=== block 1 ===
Fig. 1: block 1, clock distribution
Drawn at 1.5 px/um.
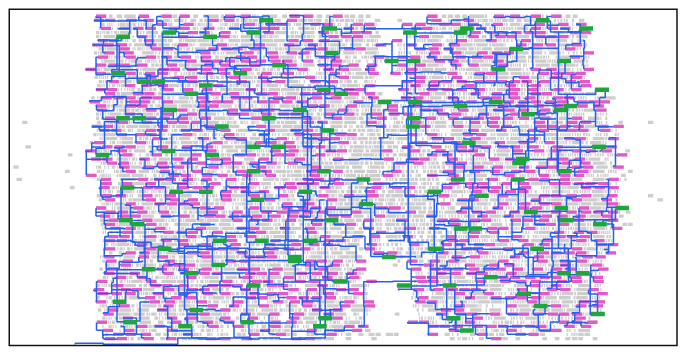
Fig. 2: block 1, metal 3
Drawn at 1.5 px/um.
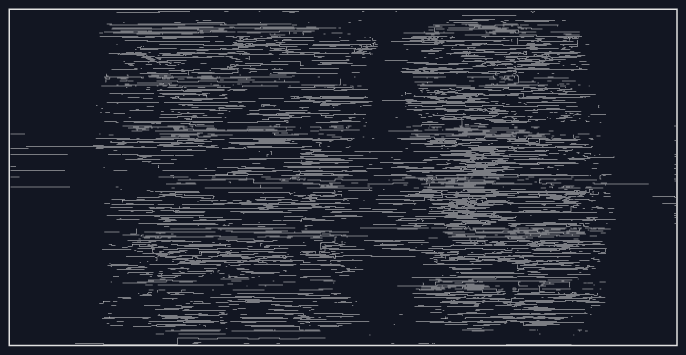
## config.mk

```make
export PLATFORM = sky130hd
export DESIGN_NAME = reorder_buffer_flat
export DESIGN_NICKNAME = d
export VERILOG_FILES = /design/src/rtl/reorder_buffer_if.sv /design/src/rtl/reorder_buffer.sv /design/src/flat_wrapper.sv
export SDC_FILE = /design/constraint.sdc
export NUM_CORES = 2
export LEC_CHECK = 0
export CORE_ASPECT_RATIO = 0.5
export CORE_UTILIZATION = 56
export DETAILED_ROUTE_END_ITERATION = 6
export PLACE_DENSITY = 0.85
export SETUP_SLACK_MARGIN = 0.4
export SLEW_MARGIN = 20
export SYNTH_ARGS = -nofsm -noshare
export SYNTH_HDL_FRONTEND = slang
export SYNTH_SLANG_ARGS = --single-unit
export TNS_END_PERCENT = 1
```

## constraint.sdc

```tcl
create_clock -name clk -period 3.1 [get_ports clk]
set_input_delay 0.31 -clock clk [delete_from_list [all_inputs] [get_ports clk]]
set_output_delay 0.31 -clock clk [all_outputs]
set_load 0.01 [all_outputs]
```

## src/rtl/reorder_buffer_if.sv

```systemverilog
// Decode/writeback/retire bundle shared between the pipeline side and the ROB.
// The pipeline side (master) presents instructions, writebacks and retire
// acceptance. The ROB side (slave) returns the tag, occupancy and head entry.
interface reorder_buffer_if #(
  parameter int TAG_WIDTH  = 4,
  parameter int DATA_WIDTH = 32,
  parameter int RF_WIDTH   = 5,
  parameter int EXEC_WIDTH = 4
);
  // Decode -> ROB
  logic                  RType_valid_ROB;
  logic                  IType_valid_ROB;
  logic                  SType_valid_ROB;
  logic [RF_WIDTH-1:0]   rd_ROB;
  logic [DATA_WIDTH-1:0] imm_ROB;
  logic [EXEC_WIDTH-1:0] executionID_ROB;
  logic [TAG_WIDTH-1:0]  alloc_tag;
  logic                  halt;
  logic [TAG_WIDTH:0]    count;
  // Execution writeback
  logic                  wb_valid;
  logic [TAG_WIDTH-1:0]  wb_tag;
  logic [DATA_WIDTH-1:0] wb_data;
  // Retire
  logic                  commit_ready;
  logic                  commit_valid;
  logic [RF_WIDTH-1:0]   commit_rd;
  logic [DATA_WIDTH-1:0] commit_data;
  logic [DATA_WIDTH-1:0] commit_imm;
  logic                  commit_is_store;
  logic [EXEC_WIDTH-1:0] commit_execID;

  modport master (
    output RType_valid_ROB, IType_valid_ROB, SType_valid_ROB,
    output rd_ROB, imm_ROB, executionID_ROB,
    output wb_valid, wb_tag, wb_data, commit_ready,
    input  alloc_tag, halt, count,
    input  commit_valid, commit_rd, commit_data, commit_imm,
    input  commit_is_store, commit_execID
  );

  modport slave (
    input  RType_valid_ROB, IType_valid_ROB, SType_valid_ROB,
    input  rd_ROB, imm_ROB, executionID_ROB,
    input  wb_valid, wb_tag, wb_data, commit_ready,
    output alloc_tag, halt, count,
    output commit_valid, commit_rd, commit_data, commit_imm,
    output commit_is_store, commit_execID
  );
endinterface

```

## src/rtl/reorder_buffer.sv

```systemverilog
// In-order reorder buffer: allocates at tail, completes on writeback,
// retires from head in program order, and halts Decode when full.
module reorder_buffer #(
  parameter int TAG_WIDTH  = 4,
  parameter int DATA_WIDTH = 32,
  parameter int RF_WIDTH   = 5,
  parameter int EXEC_WIDTH = 4
) (
  input  logic             clk,
  input  logic             rst,    // active-low, synchronous
  input  logic             flush,
  reorder_buffer_if.slave  bus
);
  localparam int DEPTH = 2 ** TAG_WIDTH;
  localparam logic [TAG_WIDTH:0] FULL_COUNT = (TAG_WIDTH + 1)'(DEPTH);

  // Entry type encoding
  localparam logic [1:0] TYPE_R = 2'd0;
  localparam logic [1:0] TYPE_I = 2'd1;
  localparam logic [1:0] TYPE_S = 2'd2;

  logic [TAG_WIDTH-1:0] r_head;
  logic [TAG_WIDTH-1:0] r_tail;
  logic [TAG_WIDTH:0]   r_count;

  logic [DEPTH-1:0]      w_valid;
  logic [DEPTH-1:0]      w_done;
  logic [1:0]            w_type   [DEPTH];
  logic [RF_WIDTH-1:0]   w_rd     [DEPTH];
  logic [DATA_WIDTH-1:0] w_imm    [DEPTH];
  logic [EXEC_WIDTH-1:0] w_execid [DEPTH];
  logic [DATA_WIDTH-1:0] w_data   [DEPTH];

  logic       w_halt;
  logic       w_any_valid;
  logic       w_alloc;
  logic [1:0] w_alloc_type;
  logic       w_commit_valid;
  logic       w_retire;

  // Halt comes from the registered count only, so a retire in the full
  // cycle frees space for the following cycle, not this one.
  assign w_halt       = (r_count == FULL_COUNT);
  assign w_any_valid  = bus.RType_valid_ROB | bus.IType_valid_ROB | bus.SType_valid_ROB;
  assign w_alloc      = w_any_valid & ~w_halt;
  // Several valids at once is illegal upstream; resolve S > I > R anyway.
  assign w_alloc_type = bus.SType_valid_ROB ? TYPE_S :
                        bus.IType_valid_ROB ? TYPE_I : TYPE_R;

  assign w_commit_valid = w_valid[r_head] & w_done[r_head];
  assign w_retire       = w_commit_valid & bus.commit_ready;

  genvar gi;
  generate
    for (gi = 0; gi < DEPTH; gi++) begin : g_entry
      logic                  r_valid;
      logic                  r_done;
      logic [1:0]            r_type;
      logic [RF_WIDTH-1:0]   r_rd;
      logic [DATA_WIDTH-1:0] r_imm;
      logic [EXEC_WIDTH-1:0] r_execid;
      logic [DATA_WIDTH-1:0] r_data;
      logic                  w_alloc_hit;
      logic                  w_wb_hit;
      logic                  w_retire_hit;

      assign w_alloc_hit  = w_alloc && (r_tail == TAG_WIDTH'(gi));
      assign w_wb_hit     = bus.wb_valid && r_valid && (bus.wb_tag == TAG_WIDTH'(gi));
      assign w_retire_hit = w_retire && (r_head == TAG_WIDTH'(gi));

      // Entry lifecycle: allocate -> done on writeback -> freed on retire
      always_ff @(posedge clk) begin
        if (!rst || flush) begin
          r_valid <= 1'b0;
          r_done  <= 1'b0;
        end else if (w_alloc_hit) begin
          r_valid <= 1'b1;
          r_done  <= 1'b0;
        end else begin
          if (w_retire_hit) r_valid <= 1'b0;
          if (w_wb_hit)     r_done  <= 1'b1;
        end
      end

      // Entry payload: captured at allocation, result filled at writeback
      always_ff @(posedge clk) begin
        if (!rst) begin
          r_type   <= TYPE_R;
          r_rd     <= '0;
          r_imm    <= '0;
          r_execid <= '0;
          r_data   <= '0;
        end else if (w_alloc_hit) begin
          r_type   <= w_alloc_type;
          r_rd     <= bus.rd_ROB;
          r_imm    <= bus.imm_ROB;
          r_execid <= bus.executionID_ROB;
          r_data   <= '0;
        end else if (w_wb_hit) begin
          r_data   <= bus.wb_data;
        end
      end

      assign w_valid[gi]  = r_valid;
      assign w_done[gi]   = r_done;
      assign w_type[gi]   = r_type;
      assign w_rd[gi]     = r_rd;
      assign w_imm[gi]    = r_imm;
      assign w_execid[gi] = r_execid;
      assign w_data[gi]   = r_data;
    end
  endgenerate

  // Head/tail pointers wrap naturally; count tracks occupancy
  always_ff @(posedge clk) begin
    if (!rst || flush) begin
      r_head  <= '0;
      r_tail  <= '0;
      r_count <= '0;
    end else begin
      if (w_alloc)  r_tail <= r_tail + 1'b1;
      if (w_retire) r_head <= r_head + 1'b1;
      r_count <= r_count + (TAG_WIDTH + 1)'(w_alloc) - (TAG_WIDTH + 1)'(w_retire);
    end
  end

  assign bus.alloc_tag       = r_tail;
  assign bus.halt            = w_halt;
  assign bus.count           = r_count;
  assign bus.commit_valid    = w_commit_valid;
  assign bus.commit_rd       = w_rd[r_head];
  assign bus.commit_data     = w_data[r_head];
  assign bus.commit_imm      = w_imm[r_head];
  assign bus.commit_is_store = (w_type[r_head] == TYPE_S);
  assign bus.commit_execID   = w_execid[r_head];
endmodule

```

## src/flat_wrapper.sv

```systemverilog
// flat-port wrapper written by rule: the top's interface ports become plain ports
module reorder_buffer_flat 
#(
  parameter int TAG_WIDTH  = 4,
  parameter int DATA_WIDTH = 32,
  parameter int RF_WIDTH   = 5,
  parameter int EXEC_WIDTH = 4
)
  (clk, rst, flush, bus_RType_valid_ROB, bus_IType_valid_ROB, bus_SType_valid_ROB, bus_rd_ROB, bus_imm_ROB, bus_executionID_ROB, bus_wb_valid, bus_wb_tag, bus_wb_data, bus_commit_ready, bus_alloc_tag, bus_halt, bus_count, bus_commit_valid, bus_commit_rd, bus_commit_data, bus_commit_imm, bus_commit_is_store, bus_commit_execID);
  reorder_buffer_if #(.TAG_WIDTH(TAG_WIDTH), .DATA_WIDTH(DATA_WIDTH), .RF_WIDTH(RF_WIDTH), .EXEC_WIDTH(EXEC_WIDTH)) bus_i ();
  input  logic clk;
  input  logic rst;
  input  logic flush;
  input wire logic [$bits(bus_i.RType_valid_ROB)-1:0] bus_RType_valid_ROB;
  input wire logic [$bits(bus_i.IType_valid_ROB)-1:0] bus_IType_valid_ROB;
  input wire logic [$bits(bus_i.SType_valid_ROB)-1:0] bus_SType_valid_ROB;
  input wire logic [$bits(bus_i.rd_ROB)-1:0] bus_rd_ROB;
  input wire logic [$bits(bus_i.imm_ROB)-1:0] bus_imm_ROB;
  input wire logic [$bits(bus_i.executionID_ROB)-1:0] bus_executionID_ROB;
  input wire logic [$bits(bus_i.wb_valid)-1:0] bus_wb_valid;
  input wire logic [$bits(bus_i.wb_tag)-1:0] bus_wb_tag;
  input wire logic [$bits(bus_i.wb_data)-1:0] bus_wb_data;
  input wire logic [$bits(bus_i.commit_ready)-1:0] bus_commit_ready;
  output wire logic [$bits(bus_i.alloc_tag)-1:0] bus_alloc_tag;
  output wire logic [$bits(bus_i.halt)-1:0] bus_halt;
  output wire logic [$bits(bus_i.count)-1:0] bus_count;
  output wire logic [$bits(bus_i.commit_valid)-1:0] bus_commit_valid;
  output wire logic [$bits(bus_i.commit_rd)-1:0] bus_commit_rd;
  output wire logic [$bits(bus_i.commit_data)-1:0] bus_commit_data;
  output wire logic [$bits(bus_i.commit_imm)-1:0] bus_commit_imm;
  output wire logic [$bits(bus_i.commit_is_store)-1:0] bus_commit_is_store;
  output wire logic [$bits(bus_i.commit_execID)-1:0] bus_commit_execID;
  assign bus_i.RType_valid_ROB = bus_RType_valid_ROB;
  assign bus_i.IType_valid_ROB = bus_IType_valid_ROB;
  assign bus_i.SType_valid_ROB = bus_SType_valid_ROB;
  assign bus_i.rd_ROB = bus_rd_ROB;
  assign bus_i.imm_ROB = bus_imm_ROB;
  assign bus_i.executionID_ROB = bus_executionID_ROB;
  assign bus_i.wb_valid = bus_wb_valid;
  assign bus_i.wb_tag = bus_wb_tag;
  assign bus_i.wb_data = bus_wb_data;
  assign bus_i.commit_ready = bus_commit_ready;
  assign bus_alloc_tag = bus_i.alloc_tag;
  assign bus_halt = bus_i.halt;
  assign bus_count = bus_i.count;
  assign bus_commit_valid = bus_i.commit_valid;
  assign bus_commit_rd = bus_i.commit_rd;
  assign bus_commit_data = bus_i.commit_data;
  assign bus_commit_imm = bus_i.commit_imm;
  assign bus_commit_is_store = bus_i.commit_is_store;
  assign bus_commit_execID = bus_i.commit_execID;
  reorder_buffer #(.TAG_WIDTH(TAG_WIDTH), .DATA_WIDTH(DATA_WIDTH), .RF_WIDTH(RF_WIDTH), .EXEC_WIDTH(EXEC_WIDTH)) u_core (.clk(clk), .rst(rst), .flush(flush), .bus(bus_i));
endmodule
```

==> out/qor.txt <==
Outcome -> finished with violations
Failing checks -> DRC, setup timing
Initial antenna violation count -> 15
Drt drc -> 19
Final setup vio count -> 67
Share of layout cells above drive strength 1 -> 0.147
Final hold slack -> 0.0105 ns
Final Hold Violation Tally -> 0
Die Wd -> 444 um
Invs w/o clock -> 22
Logic area -> 26900 um^2
Syn. warnings -> 0
Power Total -> 0.0321 W
Final nets -> 6112
Layout clock area frac -> 0.0589
CP startpoint kind -> flip-flop
Vias/cell -> 6.73
Post-synth area hogs -> dfxtp_1, nand2_1, mux4_2
FFs & Latches -> 1245
Pre-CTS setup slack -> 0.135 ns
Min setup slack post-route -> -0.198 ns
Placed Instances -> 7090
Net Sw Frac -> 0.235
Net Count, Synth -> 6249
Worst reg2reg path startpoint -> u_core.r_head[0]
CP Capture Type -> primary output
Ys flop type -> dfxtp_1
Syn_area_per_cell -> 8.91 um^2
DR WL/cell -> 25.8 um
Area after DPL -> 56800 um^2
## Picture notes: Fig. 1
Key: magenta = flip-flops [count 1245]; green = cells driving clock nets [count 107]; blue = clock wires [length 13700 um]
There are 108 routed clock nets.

## Picture notes: Fig. 2
The longest straight run is 71.3 um. The layer carries 27.7 mm of wire. 884 nets have wire on it. The layer holds 15% of the routed length.
via count: 49704
drt total wl: 190000 um
Global Route met3 Usage: 0.113

worst max-delay path, stage by stage (launching register included):
cell	delay [ns]
dfxtp_4	0.41
buf_12	0.12
buf_12	0.11
buf_16	0.18
buf_4	0.17
mux4_2	0.50
mux4_2	0.57
buf_2	0.18
layer usage:
layer  up-vias  global-route usage  wire [um]
met4         0               0.272      15900
li1      20296                   -          -
met2      4536               0.575      83700
met5         -                   0          0
met1     23542               0.452      63200
met3      1330               0.113      27700
layout by cell type, fill, tap and decap left out, types with 10 or more instances in the layout:
cell             synthesis  layout
nand2_1               2429    2429
dfxtp_1               1245    1241
a21boi_1               542     542
a21oi_1                534     532
mux4_2                 370     370
a21boi_0               130     130
clkbuf_16                0     109
buf_4                    3     107
clkdlybuf4s50_1          0      92
buf_6                   55      75
buf_12                   0      59
o21ai_0                 45      45
buf_16                   0      36
nor2_1                  35      34
clkinv_2                 0      25
and2_1                  23      23
clkbuf_1               283      23
clkbuf_8                 0      20
nand3_1                 19      18
inv_1                   22      18
and3_1                  33      17
buf_2                  167      16
diode_2                  0      15
and3_2                   0      14
ha_1                    14      11
bufinv_16                0      11
nand4_4                  0      10

=== block 2 ===
$ cat src/rtl/addsub_parity_pipe.sv
// addsub_parity_pipe
// Two-stage add/subtract unit with result parity ("balance") and status flags.
// Stage 1 holds the raw WIDTH-bit result plus carry/borrow and overflow;
// stage 2 is the output register set that drives the shared result bus.
// Both stages use valid/ready handshaking with full backpressure.
module addsub_parity_pipe #(
    parameter int WIDTH     = 5,
    parameter int OUT_WIDTH = 32,
    parameter bit SIGN_EXT  = 1'b1
) (
    input  logic                 clk,
    input  logic                 rst,
    input  logic                 in_valid,
    output logic                 in_ready,
    input  logic                 op,
    input  logic [WIDTH-1:0]     number1,
    input  logic [WIDTH-1:0]     number2,
    output logic                 out_valid,
    input  logic                 out_ready,
    output logic [OUT_WIDTH-1:0] output_result,
    output logic                 balance,
    output logic                 carry_borrow,
    output logic                 overflow,
    output logic                 zero
);

    // stage 1 state
    logic             s1_valid_q, s1_valid_d;
    logic [WIDTH-1:0] s1_raw_q;
    logic             s1_cb_q;
    logic             s1_ov_q;

    // output stage state
    logic                 out_valid_q, out_valid_d;
    logic [OUT_WIDTH-1:0] res_q;
    logic                 bal_q;
    logic                 cb_q;
    logic                 ov_q;
    logic                 zero_q;

    // handshake
    logic accept;
    logic adv2;

    // stage 1 next values
    logic [WIDTH:0]   wide_d;
    logic [WIDTH-1:0] raw_d;
    logic             cb_d;
    logic             ov_d;

    // stage 2 next values
    logic [OUT_WIDTH-1:0] ext_d;

    // Handshake: s1 can take a beat when it is empty or will drain this cycle.
    always_comb begin
        adv2     = s1_valid_q & (~out_valid_q | out_ready);
        in_ready = ~s1_valid_q | ~out_valid_q | out_ready;
        accept   = in_valid & in_ready;

        s1_valid_d  = accept | (s1_valid_q & ~adv2);
        out_valid_d = adv2 | (out_valid_q & ~out_ready);
    end

    // Arithmetic at WIDTH+1 bits; the top bit is carry on add and borrow on sub.
    always_comb begin
        if (op) begin
            wide_d = {1'b0, number1} - {1'b0, number2};
        end else begin
            wide_d = {1'b0, number1} + {1'b0, number2};
        end
        raw_d = wide_d[WIDTH-1:0];
        cb_d  = wide_d[WIDTH];

        if (op) begin
            ov_d = (number1[WIDTH-1] != number2[WIDTH-1]) &&
                   (raw_d[WIDTH-1] != number1[WIDTH-1]);
        end else begin
            ov_d = (number1[WIDTH-1] == number2[WIDTH-1]) &&
                   (raw_d[WIDTH-1] != number1[WIDTH-1]);
        end
    end

    // Extend the stage-1 raw result onto the output bus width.
    // Written as fill-then-overlay so OUT_WIDTH == WIDTH needs no special case.
    always_comb begin
        if (SIGN_EXT && s1_raw_q[WIDTH-1]) begin
            ext_d = '1;
        end else begin
            ext_d = '0;
        end
        ext_d[WIDTH-1:0] = s1_raw_q;
    end

    // Stage 1 register: loads on accept, valid tracks fill/drain.
    always_ff @(posedge clk) begin
        if (rst) begin
            s1_valid_q <= 1'b0;
            s1_raw_q   <= '0;
            s1_cb_q    <= 1'b0;
            s1_ov_q    <= 1'b0;
        end else begin
            s1_valid_q <= s1_valid_d;
            if (accept) begin
                s1_raw_q <= raw_d;
                s1_cb_q  <= cb_d;
                s1_ov_q  <= ov_d;
            end
        end
    end

    // Output register: loads when s1 advances, otherwise holds (stable under stall).
    always_ff @(posedge clk) begin
        if (rst) begin
            out_valid_q <= 1'b0;
            res_q       <= '0;
            bal_q       <= 1'b0;
            cb_q        <= 1'b0;
            ov_q        <= 1'b0;
            zero_q      <= 1'b0;
        end else begin
            out_valid_q <= out_valid_d;
            if (adv2) begin
                res_q  <= ext_d;
                bal_q  <= ~^s1_raw_q;
                cb_q   <= s1_cb_q;
                ov_q   <= s1_ov_q;
                zero_q <= (s1_raw_q == '0);
            end
        end
    end

    assign out_valid     = out_valid_q;
    assign output_result = res_q;
    assign balance       = bal_q;
    assign carry_borrow  = cb_q;
    assign overflow      = ov_q;
    assign zero          = zero_q;

endmodule

$ cat config.mk
export PLATFORM = sky130hd
export DESIGN_NAME = addsub_parity_pipe
export DESIGN_NICKNAME = d
export VERILOG_FILES = /design/src/rtl/addsub_parity_pipe.sv
export SDC_FILE = /design/constraint.sdc
export NUM_CORES = 1
export LEC_CHECK = 0
export CORE_ASPECT_RATIO = 0.7
export CORE_MARGIN = 3
export CORE_UTILIZATION = 38
export DETAILED_ROUTE_END_ITERATION = 10
export GPL_TIMING_DRIVEN = 0
export PLACE_DENSITY = 0.86
export RECOVER_POWER = 25
export SYNTH_ARGS = -nofsm -noshare
export SYNTH_HDL_FRONTEND = slang
export SYNTH_SLANG_ARGS = --single-unit
$ cat constraint.sdc
create_clock -name clk -period 2.4 [get_ports clk]
set_clock_uncertainty 0.2 [all_clocks]
set_input_delay 0.48 -clock clk [delete_from_list [all_inputs] [get_ports clk]]
set_output_delay 0.48 -clock clk [all_outputs]
set_load 0.01 [all_outputs]
==> out/qor.txt <==
Fmax -> 414 MHz
Clock group share of total power -> 0.278
Logic area -> 669 um^2
Die area -> 3960 um^2
Failing checks -> setup timing
Outcome -> finished with violations
Power Total -> 0.000916 W
Min setup slack post-route -> -0.0136 ns
Peak supply drop -> 0.387 mV
CTS root buffer -> clkbuf_8
Setup TNS -> -0.0136 ns
Crit Reg-Reg Endpoint -> s1_raw_q[3]
Post-route ant nets -> 0
Final setup vio count -> 1
Placed Instances -> 238
Critical Path Stages -> 9
[kinds of logic (layout without fill, tap and decap cells)]
family,after synthesis,after routing,share of synthesized area
AND-OR/OR-AND,28,28,0.148
XOR/XNOR,7,7,0.0499
adder cells (fa/ha/maj),9,9,0.0978
buffers and inverters,44,105,0.220
flip-flops,18,18,0.293
multiplexers,1,1,0.00815
AND/OR/NAND/NOR,45,45,0.183
[synth_stat cells, types with 2 or more instances]
master / number
or3_1: 2
a211oi_1: 2
nor3_1: 2
a21oi_1: 15
o21ai_0: 2
nand3_1: 9
nor2_1: 9
nand2_1: 14
xor2_1: 3
dfxtp_1: 18
clkbuf_1: 2
inv_1: 11
buf_2: 3
buf_4: 27
ha_1: 8
xnor2_1: 4
[per-layer routing]
| metal | routed length (um) | up-vias | track usage |
|---|---|---|---|
| met2 | 1530 | 36 | 0.243 |
| met5 | 0 | - | 0 |
| met3 | 202 | 8 | 0.0616 |
| li1 | - | 605 | - |
| met1 | 1490 | 568 | 0.214 |
| met4 | 59 | 0 | 0.0241 |
[what timing repair did]
action,4_1_cts,5_1_grt
hold endpoints to repair,0,0
gates resized,10,27
buffers inserted,2,5
endpoints found under the setup margin,32,4
pin swaps,3,15
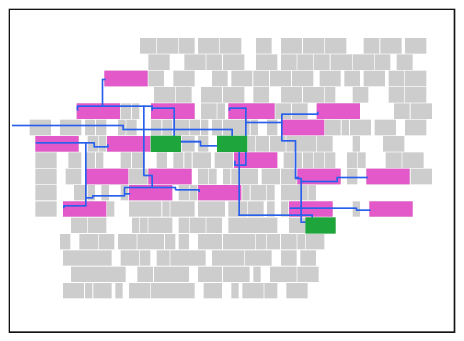
Fig. 3. Clock distribution (block 2).
Drawn at 6 px/um.
Key: blue = clock wires [length 257 um]; magenta = flip-flops [count 18]; green = cells driving clock nets [count 3]
There are 4 routed clock nets.

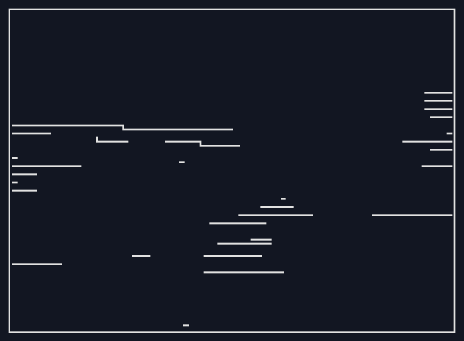
Fig. 4. Metal 3 (block 2).
Drawn at 6 px/um.
The wires run mostly horizontal. The longest straight run is 18.4 um.


=== block 3 ===
Fig. 5: block 3, clock routing
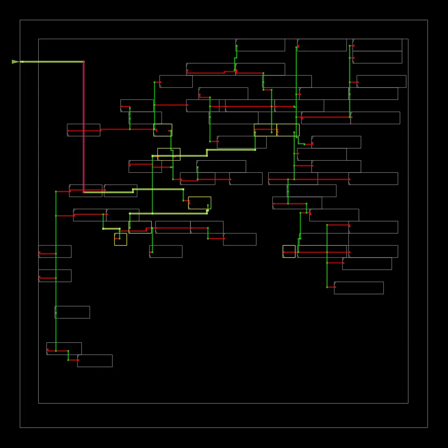
===== src/rtl/sdpram_pkg.sv =====
`default_nettype none
// ============================================================================
//  Module   : sdpram_pkg
//  Purpose  : Shared widths and types for the 16b x 256 simple dual-port RAM
//             and the FIFO controller that sits upstream of it.
//  Ports    : none (package)
//  Revision : 1.0  initial release
// ============================================================================
package sdpram_pkg;

  localparam int DATA_W_DEF = 16;
  localparam int ADDR_W_DEF = 8;
  localparam int DEPTH_DEF  = 1 << ADDR_W_DEF;

  // Pointers carry one extra bit so full and empty are distinguishable.
  typedef logic [ADDR_W_DEF:0]   ptr_t;
  typedef logic [ADDR_W_DEF-1:0] addr_t;
  typedef logic [DATA_W_DEF-1:0] data_t;

endpackage
`default_nettype wire


===== src/rtl/fifo_out_skid.sv =====
`default_nettype none
// ============================================================================
//  Module   : fifo_out_skid
//  Purpose  : Two-entry output buffer that absorbs the RAM read latency so the
//             read stream can run at one word per cycle.
//  Ports    : clk, rst_n      - clock, synchronous active-low reset
//             push/push_data  - word returning from the RAM
//             pop             - consumer takes the head word
//             out_cnt         - entries held (0..2)
//             head_data       - oldest entry
//  Revision : 1.0  initial release
// ============================================================================
module fifo_out_skid
  import sdpram_pkg::*;
#(
  parameter int DATA_W = DATA_W_DEF
) (
  input  logic              clk,
  input  logic              rst_n,
  input  logic              push,
  input  logic [DATA_W-1:0] push_data,
  input  logic              pop,
  output logic [1:0]        out_cnt,
  output logic [DATA_W-1:0] head_data
);

  logic [DATA_W-1:0] r_ent0;  // head
  logic [DATA_W-1:0] r_ent1;
  logic [1:0]        r_cnt;

  // The issuing side never pushes into a full buffer without a pop in the same
  // cycle, and pop is only asserted while r_cnt is non-zero.
  always_ff @(posedge clk) begin
    if (!rst_n) begin
      r_cnt <= 2'd0;
    end else begin
      case ({push, pop})
        2'b10: begin
          if (r_cnt == 2'd0) r_ent0 <= push_data;
          else               r_ent1 <= push_data;
          r_cnt <= r_cnt + 2'd1;
        end
        2'b01: begin
          r_ent0 <= r_ent1;
          r_cnt  <= r_cnt - 2'd1;
        end
        2'b11: begin
          if (r_cnt == 2'd2) begin
            r_ent0 <= r_ent1;
            r_ent1 <= push_data;
          end else begin
            r_ent0 <= push_data;
          end
        end
        default: ;
      endcase
    end
  end

  assign out_cnt   = r_cnt;
  assign head_data = r_ent0;

endmodule
`default_nettype wire


===== src/rtl/sdpram_fifo_ctrl.sv =====
`default_nettype none
// ============================================================================
//  Module   : sdpram_fifo_ctrl
//  Purpose  : Synchronous FIFO controller for an external simple dual-port
//             RAM. Converts a valid/ready write stream into RAM port-A writes,
//             issues port-B reads and re-times the one-cycle read data into a
//             valid/ready output stream.
//  Ports    : clk, rst_n                - clock, synchronous active-low reset
//             s_valid/s_ready/s_data    - write stream
//             m_valid/m_ready/m_data    - read stream
//             count/full/empty          - occupancy status
//             ram_wea/addra/data_a      - RAM port A (write)
//             ram_enb/addrb/data_b      - RAM port B (read, 1-cycle latency)
//  Revision : 1.0  initial release
// ============================================================================
module sdpram_fifo_ctrl
  import sdpram_pkg::*;
#(
  parameter int DATA_W = DATA_W_DEF,
  parameter int ADDR_W = ADDR_W_DEF
) (
  input  logic              clk,
  input  logic              rst_n,
  input  logic              s_valid,
  output logic              s_ready,
  input  logic [DATA_W-1:0] s_data,
  output logic              m_valid,
  input  logic              m_ready,
  output logic [DATA_W-1:0] m_data,
  output logic [ADDR_W+1:0] count,
  output logic              full,
  output logic              empty,
  output logic              ram_wea,
  output logic [ADDR_W-1:0] ram_addra,
  output logic [DATA_W-1:0] ram_data_a,
  output logic              ram_enb,
  output logic [ADDR_W-1:0] ram_addrb,
  input  logic [DATA_W-1:0] ram_data_b
);

  localparam int DEPTH = 1 << ADDR_W;
  localparam logic [ADDR_W:0] c_ptr_depth = (ADDR_W+1)'(DEPTH);

  logic [ADDR_W:0] r_wr_ptr;
  logic [ADDR_W:0] r_rd_ptr;
  logic            r_rd_inflight;

  logic [ADDR_W:0] w_ram_cnt;
  logic            w_ram_full;
  logic            w_push;
  logic            w_pop;
  logic            w_issue;
  logic [1:0]      w_out_cnt;
  logic [2:0]      w_pending;

  // Words written at earlier edges that have not yet been read out of the RAM.
  assign w_ram_cnt  = r_wr_ptr - r_rd_ptr;
  assign w_ram_full = (w_ram_cnt == c_ptr_depth);

  // Registered-state only: a pop in this cycle does not open a slot until the
  // following cycle.
  assign s_ready = rst_n && !w_ram_full;
  assign w_push  = s_valid && s_ready;

  assign m_valid = (w_out_cnt != 2'd0);
  assign w_pop   = m_valid && m_ready;

  // Buffer slots already spoken for after this cycle's pop; a new read is only
  // issued if its data is guaranteed a slot when it returns. w_pop implies
  // w_out_cnt >= 1, so the subtraction cannot underflow.
  assign w_pending = {1'b0, w_out_cnt} + {2'b00, r_rd_inflight} - {2'b00, w_pop};
  assign w_issue   = rst_n && (w_ram_cnt != '0) && (w_pending < 3'd2);

  always_ff @(posedge clk) begin
    if (!rst_n) begin
      r_wr_ptr      <= '0;
      r_rd_ptr      <= '0;
      r_rd_inflight <= 1'b0;
    end else begin
      if (w_push)  r_wr_ptr <= r_wr_ptr + 1'b1;
      if (w_issue) r_rd_ptr <= r_rd_ptr + 1'b1;
      r_rd_inflight <= w_issue;
    end
  end

  assign ram_wea    = w_push;
  assign ram_addra  = r_wr_ptr[ADDR_W-1:0];
  assign ram_data_a = s_data;
  assign ram_enb    = w_issue;
  assign ram_addrb  = r_rd_ptr[ADDR_W-1:0];

  // Read data is only captured when a read was issued last cycle; clearing
  // r_rd_inflight in reset therefore drops any read still in the RAM pipeline.
  fifo_out_skid #(
    .DATA_W (DATA_W)
  ) u_out_skid (
    .clk       (clk),
    .rst_n     (rst_n),
    .push      (r_rd_inflight),
    .push_data (ram_data_b),
    .pop       (w_pop),
    .out_cnt   (w_out_cnt),
    .head_data (m_data)
  );

  assign count = {1'b0, w_ram_cnt}
               + {{(ADDR_W+1){1'b0}}, r_rd_inflight}
               + {{ADDR_W{1'b0}}, w_out_cnt};
  assign full  = w_ram_full;
  assign empty = (count == '0);

endmodule
`default_nettype wire


===== config.mk =====
export PLATFORM = sky130hd
export DESIGN_NAME = sdpram_fifo_ctrl
export DESIGN_NICKNAME = d
export VERILOG_FILES = /design/src/rtl/sdpram_pkg.sv /design/src/rtl/fifo_out_skid.sv /design/src/rtl/sdpram_fifo_ctrl.sv
export SDC_FILE = /design/constraint.sdc
export NUM_CORES = 1
export LEC_CHECK = 0
export CORE_MARGIN = 4
export CORE_UTILIZATION = 47
export DETAILED_ROUTE_END_ITERATION = 8
export PLACE_DENSITY = 0.8
export SYNTH_ARGS = -nofsm -noshare
export SYNTH_HDL_FRONTEND = slang
export SYNTH_SLANG_ARGS = --single-unit

===== constraint.sdc =====
create_clock -name clk -period 4.1 [get_ports clk]
set_input_delay 1.025 -clock clk [delete_from_list [all_inputs] [get_ports clk]]
set_output_delay 1.025 -clock clk [all_outputs]
set_load 0.05 [all_outputs]

==> out/qor.txt <==
Cells in synth_stat.txt -> 317
Post-synthesis instance area -> 3260 um^2
GR peak layer -> met2
R2R setup slack -> 1.11 ns
Total GRT Usage -> 0.185
DPL Wire Length -> 5820 um
Register area share after synthesis -> 0.424
Outcome -> finished clean
Peak supply drop -> 0.305 mV
Tool warnings -> 31
Worst reg2reg path startpoint -> u_out_skid.out_cnt[1]
Fa+ha+maj area frac -> 0.0821
Well Taps -> 80
Routability Congestion -> 0.849
CTS tree -> yes
Fmax -> 248 MHz
Worst Hold Class -> reg -> reg
## Picture notes: Fig. 5
clk ins delay skew pair: 0.31 ns
number of CTS-inserted buffers: 5
final setup skew: 0.00969 ns
# clock sinks: 53
Clock net power: 0.000305 W

power by group:
part	switching (W)	total (W)	internal (W)
clock	0.000181	0.000305	0.000124
combinational	0.00123	0.00203	0.000803
sequential	0.0000585	0.000744	0.000685
total	0.00147	0.00308	0.00161
synthesized netlist by cell type, types with 5 or more instances:
| cell type | number | share of area |
|---|---|---|
| buf_4 | 33 | 0.076 |
| edfxtp_1 | 32 | 0.29 |
| dfxtp_1 | 21 | 0.13 |
| inv_1 | 21 | 0.024 |
| nand2_1 | 19 | 0.022 |
| nor2_1 | 19 | 0.022 |
| a21oi_1 | 18 | 0.028 |
| a22o_1 | 16 | 0.043 |
| ha_1 | 15 | 0.058 |
| nand3_1 | 9 | 0.014 |
| xnor2_1 | 9 | 0.024 |
| mux2i_1 | 8 | 0.025 |
| nand4_1 | 7 | 0.013 |
| o31ai_1 | 7 | 0.016 |
| o21ai_0 | 6 | 0.0092 |
| nor3_1 | 5 | 0.0077 |
| or4_1 | 5 | 0.012 |
| xor2_1 | 5 | 0.013 |
what timing repair did:
action	in CTS	in global routing
setup endpoints to repair	4	9
pin swaps	1	12
hold buffers	0	0
resized	6	34
setup buffers	2	4

=== block 4 ===
Fig. 6: block 4, clock routing
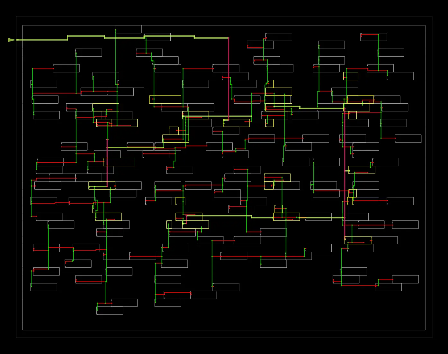
Fig. 7: block 4, clock distribution
Drawn at 3 px/um.
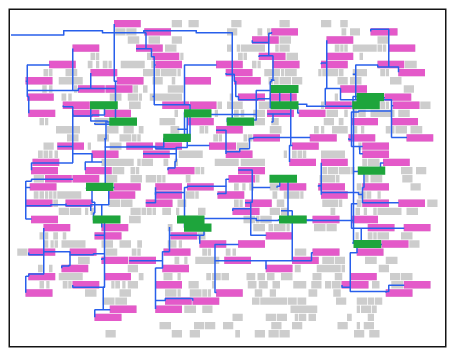
Fig. 8: block 4, metal 3
Drawn at 3 px/um.
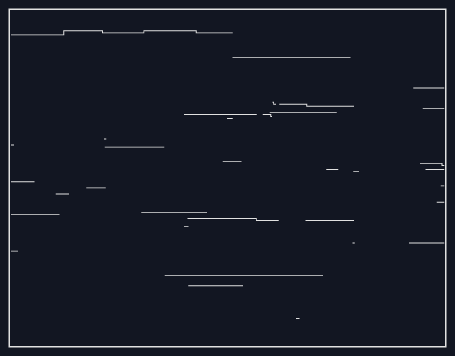
[src/rtl/regfile_pkg.sv]
// Shared defaults and output-stage state encoding for the register-file read port.
package regfile_pkg;

   localparam int DEF_WIDTH = 16;
   localparam int DEF_NREGS = 8;

   // Output stage: EMPTY has no result pending, FULL holds a result in rd_data.
   typedef enum logic {
      ST_EMPTY = 1'b0,
      ST_FULL  = 1'b1
   } out_state_t;

endpackage : regfile_pkg

[src/rtl/regfile_reader_reg_ce.sv]
// WIDTH-bit storage register with clock enable and asynchronous active-high clear.
module reg_ce #(
   parameter int WIDTH = 16
) (
   input  logic             clk,
   input  logic             rst,
   input  logic             i_ce,
   input  logic [WIDTH-1:0] i_d,
   output logic [WIDTH-1:0] o_q
);

   logic [WIDTH-1:0] r_q;

   always_ff @(posedge clk or posedge rst) begin
      if (rst) begin
         r_q <= '0;
      end else if (i_ce) begin
         r_q <= i_d;
      end
   end

   assign o_q = r_q;

endmodule : reg_ce

[src/rtl/regfile_reader.sv]
// Register file with one write port and a single-entry registered read port
// using valid/ready handshaking, write-to-read bypass and a hard-wired zero register.
module regfile_reader
   import regfile_pkg::*;
#(
   parameter  int WIDTH = DEF_WIDTH,
   parameter  int NREGS = DEF_NREGS,
   localparam int AW    = (NREGS > 1) ? $clog2(NREGS) : 1
) (
   input  logic             clk,
   input  logic             rst,
   input  logic             we,
   input  logic [AW-1:0]    waddr,
   input  logic [WIDTH-1:0] wdata,
   input  logic             rd_req,
   input  logic [AW-1:0]    rd_addr,
   output logic             rd_gnt,
   output logic             rd_valid,
   output logic [WIDTH-1:0] rd_data,
   input  logic             rd_ready,
   output logic             busy
);

   logic [WIDTH-1:0] w_regs [NREGS];
   logic             w_bypass;
   logic [WIDTH-1:0] w_rd_value;
   logic             w_gnt;
   logic             w_load;
   out_state_t       r_state;
   out_state_t       w_state_next;
   logic [WIDTH-1:0] r_rd_data;

   // Index 0 is a constant zero; writes aimed at it have no register to land in.
   assign w_regs[0] = '0;

   generate
      for (genvar gi = 1; gi < NREGS; gi++) begin : g_reg
         localparam logic [AW-1:0] IDX = AW'(gi);
         logic w_ce;

         assign w_ce = we && (waddr == IDX);

         reg_ce #(
            .WIDTH (WIDTH)
         ) u_reg (
            .clk  (clk),
            .rst  (rst),
            .i_ce (w_ce),
            .i_d  (wdata),
            .o_q  (w_regs[gi])
         );
      end
   endgenerate

   // A same-cycle write to the requested nonzero index forwards wdata so the
   // read observes the value the register holds after this edge.
   assign w_bypass   = we && (waddr == rd_addr) && (rd_addr != '0);
   assign w_rd_value = w_bypass ? wdata : w_regs[rd_addr];

   // Requests seen while reset is held are not granted, so none can slip through.
   assign w_gnt = rd_req && !rst && ((r_state == ST_EMPTY) || rd_ready);

   always_comb begin
      w_state_next = r_state;
      w_load       = 1'b0;
      case (r_state)
         ST_EMPTY: begin
            if (w_gnt) begin
               w_state_next = ST_FULL;
               w_load       = 1'b1;
            end
         end
         ST_FULL: begin
            if (rd_ready) begin
               if (w_gnt) begin
                  w_load = 1'b1;
               end else begin
                  w_state_next = ST_EMPTY;
               end
            end
         end
         default: begin
            w_state_next = ST_EMPTY;
         end
      endcase
   end

   always_ff @(posedge clk or posedge rst) begin
      if (rst) begin
         r_state <= ST_EMPTY;
      end else begin
         r_state <= w_state_next;
      end
   end

   // rd_data only changes on a load, so it keeps its last value once consumed.
   always_ff @(posedge clk or posedge rst) begin
      if (rst) begin
         r_rd_data <= '0;
      end else if (w_load) begin
         r_rd_data <= w_rd_value;
      end
   end

   assign rd_gnt   = w_gnt;
   assign rd_valid = (r_state == ST_FULL);
   assign rd_data  = r_rd_data;
   assign busy     = (r_state == ST_FULL) && !rd_ready;

endmodule : regfile_reader
[config.mk]
export PLATFORM = sky130hd
export DESIGN_NAME = regfile_reader
export DESIGN_NICKNAME = d
export VERILOG_FILES = /design/src/rtl/regfile_pkg.sv /design/src/rtl/regfile_reader_reg_ce.sv /design/src/rtl/regfile_reader.sv
export SDC_FILE = /design/constraint.sdc
export NUM_CORES = 1
export LEC_CHECK = 0
export ABC_CLOCK_PERIOD_IN_PS = 5650
export CORE_AREA = 2 2 143 110
export DETAILED_ROUTE_END_ITERATION = 8
export DIE_AREA = 0 0 145 112
export PLACE_DENSITY_LB_ADDON = 0.05
export SLEW_MARGIN = 0
export SYNTH_ARGS = -nofsm -noshare
export SYNTH_HDL_FRONTEND = slang
export SYNTH_SLANG_ARGS = --single-unit
[constraint.sdc]
create_clock -name clk -period 5.65 [get_ports clk]
set_input_delay 1.13 -clock clk [delete_from_list [all_inputs] [get_ports clk]]
set_output_delay 1.13 -clock clk [all_outputs]
set_load 0.1 [all_outputs]
==> out/qor.txt <==
Vias/cell -> 5.19
Critical Path Stages -> 5
Clk slew on worst S/H paths -> 0.06 ns
Tcrit/Tclk final -> 0.712
# clock sinks -> 129
Seq pwr -> 0.00121 W
Outcome -> finished clean
Largest net degree at the start of global routing -> 81
Vias in the first global route -> 4049
Worst R2R Path Depth -> 5
Die Wd -> 145 um
Area after DPL -> 6450 um^2
Synth cell types -> 33
Cells in synth_stat.txt -> 474
Worst Hold Class -> reg -> reg
Die Height -> 112 um
Max_cap viols -> 0
Hold Path Stages -> 2
P_leak -> 3.05 nW
Clk buf depth -> 2
Syn_area_per_cell -> 12.4 um^2
Cell taking the most area after synthesis -> dfrtp_1
Post-synth area hogs -> dfrtp_1, mux2_2, o21ai_0
Clk ins delay skew pair -> 0.41 ns
Crit Path Max Fanout -> 17
Final nets -> 541
Cts hold-fix bufs -> 0
## Picture notes: Fig. 6
Clock net power: 0.00108 W
number of CTS-inserted buffers: 17

## Picture notes: Fig. 7
Key: green = cells driving clock nets [count 17]; blue = clock wires [length 1660 um]; magenta = flip-flops [count 129]
Position of the flops: widely spread.

## Picture notes: Fig. 8
The layer carries 448 um of wire. 24 nets have wire on it. The wires run mostly horizontal. The longest straight run is 52.4 um. The layer holds 3.2% of the routed length.
via count: 3796
drt total wl: 14200 um
Global Route met3 Usage: 0.0385

-- cell families after synthesis --
kind of cell / Yosys count / synth area share
simple gates: 92 / 0.0695
flops: 129 / 0.550
xor+xnor: 3 / 0.00448
mux: 86 / 0.195
buf+inv: 55 / 0.0524
compound gates: 109 / 0.129
-- area by class of cell --
type | count | area (um^2) | area share
Sequential cell | 129 | 3230 | 0.458
Multi-Input combinational cell | 290 | 2370 | 0.336
Timing Repair Buffer | 57 | 528 | 0.0750
Clock buffer | 19 | 453 | 0.0643
Tap cell | 205 | 256 | 0.0364
Clock inverter | 13 | 136 | 0.0194
Inverter | 19 | 75.1 | 0.0107
-- synthesized netlist by cell type, types with 4 or more instances --
cell,n
inv_1,19
dfrtp_1,129
mux4_2,16
a221o_1,16
buf_6,4
buf_2,4
nand2_1,62
clkbuf_1,15
buf_4,10
nor2_1,15
a221oi_2,10
a221oi_1,5
mux2_2,67
o21ai_0,75
-- layer usage --
| layer | track usage | up-vias | routed length [um] |
|---|---|---|---|
| li1 | - | 1787 | - |
| met1 | 0.252 | 1949 | 6830 |
| met2 | 0.311 | 49 | 6810 |
| met3 | 0.0385 | 11 | 448 |
| met4 | 0.0568 | 0 | 93 |
| met5 | 0 | - | 0 |

=== block 5 ===
Fig. 9: block 5, clock routing
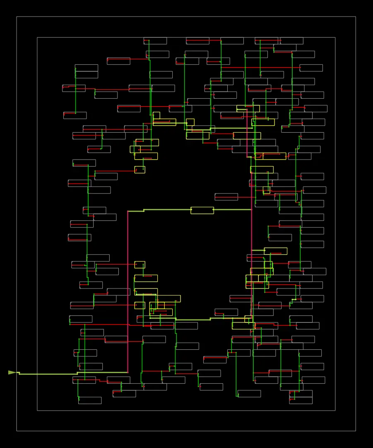
Fig. 10: block 5, clock distribution
Drawn at 3 px/um.
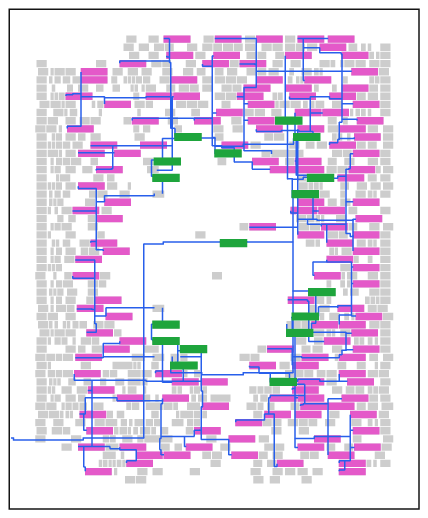
`config.mk`:
```
export PLATFORM = sky130hd
export DESIGN_NAME = unified_mem_arbiter
export DESIGN_NICKNAME = d
export VERILOG_FILES = /design/src/rtl/unified_mem_arbiter_pkg.sv /design/src/rtl/unified_mem_arbiter_watchdog.sv /design/src/rtl/unified_mem_arbiter.sv
export SDC_FILE = /design/constraint.sdc
export NUM_CORES = 1
export LEC_CHECK = 0
export CAP_MARGIN = 20
export CORE_ASPECT_RATIO = 1.25
export CORE_MARGIN = 8
export CORE_UTILIZATION = 35
export CTS_CLUSTER_DIAMETER = 120
export DETAILED_ROUTE_END_ITERATION = 12
export HOLD_SLACK_MARGIN = 0.03
export PLACE_DENSITY = 0.78
export REMOVE_ABC_BUFFERS = 1
export SYNTH_ARGS = -nofsm -noshare
export SYNTH_HDL_FRONTEND = slang
export SYNTH_SLANG_ARGS = --single-unit
```
`constraint.sdc`:
```
create_clock -name clk -period 4.4 [get_ports clk]
set_clock_uncertainty 0.2 [all_clocks]
set_input_delay 0.66 -clock clk [delete_from_list [all_inputs] [get_ports clk]]
set_output_delay 0.66 -clock clk [all_outputs]
set_load 0.01 [all_outputs]
```
`src/rtl/unified_mem_arbiter_pkg.sv`:
```
// Shared definitions for the IF/MEM unified memory arbiter.
package unified_mem_arbiter_pkg;

  typedef enum logic [1:0] {
    ST_IDLE   = 2'd0,
    ST_GNT_IF = 2'd1,
    ST_GNT_DM = 2'd2,
    ST_RESP   = 2'd3
  } arb_state_e;

  localparam logic [31:0] ABORT_DATA = 32'hDEADBEEF;

endpackage

```
`src/rtl/unified_mem_arbiter_watchdog.sv`:
```
// Grant-phase watchdog: loaded on clear, counts down while enabled,
// expires on the TIMEOUT-th enabled cycle after a clear.
module arb_watchdog #(
  parameter int TIMEOUT = 16
) (
  input  logic clk,
  input  logic rst,
  input  logic clear,
  input  logic enable,
  output logic expire
);

  localparam int CW = (TIMEOUT > 2) ? $clog2(TIMEOUT) : 1;
  localparam logic [CW-1:0] TC_LOAD = CW'(TIMEOUT - 1);

  logic [CW-1:0] cnt_q, cnt_d;

  always_comb begin
    cnt_d = cnt_q;
    if (clear) begin
      cnt_d = TC_LOAD;
    end else if (enable && (cnt_q != '0)) begin
      cnt_d = cnt_q - 1'b1;
    end
  end

  assign expire = enable && (cnt_q == '0);

  always_ff @(posedge clk or negedge rst) begin
    if (!rst) begin
      cnt_q <= '0;
    end else begin
      cnt_q <= cnt_d;
    end
  end

endmodule

```
`src/rtl/unified_mem_arbiter.sv`:
```
// Serialises IF fetches and MEM loads/stores onto one req/ack memory port,
// with a per-access watchdog and a fetch-starvation bound.
//
//   state   | meaning
//   IDLE    | no access in flight; arbitrate between if_req and dm_req
//   GNT_IF  | fetch on the memory port, waiting for mem_ack
//   GNT_DM  | load/store on the memory port, waiting for mem_ack
//   RESP    | one-cycle ready pulse to the owner; requests ignored
module unified_mem_arbiter
  import unified_mem_arbiter_pkg::*;
#(
  parameter int AW         = 32,
  parameter int DW         = 32,
  parameter int TIMEOUT    = 16,
  parameter int STARVE_MAX = 4
) (
  input  logic          clk,
  input  logic          rst,
  input  logic          if_req,
  input  logic [AW-1:0] if_addr,
  output logic [DW-1:0] if_rdata,
  output logic          if_ready,
  input  logic          dm_req,
  input  logic          dm_we,
  input  logic [AW-1:0] dm_addr,
  input  logic [DW-1:0] dm_wdata,
  output logic [DW-1:0] dm_rdata,
  output logic          dm_ready,
  output logic          stall,
  output logic          err,
  output logic          mem_req,
  output logic          mem_we,
  output logic [AW-1:0] mem_addr,
  output logic [DW-1:0] mem_wdata,
  input  logic [DW-1:0] mem_rdata,
  input  logic          mem_ack
);

  localparam int SW = (STARVE_MAX > 1) ? $clog2(STARVE_MAX + 1) : 1;
  localparam logic [SW-1:0] STARVE_LIM = SW'(STARVE_MAX);

  arb_state_e    state_q, state_d;
  logic          gnt_if_q, gnt_if_d;
  logic [SW-1:0] starve_q, starve_d;
  logic          mem_req_q, mem_req_d;
  logic          mem_we_q, mem_we_d;
  logic [AW-1:0] mem_addr_q, mem_addr_d;
  logic [DW-1:0] mem_wdata_q, mem_wdata_d;
  logic [DW-1:0] if_rdata_q, if_rdata_d;
  logic [DW-1:0] dm_rdata_q, dm_rdata_d;
  logic          err_q, err_d;

  logic grant_if;
  logic complete;
  logic wd_clear, wd_en, wd_expire;

  arb_watchdog #(.TIMEOUT(TIMEOUT)) u_watchdog (
    .clk    (clk),
    .rst    (rst),
    .clear  (wd_clear),
    .enable (wd_en),
    .expire (wd_expire)
  );

  always_comb begin
    state_d     = state_q;
    gnt_if_d    = gnt_if_q;
    starve_d    = starve_q;
    mem_req_d   = mem_req_q;
    mem_we_d    = mem_we_q;
    mem_addr_d  = mem_addr_q;
    mem_wdata_d = mem_wdata_q;
    if_rdata_d  = if_rdata_q;
    dm_rdata_d  = dm_rdata_q;
    err_d       = err_q;
    grant_if    = 1'b0;
    complete    = 1'b0;
    wd_clear    = 1'b0;
    wd_en       = 1'b0;

    case (state_q)
      ST_IDLE: begin
        if (if_req || dm_req) begin
          // DM is the older instruction unless fetch has been starved too long
          grant_if  = if_req && (!dm_req || (starve_q == STARVE_LIM));
          gnt_if_d  = grant_if;
          wd_clear  = 1'b1;
          mem_req_d = 1'b1;
          if (grant_if) begin
            state_d     = ST_GNT_IF;
            mem_we_d    = 1'b0;
            mem_addr_d  = if_addr;
            mem_wdata_d = '0;
            starve_d    = '0;
          end else begin
            state_d     = ST_GNT_DM;
            mem_we_d    = dm_we;
            mem_addr_d  = dm_addr;
            mem_wdata_d = dm_wdata;
            if (!if_req) begin
              starve_d = '0;
            end else if (starve_q != STARVE_LIM) begin
              starve_d = starve_q + 1'b1;
            end
          end
        end
      end

      ST_GNT_IF, ST_GNT_DM: begin
        wd_en = 1'b1;
        if (mem_ack) begin
          complete = 1'b1;
          if (gnt_if_q) begin
            if_rdata_d = mem_rdata;
          end else begin
            dm_rdata_d = mem_we_q ? '0 : mem_rdata;
          end
        end else if (wd_expire) begin
          complete = 1'b1;
          err_d    = 1'b1;
          if (gnt_if_q) begin
            if_rdata_d = DW'(ABORT_DATA);
          end else begin
            dm_rdata_d = DW'(ABORT_DATA);
          end
        end
        if (complete) begin
          state_d     = ST_RESP;
          mem_req_d   = 1'b0;
          mem_we_d    = 1'b0;
          mem_addr_d  = '0;
          mem_wdata_d = '0;
        end
      end

      ST_RESP: begin
        state_d = ST_IDLE;
      end

      default: begin
        state_d = ST_IDLE;
      end
    endcase
  end

  always_ff @(posedge clk or negedge rst) begin
    if (!rst) begin
      state_q     <= ST_IDLE;
      gnt_if_q    <= 1'b0;
      starve_q    <= '0;
      mem_req_q   <= 1'b0;
      mem_we_q    <= 1'b0;
      mem_addr_q  <= '0;
      mem_wdata_q <= '0;
      if_rdata_q  <= '0;
      dm_rdata_q  <= '0;
      err_q       <= 1'b0;
    end else begin
      state_q     <= state_d;
      gnt_if_q    <= gnt_if_d;
      starve_q    <= starve_d;
      mem_req_q   <= mem_req_d;
      mem_we_q    <= mem_we_d;
      mem_addr_q  <= mem_addr_d;
      mem_wdata_q <= mem_wdata_d;
      if_rdata_q  <= if_rdata_d;
      dm_rdata_q  <= dm_rdata_d;
      err_q       <= err_d;
    end
  end

  assign if_ready  = (state_q == ST_RESP) && gnt_if_q;
  assign dm_ready  = (state_q == ST_RESP) && !gnt_if_q;
  assign if_rdata  = if_rdata_q;
  assign dm_rdata  = dm_rdata_q;
  assign err       = err_q;
  assign mem_req   = mem_req_q;
  assign mem_we    = mem_we_q;
  assign mem_addr  = mem_addr_q;
  assign mem_wdata = mem_wdata_q;
  assign stall     = (if_req && !if_ready) || (dm_req && !dm_ready);

endmodule
```
==> out/qor.txt <==
Outcome -> finished clean
Net Sw Frac -> 0.369
Clk buf depth -> 2
CP startpoint kind -> primary input
Critical Path AT -> 2.21 ns
Routability Congestion -> 0.780
Rel. slew slack -> 0.403
Setup TNS -> 0 ns
Pre-CTS setup slack -> 1.35 ns
Final max-slew violation count -> 0
Top Layer Used -> met5
Final hold slack -> 0.162 ns
Die Height -> 166 um
CP Capture Type -> primary output
Vias in the first global route -> 5965
Die Wd -> 136 um
Fmax -> 326 MHz
Post-synth area hogs -> dfrtp_1, a22o_1, a221o_1
Floorplan row count -> 55
Clock group share of total power -> 0.217
Most frequent cells in the layout -> clkdlybuf4s50_1, dfrtp_1, nand2_1
Notes on Fig. 9 above:
Clock net power: 0.00145 W
# clock sinks: 141
number of CTS-inserted buffers: 17
clk ins delay skew pair: 0.41 ns

Notes on Fig. 10 above:
Key: blue = clock wires [length 2020 um]; magenta = flip-flops [count 141]; green = cells driving clock nets [count 17]
There are 18 routed clock nets. Position of the flops: widely spread.

==> synthesized netlist by cell type, drive strengths merged, types with 4 or more instances <==
cell    count
buf        28
a21boi     34
o22ai      35
a21oi      48
clkbuf     25
a221o      32
o22a       24
nand2      70
dfrtp     141
and3        4
a22o       49
inv        34
o21ai      10
nand3       4
nor2b       4
ha          7
==> worst paths after layout <==
kind / endpoint / start
setup / recovery: stall / if_req
hold / removal: if_rdata[28] / rst
setup reg to reg: mem_wdata[31] / state_q[0]
hold reg to reg: err / err
max in group asynchronous: mem_addr[10] / rst
min in group clk: err / err
==> flip-flops by register name, indices dropped and copies added, names as in the netlist <==
signal / cells
dm_rdata: 32
if_rdata: 32
mem_addr: 32
mem_wdata: 32
u_watchdog.cnt_q: 4
starve_q: 3
state_q: 2
err: 1
gnt_if_q: 1
mem_req: 1
mem_we: 1
==> cell type report <==
type | instances | share of cell area
flip-flops and latches | 141 | 0.363
repair buffers | 282 | 0.286
multi-input cells | 347 | 0.248
clock buffers | 18 | 0.0452
well taps | 228 | 0.0293
clock inverters | 14 | 0.0154
inverters | 34 | 0.0131
==> worst max-delay path: cells and delay by family <==
family          cells  cell delay, ns
buf+inv             2            1.33
compound gates      1            0.22

=== block 6 ===
`src/rtl/dac_spi_tx.sv`:
```
// SPI frame transmitter for one DAC channel: latches a parallel frame on a
// valid/ready handshake, shifts it MSB first on SYNC/SCLK/SDI, then holds SYNC high for a gap.
module dac_spi_tx #(
  parameter int FRAME_WIDTH = 24,
  parameter int CLK_DIV     = 10,
  parameter int WAIT_CYCLES = 3
) (
  input  logic                   clk_i,
  input  logic                   rst_ni,
  input  logic [FRAME_WIDTH-1:0] frame_i,
  input  logic                   valid_i,
  output logic                   ready_o,
  output logic                   done_o,
  output logic                   sync_o,
  output logic                   sclk_o,
  output logic                   sdi_o
);

  // state | meaning
  // IDLE  | waiting for a frame, ready_o high
  // HIGH  | SCLK high half-period, SDI holds the current bit
  // LOW   | SCLK low half-period, DAC has sampled on the falling edge
  // GAP   | SYNC held high after a frame before ready_o returns
  typedef enum logic [1:0] {IDLE, HIGH, LOW, GAP} state_t;

  localparam int DW = $clog2(CLK_DIV + 1);
  localparam int BW = (FRAME_WIDTH > 1) ? $clog2(FRAME_WIDTH) : 1;
  localparam int GW = (WAIT_CYCLES > 1) ? $clog2(WAIT_CYCLES) : 1;
  localparam logic [DW-1:0] DIV_LAST  = DW'(CLK_DIV - 1);
  localparam logic [BW-1:0] BIT_FIRST = BW'(FRAME_WIDTH - 1);
  localparam logic [GW-1:0] GAP_LAST  = GW'((WAIT_CYCLES > 0) ? WAIT_CYCLES - 1 : 0);

  state_t                 state, state_d;
  logic [FRAME_WIDTH-1:0] shreg, shreg_d;
  logic [DW-1:0]          div_cnt, div_d;
  logic [BW-1:0]          bit_cnt, bit_d;
  logic [GW-1:0]          gap_cnt, gap_d;
  logic                   ready_d, done_d, sync_d, sclk_d, sdi_d;

  always_ff @(posedge clk_i) begin
    if (!rst_ni) begin
      state   <= IDLE;
      shreg   <= '0;
      div_cnt <= '0;
      bit_cnt <= '0;
      gap_cnt <= '0;
      ready_o <= 1'b1;
      done_o  <= 1'b0;
      sync_o  <= 1'b1;
      sclk_o  <= 1'b1;
      sdi_o   <= 1'b0;
    end else begin
      state   <= state_d;
      shreg   <= shreg_d;
      div_cnt <= div_d;
      bit_cnt <= bit_d;
      gap_cnt <= gap_d;
      ready_o <= ready_d;
      done_o  <= done_d;
      sync_o  <= sync_d;
      sclk_o  <= sclk_d;
      sdi_o   <= sdi_d;
    end
  end

  always_comb begin
    state_d = state;
    shreg_d = shreg;
    div_d   = div_cnt;
    bit_d   = bit_cnt;
    gap_d   = gap_cnt;
    ready_d = ready_o;
    done_d  = 1'b0;
    sync_d  = sync_o;
    sclk_d  = sclk_o;
    sdi_d   = sdi_o;
    case (state)
      IDLE: begin
        if (valid_i && ready_o) begin
          state_d = HIGH;
          shreg_d = frame_i;
          sdi_d   = frame_i[FRAME_WIDTH-1];
          bit_d   = BIT_FIRST;
          div_d   = '0;
          ready_d = 1'b0;
          sync_d  = 1'b0;
          sclk_d  = 1'b1;
        end
      end
      HIGH: begin
        if (div_cnt == DIV_LAST) begin
          state_d = LOW;
          div_d   = '0;
          sclk_d  = 1'b0;
        end else begin
          div_d = div_cnt + 1'b1;
        end
      end
      LOW: begin
        if (div_cnt == DIV_LAST) begin
          div_d  = '0;
          sclk_d = 1'b1;
          if (bit_cnt != '0) begin
            state_d = HIGH;
            bit_d   = bit_cnt - 1'b1;
            shreg_d = shreg << 1;
            sdi_d   = shreg[FRAME_WIDTH-2];
          end else begin
            // SYNC rises after the last low half-period so the DAC latches the word
            done_d  = 1'b1;
            sync_d  = 1'b1;
            sdi_d   = 1'b0;
            shreg_d = '0;
            gap_d   = '0;
            if (WAIT_CYCLES == 0) begin
              state_d = IDLE;
              ready_d = 1'b1;
            end else begin
              state_d = GAP;
            end
          end
        end else begin
          div_d = div_cnt + 1'b1;
        end
      end
      GAP: begin
        if (gap_cnt == GAP_LAST) begin
          state_d = IDLE;
          ready_d = 1'b1;
          gap_d   = '0;
        end else begin
          gap_d = gap_cnt + 1'b1;
        end
      end
      default: state_d = IDLE;
    endcase
  end

endmodule

```
`config.mk`:
```
export PLATFORM = sky130hd
export DESIGN_NAME = dac_spi_tx
export DESIGN_NICKNAME = d
export VERILOG_FILES = /design/src/rtl/dac_spi_tx.sv
export SDC_FILE = /design/constraint.sdc
export NUM_CORES = 1
export LEC_CHECK = 0
export CAP_MARGIN = 30
export CORE_MARGIN = 2
export CORE_UTILIZATION = 47
export DETAILED_ROUTE_END_ITERATION = 6
export PLACE_DENSITY_LB_ADDON = 0.08
export SETUP_SLACK_MARGIN = 0.2
export SYNTH_ARGS = -nofsm -noshare
export SYNTH_HDL_FRONTEND = slang
export SYNTH_SLANG_ARGS = --single-unit
```
`constraint.sdc`:
```
create_clock -name clk_i -period 1.9 [get_ports clk_i]
set_clock_uncertainty 0.1 [all_clocks]
set_input_delay 0.38 -clock clk_i [delete_from_list [all_inputs] [get_ports clk_i]]
set_output_delay 0.38 -clock clk_i [all_outputs]
set_load 0.005 [all_outputs]
```
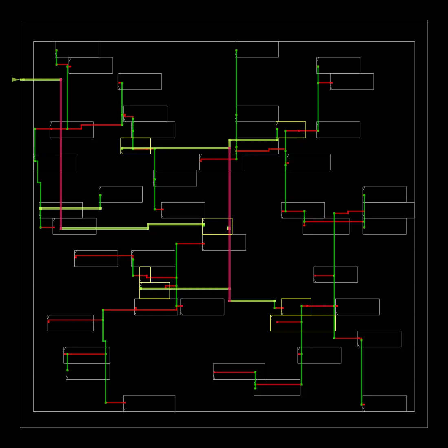
Fig. 11. Clock routing (block 6).
number of CTS-inserted buffers: 5
FFs & Latches: 41
Clock net power: 0.000678 W

-- cells by family after synthesis --
family | Yosys count | synth area share
buf+inv | 24 | 0.0556
fa+ha+maj | 7 | 0.0442
compound gates | 82 | 0.312
mux | 2 | 0.0126
simple gates | 58 | 0.161
flops | 41 | 0.415
-- synthesized netlist by cell type (all sizes together), types with 2 or more instances --
library cell  count
o21ai             5
o211ai            2
nand2b            2
nand3             5
a211oi           24
nor2             29
nand2             7
or2               2
a31o              2
dfxtp            41
o211a             2
a22oi            23
inv               8
a21oi             9
clkbuf            6
nor4b             2
buf               9
o32ai             2
nand3b            2
nor3              2
a311oi            2
ha                7
o31ai             2
a221o             3
-- critical path, stage by stage --
cell	delay [ns]
clkdlybuf4s50_1	0.56
nand2_2	0.09
mux2_4	0.27
or4_4	0.43
a21oi_2	0.15
-- state kept, by name (all words and copies together), names as in the netlist --
signal / count
state: 2
sdi_o: 1
ready_o: 1
shreg: 23
done_o: 1
gap_cnt: 2
bit_cnt: 5
div_cnt: 4
sclk_o: 1
sync_o: 1
==> out/qor.txt <==
M1 GR Usage -> 0.277
Combinational share of cell area -> 0.420
Comb group -> 0.00272 W
CP Capture Type -> flip-flop
Outcome -> finished clean
GR peak layer -> met2
Post-Route Utilization -> 0.720
Cells in synth_stat.txt -> 214
Crit Reg-Reg Endpoint -> shreg[7]
Well Taps -> 50
Area after DPL -> 2480 um^2
Post-synth area hogs -> dfxtp_1, a211oi_1, a22oi_1
CTS root buffer -> clkbuf_8
Die area -> 4750 um^2
Syn. warnings -> 0
Min setup slack post-route -> 0.149 ns
Critical path destination -> div_cnt[3]

=== block 7 ===
Fig. 12: block 7, routed metal, one colour a layer
Drawn at 1 px/um.
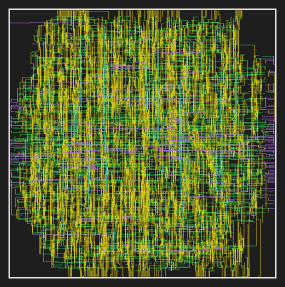
Fig. 13: block 7, metal 3
Drawn at 2 px/um.
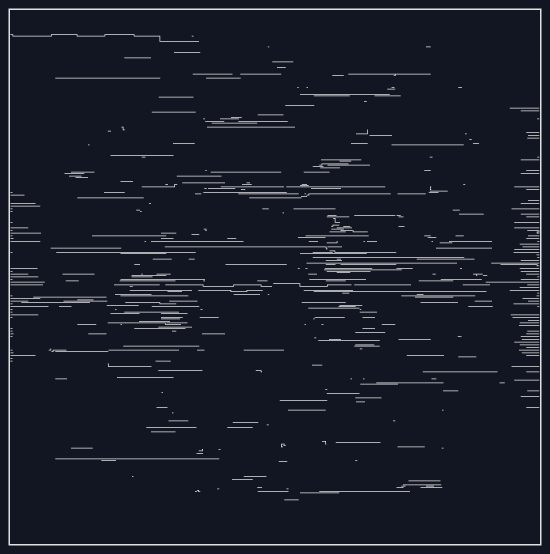
==> src/rtl/stepper_reg_bank_if.sv <==
// Host-side bus of the stepper configuration register bank.
// The master modport is the host/sequencer side; the slave modport is the bank.
interface stepper_reg_bank_if #(
    parameter int unsigned NUM_REGS = 30,
    parameter int unsigned DATA_W   = 8,
    parameter int unsigned ADDR_W   = 7
);
    logic                         wr_en;
    logic                         wr_burst;
    logic [ADDR_W-1:0]            wr_addr;
    logic [DATA_W-1:0]            wr_data;
    logic                         commit;
    logic                         step_tick;
    logic                         rd_en;
    logic                         rd_sel;
    logic [ADDR_W-1:0]            rd_addr;
    logic                         err_clr;
    logic [DATA_W-1:0]            rd_data;
    logic                         rd_valid;
    logic [NUM_REGS*DATA_W-1:0]   active_regs;
    logic                         commit_pending;
    logic                         commit_done;
    logic                         err_addr;

    modport master (
        output wr_en, wr_burst, wr_addr, wr_data, commit, step_tick,
        output rd_en, rd_sel, rd_addr, err_clr,
        input  rd_data, rd_valid, active_regs, commit_pending, commit_done, err_addr
    );

    modport slave (
        input  wr_en, wr_burst, wr_addr, wr_data, commit, step_tick,
        input  rd_en, rd_sel, rd_addr, err_clr,
        output rd_data, rd_valid, active_regs, commit_pending, commit_done, err_addr
    );
endinterface

==> src/rtl/stepper_reg_bank.sv <==
// Double-buffered stepper configuration bank: host writes fill the shadow bank and a
// commit copies it atomically into the active bank, optionally aligned to step_tick.
module stepper_reg_bank #(
    parameter int unsigned NUM_REGS    = 30,
    parameter int unsigned DATA_W      = 8,
    parameter int unsigned ADDR_W      = 7,
    parameter int unsigned SYNC_COMMIT = 1
) (
    input logic               system1000,
    input logic               system1000_rst,
    stepper_reg_bank_if.slave bus
);

    localparam int unsigned      IDX_W  = (NUM_REGS > 1) ? $clog2(NUM_REGS) : 1;
    localparam int unsigned      CMP_W  = ADDR_W + 1;
    localparam logic [CMP_W-1:0] LIMIT  = CMP_W'(NUM_REGS);
    localparam logic [ADDR_W-1:0] LAST  = ADDR_W'(NUM_REGS - 1);

    localparam logic [0:0] ST_IDLE = 1'b0;
    localparam logic [0:0] ST_PEND = 1'b1;

    logic [DATA_W-1:0]          r_shadow [NUM_REGS];
    logic [DATA_W-1:0]          r_active [NUM_REGS];
    logic [ADDR_W-1:0]          r_ptr;
    logic [0:0]                 r_state;
    logic [DATA_W-1:0]          r_rd_data;
    logic                       r_rd_valid;
    logic                       r_commit_pending;
    logic                       r_commit_done;
    logic                       r_err_addr;

    logic [ADDR_W-1:0]          w_tgt;
    logic                       w_wr_ok;
    logic                       w_wr_err;
    logic [ADDR_W-1:0]          w_ptr_nxt;
    logic                       w_rd_ok;
    logic                       w_rd_err;
    logic [DATA_W-1:0]          w_rd_word;
    logic [0:0]                 w_state_nxt;
    logic                       w_copy;
    logic [NUM_REGS*DATA_W-1:0] w_flat;

    // Write target selection and range checks.
    always_comb begin
        w_tgt     = bus.wr_burst ? r_ptr : bus.wr_addr;
        w_wr_ok   = ({1'b0, w_tgt} < LIMIT);
        w_wr_err  = bus.wr_en & ~w_wr_ok;
        w_ptr_nxt = (w_tgt == LAST) ? '0 : w_tgt + ADDR_W'(1);
        w_rd_ok   = ({1'b0, bus.rd_addr} < LIMIT);
        w_rd_err  = bus.rd_en & ~w_rd_ok;
        w_rd_word = '0;
        if (w_rd_ok) begin
            w_rd_word = bus.rd_sel ? r_active[IDX_W'(bus.rd_addr)]
                                   : r_shadow[IDX_W'(bus.rd_addr)];
        end
    end

    // Commit sequencing: immediate, or deferred to the next step boundary.
    always_comb begin
        w_state_nxt = r_state;
        w_copy      = 1'b0;
        if (SYNC_COMMIT == 0) begin
            w_copy      = bus.commit;
            w_state_nxt = ST_IDLE;
        end else begin
            case (r_state)
                ST_IDLE: begin
                    if (bus.commit) begin
                        if (bus.step_tick) begin
                            w_copy = 1'b1;
                        end else begin
                            w_state_nxt = ST_PEND;
                        end
                    end
                end
                ST_PEND: begin
                    if (bus.step_tick) begin
                        w_copy      = 1'b1;
                        w_state_nxt = ST_IDLE;
                    end
                end
                default: w_state_nxt = ST_IDLE;
            endcase
        end
    end

    always_ff @(posedge system1000) begin
        if (system1000_rst) begin
            r_state <= ST_IDLE;
        end else begin
            r_state <= w_state_nxt;
        end
    end

    // Both banks; the copy reads shadow before this cycle's write lands.
    always_ff @(posedge system1000) begin
        if (system1000_rst) begin
            for (int i = 0; i < int'(NUM_REGS); i++) begin
                r_shadow[IDX_W'(i)] <= '0;
                r_active[IDX_W'(i)] <= '0;
            end
            r_ptr <= '0;
        end else begin
            if (w_copy) begin
                for (int i = 0; i < int'(NUM_REGS); i++) begin
                    r_active[IDX_W'(i)] <= r_shadow[IDX_W'(i)];
                end
            end
            if (bus.wr_en && w_wr_ok) begin
                r_shadow[IDX_W'(w_tgt)] <= bus.wr_data;
                r_ptr                   <= w_ptr_nxt;
            end
        end
    end

    // Read port, status flags and commit handshake outputs.
    always_ff @(posedge system1000) begin
        if (system1000_rst) begin
            r_rd_data        <= '0;
            r_rd_valid       <= 1'b0;
            r_commit_pending <= 1'b0;
            r_commit_done    <= 1'b0;
            r_err_addr       <= 1'b0;
        end else begin
            r_rd_valid       <= bus.rd_en;
            r_rd_data        <= bus.rd_en ? w_rd_word : '0;
            r_commit_pending <= (w_state_nxt == ST_PEND);
            r_commit_done    <= w_copy;
            r_err_addr       <= w_wr_err | w_rd_err | (r_err_addr & ~bus.err_clr);
        end
    end

    // Register 0 occupies the most significant slice of the flat bus.
    for (genvar g = 0; g < int'(NUM_REGS); g++) begin : g_flat
        assign w_flat[(int'(NUM_REGS) - 1 - g)*int'(DATA_W) +: int'(DATA_W)] = r_active[g];
    end

    assign bus.active_regs    = w_flat;
    assign bus.rd_data        = r_rd_data;
    assign bus.rd_valid       = r_rd_valid;
    assign bus.commit_pending = r_commit_pending;
    assign bus.commit_done    = r_commit_done;
    assign bus.err_addr       = r_err_addr;

endmodule

==> src/flat_wrapper.sv <==
// flat-port wrapper written by rule: the top's interface ports become plain ports
module stepper_reg_bank_flat 
#(
    parameter int unsigned NUM_REGS    = 30,
    parameter int unsigned DATA_W      = 8,
    parameter int unsigned ADDR_W      = 7,
    parameter int unsigned SYNC_COMMIT = 1
)
  (system1000, system1000_rst, bus_wr_en, bus_wr_burst, bus_wr_addr, bus_wr_data, bus_commit, bus_step_tick, bus_rd_en, bus_rd_sel, bus_rd_addr, bus_err_clr, bus_rd_data, bus_rd_valid, bus_active_regs, bus_commit_pending, bus_commit_done, bus_err_addr);
  stepper_reg_bank_if #(.NUM_REGS(NUM_REGS), .DATA_W(DATA_W), .ADDR_W(ADDR_W)) bus_i ();
  input logic system1000;
  input logic system1000_rst;
  input wire logic [$bits(bus_i.wr_en)-1:0] bus_wr_en;
  input wire logic [$bits(bus_i.wr_burst)-1:0] bus_wr_burst;
  input wire logic [$bits(bus_i.wr_addr)-1:0] bus_wr_addr;
  input wire logic [$bits(bus_i.wr_data)-1:0] bus_wr_data;
  input wire logic [$bits(bus_i.commit)-1:0] bus_commit;
  input wire logic [$bits(bus_i.step_tick)-1:0] bus_step_tick;
  input wire logic [$bits(bus_i.rd_en)-1:0] bus_rd_en;
  input wire logic [$bits(bus_i.rd_sel)-1:0] bus_rd_sel;
  input wire logic [$bits(bus_i.rd_addr)-1:0] bus_rd_addr;
  input wire logic [$bits(bus_i.err_clr)-1:0] bus_err_clr;
  output wire logic [$bits(bus_i.rd_data)-1:0] bus_rd_data;
  output wire logic [$bits(bus_i.rd_valid)-1:0] bus_rd_valid;
  output wire logic [$bits(bus_i.active_regs)-1:0] bus_active_regs;
  output wire logic [$bits(bus_i.commit_pending)-1:0] bus_commit_pending;
  output wire logic [$bits(bus_i.commit_done)-1:0] bus_commit_done;
  output wire logic [$bits(bus_i.err_addr)-1:0] bus_err_addr;
  assign bus_i.wr_en = bus_wr_en;
  assign bus_i.wr_burst = bus_wr_burst;
  assign bus_i.wr_addr = bus_wr_addr;
  assign bus_i.wr_data = bus_wr_data;
  assign bus_i.commit = bus_commit;
  assign bus_i.step_tick = bus_step_tick;
  assign bus_i.rd_en = bus_rd_en;
  assign bus_i.rd_sel = bus_rd_sel;
  assign bus_i.rd_addr = bus_rd_addr;
  assign bus_i.err_clr = bus_err_clr;
  assign bus_rd_data = bus_i.rd_data;
  assign bus_rd_valid = bus_i.rd_valid;
  assign bus_active_regs = bus_i.active_regs;
  assign bus_commit_pending = bus_i.commit_pending;
  assign bus_commit_done = bus_i.commit_done;
  assign bus_err_addr = bus_i.err_addr;
  stepper_reg_bank #(.NUM_REGS(NUM_REGS), .DATA_W(DATA_W), .ADDR_W(ADDR_W), .SYNC_COMMIT(SYNC_COMMIT)) u_core (.system1000(system1000), .system1000_rst(system1000_rst), .bus(bus_i));
endmodule
==> config.mk <==
export PLATFORM = sky130hd
export DESIGN_NAME = stepper_reg_bank_flat
export DESIGN_NICKNAME = d
export VERILOG_FILES = /design/src/rtl/stepper_reg_bank_if.sv /design/src/rtl/stepper_reg_bank.sv /design/src/flat_wrapper.sv
export SDC_FILE = /design/constraint.sdc
export NUM_CORES = 1
export LEC_CHECK = 0
export ABC_AREA = 1
export CELL_PAD_IN_SITES_DETAIL_PLACEMENT = 1
export CELL_PAD_IN_SITES_GLOBAL_PLACEMENT = 1
export CORE_AREA = 5 5 260 262
export CTS_BUF_LIST = sky130_fd_sc_hd__clkbuf_16
export DETAILED_ROUTE_END_ITERATION = 8
export DIE_AREA = 0 0 265 267
export HOLD_SLACK_MARGIN = 0.12
export PLACE_DENSITY_LB_ADDON = 0.1
export SLEW_MARGIN = 25
export SYNTH_ARGS = -nofsm -noshare
export SYNTH_HDL_FRONTEND = slang
export SYNTH_SLANG_ARGS = --single-unit
==> constraint.sdc <==
create_clock -name system1000 -period 6.8 [get_ports system1000]
set_clock_uncertainty 0.05 [all_clocks]
set_input_delay 1.02 -clock system1000 [delete_from_list [all_inputs] [get_ports system1000]]
set_output_delay 1.02 -clock system1000 [all_outputs]
set_load 0.01 [all_outputs]
==> out/qor.txt <==
Outcome -> finished clean
Yosys reg bits -> 515
Post-synthesis instance area -> 25100 um^2
Fmax -> 228 MHz
Fin crit period -> 4.39 ns
Fp util -> 0.385
Final cell count without fillers -> 3813
Initial DRC count -> 1928
Worst reg2reg path startpoint -> u_core.r_ptr[4]
Crit Path Max Fanout -> 76
Die Wd -> 265 um
Sequential power share -> 0.469
Final max-slew violation count -> 0
Final Hold Violation Tally -> 0
Buf/Inv on CP -> 2
CP max stage delay -> 0.80 ns
Clk buf depth -> 3
Rel. slew slack -> 0.243
Notes on Fig. 12 above:
Key: green = met1 [wire length 38.8 mm]; purple = met3 [wire length 5230 um]; yellow = met2 [wire length 47.9 mm]; cyan = met4 [wire length 2530 um]

Notes on Fig. 13 above:
The longest straight run is 86.0 um. 282 nets have wire on it. The layer holds 5.5% of the routed length. The wires run mostly horizontal. The layer carries 5230 um of wire.

[logic make-up after synthesis]
family | count (synthesis)
flip-flops | 515
AND-OR/OR-AND | 126
buffers and inverters | 494
AND/OR/NAND/NOR | 1568
adder cells (fa/ha/maj) | 4
XOR/XNOR | 1
[area by class of cell]
cell class / count / area, um^2
Fill cell: 7379 / 34700
Timing Repair Buffer: 307 / 3060
Sequential cell: 515 / 15300
Clock inverter: 49 / 494
Clock buffer: 59 / 1480
Inverter: 319 / 1220
Antenna cell: 1 / 2.50
Multi-Input combinational cell: 1699 / 7860
Tap cell: 864 / 1080
[synth_stat cells, drive strengths merged]
| library cell | count |
|---|---|
| xor2 | 1 |
| o211ai | 13 |
| and3 | 1 |
| dfxtp | 19 |
| a21oi | 17 |
| inv | 315 |
| o21a | 1 |
| clkinv | 4 |
| buf | 50 |
| nand2 | 586 |
| nor2 | 538 |
| edfxtp | 496 |
| nand3 | 260 |
| and2 | 1 |
| or2 | 3 |
| a31oi | 1 |
| nor3 | 178 |
| o21ai | 94 |
| ha | 4 |
| clkbuf | 125 |
| nand3b | 1 |

=== block 8 ===
Fig. 14: block 8, clock distribution
Drawn at 8 px/um.
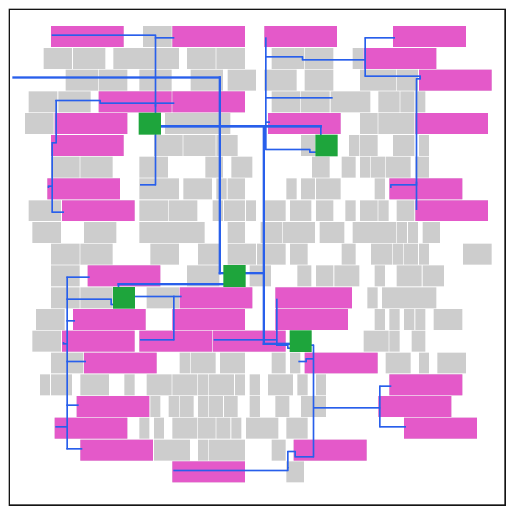
Fig. 15: block 8, metal 3
Drawn at 8 px/um.
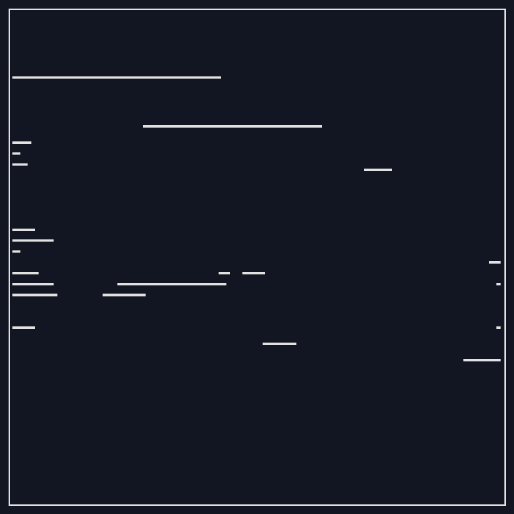
**src/rtl/instr_tx_pkg.sv**
```systemverilog
// Shared definitions for the instruction UART (tx and rx directions):
// FSM encodings, widths and the default bit period.
package instr_tx_pkg;

    localparam int unsigned CLKS_PER_BIT_DEF = 217;
    localparam int unsigned INSTR_W          = 16;
    localparam int unsigned IDX_W            = 4;
    localparam int unsigned CNT_W            = 8;
    localparam int unsigned STATE_W          = 3;

    localparam logic [STATE_W-1:0] S_IDLE       = 3'd0;
    localparam logic [STATE_W-1:0] S_START_BIT  = 3'd1;
    localparam logic [STATE_W-1:0] S_DATA_BITS  = 3'd2;
    localparam logic [STATE_W-1:0] S_STOP_BIT   = 3'd3;
    localparam logic [STATE_W-1:0] S_CLEANUP    = 3'd4;

endpackage

```
**src/rtl/baud_tick.sv**
```systemverilog
// Bit-period counter: counts 0..CLKS_PER_BIT-1, tick_o is high while the
// count sits at its last value; clr_i forces the count back to zero.
module baud_tick
    import instr_tx_pkg::*;
#(
    parameter int unsigned CLKS_PER_BIT = CLKS_PER_BIT_DEF
) (
    input  logic clk,
    input  logic rst,
    input  logic clr_i,
    output logic tick_o
);

    localparam logic [CNT_W-1:0] LAST = CNT_W'(CLKS_PER_BIT - 1);

    logic [CNT_W-1:0] cnt_q, cnt_d;
    logic             tick_q, tick_d;

    always_comb begin
        cnt_d = cnt_q + CNT_W'(1);
        if (clr_i || (cnt_q == LAST)) begin
            cnt_d = '0;
        end
        // Registered tick lines up with the cycle the count equals LAST.
        tick_d = (cnt_d == LAST);
    end

    always_ff @(posedge clk or posedge rst) begin
        if (rst) begin
            cnt_q  <= '0;
            tick_q <= 1'b0;
        end else begin
            cnt_q  <= cnt_d;
            tick_q <= tick_d;
        end
    end

    assign tick_o = tick_q;

endmodule

```
**src/rtl/instr_tx.sv**
```systemverilog
// Instruction UART transmitter: sends a 16-bit word as two back-to-back
// 8N1 frames, low byte first, each byte LSB first.
module instr_tx
    import instr_tx_pkg::*;
#(
    parameter int unsigned CLKS_PER_BIT = CLKS_PER_BIT_DEF
) (
    input  logic               clk,
    input  logic               rst,
    input  logic               i_tx_dv,
    input  logic [INSTR_W-1:0] i_tx_instr,
    output logic               o_tx_serial,
    output logic               o_tx_busy,
    output logic               o_tx_done
);

    logic [STATE_W-1:0] state_q, state_d;
    logic [INSTR_W-1:0] data_q, data_d;
    logic [IDX_W-1:0]   idx_q, idx_d;
    logic               serial_q, serial_d;
    logic               busy_q, busy_d;
    logic               done_q, done_d;
    logic [IDX_W-1:0]   nxt_idx_c;
    logic               tick;
    logic               cnt_clr;

    assign nxt_idx_c = idx_q + IDX_W'(1);
    assign cnt_clr   = (state_q == S_IDLE) || (state_q == S_CLEANUP);

    baud_tick #(
        .CLKS_PER_BIT(CLKS_PER_BIT)
    ) u_baud_tick (
        .clk   (clk),
        .rst   (rst),
        .clr_i (cnt_clr),
        .tick_o(tick)
    );

    // Outputs are computed for the next state so they change with it.
    always_comb begin
        state_d  = state_q;
        data_d   = data_q;
        idx_d    = idx_q;
        serial_d = serial_q;
        busy_d   = busy_q;
        done_d   = 1'b0;
        case (state_q)
            S_IDLE: begin
                serial_d = 1'b1;
                busy_d   = 1'b0;
                if (i_tx_dv) begin
                    state_d  = S_START_BIT;
                    data_d   = i_tx_instr;
                    idx_d    = '0;
                    serial_d = 1'b0;
                    busy_d   = 1'b1;
                end
            end
            S_START_BIT: begin
                if (tick) begin
                    state_d  = S_DATA_BITS;
                    serial_d = data_q[idx_q];
                end
            end
            S_DATA_BITS: begin
                if (tick) begin
                    if (idx_q[2:0] == 3'd7) begin
                        // Bit 7 continues to 8 for frame 1; bit 15 wraps to 0.
                        state_d  = S_STOP_BIT;
                        serial_d = 1'b1;
                        idx_d    = idx_q[3] ? IDX_W'(0) : IDX_W'(8);
                    end else begin
                        idx_d    = nxt_idx_c;
                        serial_d = data_q[nxt_idx_c];
                    end
                end
            end
            S_STOP_BIT: begin
                if (tick) begin
                    if (idx_q[3]) begin
                        state_d  = S_START_BIT;
                        serial_d = 1'b0;
                    end else begin
                        state_d  = S_CLEANUP;
                        serial_d = 1'b1;
                        done_d   = 1'b1;
                    end
                end
            end
            S_CLEANUP: begin
                state_d  = S_IDLE;
                serial_d = 1'b1;
                busy_d   = 1'b0;
            end
            default: begin
                state_d  = S_IDLE;
                idx_d    = '0;
                serial_d = 1'b1;
                busy_d   = 1'b0;
            end
        endcase
    end

    always_ff @(posedge clk or posedge rst) begin
        if (rst) begin
            state_q  <= S_IDLE;
            data_q   <= '0;
            idx_q    <= '0;
            serial_q <= 1'b1;
            busy_q   <= 1'b0;
            done_q   <= 1'b0;
        end else begin
            state_q  <= state_d;
            data_q   <= data_d;
            idx_q    <= idx_d;
            serial_q <= serial_d;
            busy_q   <= busy_d;
            done_q   <= done_d;
        end
    end

    assign o_tx_serial = serial_q;
    assign o_tx_busy   = busy_q;
    assign o_tx_done   = done_q;

endmodule

```
**config.mk**
```make
export PLATFORM = sky130hd
export DESIGN_NAME = instr_tx
export DESIGN_NICKNAME = d
export VERILOG_FILES = /design/src/rtl/instr_tx_pkg.sv /design/src/rtl/baud_tick.sv /design/src/rtl/instr_tx.sv
export SDC_FILE = /design/constraint.sdc
export NUM_CORES = 1
export LEC_CHECK = 0
export CORE_MARGIN = 1.5
export CORE_UTILIZATION = 55
export DETAILED_ROUTE_END_ITERATION = 6
export PLACE_DENSITY = 0.77
export REMOVE_ABC_BUFFERS = 1
export SLEW_MARGIN = 20
export SYNTH_ARGS = -nofsm -noshare
export SYNTH_HDL_FRONTEND = slang
export SYNTH_SLANG_ARGS = --single-unit
```
**constraint.sdc**
```tcl
create_clock -name clk -period 2.5 [get_ports clk]
set_clock_uncertainty 0.1 [all_clocks]
set_input_delay 0.75 -clock clk [delete_from_list [all_inputs] [get_ports clk]]
set_output_delay 0.75 -clock clk [all_outputs]
set_load 0.05 [all_outputs]
```
==> out/qor.txt <==
Max_cap viols -> 0
First-pass GRT wire length -> 5870 um
Final hold slack -> 0.417 ns
Vias in the first global route -> 1330
Outcome -> finished clean
Well Taps -> 46
Sequential power share -> 0.511
Layout fillers -> 288
Buf/Inv on CP -> 1
Post-route ant nets -> 0
Hold Path Stages -> 1
Net Sw Frac -> 0.317
Post-synthesis instance area -> 1900 um^2
Net switching power -> 0.000533 W
Final Instance Area -> 2230 um^2
Yosys reg bits -> 35
DPL Wire Length -> 2660 um
Post-Syn Instances -> 175
Notes on Fig. 14 above:
Key: magenta = flip-flops [count 35]; green = cells driving clock nets [count 5]; blue = clock wires [length 401 um]
There are 6 routed clock nets.
clock group share of total power: 0.202
Clock net power: 0.000341 W
clk ins delay skew pair: 0.33 ns

Notes on Fig. 15 above:
The layer carries 111 um of wire. The layer holds 3.1% of the routed length. The wires run mostly horizontal. 18 nets have wire on it.
drt total wl: 3610 um
Global Route met3 Usage: 0.0642
via count: 1375

==> logic make-up after synthesis <==
| kind of cell | after synthesis | share of synthesized area |
|---|---|---|
| mux | 30 | 0.188 |
| simple gates | 65 | 0.178 |
| xor+xnor | 8 | 0.0368 |
| buf+inv | 12 | 0.0303 |
| compound gates | 21 | 0.0796 |
| flops | 35 | 0.461 |
| fa+ha+maj | 4 | 0.0263 |
==> state kept, by name, indices dropped and copies added (netlist names) <==
signal and count:
data_q 16, idx_q 4, o_tx_busy 1, o_tx_done 1, o_tx_serial 1, state_q 3, u_baud_tick.cnt_q 8, u_baud_tick.tick_o 1
==> Yosys cell counts, types with 4 or more instances <==
master	count	area share
nor4_1	6	0.020
mux2i_1	11	0.058
o21ai_0	4	0.011
a21oi_1	4	0.011
inv_1	4	0.0079
nand3_1	6	0.016
dfrtp_1	34	0.45
xor2_1	5	0.023
clkbuf_1	4	0.0079
ha_1	4	0.026
nor2_1	19	0.038
nand2_1	16	0.032
mux2_2	16	0.095
==> metal layers <==
layer  track usage  wire, um  up-vias
li1              -         -      687
met1         0.285      1750      658
met2         0.337      1690       25
met3        0.0642       111        5
met4        0.0699        51        0
met5             0         0        -

=== block 9 ===
Fig. 16: block 9, routed metal, one colour a layer
Drawn at 2 px/um.
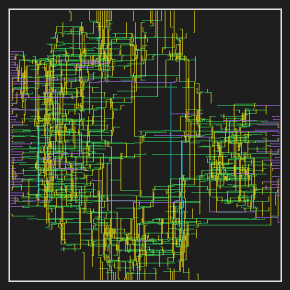
Fig. 17: block 9, clock distribution
Drawn at 3 px/um.
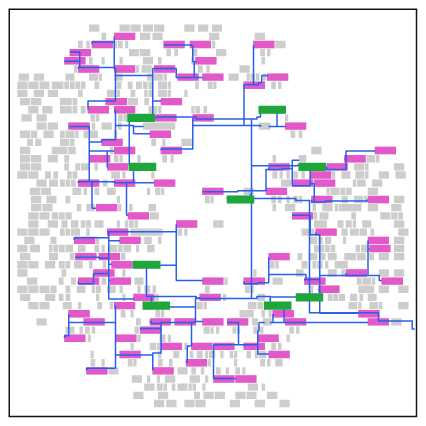
`config.mk`:
```
export PLATFORM = sky130hd
export DESIGN_NAME = fsgnj_pipe
export DESIGN_NICKNAME = d
export VERILOG_FILES = /design/src/rtl/fsgnj_pipe.sv
export SDC_FILE = /design/constraint.sdc
export NUM_CORES = 1
export LEC_CHECK = 0
export CAP_MARGIN = 20
export CORE_MARGIN = 2
export CORE_UTILIZATION = 25
export DETAILED_ROUTE_END_ITERATION = 10
export SYNTH_ARGS = -nofsm -noshare
export SYNTH_HDL_FRONTEND = slang
export SYNTH_SLANG_ARGS = --single-unit
```
`constraint.sdc`:
```
create_clock -name clk -period 3.7 [get_ports clk]
set_input_delay 0.37 -clock clk [delete_from_list [all_inputs] [get_ports clk]]
set_output_delay 0.37 -clock clk [all_outputs]
set_load 0.05 [all_outputs]
```
`src/rtl/fsgnj_pipe.sv`:
```
// fsgnj_pipe: pipelined floating-point sign-injection unit (SGNJ/SGNJN/SGNJX/MOVE)
// with NaN detection, a valid/ready handshake on both sides, a sideband tag
// carried with each op, and a saturating count of completed NaN results.
// The result is formed in stage 0; the remaining stages only delay it.
module fsgnj_pipe #(
    parameter int EXP_W = 8,
    parameter int MAN_W = 23,
    parameter int DEPTH = 2,
    parameter int TAG_W = 5,
    localparam int W = 1 + EXP_W + MAN_W
) (
    input  logic             clk,
    input  logic             rst,
    input  logic             in_valid,
    output logic             in_ready,
    input  logic [W-1:0]     x1,
    input  logic [W-1:0]     x2,
    input  logic [1:0]       mode,
    input  logic [TAG_W-1:0] in_tag,
    output logic             out_valid,
    input  logic             out_ready,
    output logic [W-1:0]     y,
    output logic             exception,
    output logic [TAG_W-1:0] out_tag,
    output logic [15:0]      nan_count,
    input  logic             nan_clear
);

    logic [DEPTH-1:0] valid_q, valid_d;
    logic [W-1:0]     data_q [DEPTH];
    logic [W-1:0]     data_d [DEPTH];
    logic [DEPTH-1:0] exc_q, exc_d;
    logic [TAG_W-1:0] tag_q [DEPTH];
    logic [TAG_W-1:0] tag_d [DEPTH];
    logic [DEPTH-1:0] load;
    logic [15:0]      nan_count_q, nan_count_d;

    logic             s1, s2, sel_sign, nan1, nan2, res_exc;
    logic [EXP_W-1:0] e1, e2;
    logic [MAN_W-1:0] m1, m2;
    logic [W-1:0]     res_y;

    // A stage may take new contents when it, or any stage after it, is empty,
    // or when the consumer is draining the last stage. This closed form avoids
    // a ripple chain of per-stage "advancing" signals.
    function automatic logic [DEPTH-1:0] calc_load(input logic [DEPTH-1:0] v,
                                                   input logic rdy);
        logic full;
        logic [DEPTH-1:0] ld;
        ld = '0;
        for (int i = 0; i < DEPTH; i++) begin
            full = 1'b1;
            for (int j = i; j < DEPTH; j++) begin
                full = full & v[j];
            end
            ld[i] = rdy | ~full;
        end
        return ld;
    endfunction

    // Stage-0 datapath: split fields, detect NaNs, choose the injected sign.
    always_comb begin
        s1 = x1[W-1];
        e1 = x1[W-2:MAN_W];
        m1 = x1[MAN_W-1:0];
        s2 = x2[W-1];
        e2 = x2[W-2:MAN_W];
        m2 = x2[MAN_W-1:0];
        nan1 = (&e1) && (|m1);
        nan2 = (&e2) && (|m2);
        case (mode)
            2'b00:   sel_sign = s2;
            2'b01:   sel_sign = ~s2;
            2'b10:   sel_sign = s1 ^ s2;
            default: sel_sign = s1;
        endcase
        res_y   = {sel_sign, e1, m1};
        res_exc = 1'b0;
        if (nan1) begin
            res_y   = {s1, {EXP_W{1'b1}}, 1'b1, m1[MAN_W-2:0]};
            res_exc = 1'b1;
        end else if (nan2) begin
            res_y   = {s2, {EXP_W{1'b1}}, 1'b1, m2[MAN_W-2:0]};
            res_exc = 1'b1;
        end
    end

    // Per-stage load enables; in_ready depends only on pipeline state and rst.
    always_comb begin
        load     = calc_load(valid_q, out_ready);
        in_ready = !rst && load[0];
    end

    // Next-state of the pipeline: payload only moves when the source is valid,
    // so a stalled output keeps its data and bubbles never overwrite results.
    always_comb begin
        valid_d = valid_q;
        data_d  = data_q;
        exc_d   = exc_q;
        tag_d   = tag_q;
        if (load[0]) begin
            valid_d[0] = in_valid;
            if (in_valid) begin
                data_d[0] = res_y;
                exc_d[0]  = res_exc;
                tag_d[0]  = in_tag;
            end
        end
        for (int i = 1; i < DEPTH; i++) begin
            if (load[i]) begin
                valid_d[i] = valid_q[i-1];
                if (valid_q[i-1]) begin
                    data_d[i] = data_q[i-1];
                    exc_d[i]  = exc_q[i-1];
                    tag_d[i]  = tag_q[i-1];
                end
            end
        end
    end

    // NaN counter: clear wins over a completing NaN; saturates at all ones.
    always_comb begin
        nan_count_d = nan_count_q;
        if (nan_clear) begin
            nan_count_d = 16'h0000;
        end else if (valid_q[DEPTH-1] && out_ready && exc_q[DEPTH-1]
                     && (nan_count_q != 16'hFFFF)) begin
            nan_count_d = nan_count_q + 16'h0001;
        end
    end

    // State registers with synchronous reset clearing valid, payload and count.
    always_ff @(posedge clk) begin
        if (rst) begin
            valid_q     <= '0;
            exc_q       <= '0;
            nan_count_q <= 16'h0000;
            for (int i = 0; i < DEPTH; i++) begin
                data_q[i] <= '0;
                tag_q[i]  <= '0;
            end
        end else begin
            valid_q     <= valid_d;
            exc_q       <= exc_d;
            nan_count_q <= nan_count_d;
            for (int i = 0; i < DEPTH; i++) begin
                data_q[i] <= data_d[i];
                tag_q[i]  <= tag_d[i];
            end
        end
    end

    // Output view of the last stage; out_valid is held low during reset.
    always_comb begin
        out_valid = valid_q[DEPTH-1] && !rst;
        y         = data_q[DEPTH-1];
        exception = exc_q[DEPTH-1];
        out_tag   = tag_q[DEPTH-1];
        nan_count = nan_count_q;
    end

endmodule

```
==> out/qor.txt <==
Initial antenna violation count -> 0
# diodes -> 0
Cts hold-fix bufs -> 0
Critical path class -> in -> out
Number of CTS-inserted buffers -> 9
Final Hold Violation Tally -> 0
Vias in the first global route -> 3788
Combinational share of cell area -> 0.342
Cell taking the most area after synthesis -> dfxtp_1
Sequential power share -> 0.455
Fa+ha+maj area frac -> 0.00291
P_leak -> 1.89 nW
Post-Route Utilization -> 0.348
Top logic family -> simple AND/OR/NAND/NOR gates
Top-count cell post-synth -> nand2_1
Total GRT Usage -> 0.137
Min setup slack post-route -> 1.16 ns
Port buffer count -> 131
CP max stage delay -> 0.82 ns
FFs w/ async S/R, synth -> 0
Peak supply drop -> 0.240 mV
Worst Hold Class -> in -> reg
Outcome -> finished clean
Comb group -> 0.000283 W
Non-clock buffers -> 136
GR Layer Usage met2 -> 0.207
Notes on Fig. 16 above:
Key: cyan = met4 [wire length 242 um]; green = met1 [wire length 5820 um]; purple = met3 [wire length 823 um]; yellow = met2 [wire length 5250 um]

Notes on Fig. 17 above:
Key: green = cells driving clock nets [count 9]; magenta = flip-flops [count 94]; blue = clock wires [length 1310 um]
Position of the flops: widely spread.
Clock net power: 0.00100 W
final setup skew: 0.00795 ns
clk ins delay skew pair: 0.34 ns
clock group share of total power: 0.425

path summary, 6_finish.rpt:
check | start | end | slack (ns) | depth (start not counted)
max reg2reg | valid_q[1] | y[7] | 1.83 | 4
min reg2reg | out_tag[3] | out_tag[3] | 0.45 | 2
min | rst | valid_q[0] | 0.41 | 2
max | out_ready | in_ready | 1.16 | 5
cell usage in the layout (no fill, tap or decap), types with 2 or more instances in the layout:
cell	n
nor3b_1	2
clkbuf_16	9
o21ai_2	2
nor2_1	45
xor2_1	3
a31oi_1	8
or4_4	2
nor3_1	7
and2_1	4
xnor2_1	9
o211ai_1	2
o21ai_1	19
nor2b_1	2
or2_2	2
nand3_1	25
nand2_1	111
inv_1	2
nand4_1	8
nor4_1	9
nand3b_1	2
a21oi_1	48
clkinvlp_4	2
dfxtp_1	94
o21ai_0	6
buf_4	5
clkdlybuf4s50_1	130
and4_1	5
a311oi_1	23
nand2b_1	2
bufinv_16	2
registers in the layout, indices dropped and copies added, names as in the netlist:
| register | flops |
|---|---|
| tag_q | 5 |
| out_tag | 5 |
| data_q | 32 |
| nan_count | 16 |
| exc_q | 2 |
| valid_q | 2 |
| y | 32 |

=== block 10 ===
Fig. 18: block 10, selected gate families
Drawn at 2 px/um.
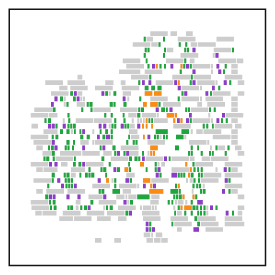
Fig. 19: block 10, clock routing
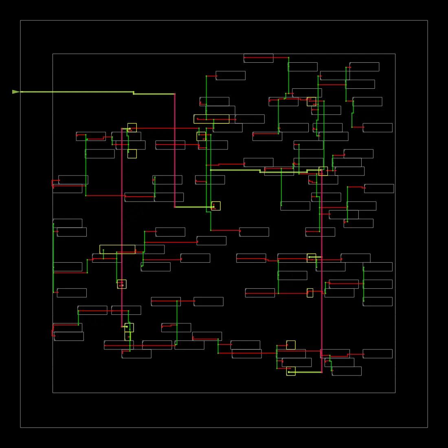
[config.mk]
export PLATFORM = sky130hd
export DESIGN_NAME = au_acc_csv
export DESIGN_NICKNAME = d
export VERILOG_FILES = /design/src/rtl/au_acc_csv.sv
export SDC_FILE = /design/constraint.sdc
export NUM_CORES = 1
export LEC_CHECK = 0
export ABC_AREA = 1
export CAP_MARGIN = 25
export CORE_MARGIN = 10
export CORE_UTILIZATION = 40
export CTS_BUF_LIST = sky130_fd_sc_hd__clkbuf_4
export CTS_CLUSTER_DIAMETER = 150
export DETAILED_ROUTE_END_ITERATION = 10
export SYNTH_ARGS = -nofsm -noshare
export SYNTH_HDL_FRONTEND = slang
export SYNTH_SLANG_ARGS = --single-unit
[constraint.sdc]
create_clock -name clk -period 4.5 [get_ports clk]
set_input_delay 1.35 -clock clk [delete_from_list [all_inputs] [get_ports clk]]
set_output_delay 1.35 -clock clk [all_outputs]
set_load 0.005 [all_outputs]
[src/rtl/au_acc_csv.sv]
// au_acc_csv: sequential multi-operand accumulator.
// Operands are folded into a redundant sum/carry pair with a 3:2 compressor,
// so accumulation never waits on a carry chain. At end of frame the pair is
// resolved CHUNK bits per cycle by a digit-serial carry-propagate adder.
// ACC_WIDTH must be a multiple of CHUNK, and WIDTH <= ACC_WIDTH.
//
// Handshake semantics (both ports): a transfer happens on a rising edge where
// valid & ready are both 1. A source holding valid must keep its data stable
// until that edge; ready never depends combinationally on valid.
module au_acc_csv #(
    parameter int WIDTH     = 8,
    parameter int ACC_WIDTH = 16,
    parameter int CHUNK     = 4,
    parameter int CNT_WIDTH = 8
) (
    input  logic                 clk,
    input  logic                 rst_n,
    input  logic                 in_valid,
    output logic                 in_ready,
    input  logic [WIDTH-1:0]     in_data,
    input  logic                 in_last,
    output logic                 out_valid,
    input  logic                 out_ready,
    output logic [ACC_WIDTH-1:0] out_data,
    output logic                 out_ovf,
    output logic [CNT_WIDTH-1:0] out_cnt,
    output logic [1:0]           o_dbg_state
);

    localparam int N     = ACC_WIDTH / CHUNK;
    // The index runs 0..N: N chunk cycles plus one finalisation cycle.
    localparam int IDX_W = $clog2(N + 1);

    typedef enum logic [1:0] {
        ST_ACC = 2'd0,
        ST_RES = 2'd1,
        ST_OUT = 2'd2
    } state_t;

    state_t                 r_state;
    state_t                 w_next;

    logic [ACC_WIDTH-1:0]   r_s;
    logic [ACC_WIDTH-1:0]   r_c;
    logic                   r_sticky;
    logic [CNT_WIDTH-1:0]   r_cnt;
    logic [IDX_W-1:0]       r_idx;
    logic                   r_carry;
    logic [ACC_WIDTH-1:0]   r_res;
    logic [ACC_WIDTH-1:0]   r_out_data;
    logic                   r_out_ovf;
    logic [CNT_WIDTH-1:0]   r_out_cnt;

    logic                   w_accept;
    logic                   w_res_done;
    logic [ACC_WIDTH-1:0]   w_x;
    logic [ACC_WIDTH-1:0]   w_c_sh;
    logic [ACC_WIDTH-1:0]   w_s_nxt;
    logic [ACC_WIDTH-1:0]   w_c_nxt;
    logic [CHUNK-1:0]       w_s_chunk;
    logic [CHUNK-1:0]       w_c_chunk;
    logic [CHUNK:0]         w_sum;
    logic                   w_ovf_final;

    assign w_accept   = in_valid & in_ready;
    assign w_res_done = (r_state == ST_RES) && (r_idx == IDX_W'(N));

    // 3:2 compression of S, C<<1 and the zero-extended operand.
    assign w_x     = ACC_WIDTH'(in_data);
    assign w_c_sh  = r_c << 1;
    assign w_s_nxt = r_s ^ w_c_sh ^ w_x;
    assign w_c_nxt = (r_s & w_c_sh) | (r_s & w_x) | (w_c_sh & w_x);

    // Chunk adder for the digit-serial resolve; the carry is registered.
    assign w_sum = {1'b0, w_s_chunk} + {1'b0, w_c_chunk} + {{CHUNK{1'b0}}, r_carry};

    // The final carry-out and the top bit of C (lost by the <<1 during
    // resolve) are both weight 2^ACC_WIDTH, so either one means overflow.
    assign w_ovf_final = r_sticky | r_carry | r_c[ACC_WIDTH-1];

    assign out_data    = r_out_data;
    assign out_ovf     = r_out_ovf;
    assign out_cnt     = r_out_cnt;
    assign o_dbg_state = r_state;

    // Select chunk r_idx of S and C<<1 (zero once the index reaches N).
    always_comb begin
        w_s_chunk = '0;
        w_c_chunk = '0;
        for (int k = 0; k < N; k++) begin
            if (r_idx == IDX_W'(k)) begin
                w_s_chunk = r_s[k*CHUNK +: CHUNK];
                w_c_chunk = w_c_sh[k*CHUNK +: CHUNK];
            end
        end
    end

    // State register.
    always_ff @(posedge clk or negedge rst_n) begin
        if (!rst_n) begin
            r_state <= ST_ACC;
        end else begin
            r_state <= w_next;
        end
    end

    // Next-state logic and handshake outputs.
    always_comb begin
        w_next    = r_state;
        in_ready  = 1'b0;
        out_valid = 1'b0;
        case (r_state)
            ST_ACC: begin
                in_ready = 1'b1;
                if (in_valid && in_last) begin
                    w_next = ST_RES;
                end
            end
            ST_RES: begin
                if (w_res_done) begin
                    w_next = ST_OUT;
                end
            end
            ST_OUT: begin
                out_valid = 1'b1;
                if (out_ready) begin
                    w_next = ST_ACC;
                end
            end
            default: begin
                w_next = ST_ACC;
            end
        endcase
    end

    // Accumulate, resolve chunk by chunk, capture the result, clear on handshake.
    always_ff @(posedge clk or negedge rst_n) begin
        if (!rst_n) begin
            r_s        <= '0;
            r_c        <= '0;
            r_sticky   <= 1'b0;
            r_cnt      <= '0;
            r_idx      <= '0;
            r_carry    <= 1'b0;
            r_res      <= '0;
            r_out_data <= '0;
            r_out_ovf  <= 1'b0;
            r_out_cnt  <= '0;
        end else begin
            case (r_state)
                ST_ACC: begin
                    if (w_accept) begin
                        r_s      <= w_s_nxt;
                        r_c      <= w_c_nxt;
                        r_sticky <= r_sticky | r_c[ACC_WIDTH-1];
                        if (r_cnt != '1) begin
                            r_cnt <= r_cnt + CNT_WIDTH'(1);
                        end
                    end
                end
                ST_RES: begin
                    if (w_res_done) begin
                        r_sticky   <= w_ovf_final;
                        r_out_data <= r_res;
                        r_out_ovf  <= w_ovf_final;
                        r_out_cnt  <= r_cnt;
                    end else begin
                        for (int k = 0; k < N; k++) begin
                            if (r_idx == IDX_W'(k)) begin
                                r_res[k*CHUNK +: CHUNK] <= w_sum[CHUNK-1:0];
                            end
                        end
                        r_carry <= w_sum[CHUNK];
                        r_idx   <= r_idx + IDX_W'(1);
                    end
                end
                ST_OUT: begin
                    if (out_ready) begin
                        r_s      <= '0;
                        r_c      <= '0;
                        r_sticky <= 1'b0;
                        r_cnt    <= '0;
                        r_idx    <= '0;
                        r_carry  <= 1'b0;
                        r_res    <= '0;
                    end
                end
                default: begin
                    r_idx <= '0;
                end
            endcase
        end
    end

endmodule

==> out/qor.txt <==
GR Layer Usage met2 -> 0.200
CP Launch Point -> o_dbg_state[0]
IO Pins -> 42
Yosys stat area -> 4620 um^2
Ao+oa area frac -> 0.0908
Logic area -> 2120 um^2
Met2 wire len -> 4650 um
First-pass GRT wire length -> 17300 um
Wire length on met3 -> 406 um
Yosys reg bits -> 88
Non-clock buffers -> 42
Final nets -> 619
Post-Route Utilization -> 0.463
Outcome -> finished clean
Peak supply drop -> 0.274 mV
## Picture notes: Fig. 18
Key: green = NAND gates [cells 240]; purple = inverting AOI/OAI gates [cells 81]; orange = NOR gates [cells 33]
final cell count without fillers: 723
combinational share of cell area: 0.402
most instantiated logic cell after routing: nand2_1

## Picture notes: Fig. 19
number of CTS-inserted buffers: 9
Clock net power: 0.000498 W
clk ins delay skew pair: 0.47 ns
# clock sinks: 88

==> registers in the layout, indices dropped and copies added, names as in the netlist <==
| register | flops |
|---|---|
| r_sticky | 1 |
| r_res | 16 |
| o_dbg_state | 2 |
| r_carry | 1 |
| r_c | 16 |
| out_data | 16 |
| out_ovf | 1 |
| r_idx | 3 |
| r_cnt | 8 |
| out_cnt | 8 |
| r_s | 16 |
==> cell usage after synthesis (all sizes together) <==
master | n | area [um^2]
xor2 | 1 | 8.76
dfrtp | 88 | 2200
o22ai | 2 | 12.5
or2 | 1 | 6.26
nand3 | 55 | 300
clkinv | 1 | 3.75
clkbuf | 3 | 11.3
nand2 | 181 | 712
buf | 18 | 103
inv | 48 | 180
nor3 | 1 | 5.00
ha | 21 | 263
a21oi | 6 | 30.0
o21ai | 73 | 377
fa | 9 | 180
nor2 | 32 | 196
nand4 | 4 | 25.0
==> critical path, stage by stage, from the launching register on <==
cell and delay, ns:
dfrtp_1 0.44, inv_1 0.09, ha_1 0.49, clkdlybuf4s50_1 0.61
==> where the power goes <==
group          switching, W  internal (W)  total, W
logic               0.00109      0.000610   0.00170
clock network      0.000278      0.000220  0.000498
registers          0.000162       0.00104   0.00120

=== block 11 ===
**config.mk**
```make
export PLATFORM = sky130hd
export DESIGN_NAME = uart_result_tx
export DESIGN_NICKNAME = d
export VERILOG_FILES = /design/src/rtl/uart_pkg.sv /design/src/rtl/uart_result_tx.sv
export SDC_FILE = /design/constraint.sdc
export NUM_CORES = 1
export LEC_CHECK = 0
export CORE_ASPECT_RATIO = 1.75
export CORE_MARGIN = 3
export CORE_UTILIZATION = 53
export CTS_CLUSTER_SIZE = 14
export DETAILED_ROUTE_END_ITERATION = 10
export PLACE_DENSITY_LB_ADDON = 0.05
export REMOVE_ABC_BUFFERS = 1
export SLEW_MARGIN = 30
export SYNTH_ARGS = -nofsm -noshare
export SYNTH_HDL_FRONTEND = slang
export SYNTH_SLANG_ARGS = --single-unit
```
**constraint.sdc**
```tcl
create_clock -name uart_sampling_clk -period 2.8 [get_ports uart_sampling_clk]
set_input_delay 0.42 -clock uart_sampling_clk [delete_from_list [all_inputs] [get_ports uart_sampling_clk]]
set_output_delay 0.42 -clock uart_sampling_clk [all_outputs]
set_load 0.03 [all_outputs]
```
**src/rtl/uart_pkg.sv**
```systemverilog
// Shared byte codes and tx framer states for the host UART link.
// Imported by both the receive-side decoder and the transmit framer.
package uart_pkg;

  localparam logic [7:0] START_BYTE  = 8'hff;
  localparam logic [7:0] TRAIN_BYTE  = 8'h3c;
  localparam logic [7:0] TEST_BYTE   = 8'hc3;
  localparam logic [7:0] STOP_BYTE   = 8'hbb;
  localparam logic [7:0] RESULT_BYTE = 8'ha5;
  localparam logic [7:0] RESEND_BYTE = 8'h5a;

  typedef enum logic [2:0] {
    IDLE,
    SOF,
    TYPE,
    PAYLOAD,
    LABEL,
    CSUM,
    EOF
  } tx_state_t;

endpackage

```
**src/rtl/uart_result_tx.sv**
```systemverilog
// Result / resend packet framer feeding the byte serializer.
// Keeps the last result so the host can ask for a replay.
module uart_result_tx
  import uart_pkg::*;
#(
  parameter int PAYLOAD_BYTES = 4
) (
  input  logic                       uart_sampling_clk,
  input  logic                       rst,
  input  logic                       result_valid,
  output logic                       result_ready,
  input  logic [8*PAYLOAD_BYTES-1:0] result_payload,
  input  logic [7:0]                 result_label,
  input  logic                       req_resend,
  input  logic                       host_retx,
  output logic [7:0]                 tx_byte,
  output logic                       tx_valid,
  input  logic                       tx_ready,
  output logic                       busy
);

  localparam int CW =
    (PAYLOAD_BYTES > 1) ? $clog2(PAYLOAD_BYTES) : 1;
  localparam logic [CW-1:0] CNT_LAST =
    CW'(PAYLOAD_BYTES - 1);

  tx_state_t state, state_n;
  logic [CW-1:0] cnt, cnt_n;
  logic [7:0] byte_q, byte_n;
  logic [7:0] csum;
  logic is_resend, resend_n;
  logic rs_pend, rt_pend, have_last;
  logic [8*PAYLOAD_BYTES-1:0] last_payload;
  logic [7:0] last_label;
  logic hs, accept, start;

  function automatic logic [7:0] pick(
    input logic [CW-1:0] idx
  );
    return last_payload[
      8*(PAYLOAD_BYTES-1-int'(idx)) +: 8];
  endfunction

  assign tx_byte  = byte_q;
  assign tx_valid = (state != IDLE);
  assign busy     = (state != IDLE);
  assign hs       = tx_valid && tx_ready;

  assign result_ready = (state == IDLE) &&
    !rs_pend && !rt_pend &&
    !req_resend && !host_retx;
  assign accept = result_valid && result_ready;
  assign start  = (state == IDLE) &&
    (rs_pend || rt_pend || accept);

  always_comb begin
    state_n  = state;
    cnt_n    = cnt;
    byte_n   = byte_q;
    resend_n = is_resend;
    unique case (state)
      IDLE: if (start) begin
        state_n  = SOF;
        byte_n   = START_BYTE;
        resend_n = rs_pend;
      end
      SOF: if (hs) begin
        state_n = TYPE;
        byte_n  = is_resend ? RESEND_BYTE
                            : RESULT_BYTE;
      end
      TYPE: if (hs) begin
        if (is_resend) begin
          state_n = EOF;
          byte_n  = STOP_BYTE;
        end else begin
          state_n = PAYLOAD;
          cnt_n   = '0;
          byte_n  = pick('0);
        end
      end
      PAYLOAD: if (hs) begin
        if (cnt == CNT_LAST) begin
          state_n = LABEL;
          byte_n  = last_label;
        end else begin
          cnt_n  = cnt + 1'b1;
          byte_n = pick(cnt + 1'b1);
        end
      end
      // label is still in flight, so fold it in here
      LABEL: if (hs) begin
        state_n = CSUM;
        byte_n  = csum + byte_q;
      end
      CSUM: if (hs) begin
        state_n = EOF;
        byte_n  = STOP_BYTE;
      end
      EOF: if (hs) begin
        state_n = IDLE;
        byte_n  = 8'h00;
      end
      default: begin
        state_n = IDLE;
        byte_n  = 8'h00;
      end
    endcase
  end

  always_ff @(posedge uart_sampling_clk) begin
    if (rst) begin
      state        <= IDLE;
      cnt          <= '0;
      byte_q       <= 8'h00;
      csum         <= 8'h00;
      is_resend    <= 1'b0;
      rs_pend      <= 1'b0;
      rt_pend      <= 1'b0;
      have_last    <= 1'b0;
      last_payload <= '0;
      last_label   <= 8'h00;
    end else begin
      state     <= state_n;
      cnt       <= cnt_n;
      byte_q    <= byte_n;
      is_resend <= resend_n;
      rs_pend   <= req_resend |
        (rs_pend & ~start);
      rt_pend   <= (host_retx & have_last) |
        (rt_pend & ~(start & ~rs_pend));
      if (accept) begin
        last_payload <= result_payload;
        last_label   <= result_label;
        have_last    <= 1'b1;
      end
      if (start)
        csum <= 8'h00;
      else if (hs && (state == PAYLOAD ||
                      state == LABEL))
        csum <= csum + byte_q;
    end
  end

endmodule

```
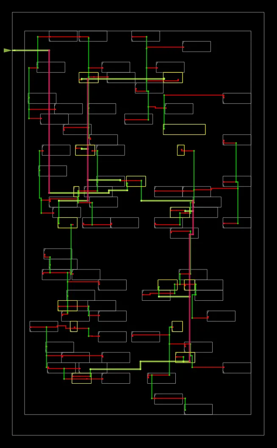
Fig. 20. Clock routing (block 11).
clk ins delay skew pair: 0.35 ns
clkbuf count: 11

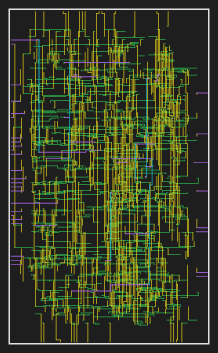
Fig. 21. Routed metal, one colour a layer (block 11).
Drawn at 3 px/um.
Key: purple = met3 [wire length 266 um]; green = met1 [wire length 3090 um]; yellow = met2 [wire length 4170 um]; cyan = met4 [wire length 179 um]

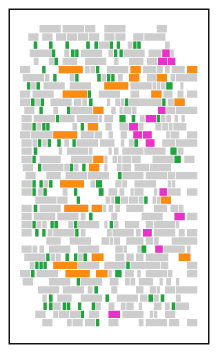
Fig. 22. Selected gate families (block 11).
Drawn at 3 px/um.
Key: orange = multiplexers [cells 23]; magenta = AND-OR and OR-AND gates [cells 14]; green = NAND gates [cells 101]

==> out/qor.txt <==
Top logic family -> AND-OR/OR-AND gates
Number of synthesized flops with an enable pin -> 0
Most frequent cells in the layout -> nand2_1, dfxtp_1, clkdlybuf4s50_1
CP Launch Point -> state[1]
Fin crit period -> 2.50 ns
Post-synth area hogs -> dfxtp_1, nand2_1, a21oi_1
# H-tree levels -> 3
Via count -> 2958
Die area -> 7320 um^2
Ao+oa area frac -> 0.211
Tightest Pin Transition -> 0.630 ns
CTS root buffer -> clkbuf_8
Outcome -> finished clean
Met2 wire len -> 4170 um
Routability Congestion -> 0.825
Critical path class -> reg -> out
Cells in synth_stat.txt -> 401
Ys flop type -> dfxtp_1
Drt total wl -> 7700 um
Clk buf depth -> 2
Post-CTS resize count -> 0
[how the worst max path moves through the flow]
stage / slack, ns / endpoint / cells past startpoint
floorplan: 0.65 / tx_byte[6] / 7
global placement: 0.45 / tx_byte[7] / 6
detailed placement: 0.36 / tx_byte[7] / 6
CTS: 0.28 / result_ready / 4
global route: 0.19 / result_ready / 4
finish: 0.30 / result_ready / 4
[area by class of cell]
type                            count  area, um^2
Inverter                           11        41.3
Clock inverter                      5        55.1
Timing Repair Buffer               66         631
Sequential cell                    65        1300
Fill cell                         499        1840
Clock buffer                       11         141
Tap cell                           78        97.6
Multi-Input combinational cell    296        1870
[critical path: cells and delay by family, from the launching register on]
kind	cells	cell delay, ns
flip-flops	1	0.42
buffers and inverters	1	0.69
AND/OR/NAND/NOR	3	0.62
[through the flow]
stage	power (W)	util	hold WS, ns	worst slack, ns	area [um^2]
6_report	0.00275	0.692	0.391	0.299	4130
5_1_grt	0.00289	0.692	0.396	0.194	4130
2_1_floorplan	0.00163	-	0.427	0.647	3210
3_5_place_dp	0.00196	0.659	0.447	0.355	3940
3_3_place_gp	0.00195	0.659	0.440	0.453	3940
4_1_cts	0.00276	0.692	0.383	0.281	4130

=== block 12 ===
Fig. 23: block 12, metal 3
Drawn at 4 px/um.
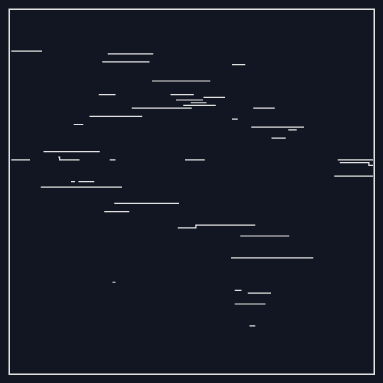
Fig. 24: block 12, selected gate families
Drawn at 3 px/um.
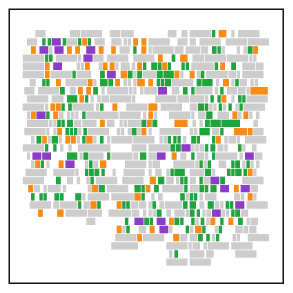
`config.mk`:
```
export PLATFORM = sky130hd
export DESIGN_NAME = ps2_host_tx
export DESIGN_NICKNAME = d
export VERILOG_FILES = /design/src/rtl/ps2_host_tx_pkg.sv /design/src/rtl/ps2_line_filter.sv /design/src/rtl/ps2_host_tx.sv
export SDC_FILE = /design/constraint.sdc
export NUM_CORES = 1
export LEC_CHECK = 0
export ABC_AREA = 1
export ABC_CLOCK_PERIOD_IN_PS = 2300
export CAP_MARGIN = 30
export CORE_MARGIN = 4
export CORE_UTILIZATION = 55
export CTS_CLUSTER_SIZE = 28
export DETAILED_ROUTE_END_ITERATION = 8
export PLACE_DENSITY = 0.79
export SYNTH_ARGS = -nofsm -noshare
export SYNTH_HDL_FRONTEND = slang
export SYNTH_SLANG_ARGS = --single-unit
```
`constraint.sdc`:
```
create_clock -name clk -period 2.3 [get_ports clk]
set_clock_uncertainty 0.15 [all_clocks]
set_input_delay 0.46 -clock clk [delete_from_list [all_inputs] [get_ports clk]]
set_output_delay 0.46 -clock clk [all_outputs]
set_load 0.01 [all_outputs]
```
`src/rtl/ps2_host_tx_pkg.sv`:
```
`default_nettype none
// ============================================================================
//  Module   : ps2_host_tx_pkg
//  Brief    : Shared PS/2 definitions: host transmitter state encoding,
//             frame geometry, common command bytes and frame builder.
//  Revision : 1.0 - initial release
// ============================================================================
package ps2_host_tx_pkg;

    // Start + 8 data + parity + stop
    localparam int PS2_FRAME_BITS = 11;

    localparam logic [7:0] PS2_CMD_SET_LEDS = 8'hED;
    localparam logic [7:0] PS2_CMD_RESET    = 8'hFF;

    typedef enum logic [2:0] {
        IDLE      = 3'd0,
        INHIBIT   = 3'd1,
        RTS       = 3'd2,
        SEND      = 3'd3,
        ACK       = 3'd4,
        WAIT_IDLE = 3'd5,
        ABORT     = 3'd6
    } ps2_tx_state_t;

    // Full frame indexed in transmit order: bit 0 = start (0), bits 1..8 =
    // data LSB first, bit 9 = odd parity, bit 10 = stop (1).
    function automatic logic [PS2_FRAME_BITS-1:0] ps2_build_frame(input logic [7:0] data);
        return {1'b1, ~^data, data, 1'b0};
    endfunction

endpackage
`default_nettype wire

```
`src/rtl/ps2_line_filter.sv`:
```
`default_nettype none
// ============================================================================
//  Module   : ps2_line_filter
//  Brief    : Synchronizes an asynchronous PS/2 line, debounces it so the
//             filtered level only follows after FILTER_LEN identical samples,
//             and emits a one-cycle pulse on each filtered 1->0 transition.
//  Revision : 1.0 - initial release
// ============================================================================
module ps2_line_filter #(
    parameter int FILTER_LEN = 8
) (
    input  logic clk,
    input  logic rst_n,
    input  logic line_in,
    output logic level,
    output logic fall
);

    localparam int                c_cnt_w    = $clog2(FILTER_LEN) + 1;
    localparam logic [c_cnt_w-1:0] c_cnt_last = c_cnt_w'(FILTER_LEN - 1);

    logic               r_sync1;
    logic               r_sync2;
    logic [c_cnt_w-1:0] r_cnt;
    logic               r_level;
    logic               r_fall;

    // Two-flop synchronizer, disagreement counter and filtered level/fall.
    // The counter restarts whenever the sample agrees with the filtered
    // level, so short glitches never accumulate toward a change.
    always_ff @(posedge clk) begin
        if (!rst_n) begin
            r_sync1 <= 1'b1;
            r_sync2 <= 1'b1;
            r_cnt   <= '0;
            r_level <= 1'b1;
            r_fall  <= 1'b0;
        end else begin
            r_sync1 <= line_in;
            r_sync2 <= r_sync1;
            r_fall  <= 1'b0;
            if (r_sync2 == r_level) begin
                r_cnt <= '0;
            end else if (r_cnt >= c_cnt_last) begin
                r_level <= r_sync2;
                r_fall  <= r_level & ~r_sync2;
                r_cnt   <= '0;
            end else begin
                r_cnt <= r_cnt + 1'b1;
            end
        end
    end

    assign level = r_level;
    assign fall  = r_fall;

endmodule
`default_nettype wire

```
`src/rtl/ps2_host_tx.sv`:
```
`default_nettype none
// ============================================================================
//  Module   : ps2_host_tx
//  Brief    : PS/2 host-to-device transmitter. Inhibits the clock, issues a
//             request-to-send, shifts out one byte on device-generated clock
//             falls, samples the device ack and reports done/error. Drives
//             only active-low output enables; tristating happens above.
//  Revision : 1.0 - initial release
// ============================================================================
module ps2_host_tx
    import ps2_host_tx_pkg::*;
#(
    parameter int INHIBIT_CYCLES = 10000,
    parameter int TIMEOUT_CYCLES = 2000000,
    parameter int FILTER_LEN     = 8
) (
    input  logic       clk,
    input  logic       CPU_RESETN,
    input  logic [7:0] tx_data,
    input  logic       tx_valid,
    output logic       tx_ready,
    output logic       busy,
    output logic       tx_done,
    output logic       tx_err,
    input  logic       ps2_clk_in,
    input  logic       ps2_data_in,
    output logic       ps2_clk_oe,
    output logic       ps2_data_oe
);

    localparam int                  c_inhib_w    = $clog2(INHIBIT_CYCLES) + 1;
    localparam int                  c_tout_w     = $clog2(TIMEOUT_CYCLES) + 1;
    localparam logic [c_inhib_w-1:0] c_inhib_last = c_inhib_w'(INHIBIT_CYCLES - 1);
    localparam logic [c_tout_w-1:0]  c_tout_last  = c_tout_w'(TIMEOUT_CYCLES - 1);
    localparam logic [3:0]           c_stop_idx   = 4'(PS2_FRAME_BITS - 1);

    ps2_tx_state_t               r_state;
    ps2_tx_state_t               w_next_state;
    logic [PS2_FRAME_BITS-1:0]   r_frame;
    logic [3:0]                  r_bit_idx;
    logic                        r_data_low;
    logic                        r_nack;
    logic [c_inhib_w-1:0]        r_inhib_cnt;
    logic [c_tout_w-1:0]         r_tout_cnt;

    logic w_clk_level;
    logic w_clk_fall;
    logic w_data_level;
    logic w_data_fall_unused;
    logic w_timeout;
    logic w_accept;

    ps2_line_filter #(
        .FILTER_LEN (FILTER_LEN)
    ) u_clk_filter (
        .clk     (clk),
        .rst_n   (CPU_RESETN),
        .line_in (ps2_clk_in),
        .level   (w_clk_level),
        .fall    (w_clk_fall)
    );

    ps2_line_filter #(
        .FILTER_LEN (FILTER_LEN)
    ) u_data_filter (
        .clk     (clk),
        .rst_n   (CPU_RESETN),
        .line_in (ps2_data_in),
        .level   (w_data_level),
        .fall    (w_data_fall_unused)
    );

    // Timeout only counts while the device owns the clock.
    assign w_timeout = (r_tout_cnt >= c_tout_last);
    assign w_accept  = (r_state == IDLE) && tx_valid;
    assign tx_ready  = (r_state == IDLE);
    assign busy      = (r_state != IDLE);

    // State register.
    always_ff @(posedge clk) begin
        if (!CPU_RESETN) begin
            r_state <= IDLE;
        end else begin
            r_state <= w_next_state;
        end
    end

    // Next-state and line/handshake outputs; timeout outranks any clock fall.
    always_comb begin
        w_next_state = r_state;
        ps2_clk_oe   = 1'b0;
        ps2_data_oe  = 1'b0;
        tx_done      = 1'b0;
        tx_err       = 1'b0;
        case (r_state)
            IDLE: begin
                if (tx_valid) begin
                    w_next_state = INHIBIT;
                end
            end
            INHIBIT: begin
                ps2_clk_oe = 1'b1;
                if (r_inhib_cnt >= c_inhib_last) begin
                    w_next_state = RTS;
                end
            end
            RTS: begin
                ps2_clk_oe   = 1'b1;
                ps2_data_oe  = 1'b1;
                w_next_state = SEND;
            end
            SEND: begin
                ps2_data_oe = r_data_low;
                if (w_timeout) begin
                    w_next_state = ABORT;
                end else if (w_clk_fall && (r_bit_idx == c_stop_idx)) begin
                    w_next_state = ACK;
                end
            end
            ACK: begin
                if (w_timeout) begin
                    w_next_state = ABORT;
                end else if (w_clk_fall) begin
                    w_next_state = WAIT_IDLE;
                end
            end
            WAIT_IDLE: begin
                if (w_timeout) begin
                    w_next_state = ABORT;
                end else if (w_clk_level && w_data_level) begin
                    tx_done      = 1'b1;
                    tx_err       = r_nack;
                    w_next_state = IDLE;
                end
            end
            ABORT: begin
                tx_done      = 1'b1;
                tx_err       = 1'b1;
                w_next_state = IDLE;
            end
            default: begin
                w_next_state = IDLE;
            end
        endcase
    end

    // Datapath: frame latch, bit shifter, ack capture and saturating counters.
    always_ff @(posedge clk) begin
        if (!CPU_RESETN) begin
            r_frame     <= '0;
            r_bit_idx   <= '0;
            r_data_low  <= 1'b0;
            r_nack      <= 1'b0;
            r_inhib_cnt <= '0;
            r_tout_cnt  <= '0;
        end else begin
            if (w_accept) begin
                r_frame <= ps2_build_frame(tx_data);
            end

            if (r_state == INHIBIT) begin
                if (!(&r_inhib_cnt)) begin
                    r_inhib_cnt <= r_inhib_cnt + 1'b1;
                end
            end else begin
                r_inhib_cnt <= '0;
            end

            if ((r_state == SEND) || (r_state == ACK) || (r_state == WAIT_IDLE)) begin
                if (!(&r_tout_cnt)) begin
                    r_tout_cnt <= r_tout_cnt + 1'b1;
                end
            end else begin
                r_tout_cnt <= '0;
            end

            // The start bit is already on the line when SEND begins, so the
            // first clock fall presents frame bit 1 (data LSB).
            if (r_state == RTS) begin
                r_data_low <= 1'b1;
                r_bit_idx  <= 4'd1;
            end else if ((r_state == SEND) && w_clk_fall && !w_timeout) begin
                r_data_low <= ~r_frame[r_bit_idx];
                if (r_bit_idx < c_stop_idx) begin
                    r_bit_idx <= r_bit_idx + 1'b1;
                end
            end

            if ((r_state == ACK) && w_clk_fall && !w_timeout) begin
                r_nack <= w_data_level;
            end
        end
    end

endmodule
`default_nettype wire
```
==> out/qor.txt <==
Outcome -> finished clean
Hold Path End -> u_data_filter.r_sync2
Total GRT Usage -> 0.213
Critical path, cell by cell -> ha_4 > nand2_2 > inv_1 > nand2_2 > inv_2 > nand3_2 > nand3_4 > o41ai_2 > buf_2
Clk slew on worst S/H paths -> 0.08 ns
IO Pins -> 19
Area after DPL -> 4220 um^2
Critical Path Most Common Cell -> nand2_2
Die Height -> 90.8 um
Worst Min Path Start -> u_data_filter.r_sync1
Crit path DRT -> 1.69 ns
Post-CTS Setup Repair Bufs -> 0
Core Area -> 6490 um^2
Port buffer count -> 18
Peak supply drop -> 0.547 mV
Rel. slew slack -> 0.702
Worst Hold Class -> reg -> reg
Clock net power -> 0.00112 W
Vias in the first global route -> 3388
# clock sinks -> 71
P_leak -> 1.96 nW
Pre-CTS setup slack -> -0.0967 ns
Tightest Pin Transition -> 0.444 ns
Final nets -> 607
About Fig. 23:
26 nets have wire on it. The layer holds 3.5% of the routed length. The wires run mostly horizontal. The longest straight run is 20.2 um.
Global Route met3 Usage: 0.0292
drt total wl: 8680 um
via count: 3546

About Fig. 24:
Key: green = NAND gates [cells 173]; orange = inverting AOI/OAI gates [cells 80, where widely spread]; purple = XOR/XNOR gates [cells 23, where widely spread]

==> cell type report <==
cell class / count / area [um^2] / share of cell area
clock inverters: 6 / 92.6 / 0.0206
multi-input cells: 374 / 2040 / 0.455
inverters: 86 / 328 / 0.0730
repair buffers: 46 / 379 / 0.0844
flip-flops and latches: 71 / 1420 / 0.317
clock buffers: 10 / 128 / 0.0284
well taps: 77 / 96.3 / 0.0215
==> cells by family (layout without fill, tap and decap cells) <==
logic type,Yosys count,after routing,share of synthesized area
adders and majority gates,6,6,0.0199
xor gates and xnor gates,23,23,0.0534
AOI/OAI and AO/OA,81,81,0.118
and+or+nand+nor,264,264,0.334
DFF,71,71,0.377
buffers and inverters,94,148,0.0978
==> per-layer routing <==
metal	up-vias	wire length [um]
met4	0	160
met5	-	0
li1	1837	-
met1	1627	4030
met3	13	303
met2	69	4190
==> sequential cells by signal, summed over array words and instances, names as in the netlist, 3 cells and up <==
name	count
r_bit_idx	4
r_frame	10
r_inhib_cnt	15
r_state	3
r_tout_cnt	22
u_clk_filter.r_cnt	4
u_data_filter.r_cnt	4
==> what timing repair did <==
item / CTS / global route
cloned: 0 / 0
pin swaps: 2 / 0
gates resized: 24 / 4
endpoints found under the setup margin: 6 / 3

=== block 13 ===
Fig. 25: block 13, routed metal, one colour a layer
Drawn at 2 px/um.
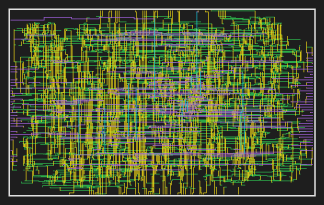
Fig. 26: block 13, clock distribution
Drawn at 4 px/um.
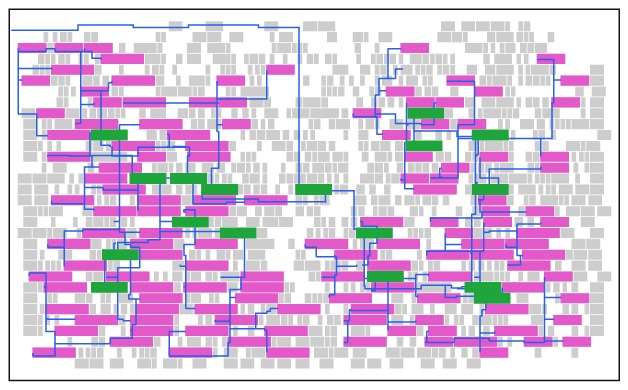
<file path="src/rtl/game_op_sequencer.sv">
// Control FSM for one play of the 24 game: holds four slot values, collects
// operand/operator key selections and sequences a shared multi-cycle ALU.
module game_op_sequencer #(
   parameter int W       = 10,
   parameter int TARGET  = 24,
   parameter int TIMEOUT = 64
) (
   input  logic         clk,
   input  logic         rst,
   input  logic         load,
   input  logic [W-1:0] n1,
   input  logic [W-1:0] n2,
   input  logic [W-1:0] n3,
   input  logic [W-1:0] n4,
   input  logic         restart,
   input  logic         key_valid,
   input  logic [3:0]   key,
   output logic         alu_start,
   output logic [1:0]   alu_op,
   output logic [W-1:0] alu_a,
   output logic [W-1:0] alu_b,
   input  logic         alu_done,
   input  logic [W-1:0] alu_result,
   input  logic         alu_err,
   output logic [W-1:0] v1,
   output logic [W-1:0] v2,
   output logic [W-1:0] v3,
   output logic [W-1:0] v4,
   output logic [3:0]   live,
   output logic [2:0]   remaining,
   output logic         busy,
   output logic         err,
   output logic         win
);

   localparam int CW = $clog2(TIMEOUT + 1);

   typedef enum logic [2:0] {
      S_IDLE, S_PICK_A, S_PICK_B, S_PICK_OP, S_ISSUE, S_WAIT, S_WRITE, S_DONE
   } state_t;

   state_t         state, nstate;
   logic [W-1:0]   vals  [4];
   logic [W-1:0]   saved [4];
   logic [1:0]     sa, sb;
   logic [W-1:0]   res;
   logic [CW-1:0]  cnt;
   logic           key_slot, key_op, key_cancel, sub_bad, div_bad, restart_ok;
   logic [1:0]     kidx;
   logic [W-1:0]   final_val;

   function automatic logic [2:0] popcount(input logic [3:0] x);
      return 3'(x[0]) + 3'(x[1]) + 3'(x[2]) + 3'(x[3]);
   endfunction

   // Key A/B/C/D map to add/sub/div/mul; ALU encodes mul as 10 and div as 11.
   function automatic logic [1:0] op_code(input logic [3:0] k);
      case (k)
         4'hA:    return 2'b00;
         4'hB:    return 2'b01;
         4'hC:    return 2'b11;
         default: return 2'b10;
      endcase
   endfunction

   assign kidx       = 2'(key - 4'd1);
   assign key_slot   = key_valid && (key >= 4'd1) && (key <= 4'd4);
   assign key_op     = key_valid && (key >= 4'hA) && (key <= 4'hD);
   assign key_cancel = key_valid && (key == 4'hE);
   assign sub_bad    = (alu_op == 2'b01) && (alu_b > alu_a);
   assign div_bad    = (alu_op == 2'b11) && (alu_b == '0);
   assign restart_ok = restart && (state != S_IDLE);

   assign v1        = vals[0];
   assign v2        = vals[1];
   assign v3        = vals[2];
   assign v4        = vals[3];
   assign remaining = popcount(live);
   assign busy      = (state == S_ISSUE) || (state == S_WAIT);

   always_comb begin
      final_val = '0;
      for (int i = 0; i < 4; i++)
         if (live[i]) final_val = vals[i];
   end

   assign win = (state == S_DONE) && (final_val == W'(TARGET));

   always_ff @(posedge clk) begin
      if (rst) state <= S_IDLE;
      else     state <= nstate;
   end

   always_comb begin
      nstate    = state;
      alu_start = 1'b0;
      err       = 1'b0;
      if (load || restart_ok) begin
         nstate = S_PICK_A;
      end else begin
         case (state)
            S_PICK_A:
               if (key_slot && live[kidx]) nstate = S_PICK_B;
            S_PICK_B:
               if (key_slot && live[kidx] && (kidx != sa)) nstate = S_PICK_OP;
               else if (key_cancel)                        nstate = S_PICK_A;
            S_PICK_OP:
               if (key_op)          nstate = S_ISSUE;
               else if (key_cancel) nstate = S_PICK_A;
            S_ISSUE:
               if (sub_bad || div_bad) begin
                  err    = 1'b1;
                  nstate = S_PICK_A;
               end else begin
                  alu_start = 1'b1;
                  nstate    = S_WAIT;
               end
            S_WAIT:
               if (alu_done) begin
                  err    = alu_err;
                  nstate = alu_err ? S_PICK_A : S_WRITE;
               end else if (cnt == CW'(TIMEOUT - 1)) begin
                  err    = 1'b1;
                  nstate = S_PICK_A;
               end
            S_WRITE:
               nstate = (popcount(live & ~(4'b0001 << sb)) == 3'd1) ? S_DONE : S_PICK_A;
            default: nstate = state;
         endcase
      end
   end

   always_ff @(posedge clk) begin
      if (rst) begin
         for (int i = 0; i < 4; i++) begin
            vals[i]  <= '0;
            saved[i] <= '0;
         end
         live   <= '0;
         sa     <= '0;
         sb     <= '0;
         alu_op <= '0;
         alu_a  <= '0;
         alu_b  <= '0;
         res    <= '0;
         cnt    <= '0;
      end else if (load) begin
         vals[0] <= n1;  vals[1] <= n2;  vals[2] <= n3;  vals[3] <= n4;
         saved[0] <= n1; saved[1] <= n2; saved[2] <= n3; saved[3] <= n4;
         live <= 4'b1111;
         sa   <= '0;
         sb   <= '0;
      end else if (restart_ok) begin
         for (int i = 0; i < 4; i++) vals[i] <= saved[i];
         live <= 4'b1111;
         sa   <= '0;
         sb   <= '0;
      end else begin
         case (state)
            S_PICK_A:
               if (key_slot && live[kidx]) sa <= kidx;
            S_PICK_B:
               if (key_slot && live[kidx] && (kidx != sa)) sb <= kidx;
            S_PICK_OP:
               // Operands are frozen here so they stay stable through WAIT.
               if (key_op) begin
                  alu_op <= op_code(key);
                  alu_a  <= vals[sa];
                  alu_b  <= vals[sb];
               end
            S_ISSUE:
               cnt <= '0;
            S_WAIT: begin
               cnt <= cnt + 1'b1;
               if (alu_done && !alu_err) res <= alu_result;
            end
            S_WRITE: begin
               vals[sa] <= res;
               live[sb] <= 1'b0;
            end
            default: ;
         endcase
      end
   end

endmodule

</file>
<file path="config.mk">
export PLATFORM = sky130hd
export DESIGN_NAME = game_op_sequencer
export DESIGN_NICKNAME = d
export VERILOG_FILES = /design/src/rtl/game_op_sequencer.sv
export SDC_FILE = /design/constraint.sdc
export NUM_CORES = 1
export LEC_CHECK = 0
export ABC_AREA = 1
export CORE_ASPECT_RATIO = 0.6
export CORE_MARGIN = 1.5
export CORE_UTILIZATION = 53
export CTS_CLUSTER_SIZE = 14
export DETAILED_ROUTE_END_ITERATION = 10
export PLACE_DENSITY = 0.79
export SETUP_SLACK_MARGIN = 0.05
export SLEW_MARGIN = 20
export SYNTH_ARGS = -nofsm -noshare
export SYNTH_HDL_FRONTEND = slang
export SYNTH_SLANG_ARGS = --single-unit
</file>
<file path="constraint.sdc">
create_clock -name clk -period 3.5 [get_ports clk]
set_input_delay 0.7 -clock clk [delete_from_list [all_inputs] [get_ports clk]]
set_output_delay 0.7 -clock clk [all_outputs]
set_load 0.05 [all_outputs]
</file>
==> out/qor.txt <==
Min setup slack post-route -> 0.268 ns
Yosys stat area -> 7070 um^2
Fa+ha+maj area frac -> 0.0411
Number of CTS-inserted buffers -> 17
Tool warnings -> 30
Ys flop type -> edfxtp_1
Yosys reg bits -> 130
Post-synthesis instance area -> 7070 um^2
Outcome -> finished clean
Tightest Pin Transition -> 0.961 ns
Clk slew on worst S/H paths -> 0.06 ns
Global Route met3 Usage -> 0.114
CP Capture Type -> primary output
Slowest cell on the critical path -> clkdlybuf4s50_1
Top Layer Used -> met4
Peak supply drop -> 0.350 mV
GR peak layer -> met1
Post-Synth Simple-Gate Area -> 0.223
Cell taking the most area after synthesis -> edfxtp_1
CTS root buffer -> clkbuf_16
DR WL/cell -> 19.0 um
Top logic family -> simple AND/OR/NAND/NOR gates
Notes on Fig. 25 above:
Key: yellow = met2 [wire length 8960 um]; cyan = met4 [wire length 278 um]; purple = met3 [wire length 3330 um]; green = met1 [wire length 9810 um]
drt total wl: 22400 um
via count: 6712

Notes on Fig. 26 above:
Key: magenta = flip-flops [count 130]; blue = clock wires [length 1620 um]; green = cells driving clock nets [count 17]
Position of the flops: widely spread. There are 18 routed clock nets.
clock group share of total power: 0.408
final setup skew: 0.0117 ns
clk ins delay skew pair: 0.42 ns
Clock net power: 0.00172 W

-- worst max path at each step --
| stage | depth (start not counted) | end | slack [ns] |
|---|---|---|---|
| after floorplan | 10 | err | 0.48 |
| after global placement | 5 | alu_start | 0.42 |
| after CTS | 6 | remaining[1] | 0.09 |
| after global routing | 5 | remaining[0] | 0.18 |
| after detailed placement | 5 | alu_start | 0.42 |
| final | 6 | remaining[2] | 0.27 |
-- area by class of cell --
cell class | instances | area (um^2)
Sequential cell | 130 | 3400
Clock buffer | 23 | 510
Multi-Input combinational cell | 551 | 2960
Timing Repair Buffer | 150 | 1460
Tap cell | 170 | 213
Fill cell | 1024 | 3790
Inverter | 142 | 533
Clock inverter | 9 | 66.3
-- where the power goes --
group / internal (W) / switching (W) / leakage [nW]
registers: 0.00172 / 0.0000812 / 1.28
clock network: 0.00103 / 0.000683 / 0.289
logic: 0.000231 / 0.000451 / 2.27
-- worst reg2reg max path, stage by stage, from the launching register on --
cell and delay [ns]:
dfxtp_1 0.64, inv_2 0.13, nor2_4 0.25, inv_2 0.11
o31ai_2 0.70, nand2_1 0.10, nand2_1 0.38

=== block 14 ===
Fig. 27: block 14, metal 3
Drawn at 2 px/um.
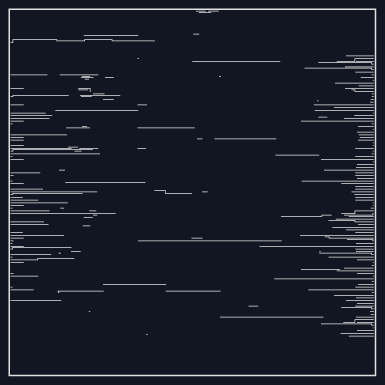
<file path="config.mk">
export PLATFORM = sky130hd
export DESIGN_NAME = if_fetch
export DESIGN_NICKNAME = d
export VERILOG_FILES = /design/src/rtl/if_fetch.sv
export SDC_FILE = /design/constraint.sdc
export NUM_CORES = 1
export LEC_CHECK = 0
export CORE_MARGIN = 8
export CORE_UTILIZATION = 45
export DETAILED_ROUTE_END_ITERATION = 10
export DONT_BUFFER_PORTS = 1
export MAX_ROUTING_LAYER = met4
export SETUP_SLACK_MARGIN = 0.05
export SYNTH_ARGS = -nofsm -noshare
export SYNTH_HDL_FRONTEND = slang
export SYNTH_SLANG_ARGS = --single-unit
</file>
<file path="constraint.sdc">
create_clock -name clk -period 2.55 [get_ports clk]
set_clock_uncertainty 0.1 [all_clocks]
set_input_delay 0.765 -clock clk [delete_from_list [all_inputs] [get_ports clk]]
set_output_delay 0.765 -clock clk [all_outputs]
set_load 0.02 [all_outputs]
</file>
<file path="src/rtl/if_fetch.sv">
// if_fetch: dual-issue instruction fetch unit feeding the IF/ID instruction buffer.
// Issues 8-byte-aligned fetches (one outstanding at most), splits each 64-bit
// response into two instruction slots with PCs, and pushes them into the buffer.
// Handles buffer back-pressure via a one-group hold register and branch
// redirects by discarding wrong-path responses.
//
// Ports:
//   clk, rst                     clock (rising edge), async active-low reset
//   branch_flag, branch_pc       redirect pulse and target
//   instbuf_full                 buffer cannot take another 2-instruction group
//   imem_req_valid/addr/ready    fetch request handshake
//   imem_rsp_valid/data          fetch response (low word = lower address)
//   inst_out1/2, inst_pc1/2      slot instructions and PCs to the buffer
//   inst_valid1/2                per-slot push strobes (one-cycle pulses)
module if_fetch #(
  parameter int unsigned     PC_W     = 32,
  parameter int unsigned     INST_W   = 32,
  parameter logic [PC_W-1:0] RESET_PC = '0
) (
  input  logic                clk,
  input  logic                rst,
  input  logic                branch_flag,
  input  logic [PC_W-1:0]     branch_pc,
  input  logic                instbuf_full,
  output logic                imem_req_valid,
  output logic [PC_W-1:0]     imem_req_addr,
  input  logic                imem_req_ready,
  input  logic                imem_rsp_valid,
  input  logic [2*INST_W-1:0] imem_rsp_data,
  output logic [INST_W-1:0]   inst_out1,
  output logic [INST_W-1:0]   inst_out2,
  output logic [PC_W-1:0]     inst_pc1,
  output logic [PC_W-1:0]     inst_pc2,
  output logic                inst_valid1,
  output logic                inst_valid2
);

  localparam int unsigned DATA_W = 2 * INST_W;

  localparam logic [2:0] S_IDLE  = 3'd0;
  localparam logic [2:0] S_REQ   = 3'd1;
  localparam logic [2:0] S_WAIT  = 3'd2;
  localparam logic [2:0] S_HOLD  = 3'd3;
  localparam logic [2:0] S_FLUSH = 3'd4;

  logic [2:0]        state, state_d;
  logic [PC_W-1:0]   pc, pc_d;
  logic [PC_W-1:0]   req_pc, req_pc_d;
  logic              req_valid_d;
  logic [PC_W-1:0]   req_addr_d;
  logic [INST_W-1:0] out1_d, out2_d;
  logic [PC_W-1:0]   pc1_d, pc2_d;
  logic              valid1_d, valid2_d;

  // Hold register: one complete group parked while the buffer is full.
  logic              hold_valid, hold_valid_d;
  logic [INST_W-1:0] hold_inst1, hold_inst1_d;
  logic [INST_W-1:0] hold_inst2, hold_inst2_d;
  logic [PC_W-1:0]   hold_pc1, hold_pc1_d;
  logic              hold_v1, hold_v1_d;

  // Group formed from the current response and the PC that requested it.
  logic [INST_W-1:0] grp_inst1, grp_inst2;
  logic [PC_W-1:0]   grp_pc1;
  logic              grp_v1;
  logic              handshake;

  assign grp_inst1 = imem_rsp_data[INST_W-1:0];
  assign grp_inst2 = imem_rsp_data[DATA_W-1:INST_W];
  assign grp_pc1   = {req_pc[PC_W-1:3], 3'b000};
  // A request made for an odd-word PC (redirect target) skips slot 1.
  assign grp_v1    = ~req_pc[2];
  assign handshake = imem_req_valid & imem_req_ready;

  // Address low bits carry no information at this point.
  logic unused_bits;
  assign unused_bits = &{1'b0, branch_pc[1:0], req_pc[1:0]};

  // State register.
  always_ff @(posedge clk or negedge rst) begin
    if (!rst) state <= S_IDLE;
    else      state <= state_d;
  end

  // Next-state and next-output logic.
  always_comb begin
    state_d      = state;
    pc_d         = pc;
    req_pc_d     = req_pc;
    req_valid_d  = 1'b0;
    req_addr_d   = imem_req_addr;
    out1_d       = inst_out1;
    out2_d       = inst_out2;
    pc1_d        = inst_pc1;
    pc2_d        = inst_pc2;
    valid1_d     = 1'b0;
    valid2_d     = 1'b0;
    hold_valid_d = hold_valid;
    hold_inst1_d = hold_inst1;
    hold_inst2_d = hold_inst2;
    hold_pc1_d   = hold_pc1;
    hold_v1_d    = hold_v1;

    case (state)
      S_IDLE: begin
        if (!branch_flag && !instbuf_full) state_d = S_REQ;
      end
      S_REQ: begin
        if (handshake) begin
          req_pc_d = pc;
          pc_d     = {pc[PC_W-1:3], 3'b000} + PC_W'(8);
          // Accepted request is already wrong-path if redirected this cycle.
          state_d  = branch_flag ? S_FLUSH : S_WAIT;
        end
      end
      S_WAIT: begin
        if (imem_rsp_valid) begin
          if (branch_flag) begin
            state_d = S_REQ;
          end else if (!instbuf_full) begin
            out1_d   = grp_inst1;
            out2_d   = grp_inst2;
            pc1_d    = grp_pc1;
            pc2_d    = grp_pc1 + PC_W'(4);
            valid1_d = grp_v1;
            valid2_d = 1'b1;
            state_d  = S_REQ;
          end else begin
            hold_valid_d = 1'b1;
            hold_inst1_d = grp_inst1;
            hold_inst2_d = grp_inst2;
            hold_pc1_d   = grp_pc1;
            hold_v1_d    = grp_v1;
            state_d      = S_HOLD;
          end
        end else if (branch_flag) begin
          state_d = S_FLUSH;
        end
      end
      S_HOLD: begin
        if (branch_flag) begin
          hold_valid_d = 1'b0;
          state_d      = S_REQ;
        end else if (!instbuf_full && hold_valid) begin
          out1_d       = hold_inst1;
          out2_d       = hold_inst2;
          pc1_d        = hold_pc1;
          pc2_d        = hold_pc1 + PC_W'(4);
          valid1_d     = hold_v1;
          valid2_d     = 1'b1;
          hold_valid_d = 1'b0;
          state_d      = S_REQ;
        end
      end
      S_FLUSH: begin
        // The wrong-path response retires the flush even if a further
        // redirect lands in the same cycle; only one request is ever in flight.
        if (imem_rsp_valid) state_d = S_REQ;
      end
      default: state_d = S_IDLE;
    endcase

    if (branch_flag) pc_d = {branch_pc[PC_W-1:2], 2'b00};

    // Request outputs follow the state being entered, so they are registered.
    if (state_d == S_REQ) begin
      req_valid_d = 1'b1;
      req_addr_d  = {pc_d[PC_W-1:3], 3'b000};
    end
  end

  // Datapath and output registers.
  always_ff @(posedge clk or negedge rst) begin
    if (!rst) begin
      pc             <= RESET_PC;
      req_pc         <= '0;
      imem_req_valid <= 1'b0;
      imem_req_addr  <= '0;
      inst_out1      <= '0;
      inst_out2      <= '0;
      inst_pc1       <= '0;
      inst_pc2       <= '0;
      inst_valid1    <= 1'b0;
      inst_valid2    <= 1'b0;
      hold_valid     <= 1'b0;
      hold_inst1     <= '0;
      hold_inst2     <= '0;
      hold_pc1       <= '0;
      hold_v1        <= 1'b0;
    end else begin
      pc             <= pc_d;
      req_pc         <= req_pc_d;
      imem_req_valid <= req_valid_d;
      imem_req_addr  <= req_addr_d;
      inst_out1      <= out1_d;
      inst_out2      <= out2_d;
      inst_pc1       <= pc1_d;
      inst_pc2       <= pc2_d;
      inst_valid1    <= valid1_d;
      inst_valid2    <= valid2_d;
      hold_valid     <= hold_valid_d;
      hold_inst1     <= hold_inst1_d;
      hold_inst2     <= hold_inst2_d;
      hold_pc1       <= hold_pc1_d;
      hold_v1        <= hold_v1_d;
    end
  end

endmodule

</file>
==> out/qor.txt <==
Outcome -> finished with violations
Failing checks -> hold timing
Clk slew on worst S/H paths -> 0.06 ns
Final Hold Violation Tally -> 284
Min setup slack post-route -> 0.252 ns
Clk ins delay skew pair -> 0.54 ns
Core Area -> 27600 um^2
Critical path, cell by cell -> or2_2 > o311a_1 > o22a_1 > nor2_2 > buf_12 > mux2_2
Drt pass-1 iters -> 6
Post-synth area hogs -> dfrtp_1, mux2_2, mux2i_1
Final hold slack -> -0.182 ns
CP Launch Point -> state[0]
Power Total -> 0.0172 W
Ys flop type -> dfrtp_1
Syn_area_per_cell -> 12.0 um^2
Yosys stat area -> 12500 um^2
CTS root buffer -> clkbuf_16
Tcrit/Tclk final -> 0.901
Crit Reg-Reg Endpoint -> imem_req_addr[27]
MUX area fraction -> 0.214
CP startpoint kind -> flip-flop
Notes on Fig. 27 above:
The layer holds 10% of the routed length. The longest straight run is 71.5 um. The wires run mostly horizontal. The layer carries 2780 um of wire. 179 nets have wire on it.
Global Route met3 Usage: 0.0597
drt total wl: 27600 um
via count: 7659

==> power groups by stage <==
stage / sequential [W] / clock, W / combinational (W)
5_1_grt: 0.00962 / 0.00508 / 0.00348
3_5_place_dp: 0.00945 / 0 / 0.00314
6_report: 0.00930 / 0.00475 / 0.00310
2_1_floorplan: 0.00852 / 0 / 0.00328
3_3_place_gp: 0.00938 / 0 / 0.00304
4_1_cts: 0.00937 / 0.00491 / 0.00315
==> sequential cells by signal, indices dropped and copies added (netlist names) <==
name	count
req_pc	30
imem_req_valid	1
pc	30
inst_pc2	2
hold_inst1	32
state	3
imem_req_addr	29
hold_pc1	29
inst_valid1	1
hold_inst2	32
inst_out2	32
hold_valid	1
inst_out1	32
inst_valid2	1
hold_v1	1
inst_pc1	28
==> routing by layer <==
layer | GRT usage | wire length [um] | vias to the layer above
met5 | - | 0 | -
met3 | 0.0597 | 2780 | 31
met4 | 0.0364 | 380 | 0
met1 | 0.228 | 12600 | 3782
met2 | 0.240 | 11900 | 257
li1 | - | - | 3589
==> final cells by class <==
class                      instances  share of cell area
timing repair buffer              29              0.0247
tap                              378              0.0341
clock buffer                      46              0.0680
clock inverter                     7              0.0116
multi-input combinational        650               0.347
inverter                           9             0.00244
sequential                       284               0.513

=== block 15 ===
File: src/rtl/spu_pkg.sv
// spu_pkg: shared state encoding, register map and bit positions for the SPU event counter.
package spu_pkg;

    typedef enum logic [1:0] {
        ST_IDLE = 2'd0,
        ST_RUN  = 2'd1,
        ST_DONE = 2'd2
    } state_e;

    localparam logic [3:0] REG_CTRL   = 4'd0;
    localparam logic [3:0] REG_ASID   = 4'd1;
    localparam logic [3:0] REG_WINDOW = 4'd2;
    localparam logic [3:0] REG_THRESH = 4'd3;
    localparam logic [3:0] REG_CNT0   = 4'd4;
    localparam logic [3:0] REG_STATUS = 4'd8;

    localparam int CTRL_START    = 0;
    localparam int CTRL_STOP     = 1;
    localparam int CTRL_CLEAR    = 2;
    localparam int CTRL_IRQ_EN   = 3;
    localparam int CTRL_PRIV_LSB = 4;
    localparam int CTRL_ASID_EN  = 7;

    localparam int STAT_DONE    = 2;
    localparam int STAT_OVF_LSB = 8;
    localparam int STAT_HIT_LSB = 16;

    localparam logic [1:0] PRIV_M = 2'b01;
    localparam logic [1:0] PRIV_S = 2'b10;
    localparam logic [1:0] PRIV_U = 2'b11;

endpackage

File: src/rtl/spu_event_cnt.sv
// spu_event_cnt: one wrapping event counter with overflow and threshold-hit sticky flags.
module spu_event_cnt #(
    parameter int CNT_WIDTH = 32
) (
    input  logic                 clk_i,
    input  logic                 rst_i,
    input  logic                 inc_i,
    input  logic                 clr_i,
    input  logic                 ovf_clr_i,
    input  logic                 hit_clr_i,
    input  logic [31:0]          thresh_i,
    output logic [CNT_WIDTH-1:0] cnt_o,
    output logic                 ovf_o,
    output logic                 hit_o
);

    logic [CNT_WIDTH-1:0] cnt_q, cnt_d, cnt_inc;
    logic                 ovf_q, ovf_d, hit_q, hit_d;

    // Sticky flags: a same-cycle set beats the W1C, but CLEAR beats everything.
    always_comb begin
        cnt_inc = cnt_q + CNT_WIDTH'(1);
        cnt_d   = clr_i ? '0 : inc_i ? cnt_inc : cnt_q;
        ovf_d   = ~clr_i & ((inc_i & (&cnt_q)) | (ovf_q & ~ovf_clr_i));
        hit_d   = ~clr_i & ((inc_i & (thresh_i != '0) & (32'(cnt_inc) == thresh_i)) | (hit_q & ~hit_clr_i));
    end

    always_ff @(posedge clk_i) begin
        if (rst_i) begin
            cnt_q <= '0;
            ovf_q <= 1'b0;
            hit_q <= 1'b0;
        end else begin
            cnt_q <= cnt_d;
            ovf_q <= ovf_d;
            hit_q <= hit_d;
        end
    end

    assign cnt_o = cnt_q;
    assign ovf_o = ovf_q;
    assign hit_o = hit_q;

endmodule

File: src/rtl/spu_event_counter.sv
// spu_event_counter: filters core event-unit cycles and counts qualified events per line over a window.
module spu_event_counter
    import spu_pkg::*;
#(
    parameter int   NUM_EVENTS = 4,
    parameter int   CNT_WIDTH  = 32,
    parameter int   ASID_WIDTH = 16,
    parameter logic SPU_ID     = 1'b0
) (
    input  logic                  clk_i,
    input  logic                  rst_i,
    input  logic [NUM_EVENTS-1:0] e_id_i,
    input  logic [ASID_WIDTH+1:0] e_info_i,
    input  logic                  s_id_i,
    input  logic                  cfg_req_i,
    input  logic                  cfg_we_i,
    input  logic [3:0]            cfg_addr_i,
    input  logic [31:0]           cfg_wdata_i,
    output logic [31:0]           cfg_rdata_o,
    output logic                  cfg_rvalid_o,
    output logic                  irq_o,
    output logic                  busy_o
);

    state_e               state_q, state_d;
    logic [31:0]          win_q, win_d;
    logic                 done_q, done_d, done_set;
    logic [7:0]           ctrl_q;
    logic [31:0]          asid_q, window_q, thresh_q;
    logic [31:0]          rdata_q, rdata_d;
    logic                 rvalid_q;
    logic                 wr, rd, wr_ctrl, w1c, start, stop, clear;
    logic [1:0]           priv;
    logic [2:0]           pmask;
    logic                 qual;
    logic [NUM_EVENTS-1:0] ovf, hit;
    logic [CNT_WIDTH-1:0] cnt [NUM_EVENTS];

    always_comb begin
        wr      = cfg_req_i & cfg_we_i;
        rd      = cfg_req_i & ~cfg_we_i;
        wr_ctrl = wr & (cfg_addr_i == REG_CTRL);
        w1c     = wr & (cfg_addr_i == REG_STATUS);
        start   = wr_ctrl & cfg_wdata_i[CTRL_START];
        stop    = wr_ctrl & cfg_wdata_i[CTRL_STOP];
        clear   = wr_ctrl & cfg_wdata_i[CTRL_CLEAR];
        priv    = e_info_i[ASID_WIDTH +: 2];
        pmask   = ctrl_q[CTRL_PRIV_LSB +: 3];
        qual    = (state_q == ST_RUN)
                & ((priv == PRIV_M & pmask[0]) | (priv == PRIV_S & pmask[1]) | (priv == PRIV_U & pmask[2]))
                & (~ctrl_q[CTRL_ASID_EN] | (e_info_i[ASID_WIDTH-1:0] == asid_q[ASID_WIDTH-1:0]))
                & (s_id_i == SPU_ID);
    end

    // A loaded window of 0 means run until STOP; otherwise the cycle seeing 1 is the last counted one.
    always_comb begin
        state_d  = state_q;
        win_d    = win_q;
        done_set = 1'b0;
        case (state_q)
            ST_IDLE, ST_DONE: begin
                if (start & ~stop) begin
                    state_d = ST_RUN;
                    win_d   = window_q;
                end
            end
            ST_RUN: begin
                if (stop | (win_q == 32'd1)) begin
                    state_d  = ST_DONE;
                    done_set = 1'b1;
                end else if (win_q != '0) begin
                    win_d = win_q - 32'd1;
                end
            end
            default: state_d = ST_IDLE;
        endcase
        done_d = ~clear & (done_set | (done_q & ~(w1c & cfg_wdata_i[STAT_DONE])));
    end

    for (genvar i = 0; i < NUM_EVENTS; i++) begin : g_cnt
        spu_event_cnt #(.CNT_WIDTH(CNT_WIDTH)) u_cnt (
            .clk_i     (clk_i),
            .rst_i     (rst_i),
            .inc_i     (qual & e_id_i[i]),
            .clr_i     (clear),
            .ovf_clr_i (w1c & cfg_wdata_i[STAT_OVF_LSB+i]),
            .hit_clr_i (w1c & cfg_wdata_i[STAT_HIT_LSB+i]),
            .thresh_i  (thresh_q),
            .cnt_o     (cnt[i]),
            .ovf_o     (ovf[i]),
            .hit_o     (hit[i])
        );
    end

    always_comb begin
        rdata_d = '0;
        if (cfg_addr_i == REG_CTRL)   rdata_d = 32'(ctrl_q);
        if (cfg_addr_i == REG_ASID)   rdata_d = asid_q;
        if (cfg_addr_i == REG_WINDOW) rdata_d = window_q;
        if (cfg_addr_i == REG_THRESH) rdata_d = thresh_q;
        if (cfg_addr_i == REG_STATUS)
            rdata_d = 32'(state_q) | (32'(done_q) << STAT_DONE)
                    | (32'(ovf) << STAT_OVF_LSB) | (32'(hit) << STAT_HIT_LSB);
        for (int k = 0; k < NUM_EVENTS; k++)
            if (cfg_addr_i == REG_CNT0 + 4'(k)) rdata_d = 32'(cnt[k]);
    end

    always_ff @(posedge clk_i) begin
        if (rst_i) begin
            state_q  <= ST_IDLE;
            win_q    <= '0;
            done_q   <= 1'b0;
            ctrl_q   <= '0;
            asid_q   <= '0;
            window_q <= '0;
            thresh_q <= '0;
            rdata_q  <= '0;
            rvalid_q <= 1'b0;
        end else begin
            state_q  <= state_d;
            win_q    <= win_d;
            done_q   <= done_d;
            if (wr_ctrl) ctrl_q <= {cfg_wdata_i[7:3], 3'b000};
            if (wr & (cfg_addr_i == REG_ASID))   asid_q   <= cfg_wdata_i;
            if (wr & (cfg_addr_i == REG_WINDOW)) window_q <= cfg_wdata_i;
            if (wr & (cfg_addr_i == REG_THRESH)) thresh_q <= cfg_wdata_i;
            rdata_q  <= rd ? rdata_d : '0;
            rvalid_q <= rd;
        end
    end

    assign cfg_rdata_o  = rdata_q;
    assign cfg_rvalid_o = rvalid_q;
    assign irq_o        = ctrl_q[CTRL_IRQ_EN] & (done_q | (|hit));
    assign busy_o       = (state_q == ST_RUN);

endmodule

File: config.mk
export PLATFORM = sky130hd
export DESIGN_NAME = spu_event_counter
export DESIGN_NICKNAME = d
export VERILOG_FILES = /design/src/rtl/spu_pkg.sv /design/src/rtl/spu_event_cnt.sv /design/src/rtl/spu_event_counter.sv
export SDC_FILE = /design/constraint.sdc
export NUM_CORES = 1
export LEC_CHECK = 0
export ABC_CLOCK_PERIOD_IN_PS = 7200
export CORE_ASPECT_RATIO = 1.1
export CORE_MARGIN = 4
export CORE_UTILIZATION = 45
export DETAILED_ROUTE_END_ITERATION = 6
export HOLD_SLACK_MARGIN = 0.1
export PLACE_DENSITY = 0.65
export SETUP_SLACK_MARGIN = 0.15
export SLEW_MARGIN = 20
export SYNTH_ARGS = -nofsm -noshare
export SYNTH_HDL_FRONTEND = slang
export SYNTH_SLANG_ARGS = --single-unit
File: constraint.sdc
create_clock -name clk_i -period 7.2 [get_ports clk_i]
set_clock_uncertainty 0.1 [all_clocks]
set_input_delay 1.08 -clock clk_i [delete_from_list [all_inputs] [get_ports clk_i]]
set_output_delay 1.08 -clock clk_i [all_outputs]
set_load 0.05 [all_outputs]
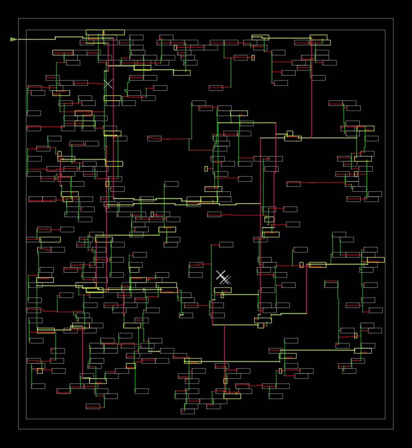
Fig. 28. Clock routing (block 15).
number of CTS-inserted buffers: 36
FFs & Latches: 305
clk ins delay skew pair: 0.56 ns
Clock net power: 0.00199 W

[final cells by class]
type | count | share of cell area
inverters | 25 | 0.00449
well taps | 513 | 0.0307
repair buffers | 135 | 0.0604
multi-input cells | 1942 | 0.552
flip-flops and latches | 305 | 0.292
clock buffers | 48 | 0.0482
clock inverters | 15 | 0.0124
[critical path: cells and delay by family]
| kind | cells | cell delay (ns) |
|---|---|---|
| XOR/XNOR | 1 | 0.42 |
| AND/OR/NAND/NOR | 5 | 1.91 |
| AND-OR/OR-AND | 2 | 0.72 |
| buffers and inverters | 1 | 0.45 |
[registers in the layout, indices dropped and copies added, names as in the netlist]
name	flops
thresh_q	32
g_cnt.u_cnt.cnt_o	128
cfg_rvalid_o	1
state_q	2
ctrl_q	5
cfg_rdata_o	32
win_q	32
window_q	32
g_cnt.u_cnt.hit_o	4
done_q	1
asid_q	32
g_cnt.u_cnt.ovf_o	4
[metal layers]
layer	up-vias	GRT usage
met3	190	0.0537
met2	863	0.476
met5	-	0
met4	0	0.144
met1	8706	0.399
li1	8565	-
==> out/qor.txt <==
Failing checks -> DRC
Seq pwr -> 0.00170 W
Post-Route Utilization -> 0.517
M1 wire length -> 28300 um
Fa+ha+maj area frac -> 0.00404
Final hold slack -> 0.351 ns
Total grt overflow -> 0
Ao+oa area frac -> 0.176
Final max-slew violation count -> 0
Area after DPL -> 19600 um^2
# diodes -> 0
Critical path, cell by cell -> clkdlybuf4s50_1 > xnor2_1 > nand4_1 > o41a_1 > nor2b_1 > and2_1 > nand2_1 > or3_1 > a21oi_1
Initial DRC count -> 1948
Post-Synth Simple-Gate Area -> 0.263
Yosys stat area -> 18600 um^2
Final nets -> 2514
Register area share after synthesis -> 0.329
Drt drc -> 11
Outcome -> finished with violations
Crit Reg-Reg Endpoint -> g_cnt[2].u_cnt.hit_o
Post-synth top cells -> nand2_1, dfxtp_1, nor2_1
Number of synthesized flops with an enable pin -> 0
Tcrit/Tclk final -> 0.588
Final cell count without fillers -> 2983

=== block 16 ===
$ cat config.mk
export PLATFORM = sky130hd
export DESIGN_NAME = stage_mem
export DESIGN_NICKNAME = d
export VERILOG_FILES = /design/src/rtl/stage_mem_pkg.sv /design/src/rtl/stage_mem_align.sv /design/src/rtl/stage_mem.sv
export SDC_FILE = /design/constraint.sdc
export NUM_CORES = 1
export LEC_CHECK = 0
export CORE_UTILIZATION = 44
export CTS_CLUSTER_DIAMETER = 200
export CTS_CLUSTER_SIZE = 20
export DETAILED_ROUTE_END_ITERATION = 8
export PLACE_DENSITY = 0.92
export SETUP_SLACK_MARGIN = 0.1
export SKIP_CTS_REPAIR_TIMING = 1
export SYNTH_ARGS = -nofsm -noshare
export SYNTH_HDL_FRONTEND = slang
export SYNTH_SLANG_ARGS = --single-unit
$ cat constraint.sdc
create_clock -name i_clock -period 2.6 [get_ports i_clock]
set_clock_uncertainty 0.1 [all_clocks]
set_input_delay 0.39 -clock i_clock [delete_from_list [all_inputs] [get_ports i_clock]]
set_output_delay 0.39 -clock i_clock [all_outputs]
set_load 0.05 [all_outputs]
$ cat src/rtl/stage_mem_pkg.sv
// Shared types for the memory-access pipeline stage.
package stage_mem_pkg;
  localparam int BYTE_EN_WIDTH = 4;

  typedef enum logic [2:0] {
    MemAccess_B  = 3'b000,
    MemAccess_H  = 3'b001,
    MemAccess_W  = 3'b010,
    MemAccess_BU = 3'b100,
    MemAccess_HU = 3'b101
  } MemAccess;

  typedef enum logic [1:0] {
    MemState_IDLE = 2'd0,
    MemState_WAIT = 2'd1,
    MemState_DONE = 2'd2
  } MemState;
endpackage

$ cat src/rtl/stage_mem_align.sv
// Store lane/strobe generation, misalignment detect and load extract/extend.
module mem_data_align
  import stage_mem_pkg::*;
(
  input  logic [1:0]               stOff,
  input  MemAccess                 stAccess,
  input  logic [31:0]              stData,
  output logic [BYTE_EN_WIDTH-1:0] byteEn,
  output logic [31:0]              wrData,
  output logic                     misaligned,
  input  logic [1:0]               ldOff,
  input  MemAccess                 ldAccess,
  input  logic [31:0]              rdData,
  output logic [31:0]              ldData
);
  logic [31:0] ldShift;

  always_comb begin
    byteEn     = '1;
    wrData     = stData;
    misaligned = 1'b0;
    case (stAccess)
      MemAccess_B, MemAccess_BU: begin
        byteEn = 4'b0001 << stOff;
        wrData = {4{stData[7:0]}};
      end
      MemAccess_H, MemAccess_HU: begin
        byteEn     = 4'b0011 << {stOff[1], 1'b0};
        wrData     = {2{stData[15:0]}};
        misaligned = stOff[0];
      end
      default: misaligned = |stOff;
    endcase
  end

  always_comb begin
    ldShift = rdData >> {ldOff, 3'b000};
    case (ldAccess)
      MemAccess_B:  ldData = {{24{ldShift[7]}}, ldShift[7:0]};
      MemAccess_BU: ldData = {24'b0, ldShift[7:0]};
      MemAccess_H:  ldData = {{16{ldShift[15]}}, ldShift[15:0]};
      MemAccess_HU: ldData = {16'b0, ldShift[15:0]};
      default:      ldData = ldShift;
    endcase
  end
endmodule

$ cat src/rtl/stage_mem.sv
// Memory-access stage: one load/store per op over a req/ack bus, stalling the pipe meanwhile.
module stage_mem
  import stage_mem_pkg::*;
#(
  parameter int TIMEOUT = 0
) (
  input  logic                     i_clock,
  input  logic                     i_reset,
  input  logic                     i_isValid,
  input  logic [31:0]              i_dataR,
  input  logic [31:0]              i_dataB,
  input  logic                     i_memRd,
  input  logic                     i_memWr,
  input  MemAccess                 i_memAccess,
  output logic [31:0]              o_memAddr,
  output logic [31:0]              o_memWrData,
  output logic [BYTE_EN_WIDTH-1:0] o_memByteEn,
  output logic                     o_memWr,
  output logic                     o_memReq,
  input  logic                     i_memAck,
  input  logic [31:0]              i_memRdData,
  output logic                     o_hazard,
  output logic [31:0]              o_dataR,
  output logic                     o_misaligned,
  output logic                     o_busError,
  output logic                     o_evMemRead,
  output logic                     o_evMemWrite
);
  MemState                  state, nextState;
  logic [31:0]              addrQ, wrDataQ, rdDataQ, tmoCnt;
  logic [1:0]               offQ;
  logic [BYTE_EN_WIDTH-1:0] enQ, stEn;
  MemAccess                 accessQ;
  logic                     isWrQ, errQ;
  logic [31:0]              stWrData, ldData;
  logic                     stMis, memOp, timedOut;

  assign memOp    = i_isValid & (i_memRd | i_memWr);
  assign timedOut = (TIMEOUT > 0) && (tmoCnt == 32'(TIMEOUT - 1));

  mem_data_align uAlign (
    .stOff     (i_dataR[1:0]),
    .stAccess  (i_memAccess),
    .stData    (i_dataB),
    .byteEn    (stEn),
    .wrData    (stWrData),
    .misaligned(stMis),
    .ldOff     (offQ),
    .ldAccess  (accessQ),
    .rdData    (rdDataQ),
    .ldData    (ldData)
  );

  always_ff @(posedge i_clock or negedge i_reset) begin
    if (!i_reset) begin
      state   <= MemState_IDLE;
      addrQ   <= '0;
      offQ    <= '0;
      enQ     <= '0;
      wrDataQ <= '0;
      accessQ <= MemAccess_B;
      isWrQ   <= 1'b0;
      rdDataQ <= '0;
      tmoCnt  <= '0;
      errQ    <= 1'b0;
    end else begin
      state <= nextState;
      case (state)
        MemState_IDLE: if (memOp && !stMis) begin
          addrQ   <= {i_dataR[31:2], 2'b00};
          offQ    <= i_dataR[1:0];
          enQ     <= stEn;
          wrDataQ <= stWrData;
          accessQ <= i_memAccess;
          isWrQ   <= i_memWr;
          rdDataQ <= '0;
          tmoCnt  <= '0;
          errQ    <= 1'b0;
        end
        MemState_WAIT: begin
          if (i_memAck) rdDataQ <= i_memRdData;
          else begin
            tmoCnt <= tmoCnt + 32'd1;
            if (timedOut) errQ <= 1'b1;
          end
        end
        default: errQ <= 1'b0;
      endcase
    end
  end

  // A timed-out transfer still passes through DONE so the pipe sees a single release cycle.
  always_comb begin
    nextState    = state;
    o_hazard     = 1'b0;
    o_misaligned = 1'b0;
    o_dataR      = i_dataR;
    o_memReq     = 1'b0;
    o_memWr      = 1'b0;
    o_memByteEn  = '0;
    o_evMemRead  = 1'b0;
    o_evMemWrite = 1'b0;
    case (state)
      MemState_IDLE: if (memOp) begin
        if (stMis) begin
          o_misaligned = 1'b1;
          o_dataR      = '0;
        end else begin
          o_hazard  = 1'b1;
          nextState = MemState_WAIT;
        end
      end
      MemState_WAIT: begin
        o_memReq    = 1'b1;
        o_memWr     = isWrQ;
        o_memByteEn = enQ;
        o_hazard    = 1'b1;
        o_dataR     = '0;
        if (i_memAck || timedOut) nextState = MemState_DONE;
      end
      MemState_DONE: begin
        nextState = MemState_IDLE;
        if (!isWrQ) o_dataR = ldData;
        o_evMemRead  = ~isWrQ & ~errQ;
        o_evMemWrite = isWrQ & ~errQ;
      end
      default: nextState = MemState_IDLE;
    endcase
  end

  assign o_memAddr   = addrQ;
  assign o_memWrData = wrDataQ;
  assign o_busError  = (state == MemState_DONE) & errQ;
endmodule

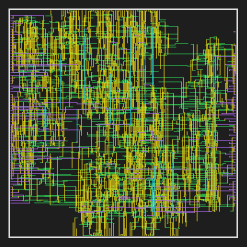
Fig. 29. Routed metal, one colour a layer (block 16).
Drawn at 2 px/um.
Key: green = met1 [wire length 6750 um]; purple = met3 [wire length 1410 um]; cyan = met4 [wire length 741 um]; yellow = met2 [wire length 9060 um]

==> out/qor.txt <==
Final Hold Violation Tally -> 47
Post-route ant nets -> 0
Global Route met3 Usage -> 0.0766
Syn_area_per_cell -> 10.5 um^2
Final setup vio count -> 22
Final hold slack -> -0.0360 ns
Failing checks -> hold timing, setup timing
Worst Hold Class -> in -> async
Outcome -> finished with violations
Critical Path AT -> 2.18 ns
FFs & Latches -> 106
R2R setup slack -> 0.51 ns
Floorplan row count -> 40
Met2 wire len -> 9060 um
Post-Route Utilization -> 0.727
Min setup slack post-route -> -0.0672 ns
Share of layout cells above drive strength 1 -> 0.260
Final Instance Area -> 8770 um^2
CP Launch Point -> accessQ[1]
Crit path DRT -> 2.11 ns
Largest net degree at the start of global routing -> 50
Non-clock buffers -> 249
Post-Syn Instances -> 519
Pre-CTS setup slack -> -0.172 ns
IO Pins -> 212
Worst R2R Path Depth -> 6
Combinational power share -> 0.526
Comb group -> 0.00430 W
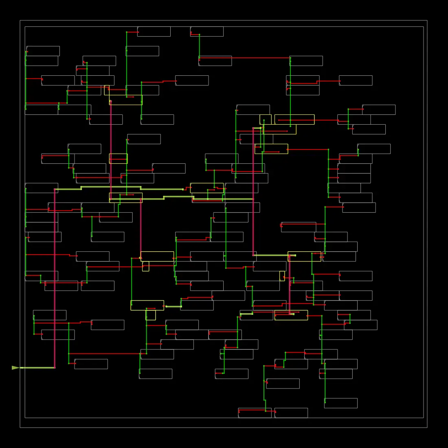
Fig. 30. Clock routing (block 16).
# clock sinks: 106
clkbuf count: 12
number of CTS-inserted buffers: 9
Clock net power: 0.00138 W

cells in the mapped netlist (all sizes together):
cell and instances:
a211o 1, clkinv 1, buf 28, a2111oi 1, nor3 1, nand2b 2
a22o 9, o2bb2ai 8, or3b 1, mux2i 42, mux2 58, a21oi 30
nand3b 7, a221o 15, nand2 82, o31ai 1, conb 1, o311a 1
xor2 1, nand3 1, and2 6, nor3b 2, and3b 1, clkbuf 15
mux4 2, nor2b 3, or2 5, nand4b 2, inv 4, o211ai 1
dfrtp 106, nor2 21, nor4 1, o21ai 59
critical path: stages (launching register included):
cell and delay (ns):
dfrtp_1 0.43, or2_2 0.43, nor3b_4 0.39, buf_4 0.20
a21oi_4 0.04, o2bb2ai_4 0.18, buf_12 0.15
state kept, by name, summed over array words and instances, names as in the netlist:
| register | count |
|---|---|
| accessQ | 3 |
| enQ | 4 |
| isWrQ | 1 |
| o_memAddr | 30 |
| o_memWrData | 32 |
| offQ | 2 |
| rdDataQ | 32 |
| state | 2 |
cell families after synthesis:
logic type,synth area share
simple gates,0.115
compound gates,0.148
flops,0.487
mux,0.205
buf+inv,0.0420
xor+xnor,0.00161
other cells,0.000689

=== block 17 ===
File: src/rtl/id_stage.sv
// Instruction decode stage: 32-entry register file with optional write-back
// forwarding, load-use hazard detection, and the ID/EX pipeline register.
module id_stage #(
  parameter int DATA_W    = 32,
  parameter int WB_BYPASS = 1,
  parameter int HAZARD_EN = 1
) (
  input  logic              clk,
  input  logic              rst_n,
  input  logic              in_valid,
  input  logic [31:0]       instr,
  input  logic [DATA_W-1:0] pc_4,
  input  logic              wb_we,
  input  logic [4:0]        wb_addr,
  input  logic [DATA_W-1:0] wb_data,
  input  logic              flush,
  output logic              stall,
  output logic              out_valid,
  output logic [5:0]        opcode,
  output logic [5:0]        funct,
  output logic [DATA_W-1:0] rs_data,
  output logic [DATA_W-1:0] rt_data,
  output logic [4:0]        rt,
  output logic [4:0]        rd,
  output logic [DATA_W-1:0] imm,
  output logic [DATA_W-1:0] jump_dest
);

  localparam logic [5:0] OP_LW = 6'h23;

  logic [DATA_W-1:0]        regFile [32];
  logic [4:0]               rsIdx;
  logic [4:0]               rtIdx;
  logic [DATA_W-1:0]        rsRead;
  logic [DATA_W-1:0]        rtRead;
  logic signed [DATA_W-1:0] immExt;
  logic [DATA_W-1:0]        jumpTarget;
  logic                     loadUse;
  logic                     unusedPcBits;

  logic                     vld_p1;
  logic [5:0]               opcode_p1;
  logic [5:0]               funct_p1;
  logic [4:0]               rt_p1;
  logic [4:0]               rd_p1;
  logic [DATA_W-1:0]        rsData_p1;
  logic [DATA_W-1:0]        rtData_p1;
  logic signed [DATA_W-1:0] imm_p1;
  logic [DATA_W-1:0]        jumpDest_p1;

  // A register read port: $0 is hard-wired to zero; a same-cycle write to the
  // index being read is forwarded when bypassing is enabled.
  function automatic logic [DATA_W-1:0] readPort(
    input logic [4:0]        idx,
    input logic [DATA_W-1:0] stored,
    input logic              weIn,
    input logic [4:0]        addrIn,
    input logic [DATA_W-1:0] dataIn
  );
    if (idx == 5'd0) return '0;
    if ((WB_BYPASS != 0) && weIn && (addrIn == idx)) return dataIn;
    return stored;
  endfunction

  // Sign-extend the 16-bit immediate field to the datapath width.
  function automatic logic signed [DATA_W-1:0] signExtend16(input logic [15:0] half);
    return {{(DATA_W-16){half[15]}}, half};
  endfunction

  assign rsIdx        = instr[25:21];
  assign rtIdx        = instr[20:16];
  assign rsRead       = readPort(rsIdx, regFile[rsIdx], wb_we, wb_addr, wb_data);
  assign rtRead       = readPort(rtIdx, regFile[rtIdx], wb_we, wb_addr, wb_data);
  assign immExt       = signExtend16(instr[15:0]);
  assign jumpTarget   = {pc_4[DATA_W-1:28], instr[25:0], 2'b00};
  // Low PC bits are replaced by the jump field and never observed.
  assign unusedPcBits = ^pc_4[27:0];

  // Load-use detection against the instruction currently held in ID/EX.
  generate
    if (HAZARD_EN != 0) begin : genHazard
      assign loadUse = in_valid & vld_p1 & ~flush & (opcode_p1 == OP_LW) &
                       (rt_p1 != 5'd0) & ((rt_p1 == rsIdx) | (rt_p1 == rtIdx));
    end else begin : genNoHazard
      assign loadUse = 1'b0;
    end
  endgenerate

  assign stall = loadUse;

  // Register file write port; entry 0 is never written.
  always_ff @(posedge clk or negedge rst_n) begin
    if (!rst_n) begin
      for (int i = 0; i < 32; i++) regFile[i] <= '0;
    end else if (wb_we && (wb_addr != 5'd0)) begin
      regFile[wb_addr] <= wb_data;
    end
  end

  // ---- ID -> EX boundary ----
  // Flush and stall both insert a bubble and keep the previous fields.
  always_ff @(posedge clk or negedge rst_n) begin
    if (!rst_n) begin
      vld_p1      <= 1'b0;
      opcode_p1   <= '0;
      funct_p1    <= '0;
      rt_p1       <= '0;
      rd_p1       <= '0;
      rsData_p1   <= '0;
      rtData_p1   <= '0;
      imm_p1      <= '0;
      jumpDest_p1 <= '0;
    end else if (flush || loadUse) begin
      vld_p1      <= 1'b0;
    end else begin
      vld_p1      <= in_valid;
      opcode_p1   <= instr[31:26];
      funct_p1    <= instr[5:0];
      rt_p1       <= rtIdx;
      rd_p1       <= instr[15:11];
      rsData_p1   <= rsRead;
      rtData_p1   <= rtRead;
      imm_p1      <= immExt;
      jumpDest_p1 <= jumpTarget;
    end
  end

  assign out_valid = vld_p1;
  assign opcode    = opcode_p1;
  assign funct     = funct_p1;
  assign rt        = rt_p1;
  assign rd        = rd_p1;
  assign rs_data   = rsData_p1;
  assign rt_data   = rtData_p1;
  assign imm       = imm_p1;
  assign jump_dest = jumpDest_p1;

endmodule

File: config.mk
export PLATFORM = sky130hd
export DESIGN_NAME = id_stage
export DESIGN_NICKNAME = d
export VERILOG_FILES = /design/src/rtl/id_stage.sv
export SDC_FILE = /design/constraint.sdc
export NUM_CORES = 2
export LEC_CHECK = 0
export ABC_AREA = 1
export CELL_PAD_IN_SITES_DETAIL_PLACEMENT = 1
export CELL_PAD_IN_SITES_GLOBAL_PLACEMENT = 2
export CORE_MARGIN = 3
export CORE_UTILIZATION = 38
export DETAILED_ROUTE_END_ITERATION = 10
export GPL_TIMING_DRIVEN = 0
export PLACE_DENSITY = 0.88
export SYNTH_ARGS = -nofsm -noshare
export SYNTH_HDL_FRONTEND = slang
export SYNTH_SLANG_ARGS = --single-unit
export TNS_END_PERCENT = 1
File: constraint.sdc
create_clock -name clk -period 2.65 [get_ports clk]
set_input_delay 0.53 -clock clk [delete_from_list [all_inputs] [get_ports clk]]
set_output_delay 0.53 -clock clk [all_outputs]
set_load 0.1 [all_outputs]
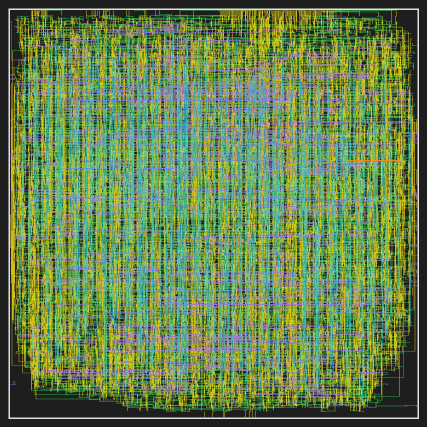
Fig. 31. Routed metal, one colour a layer (block 17).
Drawn at 1 px/um.
Key: cyan = met4 [wire length 51.6 mm]; green = met1 [wire length 154 mm]; purple = met3 [wire length 49.8 mm]; yellow = met2 [wire length 168 mm]; orange = met5 [wire length 65.3 um]
via count: 72579
drt total wl: 424000 um

==> out/qor.txt <==
Outcome -> finished with violations
Failing checks -> hold timing, capacitance limit, slew limit, setup timing
Fp util -> 0.384
Final max-slew violation count -> 33
Pre-CTS setup slack -> -2.12 ns
CP startpoint kind -> primary input
Net Sw Frac -> 0.374
Dominant class by area -> multi-input combinational cells
Final Instance Area -> 71900 um^2
CP Capture Type -> flip-flop
Final setup vio count -> 203
Crit Reg-Reg Endpoint -> rs_data[15]
Final Hold Violation Tally -> 106
Max_cap viols -> 3
Critical path destination -> rs_data[15]
Final hold slack -> -0.432 ns
Peak supply drop -> 0.753 mV
Seq pwr -> 0.0229 W
Sequential power share -> 0.392
Combinational share of cell area -> 0.399
Max-area cell share -> 0.460
# diodes -> 24
Crit path DRT -> 3.33 ns
Min setup slack post-route -> -0.441 ns
## stage by stage
step / instances / hold slack [ns] / setup TNS, ns / util / total power [W]
2_1_floorplan: 8692 / 0.234 / 0 / - / 0.0304
3_3_place_gp: 11054 / 0.455 / - / 0.415 / 0.0360
3_5_place_dp: 11065 / 0.458 / -857.69 / 0.417 / 0.0366
4_1_cts: 11325 / -0.346 / -2.30 / 0.450 / 0.0574
5_1_grt: 11332 / -0.366 / -10.40 / 0.451 / 0.0599
6_report: 11354 / -0.432 / -18.78 / 0.452 / 0.0584
## sequential cells by signal, summed over array words and instances (netlist names)
register	flops
rt	4
rd	4
imm	6
rt_data	32
funct	5
regFile	1024
opcode	6
out_valid	1
rs_data	32
jump_dest	11
## synthesized netlist by cell type (all sizes together)
library cell  instances
nand2              2749
dfrtp              1125
o211ai              199
xor2                  2
conb                  1
inv                 280
nor2                904
or2                   3
nand4                 2
nor3                 15
clkinv                2
xnor2                 2
o21ai              1325
o22ai                 5
nor4                  1
buf                 348
a21oi               437
nand3               824
clkbuf              467
## layer usage
layer | global-route usage | up-vias
met2 | 0.682 | 5431
li1 | - | 29128
met1 | 0.605 | 36478
met3 | 0.156 | 1538
met4 | 0.488 | 4
met5 | 0.00287 | -

=== block 18 ===
Fig. 32: block 18, clock distribution
Drawn at 4 px/um.
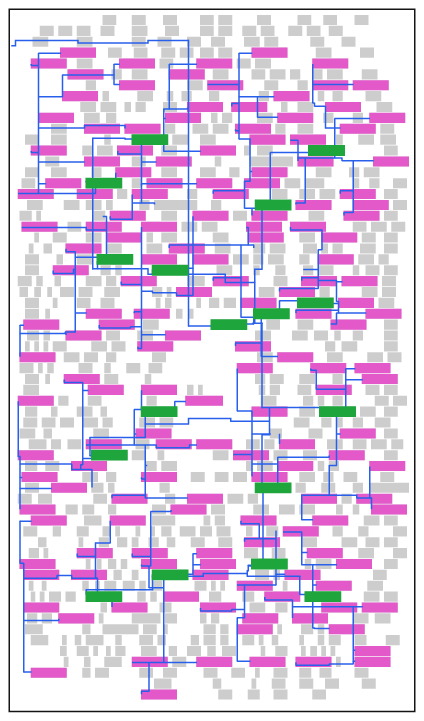
Fig. 33: block 18, clock routing
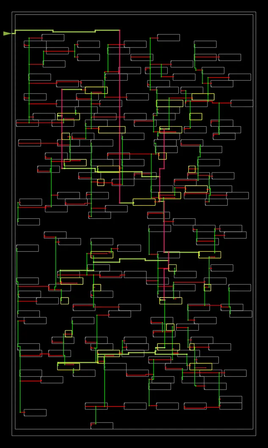
$ cat src/rtl/ryuki_datatypes.sv
// Shared trace datatypes: the buffer element format plus the drain-side state
// encoding and beat-count helper.
package ryuki_datatypes;

  typedef struct packed {
    logic [7:0]  event_id;
    logic [15:0] payload;
    logic [31:0] time_end;
    logic [31:0] time_start;
  } trace_output;

  localparam int unsigned TRACE_W = $bits(trace_output);

  typedef enum logic [2:0] {
    IDLE = 3'd0,
    REQ  = 3'd1,
    WAIT = 3'd2,
    GAP  = 3'd3,
    SEND = 3'd4
  } drain_state_t;

  function automatic int unsigned calc_nbeats(input int unsigned tw, input int unsigned ow);
    return (tw + ow - 32'd1) / ow;
  endfunction

endpackage

$ cat src/rtl/trace_drain_serialiser.sv
// Holds one captured trace element and walks it out LSB-first as fixed-width
// beats on a valid/ready stream; pulses done on the final beat's transfer.
module trace_serialiser
  import ryuki_datatypes::*;
#(
  parameter int OUT_W = 32
) (
  input  logic             clk,
  input  logic             rst,
  input  logic             load,
  input  trace_output      elem,
  input  logic             out_ready,
  output logic [OUT_W-1:0] out_data,
  output logic             out_valid,
  output logic             out_last,
  output logic             done
);

  localparam int NBEATS = int'(calc_nbeats(TRACE_W, OUT_W));
  localparam int PAD_W  = NBEATS * OUT_W;
  localparam int IDX_W  = (NBEATS > 1) ? $clog2(NBEATS) : 1;

  logic [PAD_W-1:0] elem_q, elem_d;
  logic [IDX_W-1:0] idx_q, idx_d;
  logic [OUT_W-1:0] data_q, data_d;
  logic             valid_q, valid_d;
  logic             last_q, last_d;
  logic [PAD_W-1:0] load_pad_s;

  // Zero-extend the element so the last beat carries zero padding.
  always_comb begin
    load_pad_s = '0;
    load_pad_s[TRACE_W-1:0] = elem;
  end

  // Beat sequencing: load on capture, advance on each accepted beat.
  always_comb begin
    elem_d  = elem_q;
    idx_d   = idx_q;
    data_d  = data_q;
    valid_d = valid_q;
    last_d  = last_q;
    done    = valid_q & out_ready & last_q;
    if (load) begin
      elem_d  = load_pad_s;
      idx_d   = '0;
      data_d  = load_pad_s[OUT_W-1:0];
      valid_d = 1'b1;
      last_d  = (NBEATS == 1);
    end else if (valid_q && out_ready) begin
      if (last_q) begin
        idx_d   = '0;
        data_d  = '0;
        valid_d = 1'b0;
        last_d  = 1'b0;
      end else begin
        idx_d  = idx_q + IDX_W'(1);
        data_d = elem_q[int'(idx_d) * OUT_W +: OUT_W];
        last_d = (idx_d == IDX_W'(NBEATS - 1));
      end
    end else begin
      data_d = data_q;
    end
  end

  // State registers.
  always_ff @(posedge clk or posedge rst) begin
    if (rst) begin
      elem_q  <= '0;
      idx_q   <= '0;
      data_q  <= '0;
      valid_q <= 1'b0;
      last_q  <= 1'b0;
    end else begin
      elem_q  <= elem_d;
      idx_q   <= idx_d;
      data_q  <= data_d;
      valid_q <= valid_d;
      last_q  <= last_d;
    end
  end

  assign out_data  = data_q;
  assign out_valid = valid_q;
  assign out_last  = last_q;

endmodule

$ cat src/rtl/trace_drain.sv
// Reader half of the trace buffer handshake: requests elements, times out
// silent requests, and hands captured elements to the beat serialiser.
module trace_drain
  import ryuki_datatypes::*;
#(
  parameter int OUT_W     = 32,
  parameter int TIMEOUT   = 16,
  parameter int RETRY_GAP = 4
) (
  input  logic             clk,
  input  logic             rst,
  input  logic             enable,
  output logic             data_request,
  input  trace_output      trace_element_out,
  input  logic             data_present,
  output logic [OUT_W-1:0] out_data,
  output logic             out_valid,
  input  logic             out_ready,
  output logic             out_last,
  output logic [15:0]      drained_count,
  output logic [7:0]       timeout_count
);

  localparam int WCW = $clog2(TIMEOUT + 1);
  localparam int GCW = $clog2(RETRY_GAP + 1);

  drain_state_t   state_q, state_d;
  logic [WCW-1:0] wait_cnt_q, wait_cnt_d;
  logic [GCW-1:0] gap_cnt_q, gap_cnt_d;
  logic [15:0]    drained_q, drained_d;
  logic [7:0]     timeout_q, timeout_d;
  logic           data_request_q, data_request_d;
  logic           load_s;
  logic           done_s;

  // Next-state and counter logic; data_present only matters in WAIT.
  always_comb begin
    state_d    = state_q;
    wait_cnt_d = wait_cnt_q;
    gap_cnt_d  = gap_cnt_q;
    drained_d  = drained_q;
    timeout_d  = timeout_q;
    load_s     = 1'b0;
    case (state_q)
      IDLE: begin
        if (enable) state_d = REQ;
        else        state_d = IDLE;
      end
      REQ: begin
        wait_cnt_d = '0;
        state_d    = WAIT;
      end
      WAIT: begin
        if (data_present) begin
          load_s  = 1'b1;
          state_d = SEND;
        end else if (wait_cnt_q == WCW'(TIMEOUT - 1)) begin
          if (timeout_q != 8'hFF) timeout_d = timeout_q + 8'd1;
          else                    timeout_d = timeout_q;
          gap_cnt_d = '0;
          state_d   = GAP;
        end else begin
          wait_cnt_d = wait_cnt_q + WCW'(1);
        end
      end
      GAP: begin
        if (gap_cnt_q == GCW'(RETRY_GAP - 1)) state_d = IDLE;
        else                                   gap_cnt_d = gap_cnt_q + GCW'(1);
      end
      SEND: begin
        if (done_s) begin
          drained_d = drained_q + 16'd1;
          state_d   = IDLE;
        end else begin
          state_d = SEND;
        end
      end
      default: state_d = IDLE;
    endcase
    data_request_d = (state_d == REQ);
  end

  // FSM, counters and the registered request pulse.
  always_ff @(posedge clk or posedge rst) begin
    if (rst) begin
      state_q        <= IDLE;
      wait_cnt_q     <= '0;
      gap_cnt_q      <= '0;
      drained_q      <= 16'd0;
      timeout_q      <= 8'd0;
      data_request_q <= 1'b0;
    end else begin
      state_q        <= state_d;
      wait_cnt_q     <= wait_cnt_d;
      gap_cnt_q      <= gap_cnt_d;
      drained_q      <= drained_d;
      timeout_q      <= timeout_d;
      data_request_q <= data_request_d;
    end
  end

  trace_serialiser #(.OUT_W(OUT_W)) u_ser (
    .clk       (clk),
    .rst       (rst),
    .load      (load_s),
    .elem      (trace_element_out),
    .out_ready (out_ready),
    .out_data  (out_data),
    .out_valid (out_valid),
    .out_last  (out_last),
    .done      (done_s)
  );

  assign data_request  = data_request_q;
  assign drained_count = drained_q;
  assign timeout_count = timeout_q;

endmodule

$ cat config.mk
export PLATFORM = sky130hd
export DESIGN_NAME = trace_drain
export DESIGN_NICKNAME = d
export VERILOG_FILES = /design/src/rtl/ryuki_datatypes.sv /design/src/rtl/trace_drain_serialiser.sv /design/src/rtl/trace_drain.sv
export SDC_FILE = /design/constraint.sdc
export NUM_CORES = 1
export LEC_CHECK = 0
export CAP_MARGIN = 30
export CELL_PAD_IN_SITES_DETAIL_PLACEMENT = 1
export CELL_PAD_IN_SITES_GLOBAL_PLACEMENT = 1
export CORE_ASPECT_RATIO = 1.75
export CORE_UTILIZATION = 41
export DETAILED_ROUTE_END_ITERATION = 6
export PLACE_DENSITY_LB_ADDON = 0.1
export SYNTH_ARGS = -nofsm -noshare
export SYNTH_HDL_FRONTEND = slang
export SYNTH_SLANG_ARGS = --single-unit
$ cat constraint.sdc
create_clock -name clk -period 6.9 [get_ports clk]
set_clock_uncertainty 0.1 [all_clocks]
set_input_delay 1.725 -clock clk [delete_from_list [all_inputs] [get_ports clk]]
set_output_delay 1.725 -clock clk [all_outputs]
set_load 0.05 [all_outputs]
==> out/qor.txt <==
CP Launch Point -> u_ser.out_last
Top logic family -> multiplexers
Die Wd -> 101 um
Internal power component -> 0.00260 W
CTS root buffer -> clkbuf_16
Share of layout cells above drive strength 1 -> 0.149
Port buffer count -> 151
Crit path DRT -> 5.08 ns
Critical Path Stages -> 1
Post-synthesis instance area -> 7030 um^2
Comb group -> 0.00161 W
Vias/cell -> 5.41
Largest net degree at the start of global routing -> 125
Outcome -> finished clean
Fp util -> 0.417
Fa+ha+maj area frac -> 0.0125
Cell taking the most area after synthesis -> dfrtp_1
Setup TNS -> 0 ns
M1 GR Usage -> 0.243
Syn_area_per_cell -> 12.7 um^2
Critical path class -> reg -> out
Worst Min Path Start -> drained_count[15]
Drt drc -> 0
Core Area -> 16900 um^2
Die area -> 17700 um^2
Yosys stat area -> 7030 um^2
Floorplan row count -> 63
P_leak -> 3.93 nW
Initial DRC count -> 135
About Fig. 32:
Key: blue = clock wires [length 2060 um]; magenta = flip-flops [count 160]; green = cells driving clock nets [count 17]
There are 18 routed clock nets.
clock group share of total power: 0.229
Clock net power: 0.000950 W

About Fig. 33:
# clock sinks: 160
FFs & Latches: 160
number of CTS-inserted buffers: 17

-- layout by cell type, fill, tap and decap left out, types with 10 or more instances in the layout --
master,netlist,final
mux2_1,57,57
nand2_1,23,23
clkdlybuf4s50_1,0,151
xor2_1,10,10
dfrtp_1,160,159
a22oi_1,56,56
clkbuf_16,0,17
o21ai_1,35,35
inv_1,12,11
nor2_1,13,13
mux2_2,59,59
-- through the flow --
| stage | area [um^2] | util | total power [W] | worst slack, ns | hold WS [ns] |
|---|---|---|---|---|---|
| final | 9370 | 0.556 | 0.00416 | 3.29 | 0.367 |
| after global routing | 9370 | 0.556 | 0.00439 | 3.19 | 0.391 |
| after CTS | 9370 | 0.556 | 0.00422 | 3.25 | 0.378 |
| after detailed placement | 8780 | 0.520 | 0.00324 | 2.83 | 0.367 |
| after global placement | 8750 | 0.519 | 0.00314 | 2.90 | 0.360 |
| after floorplan | 7030 | - | 0.00269 | 0.755 | 0.349 |
-- area by class of cell --
class                           count  area, um^2
Fill cell                        1771        7490
Sequential cell                   160        4010
Multi-Input combinational cell    345        2840
Timing Repair Buffer              158        1600
Clock buffer                       18         439
Tap cell                          227         284
Clock inverter                     14         155
Inverter                           12        50.0

=== block 19 ===
Fig. 34: block 19, clock distribution
Drawn at 4 px/um.
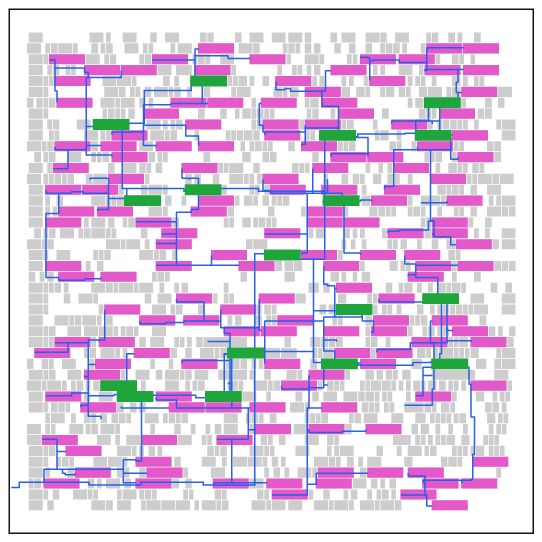
Fig. 35: block 19, clock routing
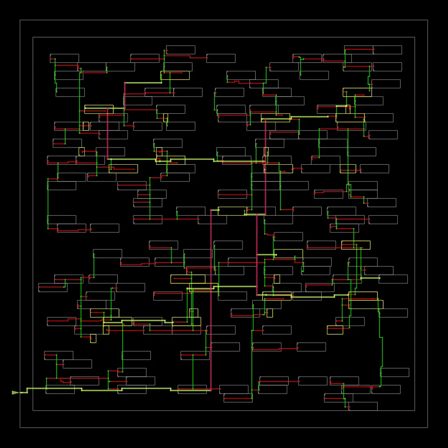
## src/rtl/data_mem_arbiter_pkg.sv

```systemverilog
// Shared types and defaults for the two-port data_mem front end.
// Imported by the interface, the arbiter sub-module and the top level.
package data_mem_arbiter_pkg;

   localparam int DATA_W = 32;
   localparam int MASK_W = 4;
   localparam int WDOG_W = 8;

   localparam int                DEF_TIMEOUT_CYCLES = 16;
   localparam logic [DATA_W-1:0] DEF_ERR_RDATA      = 32'h0000_0000;

   typedef enum logic [2:0] {
      ST_IDLE       = 3'd0,
      ST_ISSUE      = 3'd1,
      ST_WAIT_START = 3'd2,
      ST_WAIT_DONE  = 3'd3,
      ST_RESP       = 3'd4
   } state_e;

   typedef enum logic {
      REQ_CPU = 1'b0,
      REQ_DMA = 1'b1
   } req_id_e;

endpackage

```

## src/rtl/data_mem_arbiter_if.sv

```systemverilog
// Requester-side bus of the data_mem arbiter: one instance per requester.
// The requester drives the master modport, the arbiter sits on the slave modport.
interface data_mem_arbiter_if;
   import data_mem_arbiter_pkg::*;

   logic              req;
   logic              we;
   logic [DATA_W-1:0] addr;
   logic [DATA_W-1:0] wdata;
   logic [MASK_W-1:0] sign_mask;
   logic              ack;
   logic [DATA_W-1:0] rdata;

   modport master (
      output req, we, addr, wdata, sign_mask,
      input  ack, rdata
   );

   modport slave (
      input  req, we, addr, wdata, sign_mask,
      output ack, rdata
   );

endinterface

```

## src/rtl/data_mem_arbiter_rr_arbiter_2.sv

```systemverilog
// Two-way grant: fixed CPU priority or round-robin on ties.
// The tie pointer only moves when the caller confirms a grant.
module rr_arbiter_2 import data_mem_arbiter_pkg::*; (
   input  logic       clk,
   input  logic       reset,
   input  logic [1:0] req_i,
   input  logic       cpu_priority_i,
   input  logic       update_i,
   output logic       valid_o,
   output req_id_e    gnt_o
);

   req_id_e ptr_q;
   req_id_e ptr_d;

   always_comb begin
      valid_o = |req_i;
      if (req_i[REQ_CPU] && req_i[REQ_DMA]) begin
         gnt_o = cpu_priority_i ? REQ_CPU : ptr_q;
      end else if (req_i[REQ_DMA]) begin
         gnt_o = REQ_DMA;
      end else begin
         gnt_o = REQ_CPU;
      end
      // Favour whoever did not just win.
      ptr_d = (gnt_o == REQ_CPU) ? REQ_DMA : REQ_CPU;
   end

   always_ff @(posedge clk or posedge reset) begin
      if (reset) begin
         ptr_q <= REQ_CPU;
      end else if (update_i) begin
         ptr_q <= ptr_d;
      end
   end

endmodule

```

## src/rtl/data_mem_arbiter.sv

```systemverilog
// Shares data_mem between the CPU MEM stage and a DMA/debug port, one
// transaction at a time through data_mem's request/stall handshake, with a watchdog.
module data_mem_arbiter import data_mem_arbiter_pkg::*; #(
   parameter bit                CPU_PRIORITY   = 1'b0,
   parameter int                TIMEOUT_CYCLES = DEF_TIMEOUT_CYCLES,
   parameter logic [DATA_W-1:0] ERR_RDATA      = DEF_ERR_RDATA
) (
   input  logic              clk,
   input  logic              reset,
   data_mem_arbiter_if.slave cpu,
   data_mem_arbiter_if.slave dma,
   output logic [DATA_W-1:0] mem_addr,
   output logic [DATA_W-1:0] mem_write_data,
   output logic              mem_memread,
   output logic              mem_memwrite,
   output logic [MASK_W-1:0] mem_sign_mask,
   input  logic [DATA_W-1:0] mem_read_data,
   input  logic              mem_clk_stall,
   output logic              busy,
   output logic              timeout_err
);

   localparam logic [WDOG_W-1:0] TIMEOUT_L = WDOG_W'(TIMEOUT_CYCLES);

   state_e            state_q;
   req_id_e           gnt_q;
   logic              we_q;
   logic [DATA_W-1:0] addr_q;
   logic [DATA_W-1:0] wdata_q;
   logic [MASK_W-1:0] mask_q;
   logic              memread_q;
   logic              memwrite_q;
   logic              cpu_ack_q;
   logic              dma_ack_q;
   logic [DATA_W-1:0] cpu_rdata_q;
   logic [DATA_W-1:0] dma_rdata_q;
   logic [WDOG_W-1:0] wdog_q;
   logic [WDOG_W-1:0] wdog_d;
   logic              timeout_q;

   logic              arb_valid;
   req_id_e           arb_gnt;
   logic              grant_en;
   logic              done_ok;
   logic              abort;
   logic              finish;
   logic [DATA_W-1:0] fin_rdata;
   logic              sel_we;
   logic [DATA_W-1:0] sel_addr;
   logic [DATA_W-1:0] sel_wdata;
   logic [MASK_W-1:0] sel_mask;

   rr_arbiter_2 u_arb (
      .clk            (clk),
      .reset          (reset),
      .req_i          ({dma.req, cpu.req}),
      .cpu_priority_i (CPU_PRIORITY),
      .update_i       (grant_en),
      .valid_o        (arb_valid),
      .gnt_o          (arb_gnt)
   );

   always_comb begin
      sel_we    = (arb_gnt == REQ_DMA) ? dma.we        : cpu.we;
      sel_addr  = (arb_gnt == REQ_DMA) ? dma.addr      : cpu.addr;
      sel_wdata = (arb_gnt == REQ_DMA) ? dma.wdata     : cpu.wdata;
      sel_mask  = (arb_gnt == REQ_DMA) ? dma.sign_mask : cpu.sign_mask;

      // data_mem has no reset, so a stall still high after our reset blocks new grants.
      grant_en  = (state_q == ST_IDLE) && arb_valid && !mem_clk_stall;
      wdog_d    = wdog_q + 1'b1;
      done_ok   = (state_q == ST_WAIT_DONE) && !mem_clk_stall;
      abort     = (wdog_d == TIMEOUT_L) &&
                  (((state_q == ST_WAIT_START) && !mem_clk_stall) ||
                   ((state_q == ST_WAIT_DONE)  &&  mem_clk_stall));
      finish    = done_ok || abort;
      fin_rdata = abort ? ERR_RDATA : mem_read_data;
   end

   always_ff @(posedge clk or posedge reset) begin
      if (reset) begin
         state_q     <= ST_IDLE;
         gnt_q       <= REQ_CPU;
         we_q        <= 1'b0;
         addr_q      <= '0;
         wdata_q     <= '0;
         mask_q      <= '0;
         memread_q   <= 1'b0;
         memwrite_q  <= 1'b0;
         cpu_ack_q   <= 1'b0;
         dma_ack_q   <= 1'b0;
         cpu_rdata_q <= '0;
         dma_rdata_q <= '0;
         wdog_q      <= '0;
         timeout_q   <= 1'b0;
      end else begin
         memread_q  <= 1'b0;
         memwrite_q <= 1'b0;
         cpu_ack_q  <= 1'b0;
         dma_ack_q  <= 1'b0;

         case (state_q)
            ST_IDLE: begin
               if (grant_en) begin
                  gnt_q      <= arb_gnt;
                  we_q       <= sel_we;
                  addr_q     <= sel_addr;
                  wdata_q    <= sel_wdata;
                  mask_q     <= sel_mask;
                  memread_q  <= ~sel_we;
                  memwrite_q <= sel_we;
                  state_q    <= ST_ISSUE;
               end
            end
            ST_ISSUE: begin
               wdog_q  <= '0;
               state_q <= ST_WAIT_START;
            end
            ST_WAIT_START: begin
               if (mem_clk_stall) begin
                  wdog_q  <= '0;
                  state_q <= ST_WAIT_DONE;
               end else begin
                  wdog_q <= wdog_d;
               end
            end
            ST_WAIT_DONE: begin
               wdog_q <= wdog_d;
            end
            ST_RESP: begin
               state_q <= ST_IDLE;
            end
            default: begin
               state_q <= ST_IDLE;
            end
         endcase

         // Normal completion and watchdog abort both end in a single acked RESP cycle.
         if (finish) begin
            state_q <= ST_RESP;
            if (abort) begin
               timeout_q <= 1'b1;
            end
            if (gnt_q == REQ_CPU) begin
               cpu_ack_q <= 1'b1;
               if (!we_q) begin
                  cpu_rdata_q <= fin_rdata;
               end
            end else begin
               dma_ack_q <= 1'b1;
               if (!we_q) begin
                  dma_rdata_q <= fin_rdata;
               end
            end
         end
      end
   end

   assign mem_addr       = addr_q;
   assign mem_write_data = wdata_q;
   assign mem_sign_mask  = mask_q;
   assign mem_memread    = memread_q;
   assign mem_memwrite   = memwrite_q;
   assign cpu.ack        = cpu_ack_q;
   assign dma.ack        = dma_ack_q;
   assign cpu.rdata      = cpu_rdata_q;
   assign dma.rdata      = dma_rdata_q;
   assign busy           = (state_q != ST_IDLE);
   assign timeout_err    = timeout_q;

endmodule
```

## src/flat_wrapper.sv

```systemverilog
// flat-port wrapper written by rule: the top's interface ports become plain ports
module data_mem_arbiter_flat import data_mem_arbiter_pkg::*;
#(
   parameter bit                CPU_PRIORITY   = 1'b0,
   parameter int                TIMEOUT_CYCLES = DEF_TIMEOUT_CYCLES,
   parameter logic [DATA_W-1:0] ERR_RDATA      = DEF_ERR_RDATA
)
  (clk, reset, mem_addr, mem_write_data, mem_memread, mem_memwrite, mem_sign_mask, mem_read_data, mem_clk_stall, busy, timeout_err, cpu_req, cpu_we, cpu_addr, cpu_wdata, cpu_sign_mask, cpu_ack, cpu_rdata, dma_req, dma_we, dma_addr, dma_wdata, dma_sign_mask, dma_ack, dma_rdata);
  data_mem_arbiter_if cpu_i ();
  data_mem_arbiter_if dma_i ();
  input  logic clk;
  input  logic reset;
  output logic [DATA_W-1:0] mem_addr;
  output logic [DATA_W-1:0] mem_write_data;
  output logic mem_memread;
  output logic mem_memwrite;
  output logic [MASK_W-1:0] mem_sign_mask;
  input  logic [DATA_W-1:0] mem_read_data;
  input  logic mem_clk_stall;
  output logic busy;
  output logic timeout_err;
  input wire logic [$bits(cpu_i.req)-1:0] cpu_req;
  input wire logic [$bits(cpu_i.we)-1:0] cpu_we;
  input wire logic [$bits(cpu_i.addr)-1:0] cpu_addr;
  input wire logic [$bits(cpu_i.wdata)-1:0] cpu_wdata;
  input wire logic [$bits(cpu_i.sign_mask)-1:0] cpu_sign_mask;
  output wire logic [$bits(cpu_i.ack)-1:0] cpu_ack;
  output wire logic [$bits(cpu_i.rdata)-1:0] cpu_rdata;
  input wire logic [$bits(dma_i.req)-1:0] dma_req;
  input wire logic [$bits(dma_i.we)-1:0] dma_we;
  input wire logic [$bits(dma_i.addr)-1:0] dma_addr;
  input wire logic [$bits(dma_i.wdata)-1:0] dma_wdata;
  input wire logic [$bits(dma_i.sign_mask)-1:0] dma_sign_mask;
  output wire logic [$bits(dma_i.ack)-1:0] dma_ack;
  output wire logic [$bits(dma_i.rdata)-1:0] dma_rdata;
  assign cpu_i.req = cpu_req;
  assign cpu_i.we = cpu_we;
  assign cpu_i.addr = cpu_addr;
  assign cpu_i.wdata = cpu_wdata;
  assign cpu_i.sign_mask = cpu_sign_mask;
  assign cpu_ack = cpu_i.ack;
  assign cpu_rdata = cpu_i.rdata;
  assign dma_i.req = dma_req;
  assign dma_i.we = dma_we;
  assign dma_i.addr = dma_addr;
  assign dma_i.wdata = dma_wdata;
  assign dma_i.sign_mask = dma_sign_mask;
  assign dma_ack = dma_i.ack;
  assign dma_rdata = dma_i.rdata;
  data_mem_arbiter #(.CPU_PRIORITY(CPU_PRIORITY), .TIMEOUT_CYCLES(TIMEOUT_CYCLES), .ERR_RDATA(ERR_RDATA)) u_core (.clk(clk), .reset(reset), .cpu(cpu_i), .dma(dma_i), .mem_addr(mem_addr), .mem_write_data(mem_write_data), .mem_memread(mem_memread), .mem_memwrite(mem_memwrite), .mem_sign_mask(mem_sign_mask), .mem_read_data(mem_read_data), .mem_clk_stall(mem_clk_stall), .busy(busy), .timeout_err(timeout_err));
endmodule
```

## config.mk

```make
export PLATFORM = sky130hd
export DESIGN_NAME = data_mem_arbiter_flat
export DESIGN_NICKNAME = d
export VERILOG_FILES = /design/src/rtl/data_mem_arbiter_pkg.sv /design/src/rtl/data_mem_arbiter_if.sv /design/src/rtl/data_mem_arbiter_rr_arbiter_2.sv /design/src/rtl/data_mem_arbiter.sv /design/src/flat_wrapper.sv
export SDC_FILE = /design/constraint.sdc
export NUM_CORES = 1
export LEC_CHECK = 0
export ABC_AREA = 1
export CAP_MARGIN = 10
export CORE_MARGIN = 4
export CORE_UTILIZATION = 45
export DETAILED_ROUTE_END_ITERATION = 8
export PLACE_DENSITY_LB_ADDON = 0.08
export SLEW_MARGIN = 40
export SYNTH_ARGS = -nofsm -noshare
export SYNTH_HDL_FRONTEND = slang
export SYNTH_SLANG_ARGS = --single-unit
```

## constraint.sdc

```tcl
create_clock -name clk -period 6.92 [get_ports clk]
set_clock_uncertainty 0.05 [all_clocks]
set_input_delay 0.692 -clock clk [delete_from_list [all_inputs] [get_ports clk]]
set_output_delay 0.692 -clock clk [all_outputs]
set_load 0.1 [all_outputs]
```

==> out/qor.txt <==
Outcome -> finished clean
Die Height -> 131 um
Final hold slack -> 0.423 ns
Area after DPL -> 9250 um^2
Clk buf depth -> 2
Die area -> 17100 um^2
Layout clock area frac -> 0.0577
CTS root buffer -> clkbuf_16
Final Hold Violation Tally -> 0
RSZ-0062 raised after global routing -> false
Final Instance Area -> 9830 um^2
GR Layer Usage met2 -> 0.419
Via count -> 6619
Post-CTS Setup Repair Bufs -> 0
Syn. warnings -> 0
Post-Route Utilization -> 0.671
Drt total wl -> 21800 um
Invs w/o clock -> 55
Wire length on met3 -> 1880 um
Final nets -> 1314
Number of synthesized flops with an enable pin -> 0
Notes on Fig. 34 above:
Key: magenta = flip-flops [count 151]; blue = clock wires [length 1930 um]; green = cells driving clock nets [count 17]
Position of the flops: widely spread.
clk ins delay skew pair: 0.42 ns

Notes on Fig. 35 above:
clkbuf count: 22
FFs & Latches: 151
number of CTS-inserted buffers: 17
# clock sinks: 151

## path summary, 6_finish.rpt
kind	startpoint	endpoint	slack, ns	cells past startpoint
setup / recovery	u_core.wdog_q[0]	u_core.dma.rdata[30]	3.64	13
min in group asynchronous	reset	u_core.mem_addr[12]	0.73	2
setup reg to reg	u_core.wdog_q[0]	u_core.dma.rdata[30]	3.64	13
max in group asynchronous	reset	u_core.mem_write_data[15]	5.09	3
hold reg to reg	u_core.dma.rdata[15]	u_core.dma.rdata[15]	0.42	2
hold / removal	u_core.dma.rdata[15]	u_core.dma.rdata[15]	0.42	2
## state kept, by name, indices dropped and copies added (netlist names)
register,count
u_core.cpu.ack,1
u_core.we_q,1
u_core.mem_memread,1
u_core.mem_write_data,32
u_core.wdog_q,8
u_core.u_arb.ptr_q,1
u_core.timeout_err,1
u_core.cpu.rdata,32
u_core.mem_addr,32
u_core.gnt_q,1
u_core.dma.ack,1
u_core.mem_sign_mask,4
u_core.dma.rdata,32
u_core.mem_memwrite,1
u_core.state_q,3

=== block 20 ===
Fig. 36: block 20, clock distribution
Drawn at 6 px/um.
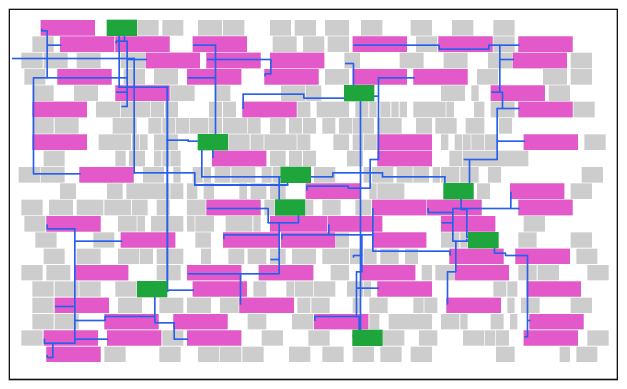
<file path="src/rtl/fft_pkg.sv">
// Shared types for the FFT front-end blocks: loader FSM states and sample order modes.
package fft_pkg;

  typedef enum logic [1:0] {
    IDLE     = 2'd0,
    FILL     = 2'd1,
    LAUNCH   = 2'd2,
    WAIT_FFT = 2'd3
  } loader_state_t;

  localparam logic ORDER_BANK = 1'b0;
  localparam logic ORDER_INTL = 1'b1;

endpackage

</file>
<file path="src/rtl/fft_bank_addr_gen.sv">
// Maps a frame sample index to a one-hot bank select and a shared bank address,
// for either bank-major or interleaved placement.
module fft_bank_addr_gen
  import fft_pkg::*;
#(
  parameter int N_BANK     = 4,
  parameter int BANK_DEPTH = 512,
  parameter int ADDR_W     = $clog2(BANK_DEPTH),
  parameter int K_W        = $clog2(N_BANK * BANK_DEPTH)
) (
  input  logic [K_W-1:0]    k_i,
  input  logic              order_i,
  output logic [N_BANK-1:0] we_o,
  output logic [ADDR_W-1:0] addr_o
);

  localparam int BANK_SH = $clog2(N_BANK);

  logic [K_W-1:0] bank_idx;

  // Both sizes are powers of two, so divide/modulo reduce to shifts and masks.
  always_comb begin
    if (order_i == ORDER_INTL) begin
      bank_idx = k_i & K_W'(N_BANK - 1);
      addr_o   = ADDR_W'(k_i >> BANK_SH);
    end else begin
      bank_idx = k_i >> ADDR_W;
      addr_o   = ADDR_W'(k_i);
    end
  end

  for (genvar gi = 0; gi < N_BANK; gi++) begin : g_we
    assign we_o[gi] = (bank_idx == K_W'(gi));
  end

endmodule

</file>
<file path="src/rtl/fft_sample_loader.sv">
// Streams ADC samples into the FFT input RAM banks, one frame at a time, and
// launches the FFT once the frame is written.
module fft_sample_loader
  import fft_pkg::*;
#(
  parameter int DATA_W     = 16,
  parameter int N_BANK     = 4,
  parameter int BANK_DEPTH = 512,
  parameter int ADDR_W     = $clog2(BANK_DEPTH)
) (
  input  logic              iCLK,
  input  logic              iRESET,
  input  logic              iARM,
  input  logic              iCONT,
  input  logic              iORDER,
  input  logic              iVALID,
  input  logic [DATA_W-1:0] iDATA,
  output logic              oREADY,
  input  logic              iFFT_RDY,
  output logic [N_BANK-1:0] oWE,
  output logic [ADDR_W-1:0] oADDR_WR,
  output logic [DATA_W-1:0] oDATA,
  output logic              oSTART,
  output logic              oBUSY,
  output logic              oOVF,
  output logic [15:0]       oFRAME_CNT
);

  localparam int             FRAME  = N_BANK * BANK_DEPTH;
  localparam int             K_W    = $clog2(FRAME);
  localparam logic [K_W-1:0] K_LAST = K_W'(FRAME - 1);

  loader_state_t     state_q, state_d;
  logic [K_W-1:0]    k_q, k_d;
  logic              cont_q, cont_d;
  logic              order_q, order_d;
  logic              ovf_q, ovf_d;
  logic              start_q, start_d;
  logic              rdy_prev_q;
  logic [15:0]       frame_cnt_q, frame_cnt_d;
  logic [N_BANK-1:0] we_q, we_d, gen_we;
  logic [ADDR_W-1:0] addr_q, addr_d, gen_addr;
  logic [DATA_W-1:0] data_q, data_d;
  logic              accept, rdy_rise, drop;

  fft_bank_addr_gen #(
    .N_BANK     (N_BANK),
    .BANK_DEPTH (BANK_DEPTH),
    .ADDR_W     (ADDR_W),
    .K_W        (K_W)
  ) u_addr_gen (
    .k_i     (k_q),
    .order_i (order_q),
    .we_o    (gen_we),
    .addr_o  (gen_addr)
  );

  // A re-arm in FILL restarts the frame, so a sample offered in that cycle is not written.
  assign accept   = (state_q == FILL) & iVALID & ~iARM;
  assign rdy_rise = iFFT_RDY & ~rdy_prev_q;
  assign drop     = cont_q & iVALID & ((state_q == LAUNCH) | (state_q == WAIT_FFT));

  always_comb begin
    state_d     = state_q;
    k_d         = k_q;
    cont_d      = cont_q;
    order_d     = order_q;
    ovf_d       = ovf_q | drop;
    start_d     = (state_q == LAUNCH);
    frame_cnt_d = frame_cnt_q;
    we_d        = '0;
    addr_d      = addr_q;
    data_d      = data_q;

    if (state_q == LAUNCH) begin
      frame_cnt_d = frame_cnt_q + 16'd1;
    end
    if (accept) begin
      we_d   = gen_we;
      addr_d = gen_addr;
      data_d = iDATA;
    end

    if (iARM) begin
      state_d = FILL;
      k_d     = '0;
      cont_d  = iCONT;
      order_d = iORDER;
      ovf_d   = 1'b0;
    end else begin
      unique case (state_q)
        IDLE: ;
        FILL: begin
          if (iVALID) begin
            if (k_q == K_LAST) state_d = LAUNCH;
            else               k_d     = k_q + K_W'(1);
          end
        end
        LAUNCH: state_d = WAIT_FFT;
        WAIT_FFT: begin
          if (rdy_rise) begin
            state_d = cont_q ? FILL : IDLE;
            k_d     = '0;
          end
        end
        default: state_d = IDLE;
      endcase
    end
  end

  always_ff @(posedge iCLK or negedge iRESET) begin
    if (!iRESET) begin
      state_q     <= IDLE;
      k_q         <= '0;
      cont_q      <= 1'b0;
      order_q     <= ORDER_BANK;
      ovf_q       <= 1'b0;
      start_q     <= 1'b0;
      rdy_prev_q  <= 1'b0;
      frame_cnt_q <= '0;
      we_q        <= '0;
      addr_q      <= '0;
      data_q      <= '0;
    end else begin
      state_q     <= state_d;
      k_q         <= k_d;
      cont_q      <= cont_d;
      order_q     <= order_d;
      ovf_q       <= ovf_d;
      start_q     <= start_d;
      rdy_prev_q  <= iFFT_RDY;
      frame_cnt_q <= frame_cnt_d;
      we_q        <= we_d;
      addr_q      <= addr_d;
      data_q      <= data_d;
    end
  end

  assign oREADY     = (state_q == FILL);
  assign oBUSY      = (state_q != IDLE);
  assign oWE        = we_q;
  assign oADDR_WR   = addr_q;
  assign oDATA      = data_q;
  assign oSTART     = start_q;
  assign oOVF       = ovf_q;
  assign oFRAME_CNT = frame_cnt_q;

endmodule

</file>
<file path="config.mk">
export PLATFORM = sky130hd
export DESIGN_NAME = fft_sample_loader
export DESIGN_NICKNAME = d
export VERILOG_FILES = /design/src/rtl/fft_pkg.sv /design/src/rtl/fft_bank_addr_gen.sv /design/src/rtl/fft_sample_loader.sv
export SDC_FILE = /design/constraint.sdc
export NUM_CORES = 1
export LEC_CHECK = 0
export CAP_MARGIN = 20
export CORE_ASPECT_RATIO = 0.6
export CORE_MARGIN = 1
export CORE_UTILIZATION = 49
export CTS_CLUSTER_DIAMETER = 200
export DETAILED_ROUTE_END_ITERATION = 8
export PLACE_DENSITY_LB_ADDON = 0.2
export SKIP_CTS_REPAIR_TIMING = 1
export SLEW_MARGIN = 15
export SYNTH_ARGS = -nofsm -noshare
export SYNTH_HDL_FRONTEND = slang
export SYNTH_HIERARCHICAL = 1
export SYNTH_SLANG_ARGS = --single-unit
export TNS_END_PERCENT = 5
</file>
<file path="constraint.sdc">
create_clock -name iCLK -period 1.88 [get_ports iCLK]
set_input_delay 0.376 -clock iCLK [delete_from_list [all_inputs] [get_ports iCLK]]
set_output_delay 0.376 -clock iCLK [all_outputs]
set_load 0.01 [all_outputs]
</file>
==> out/qor.txt <==
Outcome -> finished clean
Power Total -> 0.00318 W
Slowest cell on the critical path -> clkdlybuf4s50_1
Non-clock buffers -> 89
Global Route met3 Usage -> 0.0704
Via count -> 2137
Internal power component -> 0.00240 W
Post-synthesis instance area -> 2890 um^2
Register area -> 1580 um^2
# H-tree levels -> 3
Worst R2R Path Depth -> 5
Clk buf depth -> 2
Critical Path AT -> 1.35 ns
Yosys stat area -> 2890 um^2
Seq pwr -> 0.00152 W
FFs & Latches -> 63
Post-Synth Simple-Gate Area -> 0.143
Fp util -> 0.514
Combinational share of cell area -> 0.302
Area after DPL -> 3760 um^2
Combinational power share -> 0.155
Pre-CTS setup slack -> -0.0453 ns
CP Launch Point -> oFRAME_CNT[0]
Critical path destination -> oFRAME_CNT[0]
Invs w/o clock -> 7
## Picture notes: Fig. 36
Key: green = cells driving clock nets [count 9]; magenta = flip-flops [count 63]; blue = clock wires [length 789 um]
There are 10 routed clock nets.
final setup skew: 0.00780 ns
clock group share of total power: 0.368

[Yosys cell counts (4+ instances only)]
library cell | n | area share
dfrtp_1 | 63 | 0.55
mux2_2 | 26 | 0.10
nand2_1 | 16 | 0.021
a31oi_1 | 12 | 0.026
xnor2_1 | 9 | 0.027
mux2_1 | 8 | 0.031
inv_1 | 7 | 0.0091
and3_1 | 6 | 0.013
nand2b_1 | 6 | 0.013
nand4_1 | 6 | 0.013
nor2_1 | 6 | 0.0078
xor2_1 | 6 | 0.018
nand3_1 | 5 | 0.0087
nor3_1 | 5 | 0.0087
and2_1 | 4 | 0.0087
buf_2 | 4 | 0.0069
[layout by cell type, fill, tap and decap left out, types with 3 or more instances in the layout]
master / instances
clkdlybuf4s50_1: 68
dfrtp_1: 61
mux2_2: 26
nand2_1: 16
buf_4: 15
a31oi_1: 12
clkbuf_8: 10
xnor2_1: 9
mux2_1: 8
inv_1: 7
nor2_1: 6
and3_1: 6
nand4_1: 6
nand2b_1: 6
xor2_1: 6
nand3_1: 5
nor3_1: 5
and2_1: 4
nand3b_1: 3
a21oi_1: 3
clkinvlp_4: 3
mux2_4: 3

=== block 21 ===
Fig. 37: block 21, clock distribution
Drawn at 1.5 px/um.
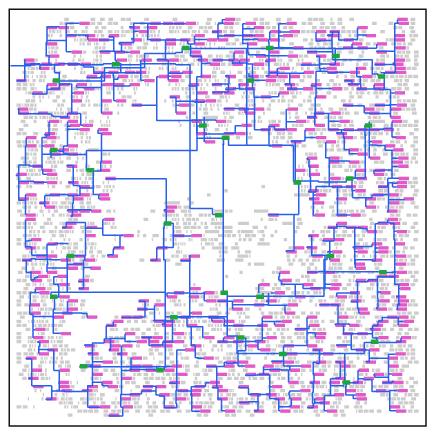
## src/rtl/pkg_opengpu.sv

```systemverilog
// Shared GPU memory-system types and geometry constants.
// Latency: n/a (declarations only).
// Backpressure: n/a (declarations only).
package pkg_opengpu;

  localparam int ADDR_WIDTH       = 32;
  localparam int CACHE_LINE_BYTES = 64;
  localparam int CACHE_LINE_BITS  = CACHE_LINE_BYTES * 8;

  // Free-running fill counters; both wrap silently at 2^32.
  typedef struct packed {
    logic [31:0] fills;
    logic [31:0] stall_cycles;
  } fill_resp_stats_t;

endpackage

```

## src/rtl/l2_line_fill_responder.sv

```systemverilog
// Fetches one cache line as BEATS word reads from backing memory and returns it whole.
// Latency: resp_valid 18 cycles after accept with an always-ready, 1-cycle memory.
// Backpressure: one fill at a time (ready only in IDLE); mem_req_ready stalls issue; no resp backpressure.
module l2_line_fill_responder #(
  parameter int ADDR_WIDTH = pkg_opengpu::ADDR_WIDTH,
  parameter int LINE_BYTES = pkg_opengpu::CACHE_LINE_BYTES,
  parameter int WORD_BYTES = 4
) (
  input  logic                            clk,
  input  logic                            rst,
  input  logic                            req_valid,
  input  logic [ADDR_WIDTH-1:0]           req_addr,
  output logic                            ready,
  output logic                            resp_valid,
  output logic [LINE_BYTES*8-1:0]         resp_rdata,
  output logic                            mem_req_valid,
  output logic [ADDR_WIDTH-1:0]           mem_req_addr,
  input  logic                            mem_req_ready,
  input  logic                            mem_resp_valid,
  input  logic [WORD_BYTES*8-1:0]         mem_resp_data,
  output logic                            err_spurious,
  output pkg_opengpu::fill_resp_stats_t   stats
);

  localparam int BEATS     = LINE_BYTES / WORD_BYTES;
  localparam int WORD_BITS = WORD_BYTES * 8;
  localparam int LINE_BITS = LINE_BYTES * 8;
  localparam int CNT_W     = $clog2(BEATS + 1);

  typedef enum logic [1:0] {
    ST_IDLE,
    ST_FETCH,
    ST_RESPOND
  } state_e;

  state_e                        state_q, state_d;
  logic [CNT_W-1:0]              issued_q, issued_d;
  logic [CNT_W-1:0]              received_q, received_d;
  logic [ADDR_WIDTH-1:0]         base_q, base_d;
  logic [LINE_BITS-1:0]          line_q, line_d;
  logic                          err_q, err_d;
  pkg_opengpu::fill_resp_stats_t stats_q, stats_d;

  // Beat address walks the line in word steps from the aligned base.
  assign mem_req_addr = base_q + (ADDR_WIDTH'(issued_q) * ADDR_WIDTH'(WORD_BYTES));
  assign resp_rdata   = line_q;
  assign err_spurious = err_q;
  assign stats        = stats_q;

  // Next-state, beat bookkeeping and handshake outputs; issue and receive are independent so they may coincide.
  always_comb begin
    state_d       = state_q;
    issued_d      = issued_q;
    received_d    = received_q;
    base_d        = base_q;
    line_d        = line_q;
    err_d         = err_q;
    stats_d       = stats_q;
    ready         = 1'b0;
    resp_valid    = 1'b0;
    mem_req_valid = 1'b0;

    case (state_q)
      ST_IDLE: begin
        ready = 1'b1;
        if (mem_resp_valid) err_d = 1'b1;
        if (req_valid) begin
          state_d    = ST_FETCH;
          base_d     = req_addr & ~ADDR_WIDTH'(LINE_BYTES - 1);
          issued_d   = '0;
          received_d = '0;
        end
      end

      ST_FETCH: begin
        mem_req_valid = (issued_q < CNT_W'(BEATS));
        if (mem_req_valid) begin
          if (mem_req_ready) issued_d = issued_q + 1'b1;
          else stats_d.stall_cycles = stats_q.stall_cycles + 32'd1;
        end
        if (mem_resp_valid) begin
          if (received_q < CNT_W'(BEATS)) begin
            line_d[int'(received_q) * WORD_BITS +: WORD_BITS] = mem_resp_data;
            received_d = received_q + 1'b1;
            if (received_q == CNT_W'(BEATS - 1)) state_d = ST_RESPOND;
          end else begin
            err_d = 1'b1;
          end
        end
      end

      ST_RESPOND: begin
        resp_valid    = 1'b1;
        stats_d.fills = stats_q.fills + 32'd1;
        state_d       = ST_IDLE;
        if (mem_resp_valid) err_d = 1'b1;
      end

      default: state_d = ST_IDLE;
    endcase
  end

  // State register with synchronous reset; reset abandons any fill in progress.
  always_ff @(posedge clk) begin
    if (rst) begin
      state_q    <= ST_IDLE;
      issued_q   <= '0;
      received_q <= '0;
      base_q     <= '0;
      line_q     <= '0;
      err_q      <= 1'b0;
      stats_q    <= '0;
    end else begin
      state_q    <= state_d;
      issued_q   <= issued_d;
      received_q <= received_d;
      base_q     <= base_d;
      line_q     <= line_d;
      err_q      <= err_d;
      stats_q    <= stats_d;
    end
  end

endmodule
```

## config.mk

```make
export PLATFORM = sky130hd
export DESIGN_NAME = l2_line_fill_responder
export DESIGN_NICKNAME = d
export VERILOG_FILES = /design/src/rtl/pkg_opengpu.sv /design/src/rtl/l2_line_fill_responder.sv
export SDC_FILE = /design/constraint.sdc
export NUM_CORES = 1
export LEC_CHECK = 0
export CORE_MARGIN = 4
export CORE_UTILIZATION = 35
export CTS_BUF_LIST = sky130_fd_sc_hd__clkbuf_8
export CTS_CLUSTER_DIAMETER = 100
export CTS_CLUSTER_SIZE = 30
export DETAILED_ROUTE_END_ITERATION = 6
export SLEW_MARGIN = 15
export SYNTH_ARGS = -nofsm -noshare
export SYNTH_HDL_FRONTEND = slang
export SYNTH_SLANG_ARGS = --single-unit
```

## constraint.sdc

```tcl
create_clock -name clk -period 5.08 [get_ports clk]
set_input_delay 0.762 -clock clk [delete_from_list [all_inputs] [get_ports clk]]
set_output_delay 0.762 -clock clk [all_outputs]
set_load 0.01 [all_outputs]
```

==> out/qor.txt <==
Post-CTS resize count -> 0
Final Instance Area -> 33400 um^2
Critical path class -> reg -> out
DPL Wire Length -> 68400 um
Hold Path Stages -> 2
Rel. slew slack -> 0.112
Post-synth top cells -> dfxtp_1, nand2b_1, mux2i_1
Tcrit/Tclk final -> 0.858
Pre-CTS setup slack -> 1.35 ns
Outcome -> finished clean
Net Sw Frac -> 0.266
Peak supply drop -> 0.157 mV
CP Capture Type -> primary output
Clk slew on worst S/H paths -> 0.18 ns
Cts hold-fix bufs -> 0
Worst Hold Class -> in -> reg
Max_cap viols -> 0
Area delta synth->final -> 31.9%
# clock sinks -> 615
Hold Path End -> received_q[0]
Most instantiated logic cell after routing -> clkdlybuf4s50_1
Number of synthesized flops with an enable pin -> 0
Most frequent cells in the layout -> clkdlybuf4s50_1, dfxtp_1, nand2b_1
Cell taking the most area after synthesis -> dfxtp_1
About Fig. 37:
Key: blue = clock wires [length 7370 um]; magenta = flip-flops [count 615]; green = cells driving clock nets [count 29]
Position of the flops: widely spread.
final setup skew: 0.0427 ns
clk ins delay skew pair: 0.73 ns
Clock net power: 0.00240 W

## registers in the layout, summed over array words and instances (netlist names)
signal,flops
base_q,26
received_q,5
issued_q,5
stats,64
resp_rdata,512
state_q,2
err_spurious,1
## worst max-delay path, cell delays in order (launching register included)
cell and delay (ns):
dfxtp_1 0.55, ha_1 0.25, ha_1 0.26, nand4_1 0.12
nor4_1 0.71, nand4_1 0.22, xnor2_1 0.20, clkdlybuf4s50_1 0.57
## area by class of cell
type	instances	area (um^2)	area share
diodes	1	2.50	0.0000750
clock buffers	32	440	0.0132
clock inverters	15	239	0.00716
inverters	12	45.0	0.00135
multi-input cells	1801	12000	0.360
flip-flops and latches	615	12300	0.369
well taps	950	1190	0.0356
repair buffers	716	7140	0.214
## cell families after synthesis
group,after synthesis,synth area share
buffers and inverters,258,0.0439
AOI/OAI and AO/OA,373,0.0902
muxes,303,0.120
other,1,0.000148
xor gates and xnor gates,54,0.0187
and+or+nand+nor,1060,0.236
DFF,615,0.487
adders and majority gates,9,0.00445
## layer usage
metal | global-route usage | share of wire
met5 | 0 | 0.00020
met4 | 0.0694 | 0.032
met3 | 0.0590 | 0.075
met2 | 0.419 | 0.48
met1 | 0.306 | 0.41

=== block 22 ===
Fig. 38: block 22, clock routing
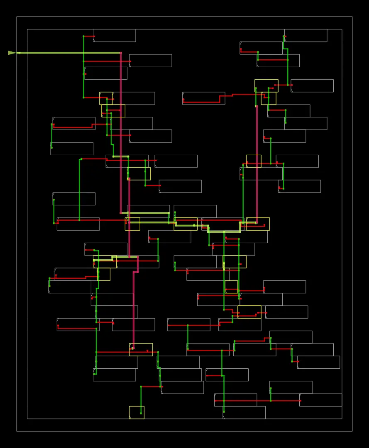
Fig. 39: block 22, metal 3
Drawn at 6 px/um.
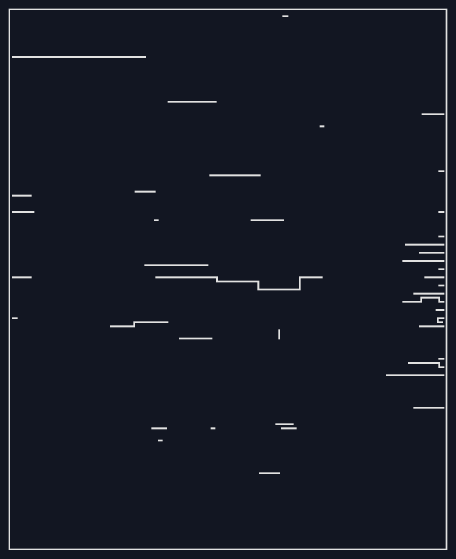
Fig. 40: block 22, clock distribution
Drawn at 6 px/um.
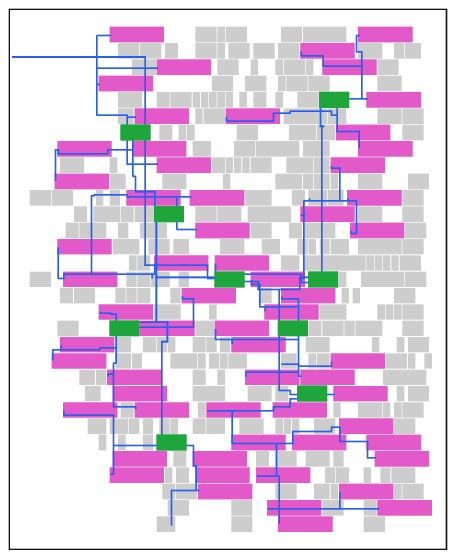
<file path="src/rtl/fifo_sum_pkg.sv">
// rtl/fifo_sum_pkg.sv - shared types and helpers for the three-row column-sum controller
package fifo_sum_pkg;

  localparam int BYTE_W = 8;

  typedef enum logic [1:0] {
    FILL1 = 2'd0,
    FILL2 = 2'd1,
    SUM   = 2'd2
  } state_e;

  // Width of a counter that must hold 0..n-1; never narrower than one bit.
  function automatic int cnt_w(input int n);
    return (n <= 2) ? 1 : $clog2(n);
  endfunction

endpackage

</file>
<file path="src/rtl/fifo_sum_outq.sv">
// rtl/fifo_sum_outq.sv - one-entry pending register feeding the UART transmitter
module fifo_sum_outq
  import fifo_sum_pkg::*;
(
  input  logic              clk_i,
  input  logic              rst_ni,
  input  logic              sum_vld_i,
  input  logic [BYTE_W-1:0] sum_i,
  input  logic              sum_last_i,
  input  logic              busy_i,
  output logic              po_flag_o,
  output logic [BYTE_W-1:0] po_sum_o,
  output logic              ovf_o,
  output logic              frame_done_o
);

  logic              pend_vld_q, pend_vld_d;
  logic [BYTE_W-1:0] pend_q, pend_d;
  logic              pend_last_q, pend_last_d;
  logic              guard_q;
  logic              ovf_q, ovf_d;
  logic              fd_q, fd_d;
  logic              issue;
  logic              drop;

  // The transmitter raises busy one cycle late, so the guard suppresses the cycle after an issue.
  assign issue        = pend_vld_q && !busy_i && !guard_q;
  assign po_flag_o    = issue;
  assign po_sum_o     = pend_q;
  assign ovf_o        = ovf_q;
  assign frame_done_o = fd_q;

  // Pending-slot update: issuing frees the slot, a new sum takes it only if it is free by then.
  always_comb begin
    pend_vld_d  = pend_vld_q;
    pend_d      = pend_q;
    pend_last_d = pend_last_q;
    drop        = 1'b0;
    if (issue) begin
      pend_vld_d = 1'b0;
    end
    if (sum_vld_i) begin
      if (!pend_vld_q || issue) begin
        pend_vld_d  = 1'b1;
        pend_d      = sum_i;
        pend_last_d = sum_last_i;
      end else begin
        drop = 1'b1;
      end
    end
    ovf_d = ovf_q || drop;
    // A frame ends when its final sum leaves, whether it went out or was thrown away.
    fd_d  = (issue && pend_last_q) || (drop && sum_last_i);
  end

  // Output-stage state registers.
  always_ff @(posedge clk_i or negedge rst_ni) begin
    if (!rst_ni) begin
      pend_vld_q  <= 1'b0;
      pend_q      <= '0;
      pend_last_q <= 1'b0;
      guard_q     <= 1'b0;
      ovf_q       <= 1'b0;
      fd_q        <= 1'b0;
    end else begin
      pend_vld_q  <= pend_vld_d;
      pend_q      <= pend_d;
      pend_last_q <= pend_last_d;
      guard_q     <= issue;
      ovf_q       <= ovf_d;
      fd_q        <= fd_d;
    end
  end

endmodule

</file>
<file path="src/rtl/fifo_sum_ctrl.sv">
// rtl/fifo_sum_ctrl.sv - sequences two line FIFOs to sum three adjacent rows per column
module fifo_sum_ctrl
  import fifo_sum_pkg::*;
#(
  parameter int COL_NUM = 50,
  parameter int ROW_NUM = 50
) (
  input  logic              sys_clk,
  input  logic              rst_n,
  input  logic              pi_flag,
  input  logic [BYTE_W-1:0] pi_data,
  output logic              wr_en1,
  output logic [BYTE_W-1:0] wr_data1,
  output logic              wr_en2,
  output logic [BYTE_W-1:0] wr_data2,
  output logic              rd_en,
  input  logic [BYTE_W-1:0] q1,
  input  logic [BYTE_W-1:0] q2,
  input  logic              busy_flag,
  output logic              po_flag,
  output logic [BYTE_W-1:0] po_sum,
  output logic              ovf,
  output logic              frame_done
);

  localparam int CW = cnt_w(COL_NUM);
  localparam int RW = cnt_w(ROW_NUM);
  localparam logic [CW-1:0] COL_LAST = CW'(COL_NUM - 1);
  localparam logic [RW-1:0] ROW_LAST = RW'(ROW_NUM - 1);

  state_e            state_q, state_d;
  logic [CW-1:0]     col_q, col_d;
  logic [RW-1:0]     row_q, row_d;
  logic              col_wrap;

  logic              wr1_q, wr2_q;
  logic [BYTE_W-1:0] data1_q;
  logic              rd_q, wb1_q, last1_q;
  logic              v2_q, wb2_q, last2_q;
  logic [BYTE_W-1:0] byte2_q;
  logic              sum_vld_q, sum_last_q;
  logic [BYTE_W-1:0] sum_q;

  // In the write-back cycle the FIFOs are fed straight from fifo_2's output and the held byte.
  assign wr_en1   = wr1_q || wb2_q;
  assign wr_en2   = wr2_q || wb2_q;
  assign wr_data1 = wb2_q ? q2 : data1_q;
  assign wr_data2 = wb2_q ? byte2_q : data1_q;
  assign rd_en    = rd_q;

  // Column/row position and phase of the frame, advanced by each received byte.
  always_comb begin
    state_d  = state_q;
    col_d    = col_q;
    row_d    = row_q;
    col_wrap = (col_q == COL_LAST);
    if (pi_flag) begin
      if (col_wrap) begin
        col_d = '0;
        row_d = (row_q == ROW_LAST) ? '0 : row_q + RW'(1);
        case (state_q)
          FILL1:   state_d = FILL2;
          FILL2:   state_d = SUM;
          SUM:     if (row_q == ROW_LAST) state_d = FILL1;
          default: state_d = FILL1;
        endcase
      end else begin
        col_d = col_q + CW'(1);
      end
    end
  end

  // Phase and position registers.
  always_ff @(posedge sys_clk or negedge rst_n) begin
    if (!rst_n) begin
      state_q <= FILL1;
      col_q   <= '0;
      row_q   <= '0;
    end else begin
      state_q <= state_d;
      col_q   <= col_d;
      row_q   <= row_d;
    end
  end

  // Three-stage byte pipeline: issue read, write back / add, present sum.
  always_ff @(posedge sys_clk or negedge rst_n) begin
    if (!rst_n) begin
      wr1_q      <= 1'b0;
      wr2_q      <= 1'b0;
      data1_q    <= '0;
      rd_q       <= 1'b0;
      wb1_q      <= 1'b0;
      last1_q    <= 1'b0;
      v2_q       <= 1'b0;
      wb2_q      <= 1'b0;
      last2_q    <= 1'b0;
      byte2_q    <= '0;
      sum_vld_q  <= 1'b0;
      sum_last_q <= 1'b0;
      sum_q      <= '0;
    end else begin
      wr1_q   <= pi_flag && (state_q == FILL1);
      wr2_q   <= pi_flag && (state_q == FILL2);
      rd_q    <= pi_flag && (state_q == SUM);
      if (pi_flag) begin
        data1_q <= pi_data;
        // The last row only drains the FIFOs; nothing of it is needed later.
        wb1_q   <= (row_q != ROW_LAST);
        last1_q <= (row_q == ROW_LAST) && col_wrap;
      end
      v2_q       <= rd_q;
      wb2_q      <= rd_q && wb1_q;
      last2_q    <= rd_q && last1_q;
      byte2_q    <= data1_q;
      sum_vld_q  <= v2_q;
      sum_last_q <= v2_q && last2_q;
      sum_q      <= q1 + q2 + byte2_q;
    end
  end

  fifo_sum_outq u_outq (
    .clk_i        (sys_clk),
    .rst_ni       (rst_n),
    .sum_vld_i    (sum_vld_q),
    .sum_i        (sum_q),
    .sum_last_i   (sum_last_q),
    .busy_i       (busy_flag),
    .po_flag_o    (po_flag),
    .po_sum_o     (po_sum),
    .ovf_o        (ovf),
    .frame_done_o (frame_done)
  );

endmodule

</file>
<file path="config.mk">
export PLATFORM = sky130hd
export DESIGN_NAME = fifo_sum_ctrl
export DESIGN_NICKNAME = d
export VERILOG_FILES = /design/src/rtl/fifo_sum_pkg.sv /design/src/rtl/fifo_sum_outq.sv /design/src/rtl/fifo_sum_ctrl.sv
export SDC_FILE = /design/constraint.sdc
export NUM_CORES = 1
export LEC_CHECK = 0
export CORE_ASPECT_RATIO = 1.25
export CORE_MARGIN = 2
export CORE_UTILIZATION = 48
export DETAILED_ROUTE_END_ITERATION = 6
export PLACE_DENSITY = 0.76
export SYNTH_ARGS = -nofsm -noshare
export SYNTH_HDL_FRONTEND = slang
export SYNTH_SLANG_ARGS = --single-unit
</file>
<file path="constraint.sdc">
create_clock -name sys_clk -period 5.6 [get_ports sys_clk]
set_clock_uncertainty 0.05 [all_clocks]
set_input_delay 0.84 -clock sys_clk [delete_from_list [all_inputs] [get_ports sys_clk]]
set_output_delay 0.84 -clock sys_clk [all_outputs]
set_load 0.005 [all_outputs]
</file>
==> out/qor.txt <==
Layout fillers -> 478
Register area share after synthesis -> 0.540
CP Capture Type -> primary output
Power density cells -> 357 nW/um^2
Drt pass-1 iters -> 4
Outcome -> finished clean
#MultiIn Comb -> 166
Final cell count without fillers -> 382
Total GRT Usage -> 0.187
Post-CTS resize count -> 0
Floorplan row count -> 31
FFs & Latches -> 61
Syn. warnings -> 0
M1 GR Usage -> 0.224
# H-tree levels -> 3
Critical path class -> in -> out
Non-clock buffers -> 58
Well Taps -> 66
# diodes -> 0
Ys flop type -> dfrtp_1
DR WL/cell -> 14.2 um
Port buffer count -> 57
Combinational share of cell area -> 0.333
## Picture notes: Fig. 38
number of CTS-inserted buffers: 9
clkbuf count: 9

## Picture notes: Fig. 39
The layer carries 196 um of wire. 33 nets have wire on it. The longest straight run is 22.1 um.

## Picture notes: Fig. 40
Key: magenta = flip-flops [count 61]; blue = clock wires [length 749 um]; green = cells driving clock nets [count 9]
Position of the flops: widely spread. There are 10 routed clock nets.

==> logic make-up (layout without fill, tap and decap cells) <==
kind of cell | count (synthesis) | after routing | synth area share
and+or+nand+nor | 92 | 92 | 0.161
DFF | 61 | 61 | 0.540
AOI/OAI and AO/OA | 28 | 28 | 0.0611
buffers and inverters | 22 | 89 | 0.0323
muxes | 19 | 19 | 0.0766
adders and majority gates | 18 | 18 | 0.101
xor gates and xnor gates | 9 | 9 | 0.0279
==> registers in the layout, indices dropped and copies added (netlist names), 2 cells and up <==
name             cells
byte2_q              8
data1_q              8
sum_q                8
u_outq.po_sum_o      8
col_q                6
row_q                6
state_q              2
==> worst max-delay path: stages <==
cell	delay (ns)
clkdlybuf4s50_1	0.42
nor2_1	0.15
and2_1	0.21
clkdlybuf4s50_1	0.52
==> report_power, final <==
group	switching [W]	internal, W	total (W)
Combinational	0.000141	0.000201	0.000342
Clock	0.000191	0.000165	0.000356
Sequential	0.0000657	0.000530	0.000595
Total	0.000397	0.000896	0.00129
==> worst max path at each step <==
stage                     to
floorplan           sum_q[7]
global placement    sum_q[7]
detailed placement  sum_q[7]
CTS                  po_flag
global route         po_flag
finish               po_flag

=== block 23 ===
Fig. 41: block 23, clock routing
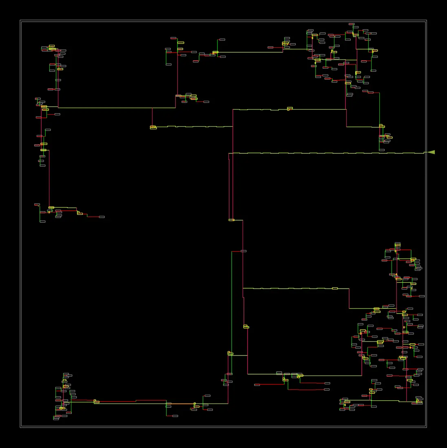
[src/rtl/aes_pkg.sv]
// Shared AES definitions: controller state encoding, widths and FIPS-197 reference vectors.
package aes_pkg;

    localparam int AES_KEY_W  = 128;
    localparam int AES_ROUNDS = 10;

    typedef enum logic [2:0] {
        ST_IDLE  = 3'd0,
        ST_START = 3'd1,
        ST_WAIT  = 3'd2,
        ST_READY = 3'd3,
        ST_ERROR = 3'd4
    } state_t;

    // FIPS-197 Appendix A.1 key and selected expanded round keys
    localparam logic [127:0] FIPS_KEY  = 128'h2b7e151628aed2a6abf7158809cf4f3c;
    localparam logic [127:0] FIPS_RK1  = 128'ha0fafe1788542cb123a339392a6c7605;
    localparam logic [127:0] FIPS_RK10 = 128'hd014f9a8c9ee2589e13f0cc8b6630ca6;

endpackage

[src/rtl/aes_rk_mux.sv]
// Registered round-key response stage: one cycle from rk_req to rk_valid, requests dropped
// unless key_ready; out-of-range indices answer with rk_err and zero data.
module aes_rk_mux
    import aes_pkg::*;
#(
    parameter int ROUNDS_P = 10
) (
    input  logic                                 clock,
    input  logic                                 reset,
    input  logic                                 key_ready,
    input  logic                                 rk_req,
    input  logic [3:0]                           rk_round,
    input  logic [(ROUNDS_P+1)*AES_KEY_W-1:0]    exp_key,
    output logic                                 rk_valid,
    output logic [AES_KEY_W-1:0]                 rk_data,
    output logic                                 rk_err
);

    logic [AES_KEY_W-1:0] sel_key;
    logic                 in_range;

    always_comb begin
        sel_key  = '0;
        in_range = 1'b0;
        for (int r = 0; r <= ROUNDS_P; r++) begin
            if (rk_round == 4'(r)) begin
                sel_key  = exp_key[r*AES_KEY_W +: AES_KEY_W];
                in_range = 1'b1;
            end
        end
    end

    always_ff @(posedge clock or negedge reset) begin
        if (!reset) begin
            rk_valid <= 1'b0;
            rk_data  <= '0;
            rk_err   <= 1'b0;
        end else begin
            rk_valid <= rk_req && key_ready;
            rk_err   <= rk_req && key_ready && !in_range;
            rk_data  <= (rk_req && key_ready && in_range) ? sel_key : '0;
        end
    end

endmodule

[src/rtl/aes_key_sched_ctrl.sv]
// Sequences the AES-128 key expansion engine under a watchdog and serves round keys
// to the cipher core; a re-offered identical key is acked from the cache without re-expansion.
module aes_key_sched_ctrl
    import aes_pkg::*;
#(
    parameter int ROUNDS_P   = 10,
    parameter int TIMEOUT_P  = 64,
    parameter int CACHE_EN_P = 1
) (
    input  logic                                 clock,
    input  logic                                 reset,
    input  logic                                 key_valid,
    input  logic [AES_KEY_W-1:0]                 key,
    output logic                                 key_ack,
    output logic                                 ke_reset,
    output logic                                 ke_start,
    output logic [AES_KEY_W-1:0]                 ke_key,
    input  logic [(ROUNDS_P+1)*AES_KEY_W-1:0]    ke_exp_key,
    input  logic                                 ke_done,
    input  logic                                 rk_req,
    input  logic [3:0]                           rk_round,
    output logic                                 rk_valid,
    output logic [AES_KEY_W-1:0]                 rk_data,
    output logic                                 rk_err,
    output logic                                 key_ready,
    output logic                                 busy,
    output logic                                 err
);

    localparam int              WD_W    = $clog2(TIMEOUT_P) + 1;
    localparam logic [WD_W-1:0] WD_MAX  = '1;
    // The count reaches TIMEOUT_P-1 on the edge that enters ERROR, so err rises
    // exactly TIMEOUT_P cycles after the ke_start cycle.
    localparam logic [WD_W-1:0] WD_LAST = WD_W'(TIMEOUT_P - 2);

    state_t          state;
    logic [WD_W-1:0] wd;
    logic            cache_valid;
    logic            accept;
    logic            cache_hit;

    // key_ack is still high while the requester sees it, so it must not re-accept
    assign accept    = key_valid && !key_ack;
    assign cache_hit = (CACHE_EN_P != 0) && cache_valid && (key == ke_key);

    always_ff @(posedge clock or negedge reset) begin
        if (!reset) begin
            state       <= ST_IDLE;
            key_ack     <= 1'b0;
            ke_reset    <= 1'b1;
            ke_start    <= 1'b0;
            ke_key      <= '0;
            key_ready   <= 1'b0;
            busy        <= 1'b0;
            err         <= 1'b0;
            cache_valid <= 1'b0;
            wd          <= '0;
        end else begin
            key_ack  <= 1'b0;
            ke_reset <= 1'b0;
            ke_start <= 1'b0;
            case (state)
                ST_IDLE: begin
                    if (accept) begin
                        key_ack  <= 1'b1;
                        ke_key   <= key;
                        ke_start <= 1'b1;
                        busy     <= 1'b1;
                        state    <= ST_START;
                    end
                end
                ST_START: begin
                    wd    <= '0;
                    state <= ST_WAIT;
                end
                ST_WAIT: begin
                    if (wd != WD_MAX) wd <= wd + 1'b1;
                    if (ke_done) begin
                        busy        <= 1'b0;
                        key_ready   <= 1'b1;
                        cache_valid <= 1'b1;
                        state       <= ST_READY;
                    end else if (wd >= WD_LAST) begin
                        busy        <= 1'b0;
                        err         <= 1'b1;
                        cache_valid <= 1'b0;
                        state       <= ST_ERROR;
                    end
                end
                ST_READY: begin
                    if (accept) begin
                        key_ack <= 1'b1;
                        if (!cache_hit) begin
                            ke_key      <= key;
                            key_ready   <= 1'b0;
                            cache_valid <= 1'b0;
                            ke_start    <= 1'b1;
                            busy        <= 1'b1;
                            state       <= ST_START;
                        end
                    end
                end
                ST_ERROR: begin
                    // Recovery takes two steps: engine reset cycle, then a fresh start
                    if (ke_reset) begin
                        ke_start <= 1'b1;
                        busy     <= 1'b1;
                        state    <= ST_START;
                    end else if (accept) begin
                        key_ack  <= 1'b1;
                        ke_key   <= key;
                        ke_reset <= 1'b1;
                        err      <= 1'b0;
                    end
                end
                default: state <= ST_IDLE;
            endcase
        end
    end

    aes_rk_mux #(
        .ROUNDS_P (ROUNDS_P)
    ) u_rk_mux (
        .clock     (clock),
        .reset     (reset),
        .key_ready (key_ready),
        .rk_req    (rk_req),
        .rk_round  (rk_round),
        .exp_key   (ke_exp_key),
        .rk_valid  (rk_valid),
        .rk_data   (rk_data),
        .rk_err    (rk_err)
    );

endmodule

[config.mk]
export PLATFORM = sky130hd
export DESIGN_NAME = aes_key_sched_ctrl
export DESIGN_NICKNAME = d
export VERILOG_FILES = /design/src/rtl/aes_pkg.sv /design/src/rtl/aes_rk_mux.sv /design/src/rtl/aes_key_sched_ctrl.sv
export SDC_FILE = /design/constraint.sdc
export NUM_CORES = 1
export LEC_CHECK = 0
export CAP_MARGIN = 40
export CORE_AREA = 2 2 709 711
export CTS_CLUSTER_SIZE = 12
export DETAILED_ROUTE_END_ITERATION = 10
export DIE_AREA = 0 0 711 713
export PLACE_DENSITY = 0.33
export SYNTH_ARGS = -nofsm -noshare
export SYNTH_HDL_FRONTEND = slang
export SYNTH_SLANG_ARGS = --single-unit
[constraint.sdc]
create_clock -name clock -period 2.3 [get_ports clock]
set_input_delay 0.23 -clock clock [delete_from_list [all_inputs] [get_ports clock]]
set_output_delay 0.23 -clock clock [all_outputs]
set_load 0.05 [all_outputs]
==> out/qor.txt <==
Post-route ant nets -> 0
CP Capture Type -> flip-flop
Placed Instances -> 10965
Failing checks -> setup timing
Synth cell types -> 51
Internal power component -> 0.0228 W
Syn_area_per_cell -> 10.7 um^2
Outcome -> finished with violations
Final Hold Violation Tally -> 0
Floorplan row count -> 260
Ys flop type -> dfrtp_1
Drt drc -> 0
#MultiIn Comb -> 1503
Post-CTS resize count -> 124
Die Height -> 713 um
Min setup slack post-route -> -0.953 ns
Ao+oa area frac -> 0.167
Worst Min Path Start -> ke_exp_key[1368]
Final setup vio count -> 134
About Fig. 41:
clk ins delay skew pair: 0.75 ns
# clock sinks: 275
clkbuf count: 61

==> routing by layer <==
metal	track usage	vias to the layer above
li1	-	12604
met2	0.237	1840
met4	0.0267	130
met5	0	-
met1	0.175	14975
met3	0.0743	525
==> registers in the layout, indices dropped and copies added (netlist names) <==
register	count
ke_reset	1
u_rk_mux.rk_err	1
busy	1
ke_key	128
err	1
u_rk_mux.rk_data	128
u_rk_mux.rk_valid	1
ke_start	1
wd	7
key_ready	1
state	3
key_ack	1
cache_valid	1
==> critical path, cell delays in order (launching register included) <==
cell      delay, ns
dfrtp_2        0.42
xnor2_2        0.18
nand4_1        0.21
nor4_2         0.34
buf_4          0.21
buf_6          0.09
nand4_1        0.29
nor4_2         0.36
buf_4          0.17
a21boi_4       0.07
buf_12         0.18
buf_16         0.22
mux2_4         0.32
==> kinds of logic (layout without fill, tap and decap cells) <==
logic type | after synthesis | in the layout
AND/OR/NAND/NOR | 337 | 337
adder cells (fa/ha/maj) | 2 | 2
flip-flops | 275 | 275
AND-OR/OR-AND | 567 | 567
buffers and inverters | 210 | 2615
other | 0 | 79
multiplexers | 513 | 513
XOR/XNOR | 84 | 84

=== block 24 ===
Fig. 42: block 24, selected gate families
Drawn at 3 px/um.
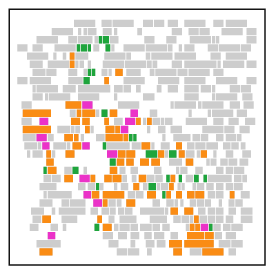
Fig. 43: block 24, clock distribution
Drawn at 6 px/um.
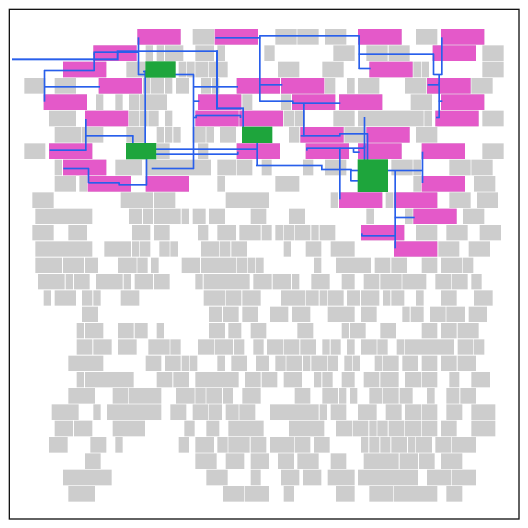
Fig. 44: block 24, routed metal, one colour a layer
Drawn at 3 px/um.
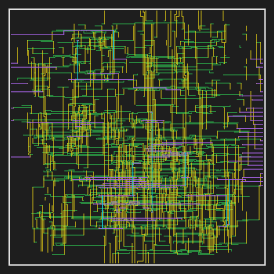
==> src/rtl/call_dispatcher_if.sv <==
// Call-register and direction-request bundle between input processor, dispatcher and car FSM.
// No storage: wiring only. The master side drives the calls and strobes, the slave side drives the requests and clears.
// No backpressure: every signal is either a level or a one-cycle strobe.
interface call_dispatcher_if #(
  parameter int N_FLOORS = 8,
  parameter int FW       = 3
);
  logic [N_FLOORS-1:0] up_call;
  logic [N_FLOORS-1:0] down_call;
  logic [N_FLOORS-1:0] floor_btn;
  logic [FW-1:0]       floor;
  logic                arrive;
  logic                door_done;
  logic                nextup;
  logic                nextdown;
  logic                open_req;
  logic [N_FLOORS-1:0] clr_up;
  logic [N_FLOORS-1:0] clr_down;
  logic [N_FLOORS-1:0] clr_btn;
  logic [1:0]          dir_state;

  modport master (
    output up_call, down_call, floor_btn, floor, arrive, door_done,
    input  nextup, nextdown, open_req, clr_up, clr_down, clr_btn, dir_state
  );

  modport slave (
    input  up_call, down_call, floor_btn, floor, arrive, door_done,
    output nextup, nextdown, open_req, clr_up, clr_down, clr_btn, dir_state
  );
endinterface

==> src/rtl/call_dispatcher.sv <==
// Picks the travel direction from pending hall/car calls and acknowledges served floors.
// Latency: every output is registered, one clk after the causing input.
// No backpressure: calls are level inputs and the clears are one-cycle pulses.
module call_dispatcher #(
  parameter int N_FLOORS     = 8,
  parameter int FW           = 3,
  parameter int DOOR_TIMEOUT = 64
) (
  input  logic             clk,
  input  logic             rst,
  call_dispatcher_if.slave bus
);
  localparam int TW = $clog2(DOOR_TIMEOUT + 1);

  typedef enum logic [1:0] {
    IDLE    = 2'b00,
    GO_UP   = 2'b01,
    GO_DOWN = 2'b10,
    SERVE   = 2'b11
  } state_t;

  state_t              state, state_n;
  logic                dir_up, dir_up_n;
  logic [TW-1:0]       timer, timer_n;
  logic                entry;

  logic                nextup_q, nextdown_q, open_q;
  logic [N_FLOORS-1:0] clr_up_q, clr_down_q, clr_btn_q;
  logic [N_FLOORS-1:0] clr_up_n, clr_down_n, clr_btn_n;

  logic                floor_ok;
  logic [N_FLOORS-1:0] any_call, here_oh, above_mask, below_mask;
  logic [FW-1:0]       near_up, near_dn;
  logic                here, above, below, up_closer;
  logic                stop_up, stop_dn, serve_again;

  always_comb begin : decode
    floor_ok = 32'(bus.floor) < N_FLOORS;
    any_call = bus.up_call | bus.down_call | bus.floor_btn;
    near_up  = '0;
    near_dn  = '0;
    for (int i = 0; i < N_FLOORS; i++) begin
      here_oh[i]    = floor_ok && (FW'(i) == bus.floor);
      above_mask[i] = floor_ok && (FW'(i) >  bus.floor);
      below_mask[i] = floor_ok && (FW'(i) <  bus.floor);
    end
    // Lowest pending floor above and highest pending floor below the car.
    for (int i = N_FLOORS - 1; i >= 0; i--)
      if (any_call[i] && above_mask[i]) near_up = FW'(i);
    for (int i = 0; i < N_FLOORS; i++)
      if (any_call[i] && below_mask[i]) near_dn = FW'(i);
    here      = |(any_call & here_oh);
    above     = |(any_call & above_mask);
    below     = |(any_call & below_mask);
    up_closer = (near_up - bus.floor) <= (bus.floor - near_dn);
    stop_up   = |(here_oh & (bus.floor_btn | bus.up_call |
                             (bus.down_call & {N_FLOORS{~above}})));
    stop_dn   = |(here_oh & (bus.floor_btn | bus.down_call |
                             (bus.up_call & {N_FLOORS{~below}})));
    // Re-open only for calls the entry pulse would actually clear, so an
    // opposite-direction hall call left for later cannot pin the car in SERVE.
    serve_again = |(here_oh & (bus.floor_btn |
                               (bus.up_call   & {N_FLOORS{dir_up | ~below}}) |
                               (bus.down_call & {N_FLOORS{~dir_up | ~above}})));
  end

  always_comb begin : next_state
    state_n  = state;
    dir_up_n = dir_up;
    timer_n  = timer;
    entry    = 1'b0;
    if (floor_ok) begin
      case (state)
        IDLE: begin
          if (here) begin
            state_n  = SERVE;
            dir_up_n = 1'b1;
            entry    = 1'b1;
          end else if (above && below) begin
            state_n = up_closer ? GO_UP : GO_DOWN;
          end else if (above) begin
            state_n = GO_UP;
          end else if (below) begin
            state_n = GO_DOWN;
          end
        end
        GO_UP: begin
          if (bus.arrive) begin
            if (stop_up) begin
              state_n  = SERVE;
              dir_up_n = 1'b1;
              entry    = 1'b1;
            end else if (!above) begin
              state_n = IDLE;
            end
          end
        end
        GO_DOWN: begin
          if (bus.arrive) begin
            if (stop_dn) begin
              state_n  = SERVE;
              dir_up_n = 1'b0;
              entry    = 1'b1;
            end else if (!below) begin
              state_n = IDLE;
            end
          end
        end
        default: begin
          if (bus.door_done || timer == TW'(DOOR_TIMEOUT - 1)) begin
            timer_n = '0;
            if (serve_again) begin
              entry = 1'b1;
            end else if (dir_up ? above : below) begin
              state_n = dir_up ? GO_UP : GO_DOWN;
            end else if (dir_up ? below : above) begin
              state_n = dir_up ? GO_DOWN : GO_UP;
            end else begin
              state_n = IDLE;
            end
          end else begin
            timer_n = timer + 1'b1;
          end
        end
      endcase
    end
    // Hall clears follow the direction the car leaves in; a call facing the other way survives unless nothing lies that way.
    clr_btn_n  = entry ? here_oh : '0;
    clr_up_n   = (entry && (dir_up_n || !below))  ? here_oh : '0;
    clr_down_n = (entry && (!dir_up_n || !above)) ? here_oh : '0;
  end

  always_ff @(posedge clk) begin : state_reg
    if (rst) begin
      state  <= IDLE;
      dir_up <= 1'b1;
      timer  <= '0;
    end else begin
      state  <= state_n;
      dir_up <= dir_up_n;
      timer  <= timer_n;
    end
  end

  always_ff @(posedge clk) begin : out_reg
    if (rst) begin
      nextup_q   <= 1'b0;
      nextdown_q <= 1'b0;
      open_q     <= 1'b0;
      clr_up_q   <= '0;
      clr_down_q <= '0;
      clr_btn_q  <= '0;
    end else begin
      nextup_q   <= (state_n == GO_UP);
      nextdown_q <= (state_n == GO_DOWN);
      open_q     <= (state_n == SERVE);
      clr_up_q   <= clr_up_n;
      clr_down_q <= clr_down_n;
      clr_btn_q  <= clr_btn_n;
    end
  end

  assign bus.nextup    = nextup_q;
  assign bus.nextdown  = nextdown_q;
  assign bus.open_req  = open_q;
  assign bus.clr_up    = clr_up_q;
  assign bus.clr_down  = clr_down_q;
  assign bus.clr_btn   = clr_btn_q;
  assign bus.dir_state = state;
endmodule

==> src/flat_wrapper.sv <==
// flat-port wrapper written by rule: the top's interface ports become plain ports
module call_dispatcher_flat 
#(
  parameter int N_FLOORS     = 8,
  parameter int FW           = 3,
  parameter int DOOR_TIMEOUT = 64
)
  (clk, rst, bus_up_call, bus_down_call, bus_floor_btn, bus_floor, bus_arrive, bus_door_done, bus_nextup, bus_nextdown, bus_open_req, bus_clr_up, bus_clr_down, bus_clr_btn, bus_dir_state);
  call_dispatcher_if #(.N_FLOORS(N_FLOORS), .FW(FW)) bus_i ();
  input  logic clk;
  input  logic rst;
  input wire logic [$bits(bus_i.up_call)-1:0] bus_up_call;
  input wire logic [$bits(bus_i.down_call)-1:0] bus_down_call;
  input wire logic [$bits(bus_i.floor_btn)-1:0] bus_floor_btn;
  input wire logic [$bits(bus_i.floor)-1:0] bus_floor;
  input wire logic [$bits(bus_i.arrive)-1:0] bus_arrive;
  input wire logic [$bits(bus_i.door_done)-1:0] bus_door_done;
  output wire logic [$bits(bus_i.nextup)-1:0] bus_nextup;
  output wire logic [$bits(bus_i.nextdown)-1:0] bus_nextdown;
  output wire logic [$bits(bus_i.open_req)-1:0] bus_open_req;
  output wire logic [$bits(bus_i.clr_up)-1:0] bus_clr_up;
  output wire logic [$bits(bus_i.clr_down)-1:0] bus_clr_down;
  output wire logic [$bits(bus_i.clr_btn)-1:0] bus_clr_btn;
  output wire logic [$bits(bus_i.dir_state)-1:0] bus_dir_state;
  assign bus_i.up_call = bus_up_call;
  assign bus_i.down_call = bus_down_call;
  assign bus_i.floor_btn = bus_floor_btn;
  assign bus_i.floor = bus_floor;
  assign bus_i.arrive = bus_arrive;
  assign bus_i.door_done = bus_door_done;
  assign bus_nextup = bus_i.nextup;
  assign bus_nextdown = bus_i.nextdown;
  assign bus_open_req = bus_i.open_req;
  assign bus_clr_up = bus_i.clr_up;
  assign bus_clr_down = bus_i.clr_down;
  assign bus_clr_btn = bus_i.clr_btn;
  assign bus_dir_state = bus_i.dir_state;
  call_dispatcher #(.N_FLOORS(N_FLOORS), .FW(FW), .DOOR_TIMEOUT(DOOR_TIMEOUT)) u_core (.clk(clk), .rst(rst), .bus(bus_i));
endmodule
==> config.mk <==
export PLATFORM = sky130hd
export DESIGN_NAME = call_dispatcher_flat
export DESIGN_NICKNAME = d
export VERILOG_FILES = /design/src/rtl/call_dispatcher_if.sv /design/src/rtl/call_dispatcher.sv /design/src/flat_wrapper.sv
export SDC_FILE = /design/constraint.sdc
export NUM_CORES = 1
export LEC_CHECK = 0
export CORE_MARGIN = 2
export CORE_UTILIZATION = 40
export CTS_BUF_LIST = sky130_fd_sc_hd__clkbuf_8
export CTS_CLUSTER_SIZE = 28
export DETAILED_ROUTE_END_ITERATION = 10
export PLACE_DENSITY_LB_ADDON = 0.1
export SLEW_MARGIN = 25
export SYNTH_ARGS = -nofsm -noshare
export SYNTH_HDL_FRONTEND = slang
export SYNTH_SLANG_ARGS = --single-unit
export TNS_END_PERCENT = 1
==> constraint.sdc <==
create_clock -name clk -period 4 [get_ports clk]
set_input_delay 0.8 -clock clk [delete_from_list [all_inputs] [get_ports clk]]
set_output_delay 0.8 -clock clk [all_outputs]
set_load 0.02 [all_outputs]
==> out/qor.txt <==
Outcome -> finished clean
Net switching power -> 0.000605 W
Vias in the first global route -> 2702
Post-synthesis instance area -> 2610 um^2
Total grt overflow -> 0
Die area -> 7180 um^2
Post-Route Utilization -> 0.629
Buf/Inv on CP -> 5
Drt total wl -> 8160 um
Core Area -> 6310 um^2
Cells in synth_stat.txt -> 301
Fin crit period -> 3.97 ns
Fp util -> 0.413
CP Launch Point -> bus_floor[0]
Fmax -> 252 MHz
Notes on Fig. 42 above:
Key: green = NAND gates [cells 27]; orange = inverting AOI/OAI gates [cells 73]; magenta = AND-OR and OR-AND gates [cells 14]

Notes on Fig. 43 above:
Key: blue = clock wires [length 452 um]; green = cells driving clock nets [count 5]; magenta = flip-flops [count 37]
There are 6 routed clock nets.
Clock net power: 0.000389 W
clock group share of total power: 0.235
clk ins delay skew pair: 0.29 ns

Notes on Fig. 44 above:
Key: purple = met3 [wire length 643 um]; yellow = met2 [wire length 3720 um]; green = met1 [wire length 3690 um]; cyan = met4 [wire length 114 um]

-- per-layer routing --
metal	routed length (um)	global-route usage
met4	113	0.0534
met5	0	0
met3	642	0.0619
met1	3690	0.312
met2	3720	0.359
-- cell usage in the layout (no fill, tap or decap), drive strengths merged, types with 11 or more instances in the layout --
| master | synthesis | layout |
|---|---|---|
| o21ai | 16 | 16 |
| inv | 16 | 17 |
| dfxtp | 37 | 37 |
| ha | 11 | 11 |
| nor2 | 44 | 44 |
| a21oi | 15 | 15 |
| clkdlybuf4s50 | 0 | 35 |
| nand2 | 16 | 16 |
| buf | 10 | 75 |
| nor3 | 29 | 29 |
-- layout make-up --
cell class	instances	share of cell area
tap	77	0.0243
inverter	16	0.0151
multi-input combinational	234	0.463
clock buffer	5	0.0173
timing repair buffer	129	0.277
clock inverter	3	0.0173
sequential	37	0.186
-- power groups by stage --
stage               clock (W)  sequential, W  combinational (W)
finish               0.000389       0.000437           0.000827
detailed placement          0       0.000446           0.000756
global route         0.000413       0.000442           0.000895
floorplan                   0       0.000481           0.000481
CTS                  0.000396       0.000438           0.000790
global placement            0       0.000447           0.000747


## Gallery

Routed metal, one colour a layer.
shot_01.png
Drawn at 4 px/um.
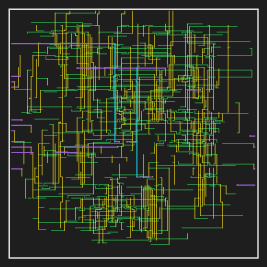
shot_02.png
Drawn at 1 px/um.
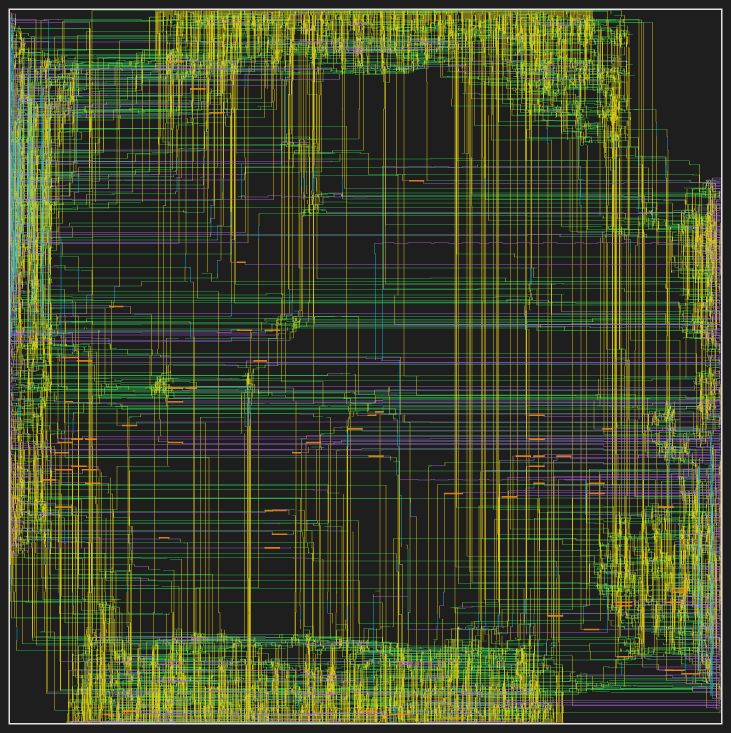
shot_03.png
Drawn at 1 px/um.
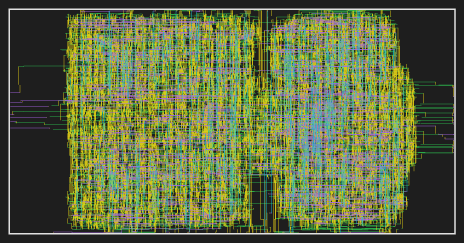
shot_04.png
Drawn at 4 px/um.
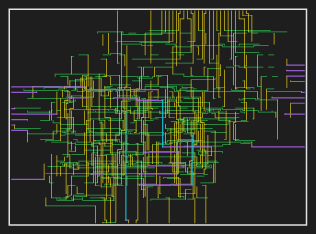
shot_05.png
Drawn at 1 px/um.
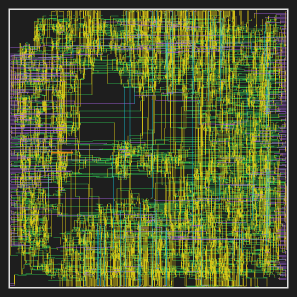
shot_06.png
Drawn at 2 px/um.
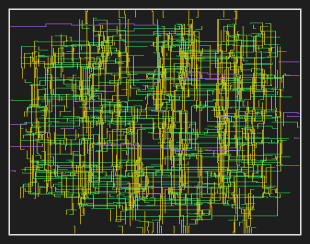
For block 21, see shot_05.png.
For block 23, see shot_02.png.
For block 1, see shot_03.png.
For block 4, see shot_06.png.
For block 2, see shot_04.png.
For block 8, see shot_01.png.


==> layout pictures side by side <==
Metal 3.
Plate I
Drawn at 4 px/um.
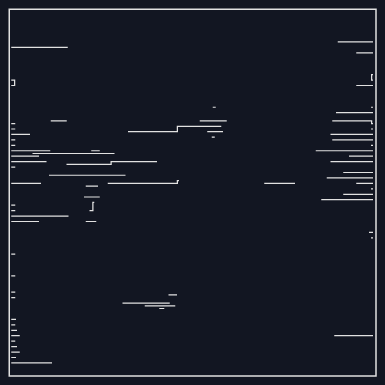
Plate II
Drawn at 2 px/um.
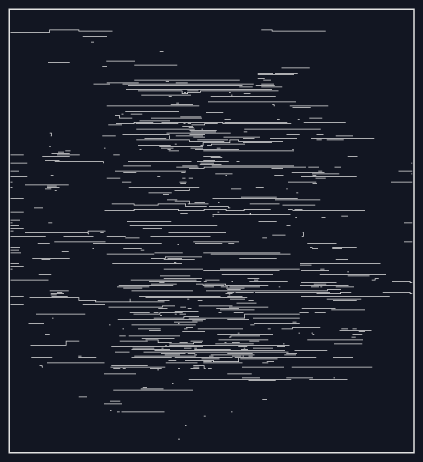
Plate III
Drawn at 6 px/um.
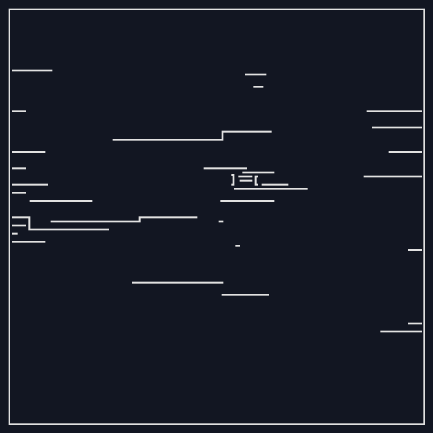
Plate IV
Drawn at 6 px/um.
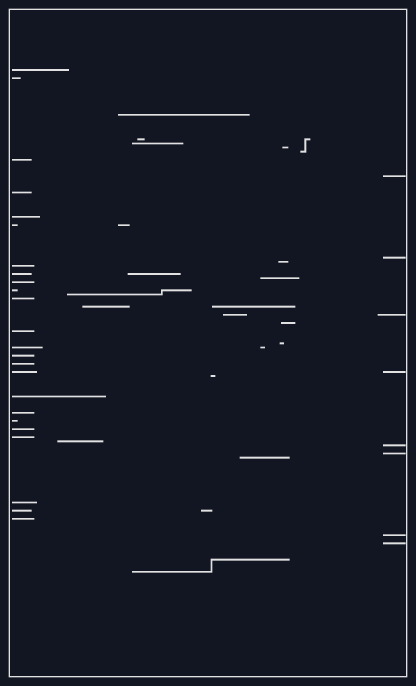
Plate V
Drawn at 6 px/um.
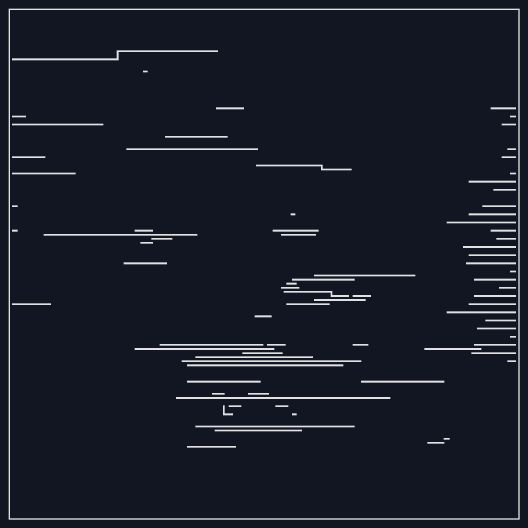
Plate VI
Drawn at 4 px/um.
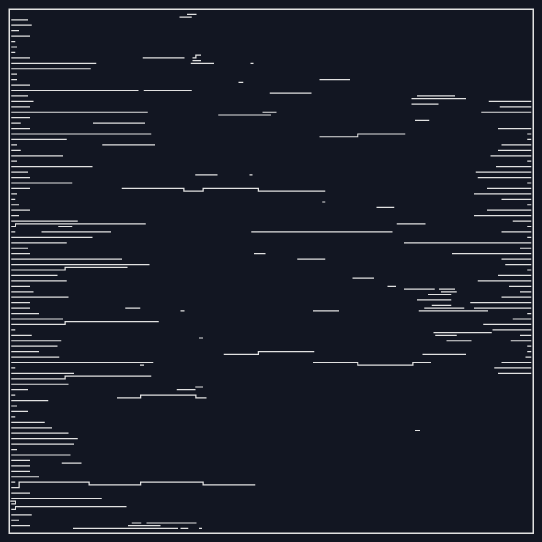
- block 19 = Plate VI
- block 3 = Plate I
- block 24 = Plate V
- block 6 = Plate III
- block 11 = Plate IV
- block 15 = Plate II
The one with the largest die is Plate II.
The one with the smallest die is Plate III.

Power figures rest on the tool's default switching activity, not on a simulated workload.
